# design 1

design_1/ff_map.png
Other sequential cells in the stronger grey, the rest of the logic in the fainter grey.
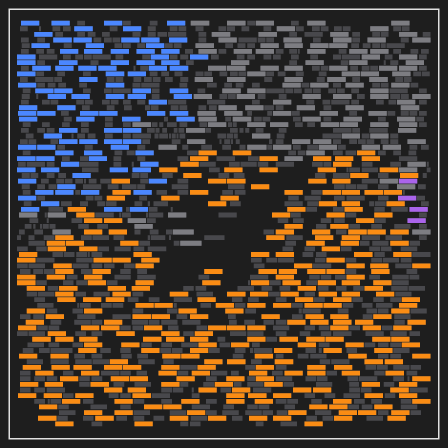

===== config.mk =====
export PLATFORM = sky130hd
export DESIGN_NAME = axi4sram_slvif_buf
export DESIGN_NICKNAME = d
export VERILOG_FILES = /design/src/rtl/axi4sram_slvif_buf.sv
export SDC_FILE = /design/constraint.sdc
export NUM_CORES = 1
export LEC_CHECK = 0
export ABC_CLOCK_PERIOD_IN_PS = 5890
export CAP_MARGIN = 20
export CORE_MARGIN = 3
export CORE_UTILIZATION = 60
export DETAILED_ROUTE_END_ITERATION = 8
export DONT_BUFFER_PORTS = 1
export PLACE_DENSITY_LB_ADDON = 0.1
export SYNTH_ARGS = -nofsm -noshare
export SYNTH_HDL_FRONTEND = slang
export SYNTH_SLANG_ARGS = --single-unit

===== constraint.sdc =====
create_clock -name ACLK -period 5.89 [get_ports ACLK]
set_input_delay 1.178 -clock ACLK [delete_from_list [all_inputs] [get_ports ACLK]]
set_output_delay 1.178 -clock ACLK [all_outputs]
set_load 0.1 [all_outputs]

===== src/rtl/axi4sram_slvif_buf.sv =====
// AXI4 SRAM slave-interface buffer stage.
// AW/AR channels pass through 2-entry skid buffers, W through a small FIFO,
// B through a 1-entry register. The R path is a pass-through unless
// AXI4SRAM_SLVIF_RSLICE_EN is defined, which inserts a 2-entry skid buffer.

module axi4sram_slvif_skid2 #(
  parameter int W = 8
) (
  input  logic         ACLK,
  input  logic         ARESETN,
  input  logic         in_en,
  input  logic [W-1:0] in_data,
  input  logic         in_valid,
  output logic         in_ready,
  output logic [W-1:0] out_data,
  output logic         out_valid,
  input  logic         out_ready
);
  logic [W-1:0] mem [2];
  logic         wr_ptr;
  logic         rd_ptr;
  logic [1:0]   cnt;
  logic         push;
  logic         pop;

  // Ready comes straight from the held-entry count, so it never depends on out_ready.
  assign in_ready  = in_en && (cnt != 2'd2);
  assign push      = in_valid && in_ready;
  assign out_valid = (cnt != 2'd0);
  assign pop       = out_valid && out_ready;
  assign out_data  = mem[rd_ptr];

  // Two-slot ring with occupancy count.
  always_ff @(posedge ACLK or negedge ARESETN) begin
    if (!ARESETN) begin
      mem[0] <= '0;
      mem[1] <= '0;
      wr_ptr <= 1'b0;
      rd_ptr <= 1'b0;
      cnt    <= 2'd0;
    end else begin
      if (push) begin
        mem[wr_ptr] <= in_data;
        wr_ptr      <= ~wr_ptr;
      end
      if (pop) rd_ptr <= ~rd_ptr;
      cnt <= cnt + 2'(push) - 2'(pop);
    end
  end
endmodule

module axi4sram_slvif_buf #(
  parameter int AXI4_DWIDTH  = 64,
  parameter int AXI4_AWIDTH  = 32,
  parameter int AXI4_IDWIDTH = 4,
  parameter int WFIFO_DEPTH  = 4
) (
  input  logic                         ACLK,
  input  logic                         ARESETN,
  input  logic [AXI4_IDWIDTH-1:0]      AWID_S,
  input  logic [AXI4_AWIDTH-1:0]       AWADDR_S,
  input  logic [7:0]                   AWLEN_S,
  input  logic [2:0]                   AWSIZE_S,
  input  logic [1:0]                   AWBURST_S,
  input  logic                         AWVALID_S,
  output logic                         AWREADY_S,
  input  logic [AXI4_DWIDTH-1:0]       WDATA_S,
  input  logic [AXI4_DWIDTH/8-1:0]     WSTRB_S,
  input  logic                         WLAST_S,
  input  logic                         WVALID_S,
  output logic                         WREADY_S,
  output logic [AXI4_IDWIDTH-1:0]      BID_S,
  output logic [1:0]                   BRESP_S,
  output logic                         BVALID_S,
  input  logic                         BREADY_S,
  input  logic [AXI4_IDWIDTH-1:0]      ARID_S,
  input  logic [AXI4_AWIDTH-1:0]       ARADDR_S,
  input  logic [7:0]                   ARLEN_S,
  input  logic [2:0]                   ARSIZE_S,
  input  logic [1:0]                   ARBURST_S,
  input  logic                         ARVALID_S,
  output logic                         ARREADY_S,
  output logic [AXI4_IDWIDTH-1:0]      RID_S,
  output logic [AXI4_DWIDTH-1:0]       RDATA_S,
  output logic [1:0]                   RRESP_S,
  output logic                         RLAST_S,
  output logic                         RVALID_S,
  input  logic                         RREADY_S,
  output logic [AXI4_IDWIDTH-1:0]      awid_mc,
  output logic [AXI4_AWIDTH-1:0]       awaddr_mc,
  output logic [7:0]                   awlen_mc,
  output logic [2:0]                   awsize_mc,
  output logic [1:0]                   awburst_mc,
  output logic                         awvalid_mc,
  input  logic                         awready_mc,
  output logic [AXI4_IDWIDTH-1:0]      arid_mc,
  output logic [AXI4_AWIDTH-1:0]       araddr_mc,
  output logic [7:0]                   arlen_mc,
  output logic [2:0]                   arsize_mc,
  output logic [1:0]                   arburst_mc,
  output logic                         arvalid_mc,
  input  logic                         arready_mc,
  output logic [AXI4_DWIDTH-1:0]       wdata_mc,
  output logic [AXI4_DWIDTH/8-1:0]     wstrb_mc,
  output logic                         wlast_mc,
  output logic                         wvalid_mc,
  input  logic                         wready_mc,
  input  logic [AXI4_IDWIDTH-1:0]      bid_mc,
  input  logic [1:0]                   bresp_mc,
  input  logic                         bvalid_mc,
  output logic                         bready_mc,
  input  logic [AXI4_IDWIDTH-1:0]      rid_mc,
  input  logic [AXI4_DWIDTH-1:0]       rdata_mc,
  input  logic [1:0]                   rresp_mc,
  input  logic                         rlast_mc,
  input  logic                         rvalid_mc,
  output logic                         rready_mc,
  output logic [$clog2(WFIFO_DEPTH):0] wfifo_level
);
  localparam int SW  = AXI4_DWIDTH / 8;
  localparam int PW  = $clog2(WFIFO_DEPTH);
  localparam int LW  = PW + 1;
  localparam int AXW = AXI4_IDWIDTH + AXI4_AWIDTH + 8 + 3 + 2;
  localparam int WW  = AXI4_DWIDTH + SW + 1;

  logic ready_en;

  // Hold all slave-side readies low until the first edge after reset release.
  always_ff @(posedge ACLK or negedge ARESETN) begin
    if (!ARESETN) ready_en <= 1'b0;
    else          ready_en <= 1'b1;
  end

  axi4sram_slvif_skid2 #(.W(AXW)) u_aw_skid (
    .ACLK      (ACLK),
    .ARESETN   (ARESETN),
    .in_en     (ready_en),
    .in_data   ({AWID_S, AWADDR_S, AWLEN_S, AWSIZE_S, AWBURST_S}),
    .in_valid  (AWVALID_S),
    .in_ready  (AWREADY_S),
    .out_data  ({awid_mc, awaddr_mc, awlen_mc, awsize_mc, awburst_mc}),
    .out_valid (awvalid_mc),
    .out_ready (awready_mc)
  );

  axi4sram_slvif_skid2 #(.W(AXW)) u_ar_skid (
    .ACLK      (ACLK),
    .ARESETN   (ARESETN),
    .in_en     (ready_en),
    .in_data   ({ARID_S, ARADDR_S, ARLEN_S, ARSIZE_S, ARBURST_S}),
    .in_valid  (ARVALID_S),
    .in_ready  (ARREADY_S),
    .out_data  ({arid_mc, araddr_mc, arlen_mc, arsize_mc, arburst_mc}),
    .out_valid (arvalid_mc),
    .out_ready (arready_mc)
  );

  logic [WW-1:0] wmem [WFIFO_DEPTH];
  logic [PW-1:0] w_wr_ptr;
  logic [PW-1:0] w_rd_ptr;
  logic          w_push;
  logic          w_pop;

  // Full blocks the push even when a pop happens in the same cycle.
  assign WREADY_S  = ready_en && (wfifo_level < LW'(WFIFO_DEPTH));
  assign wvalid_mc = (wfifo_level != '0);
  assign w_push    = WVALID_S && WREADY_S;
  assign w_pop     = wvalid_mc && wready_mc;
  assign {wdata_mc, wstrb_mc, wlast_mc} = wmem[w_rd_ptr];

  // W FIFO storage, pointers wrap naturally at the power-of-two depth.
  always_ff @(posedge ACLK or negedge ARESETN) begin
    if (!ARESETN) begin
      for (int i = 0; i < WFIFO_DEPTH; i++) wmem[i] <= '0;
      w_wr_ptr    <= '0;
      w_rd_ptr    <= '0;
      wfifo_level <= '0;
    end else begin
      if (w_push) begin
        wmem[w_wr_ptr] <= {WDATA_S, WSTRB_S, WLAST_S};
        w_wr_ptr       <= w_wr_ptr + PW'(1);
      end
      if (w_pop) w_rd_ptr <= w_rd_ptr + PW'(1);
      wfifo_level <= wfifo_level + LW'(w_push) - LW'(w_pop);
    end
  end

  assign bready_mc = !BVALID_S || BREADY_S;

  // Single-entry B response holding register.
  always_ff @(posedge ACLK or negedge ARESETN) begin
    if (!ARESETN) begin
      BVALID_S <= 1'b0;
      BID_S    <= '0;
      BRESP_S  <= 2'b00;
    end else if (bvalid_mc && bready_mc) begin
      BVALID_S <= 1'b1;
      BID_S    <= bid_mc;
      BRESP_S  <= bresp_mc;
    end else if (BREADY_S) begin
      BVALID_S <= 1'b0;
    end
  end

`ifdef AXI4SRAM_SLVIF_RSLICE_EN
  axi4sram_slvif_skid2 #(.W(AXI4_IDWIDTH + AXI4_DWIDTH + 3)) u_r_skid (
    .ACLK      (ACLK),
    .ARESETN   (ARESETN),
    .in_en     (1'b1),
    .in_data   ({rid_mc, rdata_mc, rresp_mc, rlast_mc}),
    .in_valid  (rvalid_mc),
    .in_ready  (rready_mc),
    .out_data  ({RID_S, RDATA_S, RRESP_S, RLAST_S}),
    .out_valid (RVALID_S),
    .out_ready (RREADY_S)
  );
`else
  assign RID_S     = rid_mc;
  assign RDATA_S   = rdata_mc;
  assign RRESP_S   = rresp_mc;
  assign RLAST_S   = rlast_mc;
  assign RVALID_S  = rvalid_mc;
  assign rready_mc = RREADY_S;
`endif
endmodule


# design 2

### src/rtl/serial_sub_seq.sv
`default_nettype none
// ============================================================================
//  Module      : serial_sub_seq
//  Description : Bit-serial subtract sequencer. Accepts a WIDTH-bit
//                minuend/subtrahend pair plus borrow-in over a valid/ready
//                handshake. It walks the operands LSB-first through one
//                full-subtract cell, one bit per clock, with a registered
//                borrow. It then presents the difference and the final
//                borrow-out over a valid/ready handshake.
//  Revision    : 1.0 - initial release
// ----------------------------------------------------------------------------
//  Ports
//    clk        in   1      rising-edge clock
//    rst_n      in   1      synchronous active-low reset
//    in_valid   in   1      operand pair valid
//    in_ready   out  1      operands can be accepted (IDLE and out of reset)
//    a          in   WIDTH  minuend
//    b          in   WIDTH  subtrahend
//    bin        in   1      borrow-in for bit 0
//    out_valid  out  1      result valid
//    out_ready  in   1      consumer accepts result
//    diff       out  WIDTH  (a - b - bin) mod 2^WIDTH
//    bout       out  1      final borrow-out (a < b + bin)
//    busy       out  1      operation in flight or result pending
// ============================================================================
module serial_sub_seq #(
  parameter int WIDTH = 3,
  parameter int CNT_W = $clog2(WIDTH + 1)
) (
  input  logic             clk,
  input  logic             rst_n,
  input  logic             in_valid,
  output logic             in_ready,
  input  logic [WIDTH-1:0] a,
  input  logic [WIDTH-1:0] b,
  input  logic             bin,
  output logic             out_valid,
  input  logic             out_ready,
  output logic [WIDTH-1:0] diff,
  output logic             bout,
  output logic             busy
);

  typedef enum logic [1:0] {
    IDLE  = 2'd0,
    SHIFT = 2'd1,
    DONE  = 2'd2
  } state_t;

  localparam logic [CNT_W-1:0] LAST_CNT = CNT_W'(WIDTH - 1);

  state_t           state;
  state_t           state_next;
  logic [WIDTH-1:0] sa;
  logic [WIDTH-1:0] sb;
  logic [WIDTH-1:0] sd;
  logic [WIDTH-1:0] sd_next;
  logic             br;
  logic [CNT_W-1:0] cnt;
  logic             d;
  logic             bo;
  logic             last_bit;
  logic             accept;

  // The single subtract cell operating on the current LSBs.
  assign d        = sa[0] ^ sb[0] ^ br;
  assign bo       = (~sa[0] & (sb[0] | br)) | (sb[0] & br);
  assign last_bit = (cnt == LAST_CNT);

  // Difference bits enter at the MSB so that after WIDTH steps the LSB
  // computed first has arrived at bit 0. Written as shifts so that it also
  // covers WIDTH == 1 without a zero-width slice.
  assign sd_next  = (sd >> 1) | (WIDTH'(d) << (WIDTH - 1));

  // State register.
  always_ff @(posedge clk) begin
    if (!rst_n) begin
      state <= IDLE;
    end else begin
      state <= state_next;
    end
  end

  // Next-state and handshake outputs.
  always_comb begin
    state_next = state;
    in_ready   = 1'b0;
    busy       = 1'b0;
    accept     = 1'b0;
    case (state)
      IDLE: begin
        // in_ready is gated by rst_n so nothing is offered while in reset.
        in_ready = rst_n;
        accept   = in_valid & rst_n;
        if (accept) begin
          state_next = SHIFT;
        end
      end
      SHIFT: begin
        busy = 1'b1;
        if (last_bit) begin
          state_next = DONE;
        end
      end
      DONE: begin
        busy = 1'b1;
        if (out_valid && out_ready) begin
          state_next = IDLE;
        end
      end
      default: begin
        state_next = IDLE;
      end
    endcase
  end

  // Datapath: operand shifters, borrow, bit counter and result registers.
  always_ff @(posedge clk) begin
    if (!rst_n) begin
      sa        <= '0;
      sb        <= '0;
      sd        <= '0;
      br        <= 1'b0;
      cnt       <= '0;
      diff      <= '0;
      bout      <= 1'b0;
      out_valid <= 1'b0;
    end else begin
      case (state)
        IDLE: begin
          if (accept) begin
            sa  <= a;
            sb  <= b;
            sd  <= '0;
            br  <= bin;
            cnt <= '0;
          end
        end
        SHIFT: begin
          sa  <= sa >> 1;
          sb  <= sb >> 1;
          sd  <= sd_next;
          br  <= bo;
          cnt <= cnt + CNT_W'(1);
          if (last_bit) begin
            diff      <= sd_next;
            bout      <= bo;
            out_valid <= 1'b1;
          end
        end
        DONE: begin
          // diff/bout are left untouched so they persist past the handshake.
          if (out_ready) begin
            out_valid <= 1'b0;
          end
        end
        default: begin
        end
      endcase
    end
  end

endmodule
`default_nettype wire

### config.mk
export PLATFORM = sky130hd
export DESIGN_NAME = serial_sub_seq
export DESIGN_NICKNAME = d
export VERILOG_FILES = /design/src/rtl/serial_sub_seq.sv
export SDC_FILE = /design/constraint.sdc
export NUM_CORES = 1
export LEC_CHECK = 0
export ABC_AREA = 1
export CORE_ASPECT_RATIO = 0.75
export CORE_UTILIZATION = 31
export CTS_CLUSTER_DIAMETER = 60
export DETAILED_ROUTE_END_ITERATION = 10
export GPL_TIMING_DRIVEN = 0
export SLEW_MARGIN = 5
export SYNTH_ARGS = -nofsm -noshare
export SYNTH_HDL_FRONTEND = slang
export SYNTH_SLANG_ARGS = --single-unit
### constraint.sdc
create_clock -name clk -period 1.56 [get_ports clk]
set_input_delay 0.156 -clock clk [delete_from_list [all_inputs] [get_ports clk]]
set_output_delay 0.156 -clock clk [all_outputs]
set_load 0.01 [all_outputs]
design_1/m2.png
Cells faint in the background.
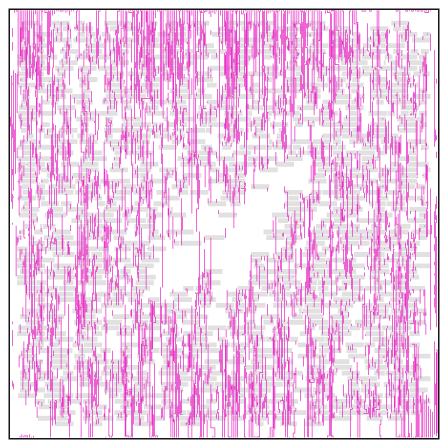
share of all routed wire = 46%
longest straight run = 79.0 um
nets with wire on the layer = 1487
via count: 11200
Global Route met2 Usage: 34.7%
final WL: 50.0 mm

design_1/congestion_map.png
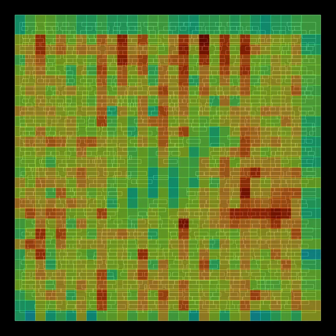
drt wl/cell: 26.9 um
final core area utilization: 64.2%
met3 usage: 9.81%

## Picture notes: design_1/ff_map.png
u_ar_skid.mem -> blue  # sequential cells 98, where north-west
wmem -> orange  # sequential cells 292
BID_S -> purple  # sequential cells 4, where east
not coloured = 117
sequential share of cell area: 51.0%
Sequential Area: 12800 um2

==> flow_metrics.py, design 1 <==
# Physical implementation metrics
metrics = {
    "floorplanning": {
        "fp-utilization_pct": 61.5,
    },
    "layout": {
        "inv_count": 10,
        "antenna_cells": 2,
        "reg.largest.list": "wmem x292, u_ar_skid.mem x98, u_aw_skid.mem x98",
        "logic_gates": 718,
    },
    "clock_network": {
        "cts-hold-fix-buffers": 0,
        "cts_setup_buffers": 0,
    },
    "detailed_routing": {
        "wl_met2_mm": 23.0,
        "ant_nets": 0,
    },
    "synth": {
        "syn_avg_cell_area_um2": 17.3,
        "synth-edff-count": 0,
    },
    "critical_path": {
        "worstRegToRegCells": 9,
    },
    "placement": {
        "portBuffers": 0,
    },
    "global_route": {
        "grt_max_degree": 512,
    },
    "status": {
        "status": "completed",
    },
}
-- design 1: logic make-up (layout without fill, tap and decap cells) --
kind of cell             after synthesis  in the layout  synth area share [%]
AND-OR/OR-AND                          2              2                0.0572
XOR/XNOR                              13             13                 0.473
adder cells (fa/ha/maj)               11             11                 0.603
buffers and inverters                162            111                  5.85
flip-flops                           511            511                  53.2
multiplexers                         665            665                  38.9
other                                  1              3                0.0156
AND/OR/NAND/NOR                       26             26                 0.921
-- design 1: critical path, cell delays in order, from the launching register on --
cell and delay (ns):
dfrtp_4 1.01, buf_4 0.48, mux4_2 0.84
design_2/congestion_map.png
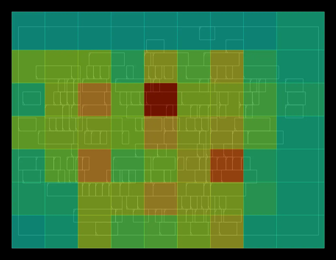
GRT busiest layer: met2
met1 GRT Util: 17.3%
drt wl/cell: 9.83 um
met3 usage: 4.44%

design_2/ff_map.png
Other sequential cells in the stronger grey, the rest of the logic in the fainter grey.
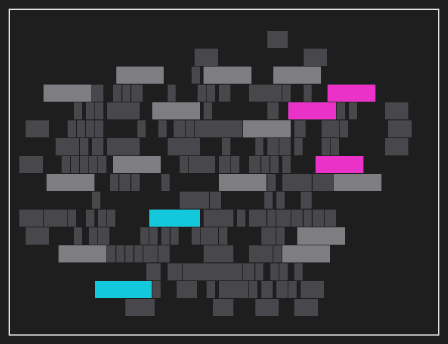
state -> cyan  # sequential cells 2
diff -> magenta  # sequential cells 3
final core area utilization: 44.9%
Sequential Area: 365 um2
sequential share of cell area: 29.9%

==> flow_metrics.py, design 2 <==
# Physical implementation metrics
metrics = {
    "global_route": {
        "antenna_found_initial": 0,
        "track_usage_pct": 12.8,
    },
    "critical_path": {
        "worst-endpoint-arrival_ns": 1.58,
        "worstSetupPathType": "reg2reg",
        "slowest_stage": "dfxtp_4",
        "cp.buffers_inverters": 3,
        "worstRegToRegCells": 8,
    },
    "synth": {
        "synthCells": 132,
        "syn-cell-area_um2": 927,
        "ys.flops": 18,
        "yosysSeqAreaShare_pct": 38.9,
        "syn_avg_cell_area_um2": 7.02,
    },
    "clock_network": {
        "htreeDepth": 1,
        "cts_tree": "built",
        "clock-root-buffer": "clkbuf_8",
    },
    "layout": {
        "drive_above_1_share_pct": 12.3,
        "comb-cell-share_pct": 41.0,
    },
    "detailed_routing": {
        "detailroute.via_count": 856,
    },
    "timing": {
        "hold_viol_final": 0,
        "post-route-period-util_pct": 91.5,
        "slew_viol_final": 0,
    },
    "worst_hold_path": {
        "min_from": "rst_n",
        "holdPathStages": 3,
    },
    "placement": {
        "dp.cells": 185,
        "place_ws_ns": -0.289,
    },
    "floorplanning": {
        "row_count": 16,
        "fp-utilization_pct": 34.1,
    },
    "status": {
        "status": "completed",
    },
    "flow_run": {
        "warnings": 31,
    },
}
==> design 2: cells by family after synthesis <==
logic type                 count (synthesis)  synth area share, %
buffers and inverters                     18                 8.37
and+or+nand+nor                           70                 30.8
adders and majority gates                  8                 11.6
DFF                                       18                 38.9
AOI/OAI and AO/OA                         18                 10.4
==> design 2: routing by layer <==
metal | vias to the layer above | track usage (%) | routed length, um
li1 | 458 | - | -
met1 | 378 | 17.3 | 962
met2 | 20 | 19.8 | 817
met3 | 0 | 4.44 | 87
met4 | 0 | 2.17 | 0
met5 | - | 0 | 0

# design 3

design_3/congestion_map.png
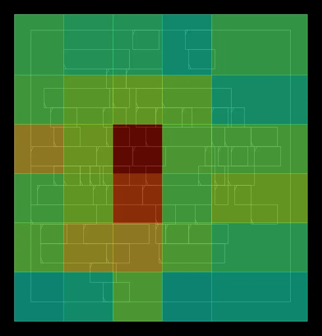

**src/rtl/arb_pkg.sv**
```systemverilog
// Shared types and width helpers for the round-robin arbiter.
// Imported by rr_pick, rr_arbiter_if and rr_arbiter.
package arb_pkg;

  typedef enum logic {IDLE, BUSY} arb_state_t;

  // Index width for n items. Clamped to at least 1 bit so a 1-entry range still has a port.
  function automatic int idx_w(input int n);
    return (n > 2) ? $clog2(n) : 1;
  endfunction

  localparam int N_REQ_DEF    = 4;
  localparam int MAX_HOLD_DEF = 64;
  localparam int IDX_W_DEF    = idx_w(N_REQ_DEF);
  localparam int CNT_W_DEF    = idx_w(MAX_HOLD_DEF);

endpackage

```
**src/rtl/rr_arbiter_if.sv**
```systemverilog
// Request/grant bundle between the requesters, the shared resource and rr_arbiter.
// wdog_err exists only when ARB_WDOG_EN is defined.
interface rr_arbiter_if #(
  parameter int N_REQ = 4
) ();
  import arb_pkg::*;

  localparam int ID_W = idx_w(N_REQ);

  logic [N_REQ-1:0] req;
  logic             done;
  logic [N_REQ-1:0] gnt;
  logic [ID_W-1:0]  gnt_id;
  logic             gnt_valid;
`ifdef ARB_WDOG_EN
  logic             wdog_err;

  modport master (output req, done, input gnt, gnt_id, gnt_valid, wdog_err);
  modport slave  (input req, done, output gnt, gnt_id, gnt_valid, wdog_err);
`else
  modport master (output req, done, input gnt, gnt_id, gnt_valid);
  modport slave  (input req, done, output gnt, gnt_id, gnt_valid);
`endif

endinterface

```
**src/rtl/rr_pick.sv**
```systemverilog
// Rotating-priority pick: first set req bit searching last+1, last+2, ... modulo N_REQ.
// Double-width masked priority encoder; purely combinational.
module rr_pick
  import arb_pkg::*;
#(
  parameter  int N_REQ = 4,
  localparam int ID_W  = idx_w(N_REQ)
) (
  input  logic [N_REQ-1:0] req,
  input  logic [ID_W-1:0]  last,
  output logic [ID_W-1:0]  pick,
  output logic             any
);

  logic [N_REQ-1:0]   mask;
  logic [2*N_REQ-1:0] dbl;

  // Lower copy keeps only bits above last; the upper copy supplies the wrapped-around tail.
  always_comb begin
    mask = '0;
    for (int i = 0; i < N_REQ; i++) begin
      mask[i] = (ID_W'(i) > last);
    end
    dbl  = {req, req & mask};
    pick = '0;
    for (int i = 2*N_REQ-1; i >= 0; i--) begin
      if (dbl[i]) pick = ID_W'(i % N_REQ);
    end
  end

  assign any = |req;

endmodule

```
**src/rtl/rr_arbiter.sv**
```systemverilog
// Round-robin arbiter: one registered one-hot grant, held until done, one bubble between grants.
// Optional hold watchdog enabled by defining ARB_WDOG_EN (adds wdog_err).
module rr_arbiter
  import arb_pkg::*;
#(
  parameter int N_REQ    = 4,
  parameter int MAX_HOLD = 64
) (
  input  logic        clk,
  input  logic        rst_n,
  rr_arbiter_if.slave bus
);

  localparam int              ID_W     = idx_w(N_REQ);
  localparam logic [ID_W-1:0] LAST_RST = ID_W'(N_REQ - 1);

  if (N_REQ < 2 || N_REQ > 16 || MAX_HOLD < 1) begin : g_param_check
    $error("rr_arbiter: N_REQ must be 2..16 and MAX_HOLD at least 1");
  end

  arb_state_t       state_q, state_d;
  logic [ID_W-1:0]  last_q, last_d;
  logic [ID_W-1:0]  gnt_id_q, gnt_id_d;
  logic [N_REQ-1:0] gnt_q, gnt_d;
  logic             gnt_valid_q, gnt_valid_d;
  logic [ID_W-1:0]  pick;
  logic             any;

`ifdef ARB_WDOG_EN
  localparam int              CNT_W     = idx_w(MAX_HOLD);
  localparam logic [CNT_W-1:0] HOLD_LAST = CNT_W'(MAX_HOLD - 1);

  logic [CNT_W-1:0] hold_q, hold_d;
  logic             wdog_err_q, wdog_err_d;
`endif

  rr_pick #(.N_REQ(N_REQ)) u_pick (
    .req  (bus.req),
    .last (last_q),
    .pick (pick),
    .any  (any)
  );

  // NOTE: every variable gets a default before the case so no path can infer a latch.
  always_comb begin
    state_d     = state_q;
    last_d      = last_q;
    gnt_d       = gnt_q;
    gnt_id_d    = gnt_id_q;
    gnt_valid_d = gnt_valid_q;
`ifdef ARB_WDOG_EN
    hold_d      = hold_q;
    wdog_err_d  = 1'b0;
`endif
    case (state_q)
      IDLE: begin
        if (any) begin
          state_d     = BUSY;
          last_d      = pick;
          gnt_d       = {{(N_REQ-1){1'b0}}, 1'b1} << pick;
          gnt_id_d    = pick;
          gnt_valid_d = 1'b1;
`ifdef ARB_WDOG_EN
          hold_d      = '0;
`endif
        end
      end
      BUSY: begin
        if (bus.done) begin
          state_d     = IDLE;
          gnt_d       = '0;
          gnt_valid_d = 1'b0;
`ifdef ARB_WDOG_EN
        // last_q is left on the offender so the next search starts just past it.
        end else if (hold_q == HOLD_LAST) begin
          state_d     = IDLE;
          gnt_d       = '0;
          gnt_valid_d = 1'b0;
          wdog_err_d  = 1'b1;
        end else begin
          hold_d      = hold_q + CNT_W'(1);
`endif
        end
      end
      default: state_d = IDLE;
    endcase
  end

  // NOTE: sequential state uses non-blocking assignments so all flops update from pre-edge values.
  always_ff @(posedge clk or negedge rst_n) begin
    if (!rst_n) begin
      state_q     <= IDLE;
      last_q      <= LAST_RST;
      gnt_q       <= '0;
      gnt_id_q    <= '0;
      gnt_valid_q <= 1'b0;
`ifdef ARB_WDOG_EN
      hold_q      <= '0;
      wdog_err_q  <= 1'b0;
`endif
    end else begin
      state_q     <= state_d;
      last_q      <= last_d;
      gnt_q       <= gnt_d;
      gnt_id_q    <= gnt_id_d;
      gnt_valid_q <= gnt_valid_d;
`ifdef ARB_WDOG_EN
      hold_q      <= hold_d;
      wdog_err_q  <= wdog_err_d;
`endif
    end
  end

  assign bus.gnt       = gnt_q;
  assign bus.gnt_id    = gnt_id_q;
  assign bus.gnt_valid = gnt_valid_q;
`ifdef ARB_WDOG_EN
  assign bus.wdog_err  = wdog_err_q;
`endif

endmodule

```
**src/flat_wrapper.sv**
```systemverilog
// flat-port wrapper written by rule: the top's interface ports become plain ports
module rr_arbiter_flat import arb_pkg::*;
#(
  parameter int N_REQ    = 4,
  parameter int MAX_HOLD = 64
)
  (clk, rst_n, bus_req, bus_done, bus_gnt, bus_gnt_id, bus_gnt_valid);
  rr_arbiter_if #(.N_REQ(N_REQ)) bus_i ();
  input  logic clk;
  input  logic rst_n;
  input wire logic [$bits(bus_i.req)-1:0] bus_req;
  input wire logic [$bits(bus_i.done)-1:0] bus_done;
  output wire logic [$bits(bus_i.gnt)-1:0] bus_gnt;
  output wire logic [$bits(bus_i.gnt_id)-1:0] bus_gnt_id;
  output wire logic [$bits(bus_i.gnt_valid)-1:0] bus_gnt_valid;
  assign bus_i.req = bus_req;
  assign bus_i.done = bus_done;
  assign bus_gnt = bus_i.gnt;
  assign bus_gnt_id = bus_i.gnt_id;
  assign bus_gnt_valid = bus_i.gnt_valid;
  rr_arbiter #(.N_REQ(N_REQ), .MAX_HOLD(MAX_HOLD)) u_core (.clk(clk), .rst_n(rst_n), .bus(bus_i));
endmodule
```
**config.mk**
```make
export PLATFORM = sky130hd
export DESIGN_NAME = rr_arbiter_flat
export DESIGN_NICKNAME = d
export VERILOG_FILES = /design/src/rtl/arb_pkg.sv /design/src/rtl/rr_arbiter_if.sv /design/src/rtl/rr_pick.sv /design/src/rtl/rr_arbiter.sv /design/src/flat_wrapper.sv
export SDC_FILE = /design/constraint.sdc
export NUM_CORES = 1
export LEC_CHECK = 0
export CAP_MARGIN = 5
export CORE_AREA = 2 2 39 41
export CTS_BUF_LIST = sky130_fd_sc_hd__clkbuf_8
export DETAILED_ROUTE_END_ITERATION = 10
export DIE_AREA = 0 0 41 43
export PLACE_DENSITY_LB_ADDON = 0.3
export REMOVE_ABC_BUFFERS = 1
export SLEW_MARGIN = 10
export SYNTH_ARGS = -nofsm -noshare
export SYNTH_HDL_FRONTEND = slang
export SYNTH_HIERARCHICAL = 1
export SYNTH_SLANG_ARGS = --single-unit
```
**constraint.sdc**
```tcl
create_clock -name clk -period 1.9 [get_ports clk]
set_input_delay 0.38 -clock clk [delete_from_list [all_inputs] [get_ports clk]]
set_output_delay 0.38 -clock clk [all_outputs]
set_load 0.01 [all_outputs]
```
# design 4

<file path="src/rtl/cpu_pkg.sv">
// Shared fetch-stage types and constants: fetch FSM state encoding, bubble
// instruction word and instruction size.
package cpu_pkg;

  typedef enum logic [1:0] {
    REQ  = 2'd0,
    WAIT = 2'd1,
    HOLD = 2'd2,
    ERR  = 2'd3
  } fetch_state_e;

  localparam logic [31:0] NOP_INSTR       = 32'h0000_0000;
  localparam int unsigned INSTR_BYTES     = 4;
  localparam logic [31:0] ADDR_ALIGN_MASK = 32'hFFFF_FFFC;

endpackage

</file>
<file path="src/rtl/if_fetch_unit_if.sv">
// Instruction-memory bus between the fetch unit (master) and instruction memory (slave).
interface if_fetch_unit_if;

  // A request is accepted in a cycle where imem_req_o and imem_gnt_i are both 1;
  // imem_addr_o is meaningful only while imem_req_o is 1 and may change while
  // ungranted. Each accepted request returns exactly one imem_rvalid_i pulse, at
  // least one cycle after the grant; imem_rdata_i is valid only with imem_rvalid_i.
  logic        imem_req_o;
  logic [31:0] imem_addr_o;
  logic        imem_gnt_i;
  logic        imem_rvalid_i;
  logic [31:0] imem_rdata_i;

  modport master (
    output imem_req_o,
    output imem_addr_o,
    input  imem_gnt_i,
    input  imem_rvalid_i,
    input  imem_rdata_i
  );

  modport slave (
    input  imem_req_o,
    input  imem_addr_o,
    output imem_gnt_i,
    output imem_rvalid_i,
    output imem_rdata_i
  );

endinterface

</file>
<file path="src/rtl/if_pc_gen.sv">
// Program counter register with next-PC selection: reset / redirect / +4 / hold.
module if_pc_gen
  import cpu_pkg::*;
#(
    parameter logic [31:0] RESET_PC = 32'h0000_0000
) (
    input  logic        clk,
    input  logic        rst_n,
    input  logic        load,
    input  logic [31:0] load_pc,
    input  logic        advance,
    output logic [31:0] pc
);

    localparam logic [31:0] PC_STEP = 32'(INSTR_BYTES);

    always_ff @(posedge clk or negedge rst_n) begin
        if (!rst_n) begin
            pc <= RESET_PC;
        end else if (load) begin
            pc <= load_pc;
        end else if (advance) begin
            pc <= pc + PC_STEP;
        end
    end

endmodule

</file>
<file path="src/rtl/if_fetch_unit.sv">
// Instruction fetch stage: owns the PC, issues single-outstanding imem requests and
// presents pc_o/instr_o to IF/ID. Define IF_MISALIGN_CHECK_EN to trap misaligned redirects.
module if_fetch_unit
  import cpu_pkg::*;
#(
    parameter logic [31:0] RESET_PC = 32'h0000_0000
) (
    input  logic               clk,
    input  logic               rst_n,
    input  logic               stall_i,
    input  logic               redirect_i,
    input  logic [31:0]        redirect_pc_i,
    if_fetch_unit_if.master    imem,
    output logic [31:0]        pc_o,
    output logic [31:0]        instr_o,
    output logic               valid_o,
`ifdef IF_MISALIGN_CHECK_EN
    output logic               misalign_o,
`endif
    output fetch_state_e       fetch_state
);

    fetch_state_e state, state_n;
    logic         kill, kill_n;
    logic [31:0]  pc;
    logic [31:0]  target;
    logic         target_misaligned;
    logic         outstanding;
    logic         pend_after;
    logic         pc_advance;
    logic         out_load;
    logic         out_clear;

`ifdef IF_MISALIGN_CHECK_EN
    assign target            = redirect_pc_i;
    assign target_misaligned = (redirect_pc_i[1:0] != 2'b00);
`else
    assign target            = redirect_pc_i & ADDR_ALIGN_MASK;
    assign target_misaligned = 1'b0;
`endif

    if_pc_gen #(.RESET_PC(RESET_PC)) u_pc_gen (
        .clk     (clk),
        .rst_n   (rst_n),
        .load    (redirect_i),
        .load_pc (target),
        .advance (pc_advance),
        .pc      (pc)
    );

    // A response is still owed to us if one was accepted earlier (WAIT, or ERR with
    // kill) and has not arrived this cycle, or if a request is granted right now.
    assign outstanding = (state == WAIT) || ((state == ERR) && kill);
    assign pend_after  = (outstanding && !imem.imem_rvalid_i) ||
                         ((state == REQ) && imem.imem_gnt_i);

    always_comb begin
        state_n    = state;
        kill_n     = kill;
        pc_advance = 1'b0;
        out_load   = 1'b0;
        out_clear  = 1'b0;
        if (redirect_i) begin
            out_clear = 1'b1;
            kill_n    = pend_after;
            if (target_misaligned) begin
                state_n = ERR;
            end else if (pend_after) begin
                state_n = WAIT;
            end else begin
                state_n = REQ;
            end
        end else begin
            case (state)
                REQ: begin
                    if (imem.imem_gnt_i) state_n = WAIT;
                end
                WAIT: begin
                    if (imem.imem_rvalid_i) begin
                        if (kill) begin
                            kill_n  = 1'b0;
                            state_n = REQ;
                        end else begin
                            out_load   = 1'b1;
                            pc_advance = 1'b1;
                            state_n    = HOLD;
                        end
                    end
                end
                HOLD: begin
                    if (!stall_i) begin
                        out_clear = 1'b1;
                        state_n   = REQ;
                    end
                end
`ifdef IF_MISALIGN_CHECK_EN
                ERR: begin
                    if (kill && imem.imem_rvalid_i) kill_n = 1'b0;
                end
`endif
                default: state_n = REQ;
            endcase
        end
    end

    always_ff @(posedge clk or negedge rst_n) begin
        if (!rst_n) begin
            state <= REQ;
            kill  <= 1'b0;
        end else begin
            state <= state_n;
            kill  <= kill_n;
        end
    end

    always_ff @(posedge clk or negedge rst_n) begin
        if (!rst_n) begin
            valid_o <= 1'b0;
            pc_o    <= 32'h0;
            instr_o <= NOP_INSTR;
        end else if (out_clear) begin
            valid_o <= 1'b0;
            pc_o    <= 32'h0;
            instr_o <= NOP_INSTR;
        end else if (out_load) begin
            valid_o <= 1'b1;
            pc_o    <= pc;
            instr_o <= imem.imem_rdata_i;
        end
    end

`ifdef IF_MISALIGN_CHECK_EN
    always_ff @(posedge clk or negedge rst_n) begin
        if (!rst_n) begin
            misalign_o <= 1'b0;
        end else if (redirect_i) begin
            misalign_o <= target_misaligned;
        end
    end
`endif

    assign imem.imem_req_o  = (state == REQ);
    assign imem.imem_addr_o = pc;
    assign fetch_state      = state;

endmodule

</file>
<file path="src/flat_wrapper.sv">
// flat-port wrapper written by rule: the top's interface ports become plain ports
module if_fetch_unit_flat import cpu_pkg::*;
#(
    parameter logic [31:0] RESET_PC = 32'h0000_0000
)
  (clk, rst_n, stall_i, redirect_i, redirect_pc_i, pc_o, instr_o, valid_o, fetch_state, imem_imem_req_o, imem_imem_addr_o, imem_imem_gnt_i, imem_imem_rvalid_i, imem_imem_rdata_i);
  if_fetch_unit_if imem_i ();
  input  logic clk;
  input  logic rst_n;
  input  logic stall_i;
  input  logic redirect_i;
  input  logic [31:0] redirect_pc_i;
  output logic [31:0] pc_o;
  output logic [31:0] instr_o;
  output logic valid_o;
  output fetch_state_e fetch_state;
  output wire logic [$bits(imem_i.imem_req_o)-1:0] imem_imem_req_o;
  output wire logic [$bits(imem_i.imem_addr_o)-1:0] imem_imem_addr_o;
  input wire logic [$bits(imem_i.imem_gnt_i)-1:0] imem_imem_gnt_i;
  input wire logic [$bits(imem_i.imem_rvalid_i)-1:0] imem_imem_rvalid_i;
  input wire logic [$bits(imem_i.imem_rdata_i)-1:0] imem_imem_rdata_i;
  assign imem_imem_req_o = imem_i.imem_req_o;
  assign imem_imem_addr_o = imem_i.imem_addr_o;
  assign imem_i.imem_gnt_i = imem_imem_gnt_i;
  assign imem_i.imem_rvalid_i = imem_imem_rvalid_i;
  assign imem_i.imem_rdata_i = imem_imem_rdata_i;
  if_fetch_unit #(.RESET_PC(RESET_PC)) u_core (.clk(clk), .rst_n(rst_n), .stall_i(stall_i), .redirect_i(redirect_i), .redirect_pc_i(redirect_pc_i), .imem(imem_i), .pc_o(pc_o), .instr_o(instr_o), .valid_o(valid_o), .fetch_state(fetch_state));
endmodule
</file>
<file path="config.mk">
export PLATFORM = sky130hd
export DESIGN_NAME = if_fetch_unit_flat
export DESIGN_NICKNAME = d
export VERILOG_FILES = /design/src/rtl/cpu_pkg.sv /design/src/rtl/if_fetch_unit_if.sv /design/src/rtl/if_pc_gen.sv /design/src/rtl/if_fetch_unit.sv /design/src/flat_wrapper.sv
export SDC_FILE = /design/constraint.sdc
export NUM_CORES = 1
export LEC_CHECK = 0
export ABC_CLOCK_PERIOD_IN_PS = 4200
export CAP_MARGIN = 10
export CORE_ASPECT_RATIO = 0.7
export CORE_MARGIN = 2
export CORE_UTILIZATION = 47
export DETAILED_ROUTE_END_ITERATION = 8
export PLACE_DENSITY_LB_ADDON = 0.15
export SYNTH_ARGS = -nofsm -noshare
export SYNTH_HDL_FRONTEND = slang
export SYNTH_HIERARCHICAL = 1
export SYNTH_SLANG_ARGS = --single-unit
</file>
<file path="constraint.sdc">
create_clock -name clk -period 4.2 [get_ports clk]
set_input_delay 0.84 -clock clk [delete_from_list [all_inputs] [get_ports clk]]
set_output_delay 0.84 -clock clk [all_outputs]
set_load 0.01 [all_outputs]
</file>
# design 5

$ cat src/rtl/hub75_pkg.sv
// Shared types and width helpers for the HUB75 BCM panel scanner.
package hub75_pkg;

  typedef enum logic [1:0] {StShift, StBlank, StLatch, StDisplay} state_e;

  // Channel offsets inside a {R,G,B} pixel word of 3*cb bits.
  function automatic int unsigned red_lsb(int unsigned cb);
    return 2 * cb;
  endfunction

  function automatic int unsigned green_lsb(int unsigned cb);
    return cb;
  endfunction

  function automatic int unsigned blue_lsb(int unsigned cb);
    return 0 * cb;
  endfunction

  // $clog2 that never yields a zero-width vector.
  function automatic int unsigned clog2_min1(int unsigned v);
    return (v <= 2) ? 1 : $clog2(v);
  endfunction

  // Bits needed to hold values 0..max_val inclusive.
  function automatic int unsigned cnt_width(int unsigned max_val);
    return clog2_min1(max_val + 1);
  endfunction

endpackage

$ cat src/rtl/hub75_bcm_timer.sv
// BCM display-slot timer: loads a plane weight and on-count, drives registered oe_n and flags
// the last cycle of the slot.
module hub75_bcm_timer #(
  parameter int unsigned DW = 7
) (
  input  logic          clk_i,
  input  logic          reset_i,
  input  logic          load_i,
  input  logic [DW-1:0] weight_i,
  input  logic [DW-1:0] on_count_i,
  output logic          oe_n_o,
  output logic          done_o
);

  logic [DW-1:0] cnt_q, cnt_d, weight_q, weight_d, on_q, on_d;
  logic          active_q, active_d, oe_n_q, oe_n_d;

  assign done_o = active_q && (cnt_q == weight_q - DW'(1));
  assign oe_n_o = oe_n_q;

  always_comb begin
    cnt_d    = cnt_q;
    weight_d = weight_q;
    on_d     = on_q;
    active_d = active_q;
    oe_n_d   = oe_n_q;
    if (load_i) begin
      cnt_d    = '0;
      weight_d = weight_i;
      on_d     = on_count_i;
      active_d = 1'b1;
      oe_n_d   = (on_count_i == '0);
    end else if (active_q) begin
      if (done_o) begin
        active_d = 1'b0;
        oe_n_d   = 1'b1;
      end else begin
        cnt_d  = cnt_q + DW'(1);
        // cnt_d is the index of the next display cycle
        oe_n_d = !(cnt_d < on_q);
      end
    end
  end

  always_ff @(posedge clk_i) begin
    if (reset_i) begin
      cnt_q    <= '0;
      weight_q <= '0;
      on_q     <= '0;
      active_q <= 1'b0;
      oe_n_q   <= 1'b1;
    end else begin
      cnt_q    <= cnt_d;
      weight_q <= weight_d;
      on_q     <= on_d;
      active_q <= active_d;
      oe_n_q   <= oe_n_d;
    end
  end

endmodule

$ cat src/rtl/hub75_bcm_scanner.sv
// HUB75 BCM scanner: shifts double-buffered frame RAM to a 2-lane panel with bit-plane weighted OE.
// Optional global dimming is enabled by defining HUB75_BRIGHTNESS_EN.
module hub75_bcm_scanner
  import hub75_pkg::*;
#(
  parameter int unsigned PANEL_WIDTH = 64,
  parameter int unsigned SCAN_ROWS   = 16,
  parameter int unsigned COLOUR_BITS = 4,
  parameter int unsigned BASE_OE     = 8,
  parameter int unsigned DEADTIME    = 2
) (
  input  logic                                                    clk,
  input  logic                                                    reset,
  output logic [clog2_min1(SCAN_ROWS)+clog2_min1(PANEL_WIDTH):0] rd_addr,
  input  logic [3*COLOUR_BITS-1:0]                                rd_data_top,
  input  logic [3*COLOUR_BITS-1:0]                                rd_data_bottom,
  input  logic                                                    swap_req,
  output logic                                                    swap_ack,
  output logic                                                    front_buf,
  output logic                                                    frame_start,
  input  logic [7:0]                                              brightness,
  output logic [1:0]                                              hub75_red,
  output logic [1:0]                                              hub75_green,
  output logic [1:0]                                              hub75_blue,
  output logic                                                    hub75_clk,
  output logic                                                    hub75_latch,
  output logic                                                    hub75_oe,
  output logic [clog2_min1(SCAN_ROWS)-1:0]                        hub75_addr
);

  localparam int unsigned CW  = clog2_min1(PANEL_WIDTH);
  localparam int unsigned RW  = clog2_min1(SCAN_ROWS);
  localparam int unsigned PW  = clog2_min1(COLOUR_BITS);
  localparam int unsigned DW  = cnt_width(BASE_OE << (COLOUR_BITS - 1));
  localparam int unsigned DTW = cnt_width(DEADTIME);
  localparam int unsigned AW  = 1 + RW + CW;

  state_e           state_q, state_d;
  logic [RW-1:0]    row_q, row_d, addr_q, addr_d;
  logic [PW-1:0]    plane_q, plane_d;
  logic [CW-1:0]    col_q, col_d;
  logic [DTW-1:0]   dead_q, dead_d;
  logic [AW-1:0]    rd_addr_q, rd_addr_d;
  logic [1:0]       red_q, red_d, green_q, green_d, blue_q, blue_d;
  logic             phase_q, phase_d, hclk_q, hclk_d, latch_q, latch_d;
  logic             front_buf_q, front_buf_d, swap_ack_q, swap_ack_d, fstart_q, fstart_d;
  logic             timer_load, timer_done, timer_oe_n;
  logic [DW-1:0]    weight, on_count;

  logic [COLOUR_BITS-1:0] top_r, top_g, top_b, bot_r, bot_g, bot_b;
  assign top_r = rd_data_top[red_lsb(COLOUR_BITS) +: COLOUR_BITS];
  assign top_g = rd_data_top[green_lsb(COLOUR_BITS) +: COLOUR_BITS];
  assign top_b = rd_data_top[blue_lsb(COLOUR_BITS) +: COLOUR_BITS];
  assign bot_r = rd_data_bottom[red_lsb(COLOUR_BITS) +: COLOUR_BITS];
  assign bot_g = rd_data_bottom[green_lsb(COLOUR_BITS) +: COLOUR_BITS];
  assign bot_b = rd_data_bottom[blue_lsb(COLOUR_BITS) +: COLOUR_BITS];

  assign weight = DW'(BASE_OE) << plane_q;

`ifdef HUB75_BRIGHTNESS_EN
  logic [7:0]    bright_q, bright_d;
  logic [DW+8:0] prod;
  assign prod     = {9'd0, weight} * {{DW{1'b0}}, ({1'b0, bright_q} + 9'd1)};
  assign on_count = DW'(prod >> 8);
`else
  logic unused_brightness;
  assign unused_brightness = ^brightness;
  assign on_count          = weight;
`endif

  always_comb begin
    state_d     = state_q;
    row_d       = row_q;
    plane_d     = plane_q;
    col_d       = col_q;
    phase_d     = phase_q;
    dead_d      = dead_q;
    addr_d      = addr_q;
    rd_addr_d   = rd_addr_q;
    red_d       = red_q;
    green_d     = green_q;
    blue_d      = blue_q;
    front_buf_d = front_buf_q;
    hclk_d      = 1'b0;
    latch_d     = 1'b0;
    swap_ack_d  = 1'b0;
    fstart_d    = 1'b0;
    timer_load  = 1'b0;
`ifdef HUB75_BRIGHTNESS_EN
    bright_d    = bright_q;
`endif
    unique case (state_q)
      StShift: begin
        // Outputs trail the phase by one cycle so data settles while hub75_clk is low.
        if (!phase_q) begin
          red_d     = {bot_r[plane_q], top_r[plane_q]};
          green_d   = {bot_g[plane_q], top_g[plane_q]};
          blue_d    = {bot_b[plane_q], top_b[plane_q]};
          rd_addr_d = {front_buf_q, row_q, col_q + 1'b1};
          phase_d   = 1'b1;
        end else begin
          hclk_d  = 1'b1;
          phase_d = 1'b0;
          col_d   = col_q + 1'b1;
          if (col_q == CW'(PANEL_WIDTH - 1)) begin
            state_d = StBlank;
            dead_d  = '0;
            addr_d  = row_q;
          end
        end
      end
      StBlank: begin
        if (dead_q == DTW'(DEADTIME - 1)) begin
          state_d = StLatch;
          latch_d = 1'b1;
        end else begin
          dead_d = dead_q + 1'b1;
        end
      end
      StLatch: begin
        timer_load = 1'b1;
        state_d    = StDisplay;
      end
      StDisplay: begin
        if (timer_done) begin
          state_d = StShift;
          col_d   = '0;
          phase_d = 1'b0;
          if (plane_q == PW'(COLOUR_BITS - 1)) begin
            plane_d = '0;
            row_d   = (row_q == RW'(SCAN_ROWS - 1)) ? '0 : row_q + 1'b1;
            if (row_q == RW'(SCAN_ROWS - 1)) begin
              fstart_d = 1'b1;
`ifdef HUB75_BRIGHTNESS_EN
              bright_d = brightness;
`endif
              if (swap_req) begin
                front_buf_d = ~front_buf_q;
                swap_ack_d  = 1'b1;
              end
            end
          end else begin
            plane_d = plane_q + 1'b1;
          end
          // Pixel 0 of the next plane is fetched from the post-flip buffer.
          rd_addr_d = {front_buf_d, row_d, {CW{1'b0}}};
        end
      end
      default: state_d = StShift;
    endcase
  end

  always_ff @(posedge clk) begin
    if (reset) begin
      state_q     <= StShift;
      row_q       <= '0;
      plane_q     <= '0;
      col_q       <= '0;
      phase_q     <= 1'b0;
      dead_q      <= '0;
      addr_q      <= '0;
      rd_addr_q   <= '0;
      red_q       <= '0;
      green_q     <= '0;
      blue_q      <= '0;
      hclk_q      <= 1'b0;
      latch_q     <= 1'b0;
      front_buf_q <= 1'b0;
      swap_ack_q  <= 1'b0;
      fstart_q    <= 1'b0;
`ifdef HUB75_BRIGHTNESS_EN
      bright_q    <= brightness;
`endif
    end else begin
      state_q     <= state_d;
      row_q       <= row_d;
      plane_q     <= plane_d;
      col_q       <= col_d;
      phase_q     <= phase_d;
      dead_q      <= dead_d;
      addr_q      <= addr_d;
      rd_addr_q   <= rd_addr_d;
      red_q       <= red_d;
      green_q     <= green_d;
      blue_q      <= blue_d;
      hclk_q      <= hclk_d;
      latch_q     <= latch_d;
      front_buf_q <= front_buf_d;
      swap_ack_q  <= swap_ack_d;
      fstart_q    <= fstart_d;
`ifdef HUB75_BRIGHTNESS_EN
      bright_q    <= bright_d;
`endif
    end
  end

  hub75_bcm_timer #(
    .DW(DW)
  ) u_timer (
    .clk_i      (clk),
    .reset_i    (reset),
    .load_i     (timer_load),
    .weight_i   (weight),
    .on_count_i (on_count),
    .oe_n_o     (timer_oe_n),
    .done_o     (timer_done)
  );

  assign rd_addr     = rd_addr_q;
  assign hub75_red   = red_q;
  assign hub75_green = green_q;
  assign hub75_blue  = blue_q;
  assign hub75_clk   = hclk_q;
  assign hub75_latch = latch_q;
  assign hub75_oe    = timer_oe_n;
  assign hub75_addr  = addr_q;
  assign front_buf   = front_buf_q;
  assign swap_ack    = swap_ack_q;
  assign frame_start = fstart_q;

endmodule

$ cat config.mk
export PLATFORM = sky130hd
export DESIGN_NAME = hub75_bcm_scanner
export DESIGN_NICKNAME = d
export VERILOG_FILES = /design/src/rtl/hub75_pkg.sv /design/src/rtl/hub75_bcm_timer.sv /design/src/rtl/hub75_bcm_scanner.sv
export SDC_FILE = /design/constraint.sdc
export NUM_CORES = 1
export LEC_CHECK = 0
export ABC_AREA = 1
export CORE_AREA = 3 3 94 96
export DETAILED_ROUTE_END_ITERATION = 16
export DIE_AREA = 0 0 97 99
export PLACE_DENSITY = 0.7
export SYNTH_ARGS = -nofsm -noshare
export SYNTH_HDL_FRONTEND = slang
export SYNTH_HIERARCHICAL = 1
export SYNTH_SLANG_ARGS = --single-unit
$ cat constraint.sdc
create_clock -name clk -period 3.95 [get_ports clk]
set_input_delay 0.5925 -clock clk [delete_from_list [all_inputs] [get_ports clk]]
set_output_delay 0.5925 -clock clk [all_outputs]
set_load 0.005 [all_outputs]
# design 6

[config.mk]
export PLATFORM = sky130hd
export DESIGN_NAME = period_stepper
export DESIGN_NICKNAME = d
export VERILOG_FILES = /design/src/rtl/period_stepper.sv
export SDC_FILE = /design/constraint.sdc
export NUM_CORES = 1
export LEC_CHECK = 0
export CORE_MARGIN = 5
export CORE_UTILIZATION = 40
export DETAILED_ROUTE_END_ITERATION = 16
export PLACE_DENSITY = 0.72
export SLEW_MARGIN = 25
export SYNTH_ARGS = -nofsm -noshare
export SYNTH_HDL_FRONTEND = slang
export SYNTH_SLANG_ARGS = --single-unit
[constraint.sdc]
create_clock -name clk -period 3.79 [get_ports clk]
set_input_delay 0.758 -clock clk [delete_from_list [all_inputs] [get_ports clk]]
set_output_delay 0.758 -clock clk [all_outputs]
set_load 0.005 [all_outputs]
[src/rtl/period_stepper.sv]
// period_stepper: octave-step period register driven by held push buttons.
// One step is taken on press, a second after a hold delay, then steps auto-repeat.
// Doubling and halving are bound-checked without overflow.
// Also drives an LED level bar and a square-wave tone at the current period.
module period_stepper #(
  parameter int WIDTH         = 24,
  parameter int LED_W         = 10,
  parameter int HOLD_CYCLES   = 25000000,
  parameter int REPEAT_CYCLES = 5000000
) (
  input  logic             clk,
  input  logic             reset,
  input  logic [WIDTH-1:0] init_period,
  input  logic [WIDTH-1:0] max_period,
  input  logic [WIDTH-1:0] min_period,
  input  logic             load,
  input  logic             increase,
  input  logic             decrease,
  output logic [WIDTH-1:0] period,
  output logic [LED_W-1:0] led,
  output logic             tone_out,
  output logic             at_max,
  output logic             at_min
);

  localparam int LVL_W   = $clog2(LED_W + 1);
  localparam int CNT_MAX = (HOLD_CYCLES > REPEAT_CYCLES) ? HOLD_CYCLES : REPEAT_CYCLES;
  localparam int CNT_W   = (CNT_MAX > 1) ? $clog2(CNT_MAX) : 1;

  localparam logic [LVL_W-1:0] LVL_RST = LVL_W'(LED_W / 2);
  localparam logic [LVL_W-1:0] LVL_TOP = LVL_W'(LED_W);
  localparam logic [CNT_W-1:0] HOLD_END = CNT_W'(HOLD_CYCLES - 1);
  localparam logic [CNT_W-1:0] REP_END  = CNT_W'(REPEAT_CYCLES - 1);

  typedef enum logic [1:0] {S_LOAD, S_IDLE, S_HOLD, S_REPEAT} state_t;

  state_t           state;
  logic             dir;      // 1: increase held, 0: decrease held
  logic [CNT_W-1:0] hcnt;
  logic [LVL_W-1:0] lvl;
  logic [WIDTH-1:0] tcnt;

  logic [WIDTH-1:0] half;
  logic             dbl_ok, hlv_ok;
  logic             attempt, up, held, step_ok, reinit;

  // Bound checks: doubling is compared at WIDTH+1 bits so a carried-out MSB is caught
  assign half   = period >> 1;
  assign dbl_ok = {period, 1'b0} <= {1'b0, max_period};
  assign hlv_ok = (half >= min_period) && (half != '0);
  assign at_max = ~dbl_ok;
  assign at_min = ~hlv_ok;

  // Thermometer bar: top lvl bits lit
  assign led = ~({LED_W{1'b1}} >> lvl);

  assign reinit = load || (state == S_LOAD);
  assign held   = (dir ? increase : decrease) && !(increase && decrease);

  // Decide whether this edge attempts a step, and in which direction
  always_comb begin
    attempt = 1'b0;
    up      = dir;
    case (state)
      S_IDLE: begin
        attempt = increase ^ decrease;
        up      = increase;
      end
      S_HOLD:   attempt = held && (hcnt == HOLD_END);
      S_REPEAT: attempt = held && (hcnt == REP_END);
      default:  attempt = 1'b0;
    endcase
    step_ok = attempt && !reinit && (up ? dbl_ok : hlv_ok);
  end

  // Press FSM with period and level registers
  always_ff @(posedge clk or negedge reset) begin
    if (!reset) begin
      state  <= S_LOAD;
      period <= '0;
      lvl    <= LVL_RST;
      dir    <= 1'b0;
      hcnt   <= '0;
    end else if (reinit) begin
      period <= init_period;
      lvl    <= LVL_RST;
      hcnt   <= '0;
      state  <= S_IDLE;
    end else begin
      if (step_ok) begin
        if (up) begin
          period <= period << 1;
          lvl    <= (lvl == '0) ? '0 : lvl - LVL_W'(1);
        end else begin
          period <= half;
          lvl    <= (lvl == LVL_TOP) ? LVL_TOP : lvl + LVL_W'(1);
        end
      end
      case (state)
        S_IDLE: begin
          if (increase ^ decrease) begin
            dir   <= increase;
            hcnt  <= '0;
            state <= S_HOLD;
          end
        end
        S_HOLD: begin
          if (!held) begin
            state <= S_IDLE;
          end else if (hcnt == HOLD_END) begin
            hcnt  <= '0;
            state <= S_REPEAT;
          end else begin
            hcnt <= hcnt + CNT_W'(1);
          end
        end
        S_REPEAT: begin
          if (!held)               state <= S_IDLE;
          else if (hcnt == REP_END) hcnt <= '0;
          else                      hcnt <= hcnt + CNT_W'(1);
        end
        default: state <= S_IDLE;
      endcase
    end
  end

  // Tone: each phase lasts period cycles; a period change restarts the phase
  always_ff @(posedge clk or negedge reset) begin
    if (!reset) begin
      tcnt     <= '0;
      tone_out <= 1'b0;
    end else if (period == '0) begin
      tcnt     <= '0;
      tone_out <= 1'b0;
    end else if (reinit || step_ok) begin
      tcnt <= '0;
    end else if (tcnt == period - WIDTH'(1)) begin
      tcnt     <= '0;
      tone_out <= ~tone_out;
    end else begin
      tcnt <= tcnt + WIDTH'(1);
    end
  end

endmodule


==> notes/layouts.md <==
Pictures saved along the way, in no particular order.

Sequential cells grouped by signal name.
Other sequential cells in the stronger grey, the rest of the logic in the fainter grey.
(a)
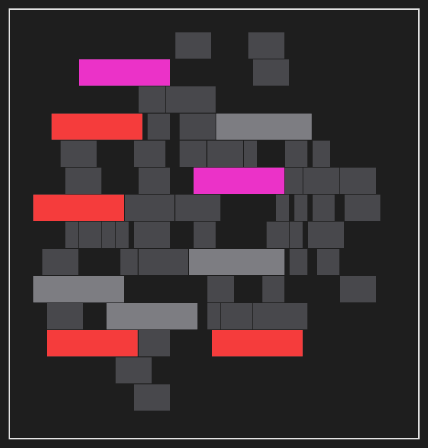
(b)
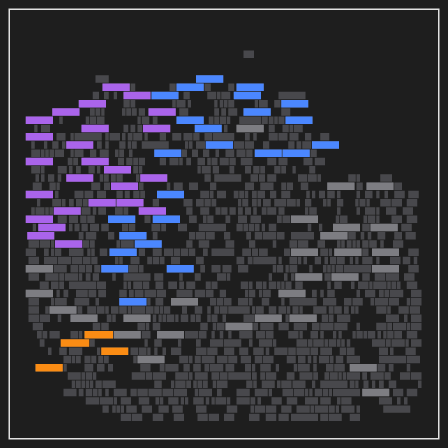
(c)
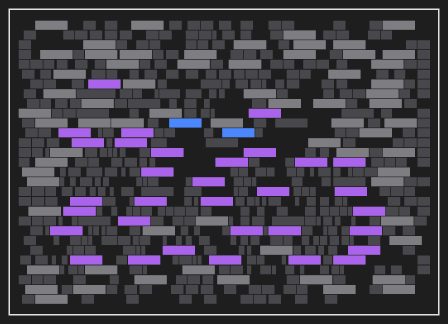
(d)
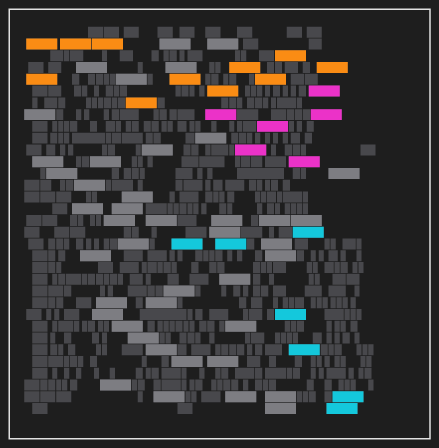
Of these, most cells: (b)
(a) comes from design 3.
(c) comes from design 4.
(d) comes from design 5.
(b) comes from design 6.

design_3/m2.png
Cells faint in the background.
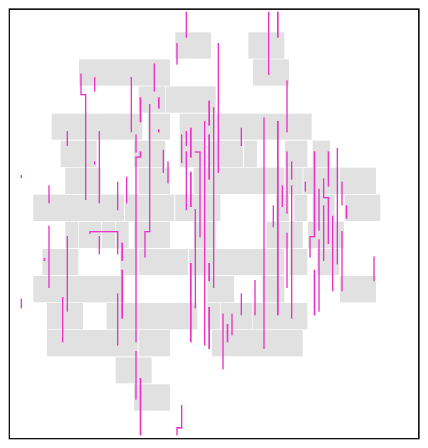
share of all routed wire = 44%
nets with wire on the layer = 59
wire length on this layer = 425 um
final WL: 970 um
Global Route met2 Usage: 18.1%
via count: 383

Notes on design_3/congestion_map.png above:
GRT busiest layer: met2
GRT Total Usage: 13.3%
met1 GRT Util: 16.9%

==> flow_metrics.py, design 3 <==
# Physical implementation metrics
metrics = {
    "status": {
        "status": "completed",
    },
    "layout": {
        "clk_share_pct": 6.17,
        "comb-cell-share_pct": 32.0,
        "lay_top_cells": "clkdlybuf4s50_1 (13), dfrtp_1 (8), nor2_1 (4), a21oi_1 (4), nand2b_1 (4)",
    },
    "power": {
        "power_frac_seq_pct": 42.5,
        "p_seq_mw": 0.299,
        "powerComb_mw": 0.194,
        "ir_worst_vdd_mv": 0.479,
    },
    "detailed_routing": {
        "drtIter0Drc": 1,
        "wl_per_cell_um": 12.9,
    },
    "clock_network": {
        "cts_tree": "built",
        "clk_pin_slew_worst_paths_ns": 0.05,
    },
    "synth": {
        "yosys_warnings": 6,
        "yosysSeqAreaShare_pct": 52.9,
        "ys_sh_mux_pct": 4.19,
    },
    "critical_path": {
        "worstRegToRegCells": 4,
        "worstPathRequired_ns": 2.05,
        "cp.depth": 6,
        "r2r_end": "u_core/bus.gnt[0]",
        "worst-endpoint-arrival_ns": 1.79,
    },
    "placement": {
        "place_ws_ns": 0.0754,
        "place_hpwl_um": 724,
    },
    "global_route": {
        "antenna_found_initial": 0,
    },
    "timing": {
        "max_slew_margin_pct": 70.0,
    },
}
## design 3: metal layers
metal	vias up	global-route usage [%]	wire length [um]
li1	187	-	-
met1	179	16.9	458
met2	13	18.1	424
met3	4	3.66	61
met4	0	10.0	25
met5	-	0	0
## design 3: sequential cells by signal, summed over array words and instances (netlist names)
register	count
u_core/bus.gnt_id	2
u_core/bus.gnt	4
u_core/state_q	1
u_core/bus.gnt_valid	1
u_core/last_q	2
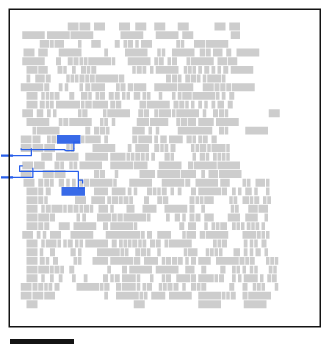
design_5/port_trees.png
Bar = 20 um.
hub75_green -> blue  # bits 2, direction output, end cells 2, wire 70.5 um
Ports: 62
# port buffers: 53

==> flow_metrics.py, design 5 <==
# Physical implementation metrics
metrics = {
    "layout": {
        "stdcell_area_um2": 4550,
        "fillCellCount": 752,
        "utilization_pct": 55.9,
        "layout_top_cell": "nand2_1",
    },
    "timing": {
        "setup_ws_ns": 0.936,
        "finalHoldWorstSlack_ns": 0.470,
        "tns_ns": 0,
    },
    "clock_network": {
        "clock-root-buffer": "clkbuf_8",
    },
    "worst_hold_path": {
        "holdPathStages": 2,
    },
    "detailed_routing": {
        "wl_mm": 8.45,
    },
    "power": {
        "ir_worst_vdd_mv": 0.308,
        "powerDensity_nw_per_um2": 668,
    },
    "placement": {
        "place_ws_ns": 0.960,
        "placedInstanceArea_um2": 4330,
    },
    "critical_path": {
        "cp.depth": 18,
        "slowest_stage": "dfxtp_1",
        "worstPathCellList": "inv_1 > ha_1 > nand2_1 > inv_1 > nor2_1 > nand3_1 > a21oi_1 > nand2_1 > nor2_4 > nand2_4 > nor2_1 > nand2_2 > inv_2 > nor2_2 > nor2_4 > o21ai_0 > nor2_1 > nor2_1",
        "worstSetupPathType": "reg2reg",
    },
    "synth": {
        "ff_type": "dfxtp_1",
        "adder_share_pct": 6.38,
    },
    "status": {
        "status": "completed",
    },
    "flow_run": {
        "warnings": 40,
    },
}
==> design 5: path summary, 6_finish.rpt <==
path	to	slack (ns)
setup / recovery	rd_addr[7]	0.94
hold / removal	u_timer/on_q[1]	0.47
setup reg to reg	rd_addr[7]	0.94
hold reg to reg	u_timer/on_q[1]	0.47
==> design 5: power breakdown <==
| group | total, mW | internal, mW | switching [mW] |
|---|---|---|---|
| Clock | 0.624 | 0.355 | 0.269 |
| Combinational | 1.42 | 0.573 | 0.850 |
| Sequential | 0.991 | 0.848 | 0.143 |
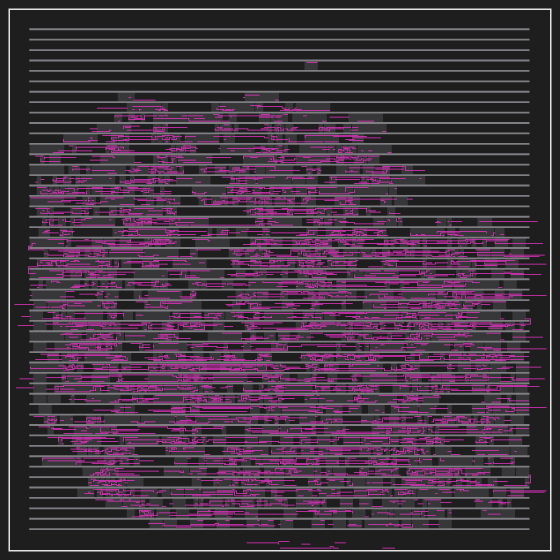
design_6/m1.png
Supply wires on this layer in grey. Cells faint in the background.
longest straight run = 37.3 um
nets with wire on the layer = 1052
wire length on this layer = 9070 um
via count: 6752
final WL: 20.6 mm
met1 GRT Util: 27.2%

==> flow_metrics.py, design 6 <==
# Physical implementation metrics
metrics = {
    "placement": {
        "portBuffers": 113,
        "dp.cells": 1210,
        "placedInstanceArea_um2": 8500,
    },
    "power": {
        "combPwrFrac_pct": 56.8,
        "power.total_mw": 4.82,
        "powerDensity_nw_per_um2": 540,
        "swShare_pct": 44.0,
        "power_clock_mw": 0.837,
        "switchingPower_mw": 2.12,
    },
    "global_route": {
        "grt_max_degree": 75,
        "grt-ovfl-total": 0,
        "met2_usage_pct": 34.5,
    },
    "critical_path": {
        "worstSetupPathType": "in2out",
        "endpoint_kind": "output pin",
        "slowest_stage": "clkdlybuf4s50_1",
        "worstReg2RegStart": "period[1]",
    },
    "layout": {
        "logic_gates": 675,
        "flops": 81,
        "layout.nets": 1136,
    },
    "clock_network": {
        "clk_latency_ns": 0.35,
    },
    "status": {
        "status": "completed",
    },
    "detailed_routing": {
        "drc": 0,
        "wl_per_cell_um": 16.8,
    },
    "synth": {
        "synth-area-yosys_um2": 6870,
        "fp_nets": 996,
    },
}
design 6: registers in the layout, indices dropped and copies added (netlist names):
name	count
dir	1
hcnt	25
lvl	4
period	24
state	2
tcnt	24
tone_out	1
design 6: kinds of logic (layout without fill, tap and decap cells):
kind of cell	after synthesis	after routing	share of synthesized area, %
compound gates	148	148	14.2
xor+xnor	64	64	8.16
fa+ha+maj	62	62	11.3
buf+inv	102	246	6.38
flops	81	81	29.6
mux	8	8	1.20
simple gates	393	393	29.3
design_4/m1.png
Supply wires on this layer in grey. Cells faint in the background.
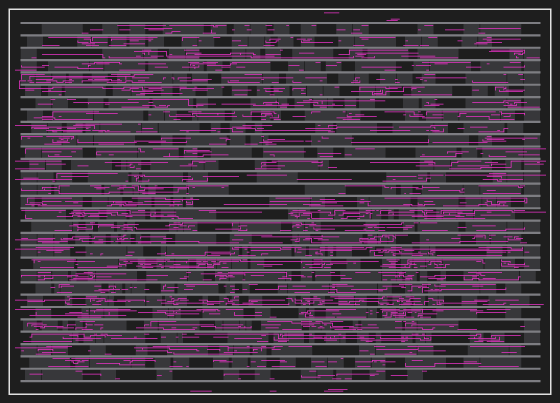
main direction = horizontal
nets with wire on the layer = 516
wire length on this layer = 5210 um
longest straight run = 42.8 um
final WL: 11.5 mm
via count: 3654
met1 GRT Util: 31.4%

==> flow_metrics.py, design 4 <==
# Physical implementation metrics
metrics = {
    "detailed_routing": {
        "dr.pass1.iters": 4,
    },
    "synth": {
        "ys_sh_simple_pct": 13.6,
        "synthTopCellsByArea": "dfrtp_1 (58%), a22o_1 (13%), buf_6 (3.1%)",
        "yosysSeqAreaShare_pct": 57.6,
        "aoi_share_pct": 20.0,
    },
    "layout": {
        "regArea_um2": 2500,
        "seq_area_share_pct": 39.6,
        "logic_gates": 235,
        "stdcell_area_um2": 6320,
        "nClkBuffers": 9,
    },
    "critical_path": {
        "slowest_stage": "or3_1",
        "critPathLaunchType": "input pin",
    },
    "floorplanning": {
        "die_area_um2": 10000,
    },
    "power": {
        "power.total_mw": 2.79,
    },
    "global_route": {
        "met2_usage_pct": 36.5,
    },
    "status": {
        "status": "completed",
    },
    "clock_network": {
        "cts_tree": "built",
        "cts_made_buffers": 9,
    },
}
-- design 4: synthesized netlist by cell type, drive strengths merged (2+ instances only) --
cell type	number
a22o	65
a31oi	13
and2b	2
and4	6
buf	16
clkbuf	9
dfrtp	100
inv	3
mux2	2
nand2	26
nand2b	3
nand3	9
nand4	9
nor2	16
nor3	5
nor4	4
o21ai	18
o31a	2
o31ai	12
or3	2
or4	12
xnor2	9
xor2	6
-- design 4: state kept, by name (all words and copies together), names as in the netlist --
signal and count:
u_core/instr_o 32, u_core/pc_o 32, u_core/fetch_state 2, u_core/valid_o 1, u_core/u_pc_gen/pc 32, u_core/kill 1

# design 7

design_7/m2.png
Cells faint in the background.
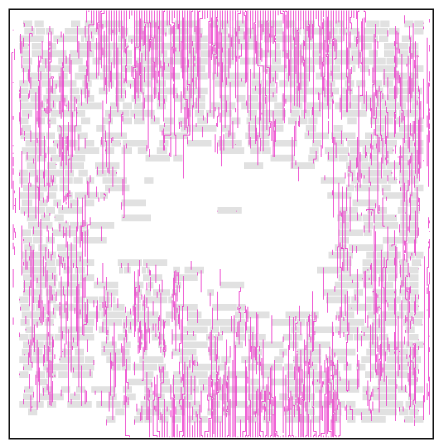

$ cat config.mk
export PLATFORM = sky130hd
export DESIGN_NAME = kmeans_apb_master
export DESIGN_NICKNAME = d
export VERILOG_FILES = /design/src/rtl/kmeans_apb_master.sv
export SDC_FILE = /design/constraint.sdc
export NUM_CORES = 1
export LEC_CHECK = 0
export ABC_CLOCK_PERIOD_IN_PS = 4600
export CAP_MARGIN = 20
export CORE_AREA = 3 3 151 153
export DETAILED_ROUTE_END_ITERATION = 8
export DIE_AREA = 0 0 154 156
export PLACE_DENSITY = 0.71
export SKIP_CTS_REPAIR_TIMING = 1
export SYNTH_ARGS = -nofsm -noshare
export SYNTH_HDL_FRONTEND = slang
export SYNTH_SLANG_ARGS = --single-unit
$ cat constraint.sdc
create_clock -name clk -period 4.6 [get_ports clk]
set_clock_uncertainty 0.15 [all_clocks]
set_input_delay 0.92 -clock clk [delete_from_list [all_inputs] [get_ports clk]]
set_output_delay 0.92 -clock clk [all_outputs]
set_load 0.05 [all_outputs]
$ cat src/rtl/kmeans_apb_master.sv
// APB initiator for the K-means accelerator: single read/write commands in,
// one SETUP/ACCESS transfer each with wait-state timeout, response out; sticky IRQ capture.
module kmeans_apb_master #(
   parameter int addrWidth      = 9,
   parameter int dataWidth      = 91,
   parameter int timeout_cycles = 255,
   parameter int timeout_width  = 8
) (
   input  logic                 clk,
   input  logic                 rst_n,
   // Request and response channels: a beat moves on any rising edge where valid & ready.
   input  logic                 cmd_valid,
   output logic                 cmd_ready,
   input  logic                 cmd_write,
   input  logic [addrWidth-1:0] cmd_addr,
   input  logic [dataWidth-1:0] cmd_wdata,
   output logic                 rsp_valid,
   input  logic                 rsp_ready,
   output logic [dataWidth-1:0] rsp_rdata,
   output logic                 rsp_timeout,
   output logic                 psel,
   output logic                 penable,
   output logic                 pwrite,
   output logic [addrWidth-1:0] paddr,
   output logic [dataWidth-1:0] pwdata,
   input  logic                 pready,
   input  logic [dataWidth-1:0] prdata,
   input  logic                 interupt,
   input  logic                 irq_clear,
   output logic                 irq_pending
);

   typedef enum logic [1:0] {IDLE, SETUP, ACCESS, RESP} state_t;

   localparam logic [timeout_width-1:0] tmo_last = timeout_width'(timeout_cycles);

   state_t                   state, state_nxt;
   logic [timeout_width-1:0] wait_cnt;
   logic                     irq_d;
   logic                     tmo_hit;

   // A late pready on the last allowed cycle still counts as a normal completion.
   assign tmo_hit = (state == ACCESS) && !pready && (wait_cnt == tmo_last);

   always_ff @(posedge clk or negedge rst_n) begin
      if (!rst_n) state <= IDLE;
      else        state <= state_nxt;
   end

   always_comb begin
      state_nxt = state;
      cmd_ready = 1'b0;
      psel      = 1'b0;
      penable   = 1'b0;
      rsp_valid = 1'b0;
      case (state)
         IDLE: begin
            cmd_ready = 1'b1;
            if (cmd_valid) state_nxt = SETUP;
         end
         SETUP: begin
            psel      = 1'b1;
            state_nxt = ACCESS;
         end
         ACCESS: begin
            psel    = 1'b1;
            penable = 1'b1;
            if (pready || tmo_hit) state_nxt = RESP;
         end
         RESP: begin
            rsp_valid = 1'b1;
            if (rsp_ready) state_nxt = IDLE;
         end
         default: state_nxt = IDLE;
      endcase
   end

   // APB address/data/control hold their last values outside a transfer.
   always_ff @(posedge clk or negedge rst_n) begin
      if (!rst_n) begin
         pwrite      <= 1'b0;
         paddr       <= '0;
         pwdata      <= '0;
         wait_cnt    <= '0;
         rsp_rdata   <= '0;
         rsp_timeout <= 1'b0;
      end else begin
         if (state == IDLE && cmd_valid) begin
            pwrite <= cmd_write;
            paddr  <= cmd_addr;
            pwdata <= cmd_wdata;
         end
         if (state == SETUP) wait_cnt <= '0;
         if (state == ACCESS) begin
            if (pready) begin
               rsp_rdata   <= pwrite ? '0 : prdata;
               rsp_timeout <= 1'b0;
            end else if (tmo_hit) begin
               rsp_rdata   <= '0;
               rsp_timeout <= 1'b1;
            end else begin
               wait_cnt <= wait_cnt + timeout_width'(1);
            end
         end
      end
   end

   // Edge-detected interrupt; a new edge beats a simultaneous clear.
   always_ff @(posedge clk or negedge rst_n) begin
      if (!rst_n) begin
         irq_d       <= 1'b0;
         irq_pending <= 1'b0;
      end else begin
         irq_d <= interupt;
         if (interupt && !irq_d) irq_pending <= 1'b1;
         else if (irq_clear)     irq_pending <= 1'b0;
      end
   end

endmodule

# design 8

`src/rtl/uart_pkg.sv`:
```
// Shared types and constants for the oversampling UART receiver.
package uart_pkg;

    typedef enum logic [2:0] {
        IDLE,
        START,
        DATA,
        PARITY,
        STOP
    } rx_state_e;

    localparam int PAR_NONE = 0;
    localparam int PAR_EVEN = 1;
    localparam int PAR_ODD  = 2;

    function automatic logic maj3(input logic a, input logic b, input logic c);
        return (a & b) | (a & c) | (b & c);
    endfunction

endpackage

```
`src/rtl/uart_rx_sampler.sv`:
```
// Line synchronizer and sample-value source for uart_rx_os.
// UART_RX_MAJORITY_EN selects 2-of-3 majority over the last three ticks.
module uart_rx_sampler
    import uart_pkg::*;
(
    input  logic clk,
    input  logic rst,
`ifdef UART_RX_MAJORITY_EN
    input  logic sample_tick,
`endif
    input  logic rxd,
    output logic rxd_s,
    output logic sample
);

    logic sync1;
    logic sync2;

    always_ff @(posedge clk) begin
        if (!rst) begin
            sync1 <= 1'b1;
            sync2 <= 1'b1;
        end else begin
            sync1 <= rxd;
            sync2 <= sync1;
        end
    end

    assign rxd_s = sync2;

`ifdef UART_RX_MAJORITY_EN
    // hist[0] is rxd_s at the previous tick, hist[1] the tick before that
    logic [1:0] hist;

    always_ff @(posedge clk) begin
        if (!rst) begin
            hist <= 2'b11;
        end else if (sample_tick) begin
            hist <= {hist[0], sync2};
        end
    end

    assign sample = maj3(sync2, hist[0], hist[1]);
`else
    assign sample = sync2;
`endif

endmodule

```
`src/rtl/uart_rx_os.sv`:
```
// Oversampling UART receiver: frame FSM, counters, shift register and a
// valid/ready output register with overrun detection. Optional: UART_RX_MAJORITY_EN.
module uart_rx_os
    import uart_pkg::*;
#(
    parameter int DATA_BITS   = 8,
    parameter int OVERSAMPLE  = 16,
    parameter int PARITY_MODE = 0,
    parameter int STOP_BITS   = 1
) (
    input  logic                 clk,
    input  logic                 rst,
    input  logic                 sample_tick,
    input  logic                 rxd,
    output logic                 rx_busy,
    output logic                 rx_valid,
    input  logic                 rx_ready,
    output logic [DATA_BITS-1:0] rx_data,
    output logic                 rx_perr,
    output logic                 rx_ferr,
    output logic                 rx_ovr
);

    localparam int OS_W  = $clog2(OVERSAMPLE);
    localparam int BIT_W = $clog2(DATA_BITS + 1);

    localparam logic [OS_W-1:0]  OS_HALF   = OS_W'(OVERSAMPLE / 2 - 1);
    localparam logic [OS_W-1:0]  OS_LAST   = OS_W'(OVERSAMPLE - 1);
    localparam logic [BIT_W-1:0] DATA_LAST = BIT_W'(DATA_BITS - 1);
    localparam logic [BIT_W-1:0] STOP_LAST = BIT_W'(STOP_BITS - 1);

    logic rxd_s;
    logic sample;

    uart_rx_sampler u_sampler (
        .clk        (clk),
        .rst        (rst),
`ifdef UART_RX_MAJORITY_EN
        .sample_tick(sample_tick),
`endif
        .rxd        (rxd),
        .rxd_s      (rxd_s),
        .sample     (sample)
    );

    rx_state_e            state_q, state_d;
    logic [OS_W-1:0]      os_q, os_d;
    logic [BIT_W-1:0]     bit_q, bit_d;
    logic [DATA_BITS-1:0] shift_q, shift_d;
    logic                 fperr_q, fperr_d;
    logic                 fferr_q, fferr_d;
    logic                 commit_q, commit_d;

    always_ff @(posedge clk) begin
        if (!rst) begin
            state_q  <= IDLE;
            os_q     <= '0;
            bit_q    <= '0;
            shift_q  <= '0;
            fperr_q  <= 1'b0;
            fferr_q  <= 1'b0;
            commit_q <= 1'b0;
        end else begin
            state_q  <= state_d;
            os_q     <= os_d;
            bit_q    <= bit_d;
            shift_q  <= shift_d;
            fperr_q  <= fperr_d;
            fferr_q  <= fferr_d;
            commit_q <= commit_d;
        end
    end

    always_comb begin
        state_d  = state_q;
        os_d     = os_q;
        bit_d    = bit_q;
        shift_d  = shift_q;
        fperr_d  = fperr_q;
        fferr_d  = fferr_q;
        commit_d = 1'b0;
        if (sample_tick) begin
            case (state_q)
                IDLE: begin
                    if (!rxd_s) begin
                        state_d = START;
                        os_d    = '0;
                    end
                end
                START: begin
                    if (os_q == OS_HALF) begin
                        os_d = '0;
                        if (sample) begin
                            state_d = IDLE;
                        end else begin
                            state_d = DATA;
                            bit_d   = '0;
                            fperr_d = 1'b0;
                            fferr_d = 1'b0;
                        end
                    end else begin
                        os_d = os_q + 1'b1;
                    end
                end
                DATA: begin
                    if (os_q == OS_LAST) begin
                        os_d    = '0;
                        shift_d = {sample, shift_q[DATA_BITS-1:1]};
                        bit_d   = bit_q + 1'b1;
                        if (bit_q == DATA_LAST) begin
                            bit_d   = '0;
                            state_d = (PARITY_MODE != PAR_NONE) ? PARITY : STOP;
                        end
                    end else begin
                        os_d = os_q + 1'b1;
                    end
                end
                PARITY: begin
                    if (os_q == OS_LAST) begin
                        os_d    = '0;
                        fperr_d = ((^shift_q) ^ sample) != (PARITY_MODE == PAR_ODD);
                        state_d = STOP;
                    end else begin
                        os_d = os_q + 1'b1;
                    end
                end
                STOP: begin
                    if (os_q == OS_LAST) begin
                        os_d = '0;
                        if (!sample) begin
                            fferr_d = 1'b1;
                        end
                        // Leave at mid-stop so a back-to-back start edge is not missed
                        if (bit_q == STOP_LAST) begin
                            state_d  = IDLE;
                            bit_d    = '0;
                            commit_d = 1'b1;
                        end else begin
                            bit_d = bit_q + 1'b1;
                        end
                    end else begin
                        os_d = os_q + 1'b1;
                    end
                end
                default: state_d = IDLE;
            endcase
        end
    end

    // Output handshake: a frame transfers on any edge where rx_valid && rx_ready;
    // rx_ready may be high while rx_valid is low, and a commit into a full,
    // unaccepted register is dropped with a one-cycle rx_ovr pulse.
    logic load;
    assign load = commit_q && (!rx_valid || rx_ready);

    always_ff @(posedge clk) begin
        if (!rst) begin
            rx_valid <= 1'b0;
            rx_data  <= '0;
            rx_perr  <= 1'b0;
            rx_ferr  <= 1'b0;
            rx_ovr   <= 1'b0;
            rx_busy  <= 1'b0;
        end else begin
            rx_busy <= (state_d != IDLE);
            rx_ovr  <= commit_q && rx_valid && !rx_ready;
            if (load) begin
                rx_valid <= 1'b1;
                rx_data  <= shift_q;
                rx_perr  <= fperr_q;
                rx_ferr  <= fferr_q;
            end else if (rx_valid && rx_ready) begin
                rx_valid <= 1'b0;
            end
        end
    end

endmodule

```
`config.mk`:
```
export PLATFORM = sky130hd
export DESIGN_NAME = uart_rx_os
export DESIGN_NICKNAME = d
export VERILOG_FILES = /design/src/rtl/uart_pkg.sv /design/src/rtl/uart_rx_sampler.sv /design/src/rtl/uart_rx_os.sv
export SDC_FILE = /design/constraint.sdc
export NUM_CORES = 1
export LEC_CHECK = 0
export CORE_MARGIN = 2
export CORE_UTILIZATION = 50
export DETAILED_ROUTE_END_ITERATION = 16
export PLACE_DENSITY = 0.72
export RECOVER_POWER = 100
export SLEW_MARGIN = 20
export SYNTH_ARGS = -nofsm -noshare
export SYNTH_HDL_FRONTEND = slang
export SYNTH_SLANG_ARGS = --single-unit
```
`constraint.sdc`:
```
create_clock -name clk -period 4 [get_ports clk]
set_input_delay 0.8 -clock clk [delete_from_list [all_inputs] [get_ports clk]]
set_output_delay 0.8 -clock clk [all_outputs]
set_load 0.02 [all_outputs]
```
# design 9

File: config.mk
export PLATFORM = sky130hd
export DESIGN_NAME = demod_stream_arbiter_flat
export DESIGN_NICKNAME = d
export VERILOG_FILES = /design/src/rtl/demod_stream_arbiter_if.sv /design/src/rtl/demod_stream_arbiter.sv /design/src/flat_wrapper.sv
export SDC_FILE = /design/constraint.sdc
export NUM_CORES = 1
export LEC_CHECK = 0
export ABC_AREA = 1
export CORE_MARGIN = 2
export CORE_UTILIZATION = 35
export CTS_CLUSTER_DIAMETER = 80
export DETAILED_ROUTE_END_ITERATION = 8
export PLACE_DENSITY = 0.73
export SLEW_MARGIN = 20
export SYNTH_ARGS = -nofsm -noshare
export SYNTH_HDL_FRONTEND = slang
export SYNTH_SLANG_ARGS = --single-unit
File: constraint.sdc
create_clock -name s00_axis_aclk -period 2.55 [get_ports s00_axis_aclk]
set_input_delay 0.51 -clock s00_axis_aclk [delete_from_list [all_inputs] [get_ports s00_axis_aclk]]
set_output_delay 0.51 -clock s00_axis_aclk [all_outputs]
set_load 0.03 [all_outputs]
File: src/rtl/demod_stream_arbiter_if.sv
// AXI-Stream style bundle shared by requester, resource and result ports
// of the demodulator stream arbiter.

// Handshake: a beat transfers on a rising clock edge where tvalid and tready
// are both high; tdata/tlast are only meaningful while tvalid is high.
interface demod_stream_arbiter_if #(
  parameter int DATA_WIDTH = 32
);
  logic                  tvalid;
  logic                  tready;
  logic                  tlast;
  logic [DATA_WIDTH-1:0] tdata;

  modport master (output tvalid, output tlast, output tdata, input tready);
  modport slave  (input tvalid, input tlast, input tdata, output tready);
endinterface

File: src/rtl/demod_stream_arbiter.sv
// Packet-granular round-robin arbiter sharing one order-preserving demod stage
// between two IQ requesters; a tag FIFO steers returning results per channel.

module demod_stream_arbiter #(
  parameter int DATA_WIDTH   = 32,
  parameter int MAX_INFLIGHT = 8
) (
  input  logic                            s00_axis_aclk,
  input  logic                            s00_axis_aresetn,
  demod_stream_arbiter_if.slave           s00_axis,
  demod_stream_arbiter_if.slave           s01_axis,
  demod_stream_arbiter_if.master          m_res_axis,
  demod_stream_arbiter_if.slave           s_res_axis,
  demod_stream_arbiter_if.master          m00_axis,
  demod_stream_arbiter_if.master          m01_axis,
  output logic [$clog2(MAX_INFLIGHT):0]   inflight,
  output logic [1:0]                      dbg_state
);

  localparam int CW = $clog2(MAX_INFLIGHT);
  localparam logic [CW:0] FULL_CNT = (CW + 1)'(MAX_INFLIGHT);

  typedef enum logic [1:0] {IDLE, GRANT0, GRANT1} state_t;

  state_t        state, state_nxt;
  logic          last_grant;
  logic [CW:0]   count;
  logic [CW-1:0] wr_ptr, rd_ptr;
  logic          tag_mem [MAX_INFLIGHT];

  logic full, empty, push, pop, issue_tag, head_tag, head_busy;

  assign full      = (count == FULL_CNT);
  assign empty     = (count == '0);
  assign inflight  = count;
  assign dbg_state = state;

  // Arbitration and combinational issue path
  always_comb begin
    state_nxt         = state;
    issue_tag         = 1'b0;
    s00_axis.tready   = 1'b0;
    s01_axis.tready   = 1'b0;
    m_res_axis.tvalid = 1'b0;
    m_res_axis.tlast  = 1'b0;
    m_res_axis.tdata  = '0;
    case (state)
      IDLE: begin
        if (s00_axis.tvalid && s01_axis.tvalid)
          state_nxt = last_grant ? GRANT0 : GRANT1;
        else if (s00_axis.tvalid)
          state_nxt = GRANT0;
        else if (s01_axis.tvalid)
          state_nxt = GRANT1;
      end
      GRANT0: begin
        m_res_axis.tvalid = s00_axis.tvalid && !full;
        m_res_axis.tlast  = s00_axis.tlast;
        m_res_axis.tdata  = s00_axis.tdata;
        s00_axis.tready   = m_res_axis.tready && !full;
        if (m_res_axis.tvalid && m_res_axis.tready && s00_axis.tlast)
          state_nxt = IDLE;
      end
      GRANT1: begin
        issue_tag         = 1'b1;
        m_res_axis.tvalid = s01_axis.tvalid && !full;
        m_res_axis.tlast  = s01_axis.tlast;
        m_res_axis.tdata  = s01_axis.tdata;
        s01_axis.tready   = m_res_axis.tready && !full;
        if (m_res_axis.tvalid && m_res_axis.tready && s01_axis.tlast)
          state_nxt = IDLE;
      end
      default: state_nxt = IDLE;
    endcase
  end

  assign push = m_res_axis.tvalid && m_res_axis.tready;

  // Head-of-line: the oldest tag's output must have room before any result moves
  assign head_tag  = tag_mem[rd_ptr];
  assign head_busy = head_tag ? (m01_axis.tvalid && !m01_axis.tready)
                              : (m00_axis.tvalid && !m00_axis.tready);
  assign s_res_axis.tready = !empty && !head_busy;
  assign pop = s_res_axis.tvalid && s_res_axis.tready;

  always_ff @(posedge s00_axis_aclk or negedge s00_axis_aresetn) begin
    if (!s00_axis_aresetn) begin
      state      <= IDLE;
      last_grant <= 1'b1;
    end else begin
      state <= state_nxt;
      if (state == IDLE && state_nxt == GRANT0) last_grant <= 1'b0;
      if (state == IDLE && state_nxt == GRANT1) last_grant <= 1'b1;
    end
  end

  always_ff @(posedge s00_axis_aclk) begin
    if (push) tag_mem[wr_ptr] <= issue_tag;
  end

  always_ff @(posedge s00_axis_aclk or negedge s00_axis_aresetn) begin
    if (!s00_axis_aresetn) begin
      count  <= '0;
      wr_ptr <= '0;
      rd_ptr <= '0;
    end else begin
      if (push) wr_ptr <= wr_ptr + 1'b1;
      if (pop)  rd_ptr <= rd_ptr + 1'b1;
      case ({push, pop})
        2'b10:   count <= count + 1'b1;
        2'b01:   count <= count - 1'b1;
        default: count <= count;
      endcase
    end
  end

  // Result registers: a new load for a channel wins over its own handshake clear
  always_ff @(posedge s00_axis_aclk or negedge s00_axis_aresetn) begin
    if (!s00_axis_aresetn) begin
      m00_axis.tvalid <= 1'b0;
      m00_axis.tlast  <= 1'b0;
      m00_axis.tdata  <= '0;
      m01_axis.tvalid <= 1'b0;
      m01_axis.tlast  <= 1'b0;
      m01_axis.tdata  <= '0;
    end else begin
      if (pop && !head_tag) begin
        m00_axis.tvalid <= 1'b1;
        m00_axis.tlast  <= s_res_axis.tlast;
        m00_axis.tdata  <= s_res_axis.tdata;
      end else if (m00_axis.tready) begin
        m00_axis.tvalid <= 1'b0;
      end
      if (pop && head_tag) begin
        m01_axis.tvalid <= 1'b1;
        m01_axis.tlast  <= s_res_axis.tlast;
        m01_axis.tdata  <= s_res_axis.tdata;
      end else if (m01_axis.tready) begin
        m01_axis.tvalid <= 1'b0;
      end
    end
  end

endmodule

File: src/flat_wrapper.sv
// flat-port wrapper written by rule: the top's interface ports become plain ports
module demod_stream_arbiter_flat 
#(
  parameter int DATA_WIDTH   = 32,
  parameter int MAX_INFLIGHT = 8
)
  (s00_axis_aclk, s00_axis_aresetn, inflight, dbg_state, s00_axis_tvalid, s00_axis_tlast, s00_axis_tdata, s00_axis_tready, s01_axis_tvalid, s01_axis_tlast, s01_axis_tdata, s01_axis_tready, m_res_axis_tvalid, m_res_axis_tlast, m_res_axis_tdata, m_res_axis_tready, s_res_axis_tvalid, s_res_axis_tlast, s_res_axis_tdata, s_res_axis_tready, m00_axis_tvalid, m00_axis_tlast, m00_axis_tdata, m00_axis_tready, m01_axis_tvalid, m01_axis_tlast, m01_axis_tdata, m01_axis_tready);
  demod_stream_arbiter_if #(.DATA_WIDTH(DATA_WIDTH)) s00_axis_i ();
  demod_stream_arbiter_if #(.DATA_WIDTH(DATA_WIDTH)) s01_axis_i ();
  demod_stream_arbiter_if #(.DATA_WIDTH(DATA_WIDTH)) m_res_axis_i ();
  demod_stream_arbiter_if #(.DATA_WIDTH(DATA_WIDTH)) s_res_axis_i ();
  demod_stream_arbiter_if #(.DATA_WIDTH(DATA_WIDTH)) m00_axis_i ();
  demod_stream_arbiter_if #(.DATA_WIDTH(DATA_WIDTH)) m01_axis_i ();
  input  logic s00_axis_aclk;
  input  logic s00_axis_aresetn;
  output logic [$clog2(MAX_INFLIGHT):0] inflight;
  output logic [1:0] dbg_state;
  input wire logic [$bits(s00_axis_i.tvalid)-1:0] s00_axis_tvalid;
  input wire logic [$bits(s00_axis_i.tlast)-1:0] s00_axis_tlast;
  input wire logic [$bits(s00_axis_i.tdata)-1:0] s00_axis_tdata;
  output wire logic [$bits(s00_axis_i.tready)-1:0] s00_axis_tready;
  input wire logic [$bits(s01_axis_i.tvalid)-1:0] s01_axis_tvalid;
  input wire logic [$bits(s01_axis_i.tlast)-1:0] s01_axis_tlast;
  input wire logic [$bits(s01_axis_i.tdata)-1:0] s01_axis_tdata;
  output wire logic [$bits(s01_axis_i.tready)-1:0] s01_axis_tready;
  output wire logic [$bits(m_res_axis_i.tvalid)-1:0] m_res_axis_tvalid;
  output wire logic [$bits(m_res_axis_i.tlast)-1:0] m_res_axis_tlast;
  output wire logic [$bits(m_res_axis_i.tdata)-1:0] m_res_axis_tdata;
  input wire logic [$bits(m_res_axis_i.tready)-1:0] m_res_axis_tready;
  input wire logic [$bits(s_res_axis_i.tvalid)-1:0] s_res_axis_tvalid;
  input wire logic [$bits(s_res_axis_i.tlast)-1:0] s_res_axis_tlast;
  input wire logic [$bits(s_res_axis_i.tdata)-1:0] s_res_axis_tdata;
  output wire logic [$bits(s_res_axis_i.tready)-1:0] s_res_axis_tready;
  output wire logic [$bits(m00_axis_i.tvalid)-1:0] m00_axis_tvalid;
  output wire logic [$bits(m00_axis_i.tlast)-1:0] m00_axis_tlast;
  output wire logic [$bits(m00_axis_i.tdata)-1:0] m00_axis_tdata;
  input wire logic [$bits(m00_axis_i.tready)-1:0] m00_axis_tready;
  output wire logic [$bits(m01_axis_i.tvalid)-1:0] m01_axis_tvalid;
  output wire logic [$bits(m01_axis_i.tlast)-1:0] m01_axis_tlast;
  output wire logic [$bits(m01_axis_i.tdata)-1:0] m01_axis_tdata;
  input wire logic [$bits(m01_axis_i.tready)-1:0] m01_axis_tready;
  assign s00_axis_i.tvalid = s00_axis_tvalid;
  assign s00_axis_i.tlast = s00_axis_tlast;
  assign s00_axis_i.tdata = s00_axis_tdata;
  assign s00_axis_tready = s00_axis_i.tready;
  assign s01_axis_i.tvalid = s01_axis_tvalid;
  assign s01_axis_i.tlast = s01_axis_tlast;
  assign s01_axis_i.tdata = s01_axis_tdata;
  assign s01_axis_tready = s01_axis_i.tready;
  assign m_res_axis_tvalid = m_res_axis_i.tvalid;
  assign m_res_axis_tlast = m_res_axis_i.tlast;
  assign m_res_axis_tdata = m_res_axis_i.tdata;
  assign m_res_axis_i.tready = m_res_axis_tready;
  assign s_res_axis_i.tvalid = s_res_axis_tvalid;
  assign s_res_axis_i.tlast = s_res_axis_tlast;
  assign s_res_axis_i.tdata = s_res_axis_tdata;
  assign s_res_axis_tready = s_res_axis_i.tready;
  assign m00_axis_tvalid = m00_axis_i.tvalid;
  assign m00_axis_tlast = m00_axis_i.tlast;
  assign m00_axis_tdata = m00_axis_i.tdata;
  assign m00_axis_i.tready = m00_axis_tready;
  assign m01_axis_tvalid = m01_axis_i.tvalid;
  assign m01_axis_tlast = m01_axis_i.tlast;
  assign m01_axis_tdata = m01_axis_i.tdata;
  assign m01_axis_i.tready = m01_axis_tready;
  demod_stream_arbiter #(.DATA_WIDTH(DATA_WIDTH), .MAX_INFLIGHT(MAX_INFLIGHT)) u_core (.s00_axis_aclk(s00_axis_aclk), .s00_axis_aresetn(s00_axis_aresetn), .s00_axis(s00_axis_i), .s01_axis(s01_axis_i), .m_res_axis(m_res_axis_i), .s_res_axis(s_res_axis_i), .m00_axis(m00_axis_i), .m01_axis(m01_axis_i), .inflight(inflight), .dbg_state(dbg_state));
endmodule
# design 10

`config.mk`:
```
export PLATFORM = sky130hd
export DESIGN_NAME = nbit_serial_sub
export DESIGN_NICKNAME = d
export VERILOG_FILES = /design/src/rtl/nbit_serial_sub_pkg.sv /design/src/rtl/nbit_serial_sub_full_subtractor.sv /design/src/rtl/nbit_serial_sub.sv
export SDC_FILE = /design/constraint.sdc
export NUM_CORES = 1
export LEC_CHECK = 0
export CAP_MARGIN = 0
export CELL_PAD_IN_SITES_DETAIL_PLACEMENT = 1
export CELL_PAD_IN_SITES_GLOBAL_PLACEMENT = 1
export CORE_MARGIN = 10
export CORE_UTILIZATION = 37
export CTS_CLUSTER_SIZE = 20
export DETAILED_ROUTE_END_ITERATION = 10
export PLACE_DENSITY_LB_ADDON = 0.1
export SYNTH_ARGS = -nofsm -noshare
export SYNTH_HDL_FRONTEND = slang
export SYNTH_SLANG_ARGS = --single-unit
```
`constraint.sdc`:
```
create_clock -name clk -period 1.25 [get_ports clk]
set_clock_uncertainty 0.05 [all_clocks]
set_input_delay 0.25 -clock clk [delete_from_list [all_inputs] [get_ports clk]]
set_output_delay 0.25 -clock clk [all_outputs]
set_load 0.05 [all_outputs]
```
`src/rtl/nbit_serial_sub_pkg.sv`:
```
// rtl/nbit_serial_sub_pkg.sv - shared state encoding and counter sizing for the serial subtractor
package nbit_serial_sub_pkg;

  typedef enum logic [1:0] {
    ST_IDLE = 2'd0,
    ST_RUN  = 2'd1,
    ST_DONE = 2'd2
  } state_e;

  localparam int N_DEFAULT = 4;
  localparam int CW        = $clog2(N_DEFAULT);

  // Never narrower than one bit, so N=2 still gets a usable counter.
  function automatic int cnt_width(input int n);
    return (n <= 2) ? 1 : $clog2(n);
  endfunction

endpackage

```
`src/rtl/nbit_serial_sub_full_subtractor.sv`:
```
// rtl/nbit_serial_sub_full_subtractor.sv - one-bit full subtractor cell, x - y - bi
module full_subtractor
  import nbit_serial_sub_pkg::*;
(
  input  logic x,
  input  logic y,
  input  logic bi,
  output logic d,
  output logic bo
);

  assign d  = x ^ y ^ bi;
  assign bo = (~x & y) | (~(x ^ y) & bi);

endmodule

```
`src/rtl/nbit_serial_sub.sv`:
```
// rtl/nbit_serial_sub.sv - bit-serial N-bit subtractor, LSB first, start/done handshake
module nbit_serial_sub
  import nbit_serial_sub_pkg::*;
#(
  parameter int N = N_DEFAULT
) (
  input  logic         clk,
  input  logic         rst,
  input  logic         start,
  input  logic [N-1:0] a,
  input  logic [N-1:0] b,
  input  logic         bin,
  output logic         busy,
  output logic         done,
  output logic [N-1:0] diff,
  output logic         bout
);

  localparam int                CNT_W    = cnt_width(N);
  localparam logic [CNT_W-1:0] CNT_LAST = CNT_W'(N - 1);

  state_e           state_q;
  logic [N-1:0]     sa_q, sb_q, res_q, diff_q;
  logic [N-1:0]     sa_d, sb_d, res_d;
  logic             br_q, bout_q, busy_q, done_q;
  logic [CNT_W-1:0] cnt_q;
  logic             d_w, bo_w;

  full_subtractor u_fs (
    .x  (sa_q[0]),
    .y  (sb_q[0]),
    .bi (br_q),
    .d  (d_w),
    .bo (bo_w)
  );

  assign sa_d  = sa_q >> 1;
  assign sb_d  = sb_q >> 1;
  assign res_d = {d_w, res_q[N-1:1]};

  always_ff @(posedge clk or posedge rst) begin
    if (rst) begin
      state_q <= ST_IDLE;
      sa_q    <= '0;
      sb_q    <= '0;
      res_q   <= '0;
      br_q    <= 1'b0;
      cnt_q   <= '0;
      diff_q  <= '0;
      bout_q  <= 1'b0;
      busy_q  <= 1'b0;
      done_q  <= 1'b0;
    end else begin
      case (state_q)
        ST_IDLE, ST_DONE: begin
          done_q <= 1'b0;
          if (start) begin
            sa_q    <= a;
            sb_q    <= b;
            br_q    <= bin;
            res_q   <= '0;
            cnt_q   <= '0;
            busy_q  <= 1'b1;
            state_q <= ST_RUN;
          end else begin
            busy_q  <= 1'b0;
            state_q <= ST_IDLE;
          end
        end
        ST_RUN: begin
          sa_q  <= sa_d;
          sb_q  <= sb_d;
          br_q  <= bo_w;
          res_q <= res_d;
          cnt_q <= cnt_q + 1'b1;
          // Last bit: publish the result on the same edge that enters DONE.
          if (cnt_q == CNT_LAST) begin
            diff_q  <= res_d;
            bout_q  <= bo_w;
            busy_q  <= 1'b0;
            done_q  <= 1'b1;
            state_q <= ST_DONE;
          end
        end
        default: begin
          busy_q  <= 1'b0;
          done_q  <= 1'b0;
          state_q <= ST_IDLE;
        end
      endcase
    end
  end

  assign busy = busy_q;
  assign done = done_q;
  assign diff = diff_q;
  assign bout = bout_q;

endmodule

```
design_10/m2.png
Cells faint in the background.
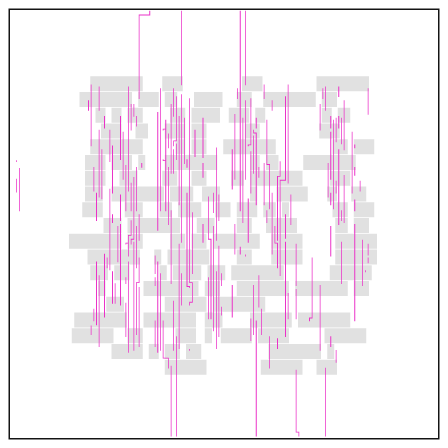
main direction = vertical
share of all routed wire = 53%
longest straight run = 34.5 um
nets with wire on the layer = 125
via count: 773
final WL: 2.57 mm
Global Route met2 Usage: 17.3%

design_10/m1.png
Supply wires on this layer in grey. Cells faint in the background.
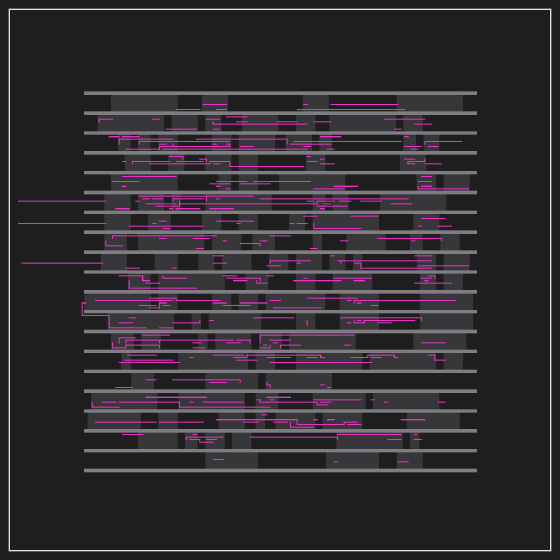
wire length on this layer = 1020 um
nets with wire on the layer = 120
share of all routed wire = 40%
main direction = horizontal
met1 GRT Util: 11.0%

==> flow_metrics.py, design 10 <==
# Physical implementation metrics
metrics = {
    "status": {
        "status": "finished with violations",
        "violations": "negative setup slack",
    },
    "global_route": {
        "grt-ovfl-total": 0,
        "busiest_layer": "met2",
    },
    "synth": {
        "synth-edff-count": 0,
        "syn-cell-area_um2": 1080,
        "top_cells_by_count": "dfrtp_1 (22), a22o_1 (7)",
        "synth.logic.top_family": "AND-OR/OR-AND gates",
    },
    "power": {
        "powerDensity_nw_per_um2": 2710,
    },
    "timing": {
        "finalSetupViolations": 6,
        "setup_ws_ns": -0.110,
    },
    "flow_run": {
        "warnings": 29,
    },
    "layout": {
        "lay_top_cells": "dfrtp_1 (21), buf_4 (15), clkdlybuf4s50_1 (11)",
    },
    "floorplanning": {
        "core_area_um2": 2780,
        "fp.dieW_um": 74.0,
    },
    "critical_path": {
        "endpoint_kind": "flip-flop",
    },
    "clock_network": {
        "cts_made_buffers": 3,
    },
}
[design 10: where the power goes]
part           switching, mW  internal (mW)
clock network          0.232          0.178
logic                   1.07           1.34
registers              0.316           1.05
[design 10: per-stage QoR]
stage	total power [mW]	area (um2)
finish	4.20	1550
global route	4.49	1550
CTS	4.10	1500
detailed placement	3.61	1430
global placement	3.53	1430
floorplan	2.72	1080
[design 10: final cells by class]
cell class                      count  area, um2
Clock buffer                        4       36.3
Fill cell                         294       1230
Inverter                            6       22.5
Multi-Input combinational cell     52        469
Sequential cell                    22        552
Tap cell                           31       38.8
Timing Repair Buffer               37        429
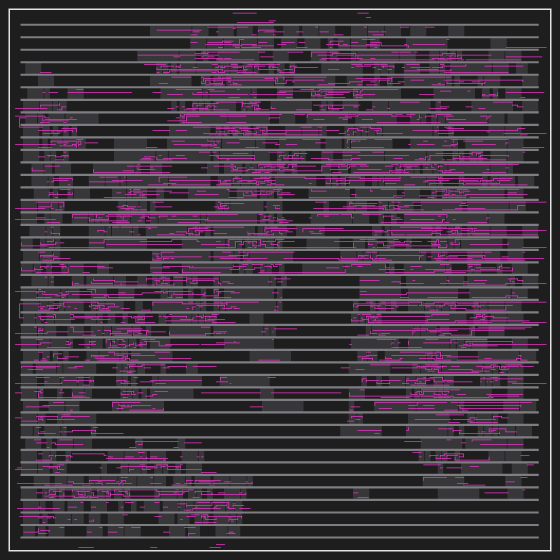
design_9/m1.png
Supply wires on this layer in grey. Cells faint in the background.
wire length on this layer = 5630 um
longest straight run = 29.0 um
final WL: 13.7 mm
via count: 4602
met1 GRT Util: 25.0%

design_9/port_trees.png
Bar = 20 um.
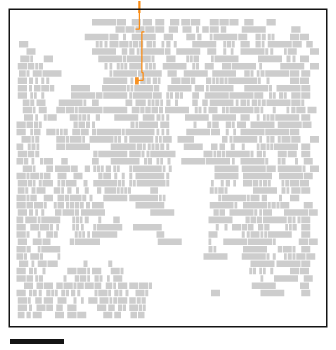
m00_axis_tready -> orange  # bits 1, direction input, end cells 1, wire 29.8 um
Ports: 218
# port buffers: 217

==> flow_metrics.py, design 9 <==
# Physical implementation metrics
metrics = {
    "timing": {
        "max_freq_mhz": 414,
        "fin_worst_skew_ns": 0.00776,
        "finalSetupViolations": 0,
        "period_minus_slack_ns": 2.41,
    },
    "critical_path": {
        "worstPathCellList": "inv_2 > ha_1 > clkinv_2 > buf_4 > a21oi_2 > buf_12",
        "worst-endpoint-arrival_ns": 1.90,
        "cp.depth": 6,
        "worstSetupPathType": "reg2out",
        "cp.buffers_inverters": 4,
    },
    "detailed_routing": {
        "via_per_inst": 4.79,
    },
    "synth": {
        "fp_nets": 681,
        "ys_sh_mux_pct": 0,
        "synth-area-yosys_um2": 4500,
        "yosys_warnings": 0,
        "ys_async_sr_fraction_pct": 91.0,
        "synth_cell_type_count": 31,
    },
    "layout": {
        "lay_top_cells": "nand2_1 (204), clkdlybuf4s50_1 (179), dfrtp_1 (76)",
        "layout_top_cell": "nand2_1",
        "utilization_pct": 58.2,
        "seq_area_share_pct": 31.1,
    },
    "floorplanning": {
        "row_count": 41,
    },
    "flow_run": {
        "warnings": 29,
    },
    "status": {
        "status": "completed",
    },
    "power": {
        "p_leak_nw": 3.44,
    },
    "clock_network": {
        "cts_tree": "built",
        "cts_made_buffers": 9,
    },
    "placement": {
        "place_ws_ns": -0.146,
    },
    "global_route": {
        "grt_first_pass_wirelength_mm": 22.4,
    },
}
[design 9: final timing paths]
check	to	startpoint	slack, ns
worst max register to register	u_core.inflight[3]	u_core.rd_ptr[0]	0.15
worst min register to register	u_core.m00_axis.tdata[4]	u_core.m00_axis.tdata[4]	0.47
max in group asynchronous	u_core.m01_axis.tdata[25]	s00_axis_aresetn	1.63
worst min-delay path	u_core.m00_axis.tdata[16]	s00_axis_aresetn	0.24
min in group s00_axis_aclk	u_core.m00_axis.tdata[4]	u_core.m00_axis.tdata[4]	0.47
worst max-delay path	m_res_axis_tdata[15]	u_core.dbg_state[0]	0.14
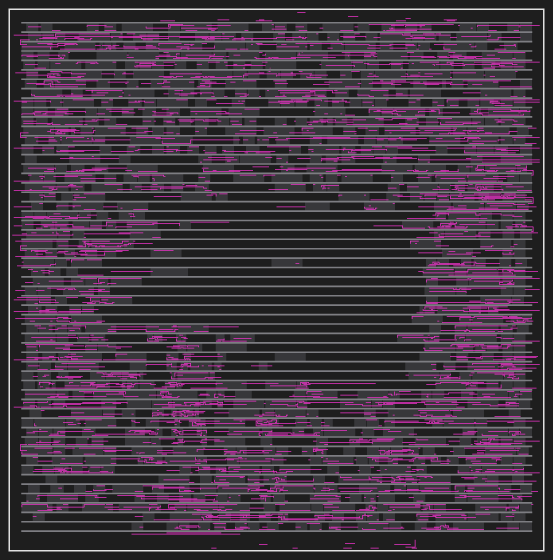
design_7/m1.png
Supply wires on this layer in grey. Cells faint in the background.
nets with wire on the layer = 935
main direction = horizontal
longest straight run = 51.1 um
via count: 5717
final WL: 23.0 mm
met1 GRT Util: 22.0%

About design_7/m2.png:
nets with wire on the layer = 983
longest straight run = 63.6 um
wire length on this layer = 11500 um
main direction = vertical
Global Route met2 Usage: 31.3%

==> flow_metrics.py, design 7 <==
# Physical implementation metrics
metrics = {
    "status": {
        "status": "completed",
    },
    "power": {
        "power.total_mw": 10.7,
        "power_frac_seq_pct": 27.9,
        "powerComb_mw": 5.92,
        "powerDensity_nw_per_um2": 841,
    },
    "detailed_routing": {
        "met3WireLength_mm": 2.24,
        "dr.pass1.iters": 4,
    },
    "synth": {
        "ys_async_sr_fraction_pct": 100,
        "ys_sh_mux_pct": 15.0,
        "synth-xor-area-share_pct": 0.226,
        "largest_area_cell": "dfrtp_1",
    },
    "global_route": {
        "grt-ovfl-total": 0,
        "antenna_found_initial": 0,
        "busiest_layer": "met2",
    },
    "timing": {
        "rsz0062_at_grt": "false",
    },
    "placement": {
        "place_ws_ns": 1.57,
    },
    "critical_path": {
        "cp.depth": 3,
        "worstPathRequired_ns": 3.53,
        "cp.buffers_inverters": 2,
    },
    "clock_network": {
        "htreeDepth": 1,
    },
}
==> design 7: registers in the layout, summed over array words and instances, names as in the netlist, 2 cells and up <==
name,flops
pwdata,91
rsp_rdata,91
paddr,9
wait_cnt,8
state,2
==> design 7: final cells by class <==
type / instances / area, um2
multi-input combinational: 250 / 2410
inverter: 7 / 26.3
tap: 280 / 350
fill: 1734 / 8980
clock inverter: 5 / 52.6
clock buffer: 33 / 683
sequential: 205 / 5130
timing repair buffer: 401 / 4060
design_8/m1.png
Supply wires on this layer in grey. Cells faint in the background.
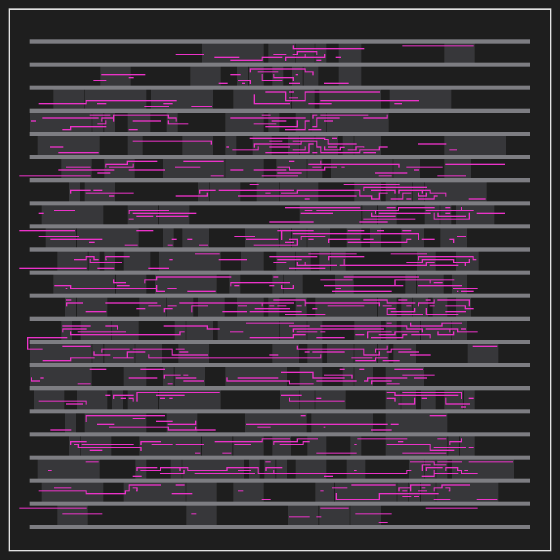
wire length on this layer = 1570 um
nets with wire on the layer = 204
main direction = horizontal
via count: 1369
final WL: 3.41 mm
met1 GRT Util: 21.9%

==> flow_metrics.py, design 8 <==
# Physical implementation metrics
metrics = {
    "detailed_routing": {
        "wl_per_cell_um": 13.3,
        "drtIter0Drc": 142,
        "via_per_inst": 5.33,
        "dr.pass1.iters": 4,
    },
    "floorplanning": {
        "die_area_um2": 4040,
    },
    "global_route": {
        "grt_max_degree": 34,
        "grt-ovfl-total": 0,
    },
    "layout": {
        "seq_area_share_pct": 37.4,
        "regArea_um2": 741,
        "comb-cell-share_pct": 47.3,
    },
    "critical_path": {
        "cp_top_family": "simple AND/OR/NAND/NOR gates",
        "cp.buffers_inverters": 2,
    },
    "status": {
        "status": "completed",
    },
    "synth": {
        "ys_async_sr_fraction_pct": 0,
        "synth-edff-count": 0,
    },
    "clock_network": {
        "cts_setup_buffers": 0,
    },
}
## design 8: worst paths after layout
check	start	endpoint	slack (ns)	cells after the start
setup / recovery	sample_tick	bit_q[2]	1.49	5
hold / removal	u_sampler.sync1	u_sampler.rxd_s	0.45	1
setup reg to reg	state_q[1]	shift_q[1]	1.79	4
hold reg to reg	u_sampler.sync1	u_sampler.rxd_s	0.45	1
## design 8: report_power, final
part	leakage, nW	total [mW]	internal, mW	switching [mW]
logic	0.495	0.0218	0.00849	0.0133
registers	0.299	0.372	0.370	0.00193
clock network	0.0310	0.190	0.0662	0.124
total	0.825	0.584	0.445	0.139

==> gallery <==
Sequential cells grouped by signal name.
Other sequential cells in the stronger grey, the rest of the logic in the fainter grey.
image #1
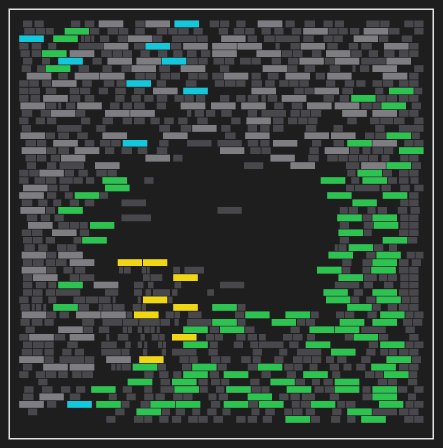
image #2
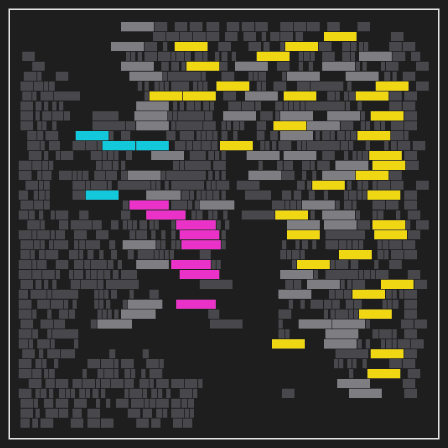
image #3
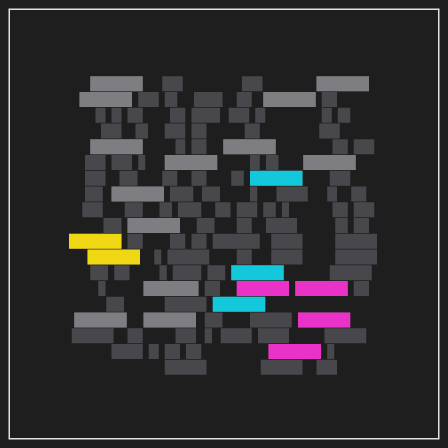
image #4
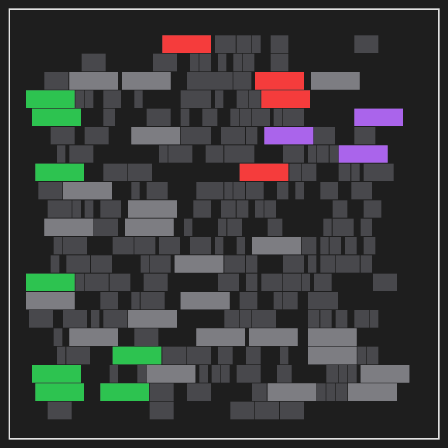
The one with the fewest sequential cells is image #3.
The one with the most cells is image #1.
image #1: design 7
image #4: design 8
image #3: design 10
image #2: design 9

Key to image #3:
res_q -> cyan  # sequential cells 3
cnt_q -> yellow  # sequential cells 2
diff -> magenta  # sequential cells 4
not coloured = 13


# design 11

`config.mk`:
```
export PLATFORM = sky130hd
export DESIGN_NAME = keypad_entry_ctrl
export DESIGN_NICKNAME = d
export VERILOG_FILES = /design/src/rtl/keypad_entry_ctrl.sv
export SDC_FILE = /design/constraint.sdc
export NUM_CORES = 1
export LEC_CHECK = 0
export CAP_MARGIN = 30
export CORE_MARGIN = 4
export CORE_UTILIZATION = 50
export CTS_BUF_LIST = sky130_fd_sc_hd__clkbuf_4 sky130_fd_sc_hd__clkbuf_8
export DETAILED_ROUTE_END_ITERATION = 6
export PLACE_DENSITY = 0.73
export SYNTH_ARGS = -nofsm -noshare
export SYNTH_HDL_FRONTEND = slang
export SYNTH_SLANG_ARGS = --single-unit
```
`constraint.sdc`:
```
create_clock -name clk -period 5.89 [get_ports clk]
set_input_delay 1.178 -clock clk [delete_from_list [all_inputs] [get_ports clk]]
set_output_delay 1.178 -clock clk [all_outputs]
set_load 0.02 [all_outputs]
```
`src/rtl/keypad_entry_ctrl.sv`:
```
// keypad_entry_ctrl: keypad scanner with debounce, key decode and number-entry buffer; optional KEYPAD_AUTOREPEAT_EN
module keypad_entry_ctrl #(
  parameter int ROWS          = 4,
  parameter int COLS          = 3,
  parameter int NUM_DIGITS    = 2,
  parameter int SCAN_DIV      = 16,
  parameter int DEBOUNCE      = 50000,
  parameter int REPEAT_DELAY  = 25000000,
  parameter int REPEAT_PERIOD = 10000000
) (
  input  logic                              clk,
  input  logic                              rstn,
  input  logic [COLS-1:0]                   keyboard_cols,
  output logic [ROWS-1:0]                   keyboard_rows,
  output logic                              key_event,
  output logic [3:0]                        key_code,
  output logic [4*NUM_DIGITS-1:0]           cascade_reg,
  output logic [$clog2(NUM_DIGITS+1)-1:0]   num_count,
  output logic                              entry_valid,
  output logic [4*NUM_DIGITS-1:0]           entry_value,
  input  logic                              entry_ready,
  output logic                              start_game,
  output logic                              key_dropped
);
  localparam int RW = $clog2(ROWS);
  localparam int CW = $clog2(COLS);
  localparam int SW = $clog2(SCAN_DIV);
  localparam int DW = $clog2(DEBOUNCE + 1);
  localparam int NW = $clog2(NUM_DIGITS + 1);
  if (ROWS < 2 || ROWS > 8 || COLS < 2 || COLS > 8 || ROWS * COLS > 16 || NUM_DIGITS < 1 ||
      NUM_DIGITS > 8 || SCAN_DIV < 4 || DEBOUNCE < 2 || REPEAT_DELAY < 1 || REPEAT_PERIOD < 1) begin : g_bad_params
    $error("keypad_entry_ctrl: parameter out of range");
  end
  typedef enum logic [1:0] {SCAN, PRESS_DB, HELD, REL_DB} state_t;
  state_t                  r_state, w_state;
  logic [COLS-1:0]         r_sync, r_scols, w_col_mask;
  logic [RW-1:0]           r_row, w_row, w_row_inc;
  logic [CW-1:0]           r_col, w_col, w_cidx;
  logic [SW-1:0]           r_dwell, w_dwell;
  logic [DW-1:0]           r_db, w_db;
  logic [4:0]              w_k;
  logic [3:0]              w_code, r_key_code;
  logic                    w_accept, w_repeat, w_digit, r_key_event;
  logic [4*NUM_DIGITS-1:0] r_cascade, r_value;
  logic [4*NUM_DIGITS+3:0] w_ext;
  logic [NW-1:0]           r_count;
  logic                    r_valid, r_start, r_drop;
  // Row 0 is the MSB of the row drive and column 0 the MSB of the column sense
  assign keyboard_rows = {1'b1, {(ROWS-1){1'b0}}} >> r_row;
  assign w_col_mask    = {1'b1, {(COLS-1){1'b0}}} >> r_col;
  assign w_row_inc     = (r_row == RW'(ROWS - 1)) ? '0 : r_row + 1'b1;
  assign w_k           = 5'(r_row) * 5'(COLS) + 5'(r_col);
  assign w_code        = (w_k < 5'd9) ? 4'(w_k + 5'd1) : (w_k == 5'd9) ? 4'hA : (w_k == 5'd10) ? 4'h0 :
                         (w_k == 5'd11) ? 4'hB : w_k[3:0];
  assign w_digit       = (w_code != 4'hA) && (w_code != 4'hB);
  assign w_ext         = {r_cascade, r_key_code};
  assign key_event     = r_key_event;
  assign key_code      = r_key_code;
  assign cascade_reg   = r_cascade;
  assign num_count     = r_count;
  assign entry_valid   = r_valid;
  assign entry_value   = r_value;
  assign start_game    = r_start;
  assign key_dropped   = r_drop;
  // Column index of the single active sense line (only meaningful when one-hot)
  always_comb begin
    w_cidx = '0;
    for (int i = 0; i < COLS; i++) if (r_scols[i]) w_cidx = CW'(COLS - 1 - i);
  end
  // Scan / debounce FSM next-state; rotation always resumes from the row after the latched one
  always_comb begin
    w_state  = r_state;
    w_row    = r_row;
    w_col    = r_col;
    w_dwell  = r_dwell;
    w_db     = r_db;
    w_accept = 1'b0;
    case (r_state)
      SCAN: begin
        if (r_dwell == SW'(SCAN_DIV - 1)) begin
          w_dwell = '0;
          w_db    = '0;
          if ($onehot(r_scols)) begin
            w_state = PRESS_DB;
            w_col   = w_cidx;
          end else w_row = w_row_inc;
        end else w_dwell = r_dwell + 1'b1;
      end
      PRESS_DB: begin
        if (r_scols != w_col_mask) begin
          w_state = SCAN;
          w_row   = w_row_inc;
        end else if (r_db == DW'(DEBOUNCE - 1)) begin
          w_state  = HELD;
          w_accept = 1'b1;
        end else w_db = r_db + 1'b1;
      end
      HELD: begin
        if (r_scols == '0) begin
          w_state = REL_DB;
          w_db    = '0;
        end
      end
      default: begin
        if (r_scols != '0) w_state = HELD;
        else if (r_db == DW'(DEBOUNCE - 1)) begin
          w_state = SCAN;
          w_row   = w_row_inc;
        end else w_db = r_db + 1'b1;
      end
    endcase
  end
`ifdef KEYPAD_AUTOREPEAT_EN
  localparam int PW = $clog2((REPEAT_DELAY > REPEAT_PERIOD ? REPEAT_DELAY : REPEAT_PERIOD) + 1);
  logic [PW-1:0] r_rep, w_rep;
  logic          r_first, w_first;
  // Repeat timer runs only while a digit is held; any exit from HELD rearms the initial delay
  always_comb begin
    w_rep    = '0;
    w_first  = 1'b1;
    w_repeat = 1'b0;
    if (r_state == HELD && r_scols != '0 && w_digit) begin
      w_first = r_first;
      if (r_rep == (r_first ? PW'(REPEAT_DELAY - 1) : PW'(REPEAT_PERIOD - 1))) begin
        w_repeat = 1'b1;
        w_first  = 1'b0;
      end else w_rep = r_rep + 1'b1;
    end
  end
  // Repeat timer registers
  always_ff @(posedge clk) begin
    if (!rstn) begin
      r_rep   <= '0;
      r_first <= 1'b1;
    end else begin
      r_rep   <= w_rep;
      r_first <= w_first;
    end
  end
`else
  assign w_repeat = 1'b0;
`endif
  // Column synchroniser, FSM state and registered key event
  always_ff @(posedge clk) begin
    if (!rstn) begin
      r_sync      <= '0;
      r_scols     <= '0;
      r_state     <= SCAN;
      r_row       <= '0;
      r_col       <= '0;
      r_dwell     <= '0;
      r_db        <= '0;
      r_key_event <= 1'b0;
      r_key_code  <= '0;
    end else begin
      r_sync      <= keyboard_cols;
      r_scols     <= r_sync;
      r_state     <= w_state;
      r_row       <= w_row;
      r_col       <= w_col;
      r_dwell     <= w_dwell;
      r_db        <= w_db;
      r_key_event <= w_accept | w_repeat;
      if (w_accept | w_repeat) r_key_code <= w_code;
    end
  end
  // Entry buffer acts on the registered event; a pending entry blocks every key
  always_ff @(posedge clk) begin
    if (!rstn) begin
      r_cascade <= '0;
      r_value   <= '0;
      r_count   <= '0;
      r_valid   <= 1'b0;
      r_start   <= 1'b0;
      r_drop    <= 1'b0;
    end else begin
      r_start <= 1'b0;
      r_drop  <= 1'b0;
      if (r_valid && entry_ready) r_valid <= 1'b0;
      if (r_key_event) begin
        if (r_valid) r_drop <= 1'b1;
        else if (r_key_code == 4'hA) begin
          r_cascade <= '0;
          r_count   <= '0;
        end else if (r_key_code == 4'hB) begin
          if (r_count != '0) begin
            r_value   <= r_cascade;
            r_valid   <= 1'b1;
            r_cascade <= '0;
            r_count   <= '0;
          end else r_start <= 1'b1;
        end else begin
          r_cascade <= w_ext[4*NUM_DIGITS-1:0];
          r_count   <= (r_count == NW'(NUM_DIGITS)) ? r_count : r_count + 1'b1;
        end
      end
    end
  end
endmodule

```
# design 12

`src/rtl/pic_pkg.sv`:
```
// Shared definitions for the N-channel interrupt controller.
package pic_pkg;
  typedef enum logic [2:0] {
    ST_IDLE,
    ST_PEND,
    ST_ACK1,
    ST_WAIT2,
    ST_VECT
  } pic_state_e;

  localparam logic [2:0] A_CTRL = 3'd0;
  localparam logic [2:0] A_IMR  = 3'd1;
  localparam logic [2:0] A_TRIG = 3'd2;
  localparam logic [2:0] A_IRR  = 3'd3;
  localparam logic [2:0] A_ISR  = 3'd4;
  localparam logic [2:0] A_EOI  = 3'd5;
  localparam logic [2:0] A_PRIO = 3'd6;

  localparam int CTRL_ROT  = 0;
  localparam int CTRL_AEOI = 1;
endpackage

```
`src/rtl/pic_prio_arb.sv`:
```
// Combinational priority arbiter: picks the highest-priority request that
// outranks every in-service line, in fixed or rotating order.
module pic_prio_arb #(
  parameter int N_IRQ = 8,
  localparam int PW = $clog2(N_IRQ)
) (
  input  logic [N_IRQ-1:0] req,
  input  logic [N_IRQ-1:0] isr,
  input  logic             rotate_en,
  input  logic [PW-1:0]    prio_ptr,
  output logic [PW-1:0]    sel_idx,
  output logic             any
);
  // Rank 0 is highest. Rotating mode puts the line after prio_ptr at rank 0.
  function automatic int rank(input int i, input logic rot, input logic [PW-1:0] p);
    int r;
    if (!rot) return i;
    r = i + N_IRQ - 1 - int'(p);
    if (r >= N_IRQ) r = r - N_IRQ;
    return r;
  endfunction

  // Find the best in-service rank, then the best request strictly above it.
  always_comb begin
    int isr_top;
    int best;
    int r;
    isr_top = N_IRQ;
    best    = N_IRQ;
    r       = 0;
    sel_idx = '0;
    any     = 1'b0;
    for (int i = 0; i < N_IRQ; i++) begin
      r = rank(i, rotate_en, prio_ptr);
      if (isr[i] && r < isr_top) isr_top = r;
    end
    for (int i = 0; i < N_IRQ; i++) begin
      r = rank(i, rotate_en, prio_ptr);
      if (req[i] && r < isr_top && r < best) begin
        best    = r;
        sel_idx = PW'(i);
        any     = 1'b1;
      end
    end
  end
endmodule

```
`src/rtl/pic_nchan.sv`:
```
// Programmable interrupt controller: registers, edge detect, INTA FSM, read mux.
module pic_nchan
  import pic_pkg::*;
#(
  parameter int         N_IRQ    = 8,
  parameter logic [7:0] VEC_BASE = 8'hA0,
  parameter logic [7:0] SPUR_VEC = 8'hFF
) (
  input  logic             clk,
  input  logic             reset,
  input  logic [2:0]       addr,
  input  logic             wr_en,
  input  logic [N_IRQ-1:0] wdata,
  output logic [N_IRQ-1:0] rdata,
  input  logic [N_IRQ-1:0] intreq,
  input  logic             intackN,
  output logic             int_out,
  output logic [7:0]       vec_out,
  output logic             vec_valid
);
  localparam int PW = $clog2(N_IRQ);

  pic_state_e       r_state, w_next;
  logic [1:0]       r_ctrl;
  logic [N_IRQ-1:0] r_imr, r_trig, r_irr, r_isr, r_prev;
  logic [PW-1:0]    r_prio, r_sel;
  logic             r_spur, r_int_out;

  logic [PW-1:0]    w_sel;
  logic             w_any, w_ack, w_ack_real, w_vexit, w_aeoi, w_eoi_v;
  logic [4:0]       w_eoi_idx;
  logic [N_IRQ-1:0] w_sel_oh, w_set, w_irr_clr, w_eoi_clr, w_aeoi_clr, w_isr_clr;

  pic_prio_arb #(.N_IRQ(N_IRQ)) u_arb (
    .req      (r_irr & r_imr),
    .isr      (r_isr),
    .rotate_en(r_ctrl[CTRL_ROT]),
    .prio_ptr (r_prio),
    .sel_idx  (w_sel),
    .any      (w_any)
  );

  // EOI index is 5 bits wide even when the data bus is narrower.
  if (N_IRQ >= 5) begin : g_idx_wide
    assign w_eoi_idx = wdata[4:0];
  end else begin : g_idx_narrow
    assign w_eoi_idx = 5'(wdata);
  end

  assign w_ack      = (r_state == ST_PEND) && !intackN;
  assign w_ack_real = w_ack && w_any;
  assign w_vexit    = (r_state == ST_VECT) && intackN;
  assign w_aeoi     = w_vexit && r_ctrl[CTRL_AEOI] && !r_spur;
  assign w_sel_oh   = N_IRQ'(1) << w_sel;

  // Level lines follow intreq until acked; edge lines latch rising edges.
  assign w_set     = r_imr & ((r_trig & intreq & ~r_prev) | (~r_trig & intreq));
  assign w_irr_clr = (~r_trig & ~intreq)
                   | ((wr_en && addr == A_IRR) ? wdata : '0)
                   | (w_ack_real ? w_sel_oh : '0);

  // EOI command and auto-EOI may hit the same bit; OR-ing clears it once.
  assign w_eoi_v    = wr_en && (addr == A_EOI) && (int'(w_eoi_idx) < N_IRQ);
  assign w_eoi_clr  = w_eoi_v ? (N_IRQ'(1) << w_eoi_idx) : '0;
  assign w_aeoi_clr = w_aeoi ? (N_IRQ'(1) << r_sel) : '0;
  assign w_isr_clr  = (w_eoi_clr | w_aeoi_clr) & r_isr;

  // Handshake state register.
  always_ff @(posedge clk) begin
    if (reset) r_state <= ST_IDLE;
    else       r_state <= w_next;
  end

  // Two-pulse INTA sequencing.
  always_comb begin
    w_next = r_state;
    case (r_state)
      ST_IDLE:  if (w_any)    w_next = ST_PEND;
      ST_PEND:  if (!intackN) w_next = ST_ACK1;
      ST_ACK1:  if (intackN)  w_next = ST_WAIT2;
      ST_WAIT2: if (!intackN) w_next = ST_VECT;
      ST_VECT:  if (intackN)  w_next = ST_IDLE;
      default:                w_next = ST_IDLE;
    endcase
  end

  // Registers, request/service tracking, latched selection and int_out.
  always_ff @(posedge clk) begin
    if (reset) begin
      r_ctrl    <= '0;
      r_imr     <= '0;
      r_trig    <= '0;
      r_irr     <= '0;
      r_isr     <= '0;
      r_prev    <= '0;
      r_prio    <= PW'(N_IRQ - 1);
      r_sel     <= '0;
      r_spur    <= 1'b0;
      r_int_out <= 1'b0;
    end else begin
      r_prev <= intreq;
      if (wr_en && addr == A_CTRL) r_ctrl <= wdata[1:0];
      if (wr_en && addr == A_IMR)  r_imr  <= wdata;
      if (wr_en && addr == A_TRIG) r_trig <= wdata;
      r_irr <= (r_irr & ~w_irr_clr) | w_set;
      r_isr <= (r_isr & ~w_isr_clr) | (w_ack_real ? w_sel_oh : '0);
      if (w_aeoi && |w_aeoi_clr & r_isr) r_prio <= r_sel;
      else if (|(w_eoi_clr & r_isr))      r_prio <= PW'(w_eoi_idx);
      if (w_ack) begin
        r_sel  <= w_sel;
        r_spur <= !w_any;
      end
      if (r_state == ST_IDLE && w_any) r_int_out <= 1'b1;
      else if (w_vexit)                r_int_out <= 1'b0;
    end
  end

  assign int_out   = r_int_out;
  assign vec_valid = (r_state == ST_VECT);
  assign vec_out   = !vec_valid ? 8'h00 : (r_spur ? SPUR_VEC : VEC_BASE + 8'(r_sel));

  // Combinational register read-back.
  always_comb begin
    rdata = '0;
    case (addr)
      A_CTRL: rdata = N_IRQ'(r_ctrl);
      A_IMR:  rdata = r_imr;
      A_TRIG: rdata = r_trig;
      A_IRR:  rdata = r_irr;
      A_ISR:  rdata = r_isr;
      A_PRIO: rdata = N_IRQ'(r_prio);
      default: rdata = '0;
    endcase
  end
endmodule

```
`config.mk`:
```
export PLATFORM = sky130hd
export DESIGN_NAME = pic_nchan
export DESIGN_NICKNAME = d
export VERILOG_FILES = /design/src/rtl/pic_pkg.sv /design/src/rtl/pic_prio_arb.sv /design/src/rtl/pic_nchan.sv
export SDC_FILE = /design/constraint.sdc
export NUM_CORES = 1
export LEC_CHECK = 0
export CORE_UTILIZATION = 50
export CTS_CLUSTER_SIZE = 30
export DETAILED_ROUTE_END_ITERATION = 8
export GPL_ROUTABILITY_DRIVEN = 0
export PLACE_DENSITY = 0.67
export SLEW_MARGIN = 10
export SYNTH_ARGS = -nofsm -noshare
export SYNTH_HDL_FRONTEND = slang
export SYNTH_SLANG_ARGS = --single-unit
export TNS_END_PERCENT = 100
```
`constraint.sdc`:
```
create_clock -name clk -period 49.1 [get_ports clk]
set_input_delay 12.275 -clock clk [delete_from_list [all_inputs] [get_ports clk]]
set_output_delay 12.275 -clock clk [all_outputs]
set_load 0.01 [all_outputs]
```
# design 13

===== src/rtl/coin_acceptor.sv =====
// Coin-sensor front end: debounces raw sensor readings, classifies them into denomination values,
// buffers valid coins in a small FIFO and presents them to the vending FSM one pulse at a time.
module coin_acceptor #(
  parameter int unsigned DEPTH    = 4,
  parameter int unsigned DEBOUNCE = 3
) (
  input  logic        clk,
  input  logic        rst,
  input  logic        sense_valid,
  input  logic [2:0]  sense_code,
  input  logic        accept_en,
  output logic [15:0] coin_in,
  output logic        reject_out,
  output logic        full,
  output logic [3:0]  count
);

  localparam int unsigned PW = (DEPTH > 2) ? $clog2(DEPTH) : 1;
  localparam logic [3:0] DB_LAST = 4'(DEBOUNCE);
  localparam logic [3:0] DEPTH_C = 4'(DEPTH);

  typedef enum logic [1:0] {
    S_IDLE,
    S_DEBOUNCE,
    S_CLASSIFY,
    S_WAIT_RELEASE
  } state_e;

  state_e          state_q, state_d;
  logic [3:0]      cnt_q, cnt_d;
  logic [2:0]      code_q, code_d;
  logic            init_q, init_d;
  logic [15:0]     mem_q [DEPTH];
  logic [15:0]     mem_d [DEPTH];
  logic [PW-1:0]   wr_ptr_q, wr_ptr_d;
  logic [PW-1:0]   rd_ptr_q, rd_ptr_d;
  logic [3:0]      count_q, count_d;
  logic            full_q, full_d;
  logic [15:0]     coin_q, coin_d;
  logic            reject_q, reject_d;

  logic [15:0]     coin_val;
  logic            classify;
  logic            push;
  logic            pop;

  function automatic logic [15:0] denom(input logic [2:0] c);
    logic [15:0] v;
    case (c)
      3'd1:    v = 16'd10;
      3'd2:    v = 16'd20;
      3'd3:    v = 16'd50;
      3'd4:    v = 16'd100;
      3'd5:    v = 16'd200;
      default: v = 16'd0;
    endcase
    return v;
  endfunction

  function automatic logic [PW-1:0] ptr_inc(input logic [PW-1:0] p);
    return (p == PW'(DEPTH - 1)) ? '0 : p + PW'(1);
  endfunction

  // Sensing FSM. init_q marks the first clock after reset so that a coin
  // already in the sensor at reset release is skipped rather than debounced.
  always_comb begin
    state_d = state_q;
    cnt_d   = cnt_q;
    code_d  = code_q;
    init_d  = 1'b0;
    case (state_q)
      S_IDLE: begin
        if (sense_valid) begin
          if (init_q) begin
            state_d = S_WAIT_RELEASE;
          end else begin
            cnt_d   = 4'd1;
            code_d  = sense_code;
            state_d = (DEBOUNCE == 1) ? S_CLASSIFY : S_DEBOUNCE;
          end
        end
      end
      S_DEBOUNCE: begin
        if (!sense_valid) begin
          state_d = S_IDLE;
        end else if (sense_code != code_q) begin
          cnt_d  = 4'd1;
          code_d = sense_code;
        end else begin
          cnt_d = cnt_q + 4'd1;
          if (cnt_d == DB_LAST) begin
            state_d = S_CLASSIFY;
          end
        end
      end
      S_CLASSIFY: begin
        state_d = S_WAIT_RELEASE;
      end
      S_WAIT_RELEASE: begin
        if (!sense_valid) begin
          state_d = S_IDLE;
        end
      end
      default: begin
        state_d = S_IDLE;
      end
    endcase
  end

  // FIFO and output stage. Full is judged on the registered count, so a coin
  // classified while full is rejected even if a pop happens in the same cycle.
  always_comb begin
    coin_val = denom(code_q);
    classify = (state_q == S_CLASSIFY);
    push     = classify && (coin_val != '0) && !full_q;
    reject_d = classify && ((coin_val == '0) || full_q);
    pop      = (count_q != '0) && accept_en && (coin_q == '0);

    mem_d = mem_q;
    if (push) begin
      mem_d[wr_ptr_q] = coin_val;
    end
    wr_ptr_d = push ? ptr_inc(wr_ptr_q) : wr_ptr_q;
    rd_ptr_d = pop  ? ptr_inc(rd_ptr_q) : rd_ptr_q;
    coin_d   = pop  ? mem_q[rd_ptr_q]   : '0;

    case ({push, pop})
      2'b10:   count_d = count_q + 4'd1;
      2'b01:   count_d = count_q - 4'd1;
      default: count_d = count_q;
    endcase
    full_d = (count_d == DEPTH_C);
  end

  always_ff @(posedge clk or negedge rst) begin
    if (!rst) begin
      state_q  <= S_IDLE;
      cnt_q    <= '0;
      code_q   <= '0;
      init_q   <= 1'b1;
      mem_q    <= '{default: '0};
      wr_ptr_q <= '0;
      rd_ptr_q <= '0;
      count_q  <= '0;
      full_q   <= 1'b0;
      coin_q   <= '0;
      reject_q <= 1'b0;
    end else begin
      state_q  <= state_d;
      cnt_q    <= cnt_d;
      code_q   <= code_d;
      init_q   <= init_d;
      mem_q    <= mem_d;
      wr_ptr_q <= wr_ptr_d;
      rd_ptr_q <= rd_ptr_d;
      count_q  <= count_d;
      full_q   <= full_d;
      coin_q   <= coin_d;
      reject_q <= reject_d;
    end
  end

  assign coin_in    = coin_q;
  assign reject_out = reject_q;
  assign full       = full_q;
  assign count      = count_q;

endmodule

===== config.mk =====
export PLATFORM = sky130hd
export DESIGN_NAME = coin_acceptor
export DESIGN_NICKNAME = d
export VERILOG_FILES = /design/src/rtl/coin_acceptor.sv
export SDC_FILE = /design/constraint.sdc
export NUM_CORES = 1
export LEC_CHECK = 0
export CAP_MARGIN = 25
export CORE_ASPECT_RATIO = 1.4
export CORE_MARGIN = 1
export CORE_UTILIZATION = 60
export DETAILED_ROUTE_END_ITERATION = 12
export PLACE_DENSITY_LB_ADDON = 0.25
export SLEW_MARGIN = 20
export SYNTH_ARGS = -nofsm -noshare
export SYNTH_HDL_FRONTEND = slang
export SYNTH_SLANG_ARGS = --single-unit

===== constraint.sdc =====
create_clock -name clk -period 7.7 [get_ports clk]
set_input_delay 0.77 -clock clk [delete_from_list [all_inputs] [get_ports clk]]
set_output_delay 0.77 -clock clk [all_outputs]
set_load 0.05 [all_outputs]

# design 14

`src/rtl/pipe_pkg.sv`:
```
`default_nettype none
// ============================================================================
//  Module      : pipe_pkg
//  Description : Shared definitions for the chained skid-buffer pipeline:
//                per-stage state encoding, default data width and a helper
//                that converts a stage state into its entry count.
//  Revision    : 1.0 - initial release
// ============================================================================
package pipe_pkg;

    // Default data width used by both the stage and the top level.
    localparam int c_default_width = 32;

    // Stage occupancy states. The encoding equals the number of entries
    // held, which lets the top level sum occupancies directly.
    typedef enum logic [1:0] {
        ST_EMPTY = 2'd0,
        ST_ONE   = 2'd1,
        ST_FULL  = 2'd2
    } stage_state_t;

    // Number of entries a stage holds in a given state.
    function automatic logic [1:0] state_occupancy(input stage_state_t s);
        case (s)
            ST_ONE:  return 2'd1;
            ST_FULL: return 2'd2;
            default: return 2'd0;
        endcase
    endfunction

endpackage : pipe_pkg
`default_nettype wire

```
`src/rtl/pipe_skid.sv`:
```
`default_nettype none
// ============================================================================
//  Module      : pipe_skid
//  Description : One skid-buffer stage. A main register drives the output
//                and a skid register absorbs one extra entry, so the
//                upstream ready is purely registered (no combinational path
//                from downstream ready back to upstream ready).
//  Revision    : 1.0 - initial release
// ============================================================================
module pipe_skid
    import pipe_pkg::*;
#(
    parameter int               WIDTH     = c_default_width,
    parameter logic [WIDTH-1:0] RESET_VAL = '0
)(
    input  logic             i_clk,
    input  logic             i_rst_n,   // synchronous, active-low
    input  logic             i_flush,
    input  logic [WIDTH-1:0] i_din,
    input  logic             i_valid,
    output logic             o_ready,
    output logic [WIDTH-1:0] o_dout,
    output logic             o_valid,
    input  logic             i_ready,
    output logic [1:0]       o_occ
);

    stage_state_t     r_state;
    stage_state_t     w_state_nxt;
    logic [WIDTH-1:0] r_main;
    logic [WIDTH-1:0] r_skid;

    logic w_ready;
    logic w_valid;
    logic w_in_fire;
    logic w_out_fire;
    logic w_load_main_in;
    logic w_load_main_skid;
    logic w_load_skid;

    // Handshake qualifiers come only from the state register.
    assign w_ready    = (r_state != ST_FULL);
    assign w_valid    = (r_state != ST_EMPTY);
    assign w_in_fire  = i_valid & w_ready;
    assign w_out_fire = w_valid & i_ready;

    assign o_ready = w_ready;
    assign o_valid = w_valid;
    assign o_dout  = r_main;
    assign o_occ   = state_occupancy(r_state);

    // Next-state and register-load decode; flush empties the stage and
    // suppresses every load so the data registers keep their contents.
    always_comb begin
        w_state_nxt      = r_state;
        w_load_main_in   = 1'b0;
        w_load_main_skid = 1'b0;
        w_load_skid      = 1'b0;
        case (r_state)
            ST_EMPTY: begin
                if (w_in_fire) begin
                    w_state_nxt    = ST_ONE;
                    w_load_main_in = 1'b1;
                end
            end
            ST_ONE: begin
                if (w_in_fire && w_out_fire) begin
                    w_load_main_in = 1'b1;
                end else if (w_in_fire) begin
                    w_state_nxt = ST_FULL;
                    w_load_skid = 1'b1;
                end else if (w_out_fire) begin
                    w_state_nxt = ST_EMPTY;
                end
            end
            ST_FULL: begin
                // Upstream ready is low here, so only the output can move.
                if (w_out_fire) begin
                    w_state_nxt      = ST_ONE;
                    w_load_main_skid = 1'b1;
                end
            end
            default: begin
                w_state_nxt = ST_EMPTY;
            end
        endcase
        if (i_flush) begin
            w_state_nxt      = ST_EMPTY;
            w_load_main_in   = 1'b0;
            w_load_main_skid = 1'b0;
            w_load_skid      = 1'b0;
        end
    end

    // Stage state register.
    always_ff @(posedge i_clk) begin
        if (!i_rst_n) begin
            r_state <= ST_EMPTY;
        end else begin
            r_state <= w_state_nxt;
        end
    end

    // Main and skid data registers.
    always_ff @(posedge i_clk) begin
        if (!i_rst_n) begin
            r_main <= RESET_VAL;
            r_skid <= RESET_VAL;
        end else begin
            if (w_load_main_in) begin
                r_main <= i_din;
            end else if (w_load_main_skid) begin
                r_main <= r_skid;
            end
            if (w_load_skid) begin
                r_skid <= i_din;
            end
        end
    end

endmodule : pipe_skid
`default_nettype wire

```
`src/rtl/pipe_reg.sv`:
```
`default_nettype none
// ============================================================================
//  Module      : pipe_reg
//  Description : Chain of STAGES skid-buffer stages giving a fully registered
//                valid/ready pipeline with flush and an occupancy count.
//                STAGES is intended to lie in 1..8.
//  Revision    : 1.0 - initial release
// ============================================================================
module pipe_reg
    import pipe_pkg::*;
#(
    parameter int               WIDTH     = c_default_width,
    parameter int               STAGES    = 1,
    parameter logic [WIDTH-1:0] RESET_VAL = '0
)(
    input  logic                              CLK,
    input  logic                              RST,      // synchronous, active-low
    input  logic [WIDTH-1:0]                  Din,
    input  logic                              InValid,
    output logic                              InReady,
    input  logic                              Flush,
    output logic [WIDTH-1:0]                  Dout,
    output logic                              OutValid,
    input  logic                              OutReady,
    output logic [$clog2(2*STAGES+1)-1:0]     Level
);

    localparam int c_level_w = $clog2(2*STAGES+1);

    // Inter-stage links: index k is the input side of stage k,
    // index STAGES is the pipeline output.
    logic [WIDTH-1:0] w_data  [0:STAGES];
    logic             w_valid [0:STAGES];
    logic             w_ready [0:STAGES];
    logic [1:0]       w_occ   [0:STAGES-1];
    logic [c_level_w-1:0] w_level;

    assign w_data[0]       = Din;
    assign w_valid[0]      = InValid;
    assign InReady         = w_ready[0];
    assign Dout            = w_data[STAGES];
    assign OutValid        = w_valid[STAGES];
    assign w_ready[STAGES] = OutReady;
    assign Level           = w_level;

    genvar g;
    generate
        for (g = 0; g < STAGES; g++) begin : g_stage
            pipe_skid #(
                .WIDTH     (WIDTH),
                .RESET_VAL (RESET_VAL)
            ) u_stage (
                .i_clk   (CLK),
                .i_rst_n (RST),
                .i_flush (Flush),
                .i_din   (w_data[g]),
                .i_valid (w_valid[g]),
                .o_ready (w_ready[g]),
                .o_dout  (w_data[g+1]),
                .o_valid (w_valid[g+1]),
                .i_ready (w_ready[g+1]),
                .o_occ   (w_occ[g])
            );
        end
    endgenerate

    // Total entries held: sum of per-stage occupancies, all registered.
    always_comb begin
        w_level = '0;
        for (int k = 0; k < STAGES; k++) begin
            w_level = w_level + c_level_w'(w_occ[k]);
        end
    end

endmodule : pipe_reg
`default_nettype wire

```
`config.mk`:
```
export PLATFORM = sky130hd
export DESIGN_NAME = pipe_reg
export DESIGN_NICKNAME = d
export VERILOG_FILES = /design/src/rtl/pipe_pkg.sv /design/src/rtl/pipe_skid.sv /design/src/rtl/pipe_reg.sv
export SDC_FILE = /design/constraint.sdc
export NUM_CORES = 1
export LEC_CHECK = 0
export CORE_MARGIN = 2
export CORE_UTILIZATION = 45
export CTS_BUF_LIST = sky130_fd_sc_hd__clkbuf_16
export CTS_CLUSTER_DIAMETER = 150
export CTS_CLUSTER_SIZE = 25
export DETAILED_ROUTE_END_ITERATION = 16
export GPL_ROUTABILITY_DRIVEN = 0
export GPL_TIMING_DRIVEN = 0
export PLACE_DENSITY = 0.7
export SLEW_MARGIN = 25
export SYNTH_ARGS = -nofsm -noshare
export SYNTH_HDL_FRONTEND = slang
export SYNTH_SLANG_ARGS = --single-unit
```
`constraint.sdc`:
```
create_clock -name CLK -period 2.5 [get_ports CLK]
set_input_delay 0.5 -clock CLK [delete_from_list [all_inputs] [get_ports CLK]]
set_output_delay 0.5 -clock CLK [all_outputs]
set_load 0.05 [all_outputs]
```
design_11/ff_map.png
Other sequential cells in the stronger grey, the rest of the logic in the fainter grey.
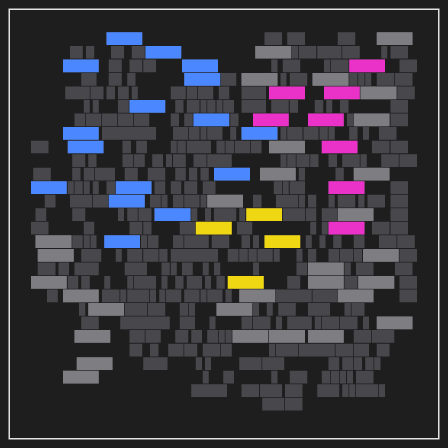
r_dwell -> yellow  # sequential cells 4, where centre
r_db -> blue  # sequential cells 16
cascade_reg -> magenta  # sequential cells 8, where north-east
Sequential Area: 1160 um2
Power Sequential: 0.400 mW
sequential share of cell area: 31.8%
final core area utilization: 61.6%

design_11/port_trees.png
Bar = 20 um.
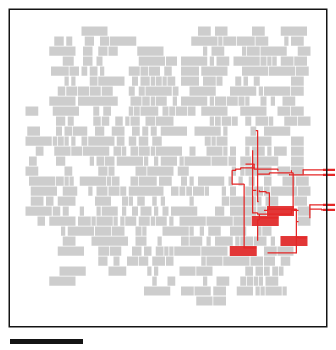
key_code -> red  # bits 4, direction output, end cells 4, wire 198 um
Ports: 36
# port buffers: 35

==> flow_metrics.py, design 11 <==
# Physical implementation metrics
metrics = {
    "timing": {
        "rsz0062_at_grt": "false",
        "finalHoldWorstSlack_ns": 0.455,
        "hold_viol_final": 0,
        "worst_slew_pin_slew_ns": 1.02,
        "max_freq_mhz": 301,
        "setup_ws_ns": 2.57,
    },
    "power": {
        "powerDensity_nw_per_um2": 219,
        "intPower_mw": 0.614,
        "power_frac_seq_pct": 50.0,
        "p_leak_nw": 1.41,
    },
    "global_route": {
        "grt_max_degree": 38,
        "grt_first_pass_wirelength_mm": 10.7,
    },
    "clock_network": {
        "clock-root-buffer": "clkbuf_8",
        "cts.repair.resized": 0,
        "cts_sinks": 58,
        "ctsLongestPathBuffers": 2,
    },
    "layout": {
        "logic_area_um2": 1760,
        "layout.nets": 404,
    },
    "critical_path": {
        "worstSetupPathType": "in2reg",
        "slowest_stage": "o311ai_1",
    },
    "synth": {
        "fp_nets": 370,
        "ys.flops": 58,
    },
    "floorplanning": {
        "die_area_um2": 7400,
    },
    "status": {
        "status": "completed",
    },
    "worst_hold_path": {
        "min_to": "r_scols[1]",
    },
}
## design 11: power by group through the flow
stage | Sequential [mW] | Clock [mW] | Combinational [mW]
6_report | 0.400 | 0.374 | 0.0258
3_3_place_gp | 0.408 | 0 | 0.0252
2_1_floorplan | 0.408 | 0 | 0.0182
4_1_cts | 0.400 | 0.383 | 0.0259
5_1_grt | 0.400 | 0.402 | 0.0291
3_5_place_dp | 0.408 | 0 | 0.0259
## design 11: kinds of logic after synthesis
family,synth area share (%)
simple gates,23.6
mux,6.58
fa+ha+maj,8.96
compound gates,18.2
flops,38.2
xor+xnor,0.576
buf+inv,3.99
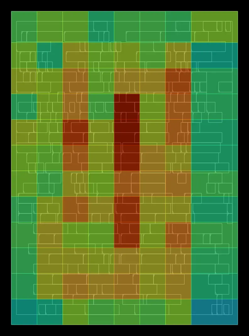
design_13/congestion_map.png
GRT Total Usage: 21.0%
GRT busiest layer: met2
met1 GRT Util: 27.0%

==> flow_metrics.py, design 13 <==
# Physical implementation metrics
metrics = {
    "timing": {
        "rsz0062_at_grt": "false",
        "period_minus_slack_ns": 3.20,
    },
    "global_route": {
        "antenna_found_initial": 0,
    },
    "layout": {
        "layout.nets": 256,
        "largest_reg_flops": 28,
        "layout.cells.non_filler": 300,
    },
    "synth": {
        "yosys_warnings": 0,
        "yosys-stat-cells": 222,
        "syn-cell-area_um2": 2900,
        "synthTopCellsByArea": "dfrtp_1 (47%), mux2_4 (14%), mux4_2 (5.4%)",
    },
    "floorplanning": {
        "num_io_pins": 29,
        "die_y_um": 84.3,
    },
    "flow_run": {
        "cap_violations": 0,
    },
    "power": {
        "intPower_mw": 0.772,
    },
    "detailed_routing": {
        "ant_nets": 0,
    },
    "status": {
        "status": "completed",
    },
}
design 13: layer usage:
layer / track usage (%) / up-vias
li1: - / 786
met1: 27.0 / 814
met2: 35.0 / 22
met3: 4.16 / 6
met4: 6.82 / 0
met5: 0 / -
design 13: critical path: stages:
cell and delay (ns):
clkdlybuf4s50_1 0.45, nor4b_1 0.20, nand3_1 0.33, inv_1 0.15, ha_1 0.31, fa_1 0.46
mux2_2 0.28, or3_1 0.37, a21oi_1 0.12
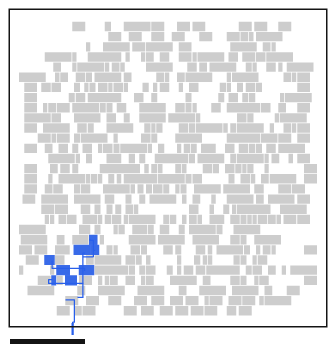
design_14/port_trees.png
Bar = 20 um.
OutReady -> blue  # bits 1, direction input, end cells 8, wire 54.6 um
Ports: 73
# port buffers: 71

design_14/congestion_map.png
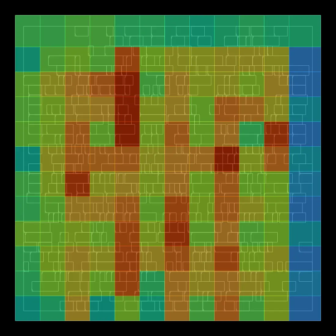
GRT Total Usage: 23.1%
met1 GRT Util: 30.9%
met3 usage: 5.01%
Global Route met2 Usage: 37.2%
final core area utilization: 63.5%

==> flow_metrics.py, design 14 <==
# Physical implementation metrics
metrics = {
    "synth": {
        "synthCells": 349,
        "synth.logic.top_family": "AND-OR/OR-AND gates",
        "fp_nets": 386,
        "ys_async_sr_fraction_pct": 0,
    },
    "layout": {
        "clk_share_pct": 6.86,
        "seq_area_share_pct": 32.9,
        "comb-cell-share_pct": 34.6,
    },
    "worst_hold_path": {
        "holdPathStages": 2,
    },
    "power": {
        "powerDensity_nw_per_um2": 685,
    },
    "placement": {
        "place_hpwl_mm": 5.31,
        "dp.cells": 497,
    },
    "floorplanning": {
        "die_y_um": 84.7,
    },
    "clock_network": {
        "clk_latency_ns": 0.33,
    },
    "critical_path": {
        "worstPathCellList": "nand2b_1 > clkdlybuf4s50_1",
    },
    "status": {
        "status": "completed",
    },
}
[design 14: cell usage in the layout (no fill, tap or decap), drive strengths merged, types with 2 or more instances in the layout]
master / count
a31oi: 32
o21ai: 32
or3b: 2
inv: 2
o31ai: 32
clkinv: 4
nand3: 32
clkbuf: 26
clkdlybuf4s50: 71
a21boi: 32
buf: 22
dfxtp: 66
nand2: 66
nor2b: 2
nand2b: 3
[design 14: report_power, final]
group / internal [mW] / switching, mW / total (mW)
logic: 0.175 / 0.271 / 0.447
registers: 1.10 / 0.0223 / 1.12
clock network: 0.749 / 0.432 / 1.18
total: 2.02 / 0.725 / 2.75
design_12/port_trees.png
Bar = 20 um.
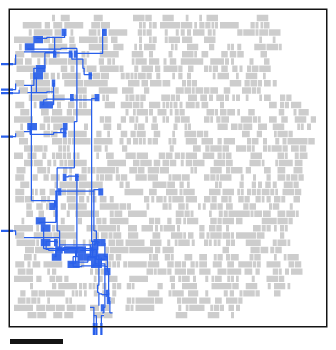
wdata -> blue  # bits 8, direction input, end cells 46, wire 740 um
Ports: 41
# port buffers: 40

design_12/m2.png
Cells faint in the background.
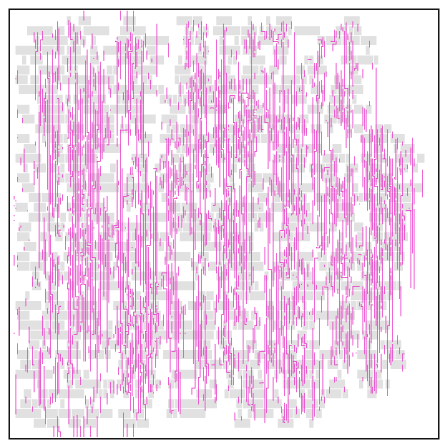
longest straight run = 59.5 um
share of all routed wire = 45%
via count: 6931
final WL: 20.7 mm
Global Route met2 Usage: 49.6%

==> flow_metrics.py, design 12 <==
# Physical implementation metrics
metrics = {
    "status": {
        "status": "completed",
    },
    "detailed_routing": {
        "met3WireLength_mm": 1.27,
        "drc": 0,
    },
    "power": {
        "swShare_pct": 24.4,
        "combPwrFrac_pct": 12.2,
    },
    "placement": {
        "place_ws_ns": 21.56,
    },
    "flow_run": {
        "warnings": 29,
    },
    "clock_network": {
        "cts-hold-fix-buffers": 0,
        "clock-root-buffer": "clkbuf_16",
    },
    "layout": {
        "layout.cells.non_filler": 1107,
        "stdcell_area_um2": 7450,
    },
    "critical_path": {
        "worstPathRequired_ns": 49.29,
        "cpPeakStageDelay_ns": 0.63,
    },
    "synth": {
        "largest_area_cell": "dfxtp_1",
        "syn_avg_cell_area_um2": 7.59,
        "ys_async_sr_fraction_pct": 0,
        "adder_share_pct": 14.3,
    },
    "timing": {
        "max_slew_margin_pct": 33.3,
    },
    "floorplanning": {
        "row_count": 42,
    },
}
design 12: layout make-up:
cell class              instances  area, um2
fillers                      1308       5790
multi-input cells             787       5440
flip-flops and latches         53       1060
repair buffers                 44        430
well taps                     176        220
inverters                      40        150
clock buffers                   7        143
design 12: worst max-delay path: cells and delay by family, from the launching register on:
kind / cells / cell delay, ns
buffers and inverters: 7 / 0.60
adder cells (fa/ha/maj): 17 / 4.70
AND/OR/NAND/NOR: 33 / 6.13
multiplexers: 5 / 1.37
AND-OR/OR-AND: 62 / 14.80
flip-flops: 1 / 0.45


==> gallery <==
I/O nets highlighted.
picture 1
Bar = 20 um.
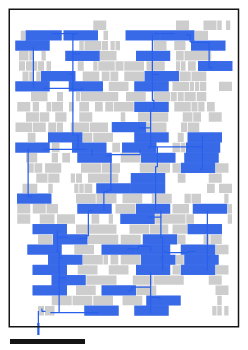
picture 2
Bar = 50 um.
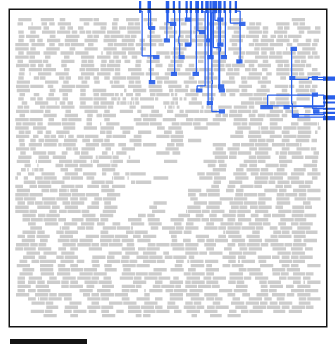
picture 3
Bar = 20 um.
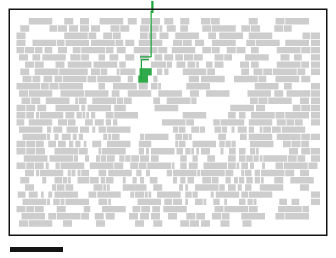
picture 4
Bar = 20 um.
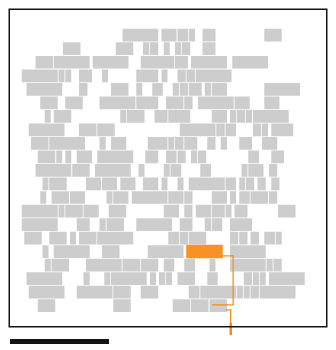
picture 5
Bar = 10 um.
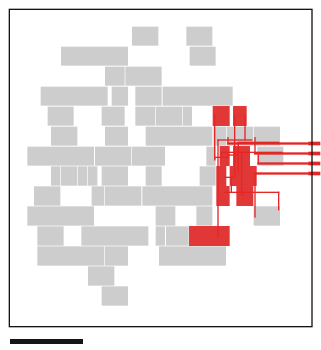
picture 6
Bar = 50 um.
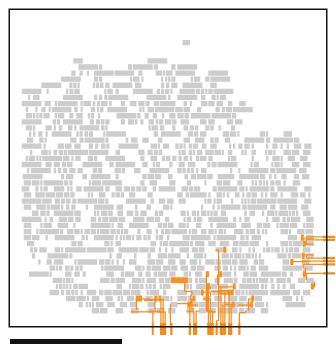
| from | picture |
|---|---|
| design 3 | picture 5 |
| design 13 | picture 1 |
| design 4 | picture 3 |
| design 1 | picture 2 |
| design 6 | picture 6 |
| design 8 | picture 4 |


==> gallery <==
Routing congestion map.
Plate I
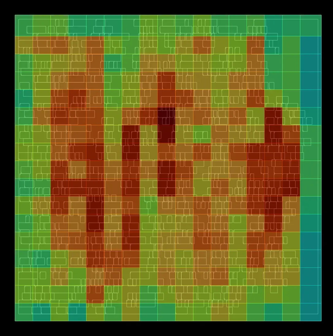
Plate II
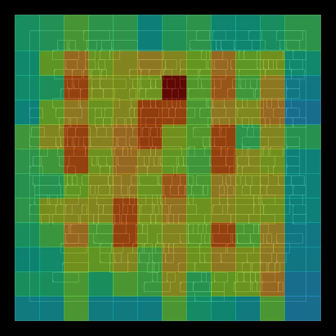
Plate III
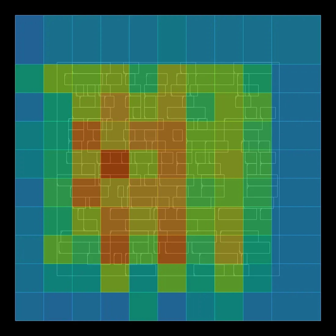
Plate IV
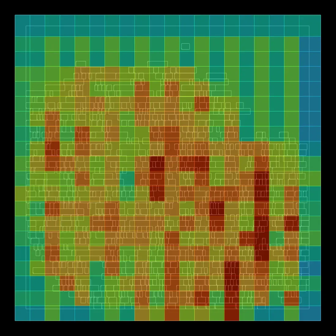
Plate V
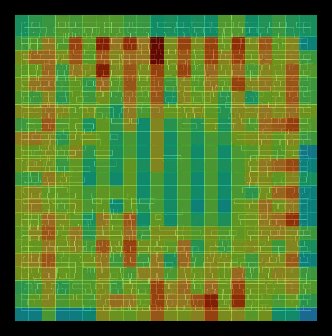
Plate VI
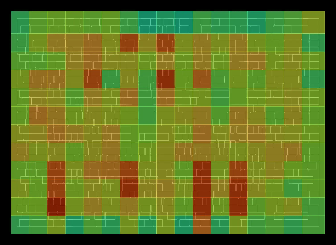
Plate IV: design 6
Plate III: design 10
Plate V: design 7
Plate II: design 11
Plate VI: design 4
Plate I: design 12
- highest track usage: Plate I
- least wire per cell: Plate II

No activity file was given, so power comes from the tool's default toggle rates.
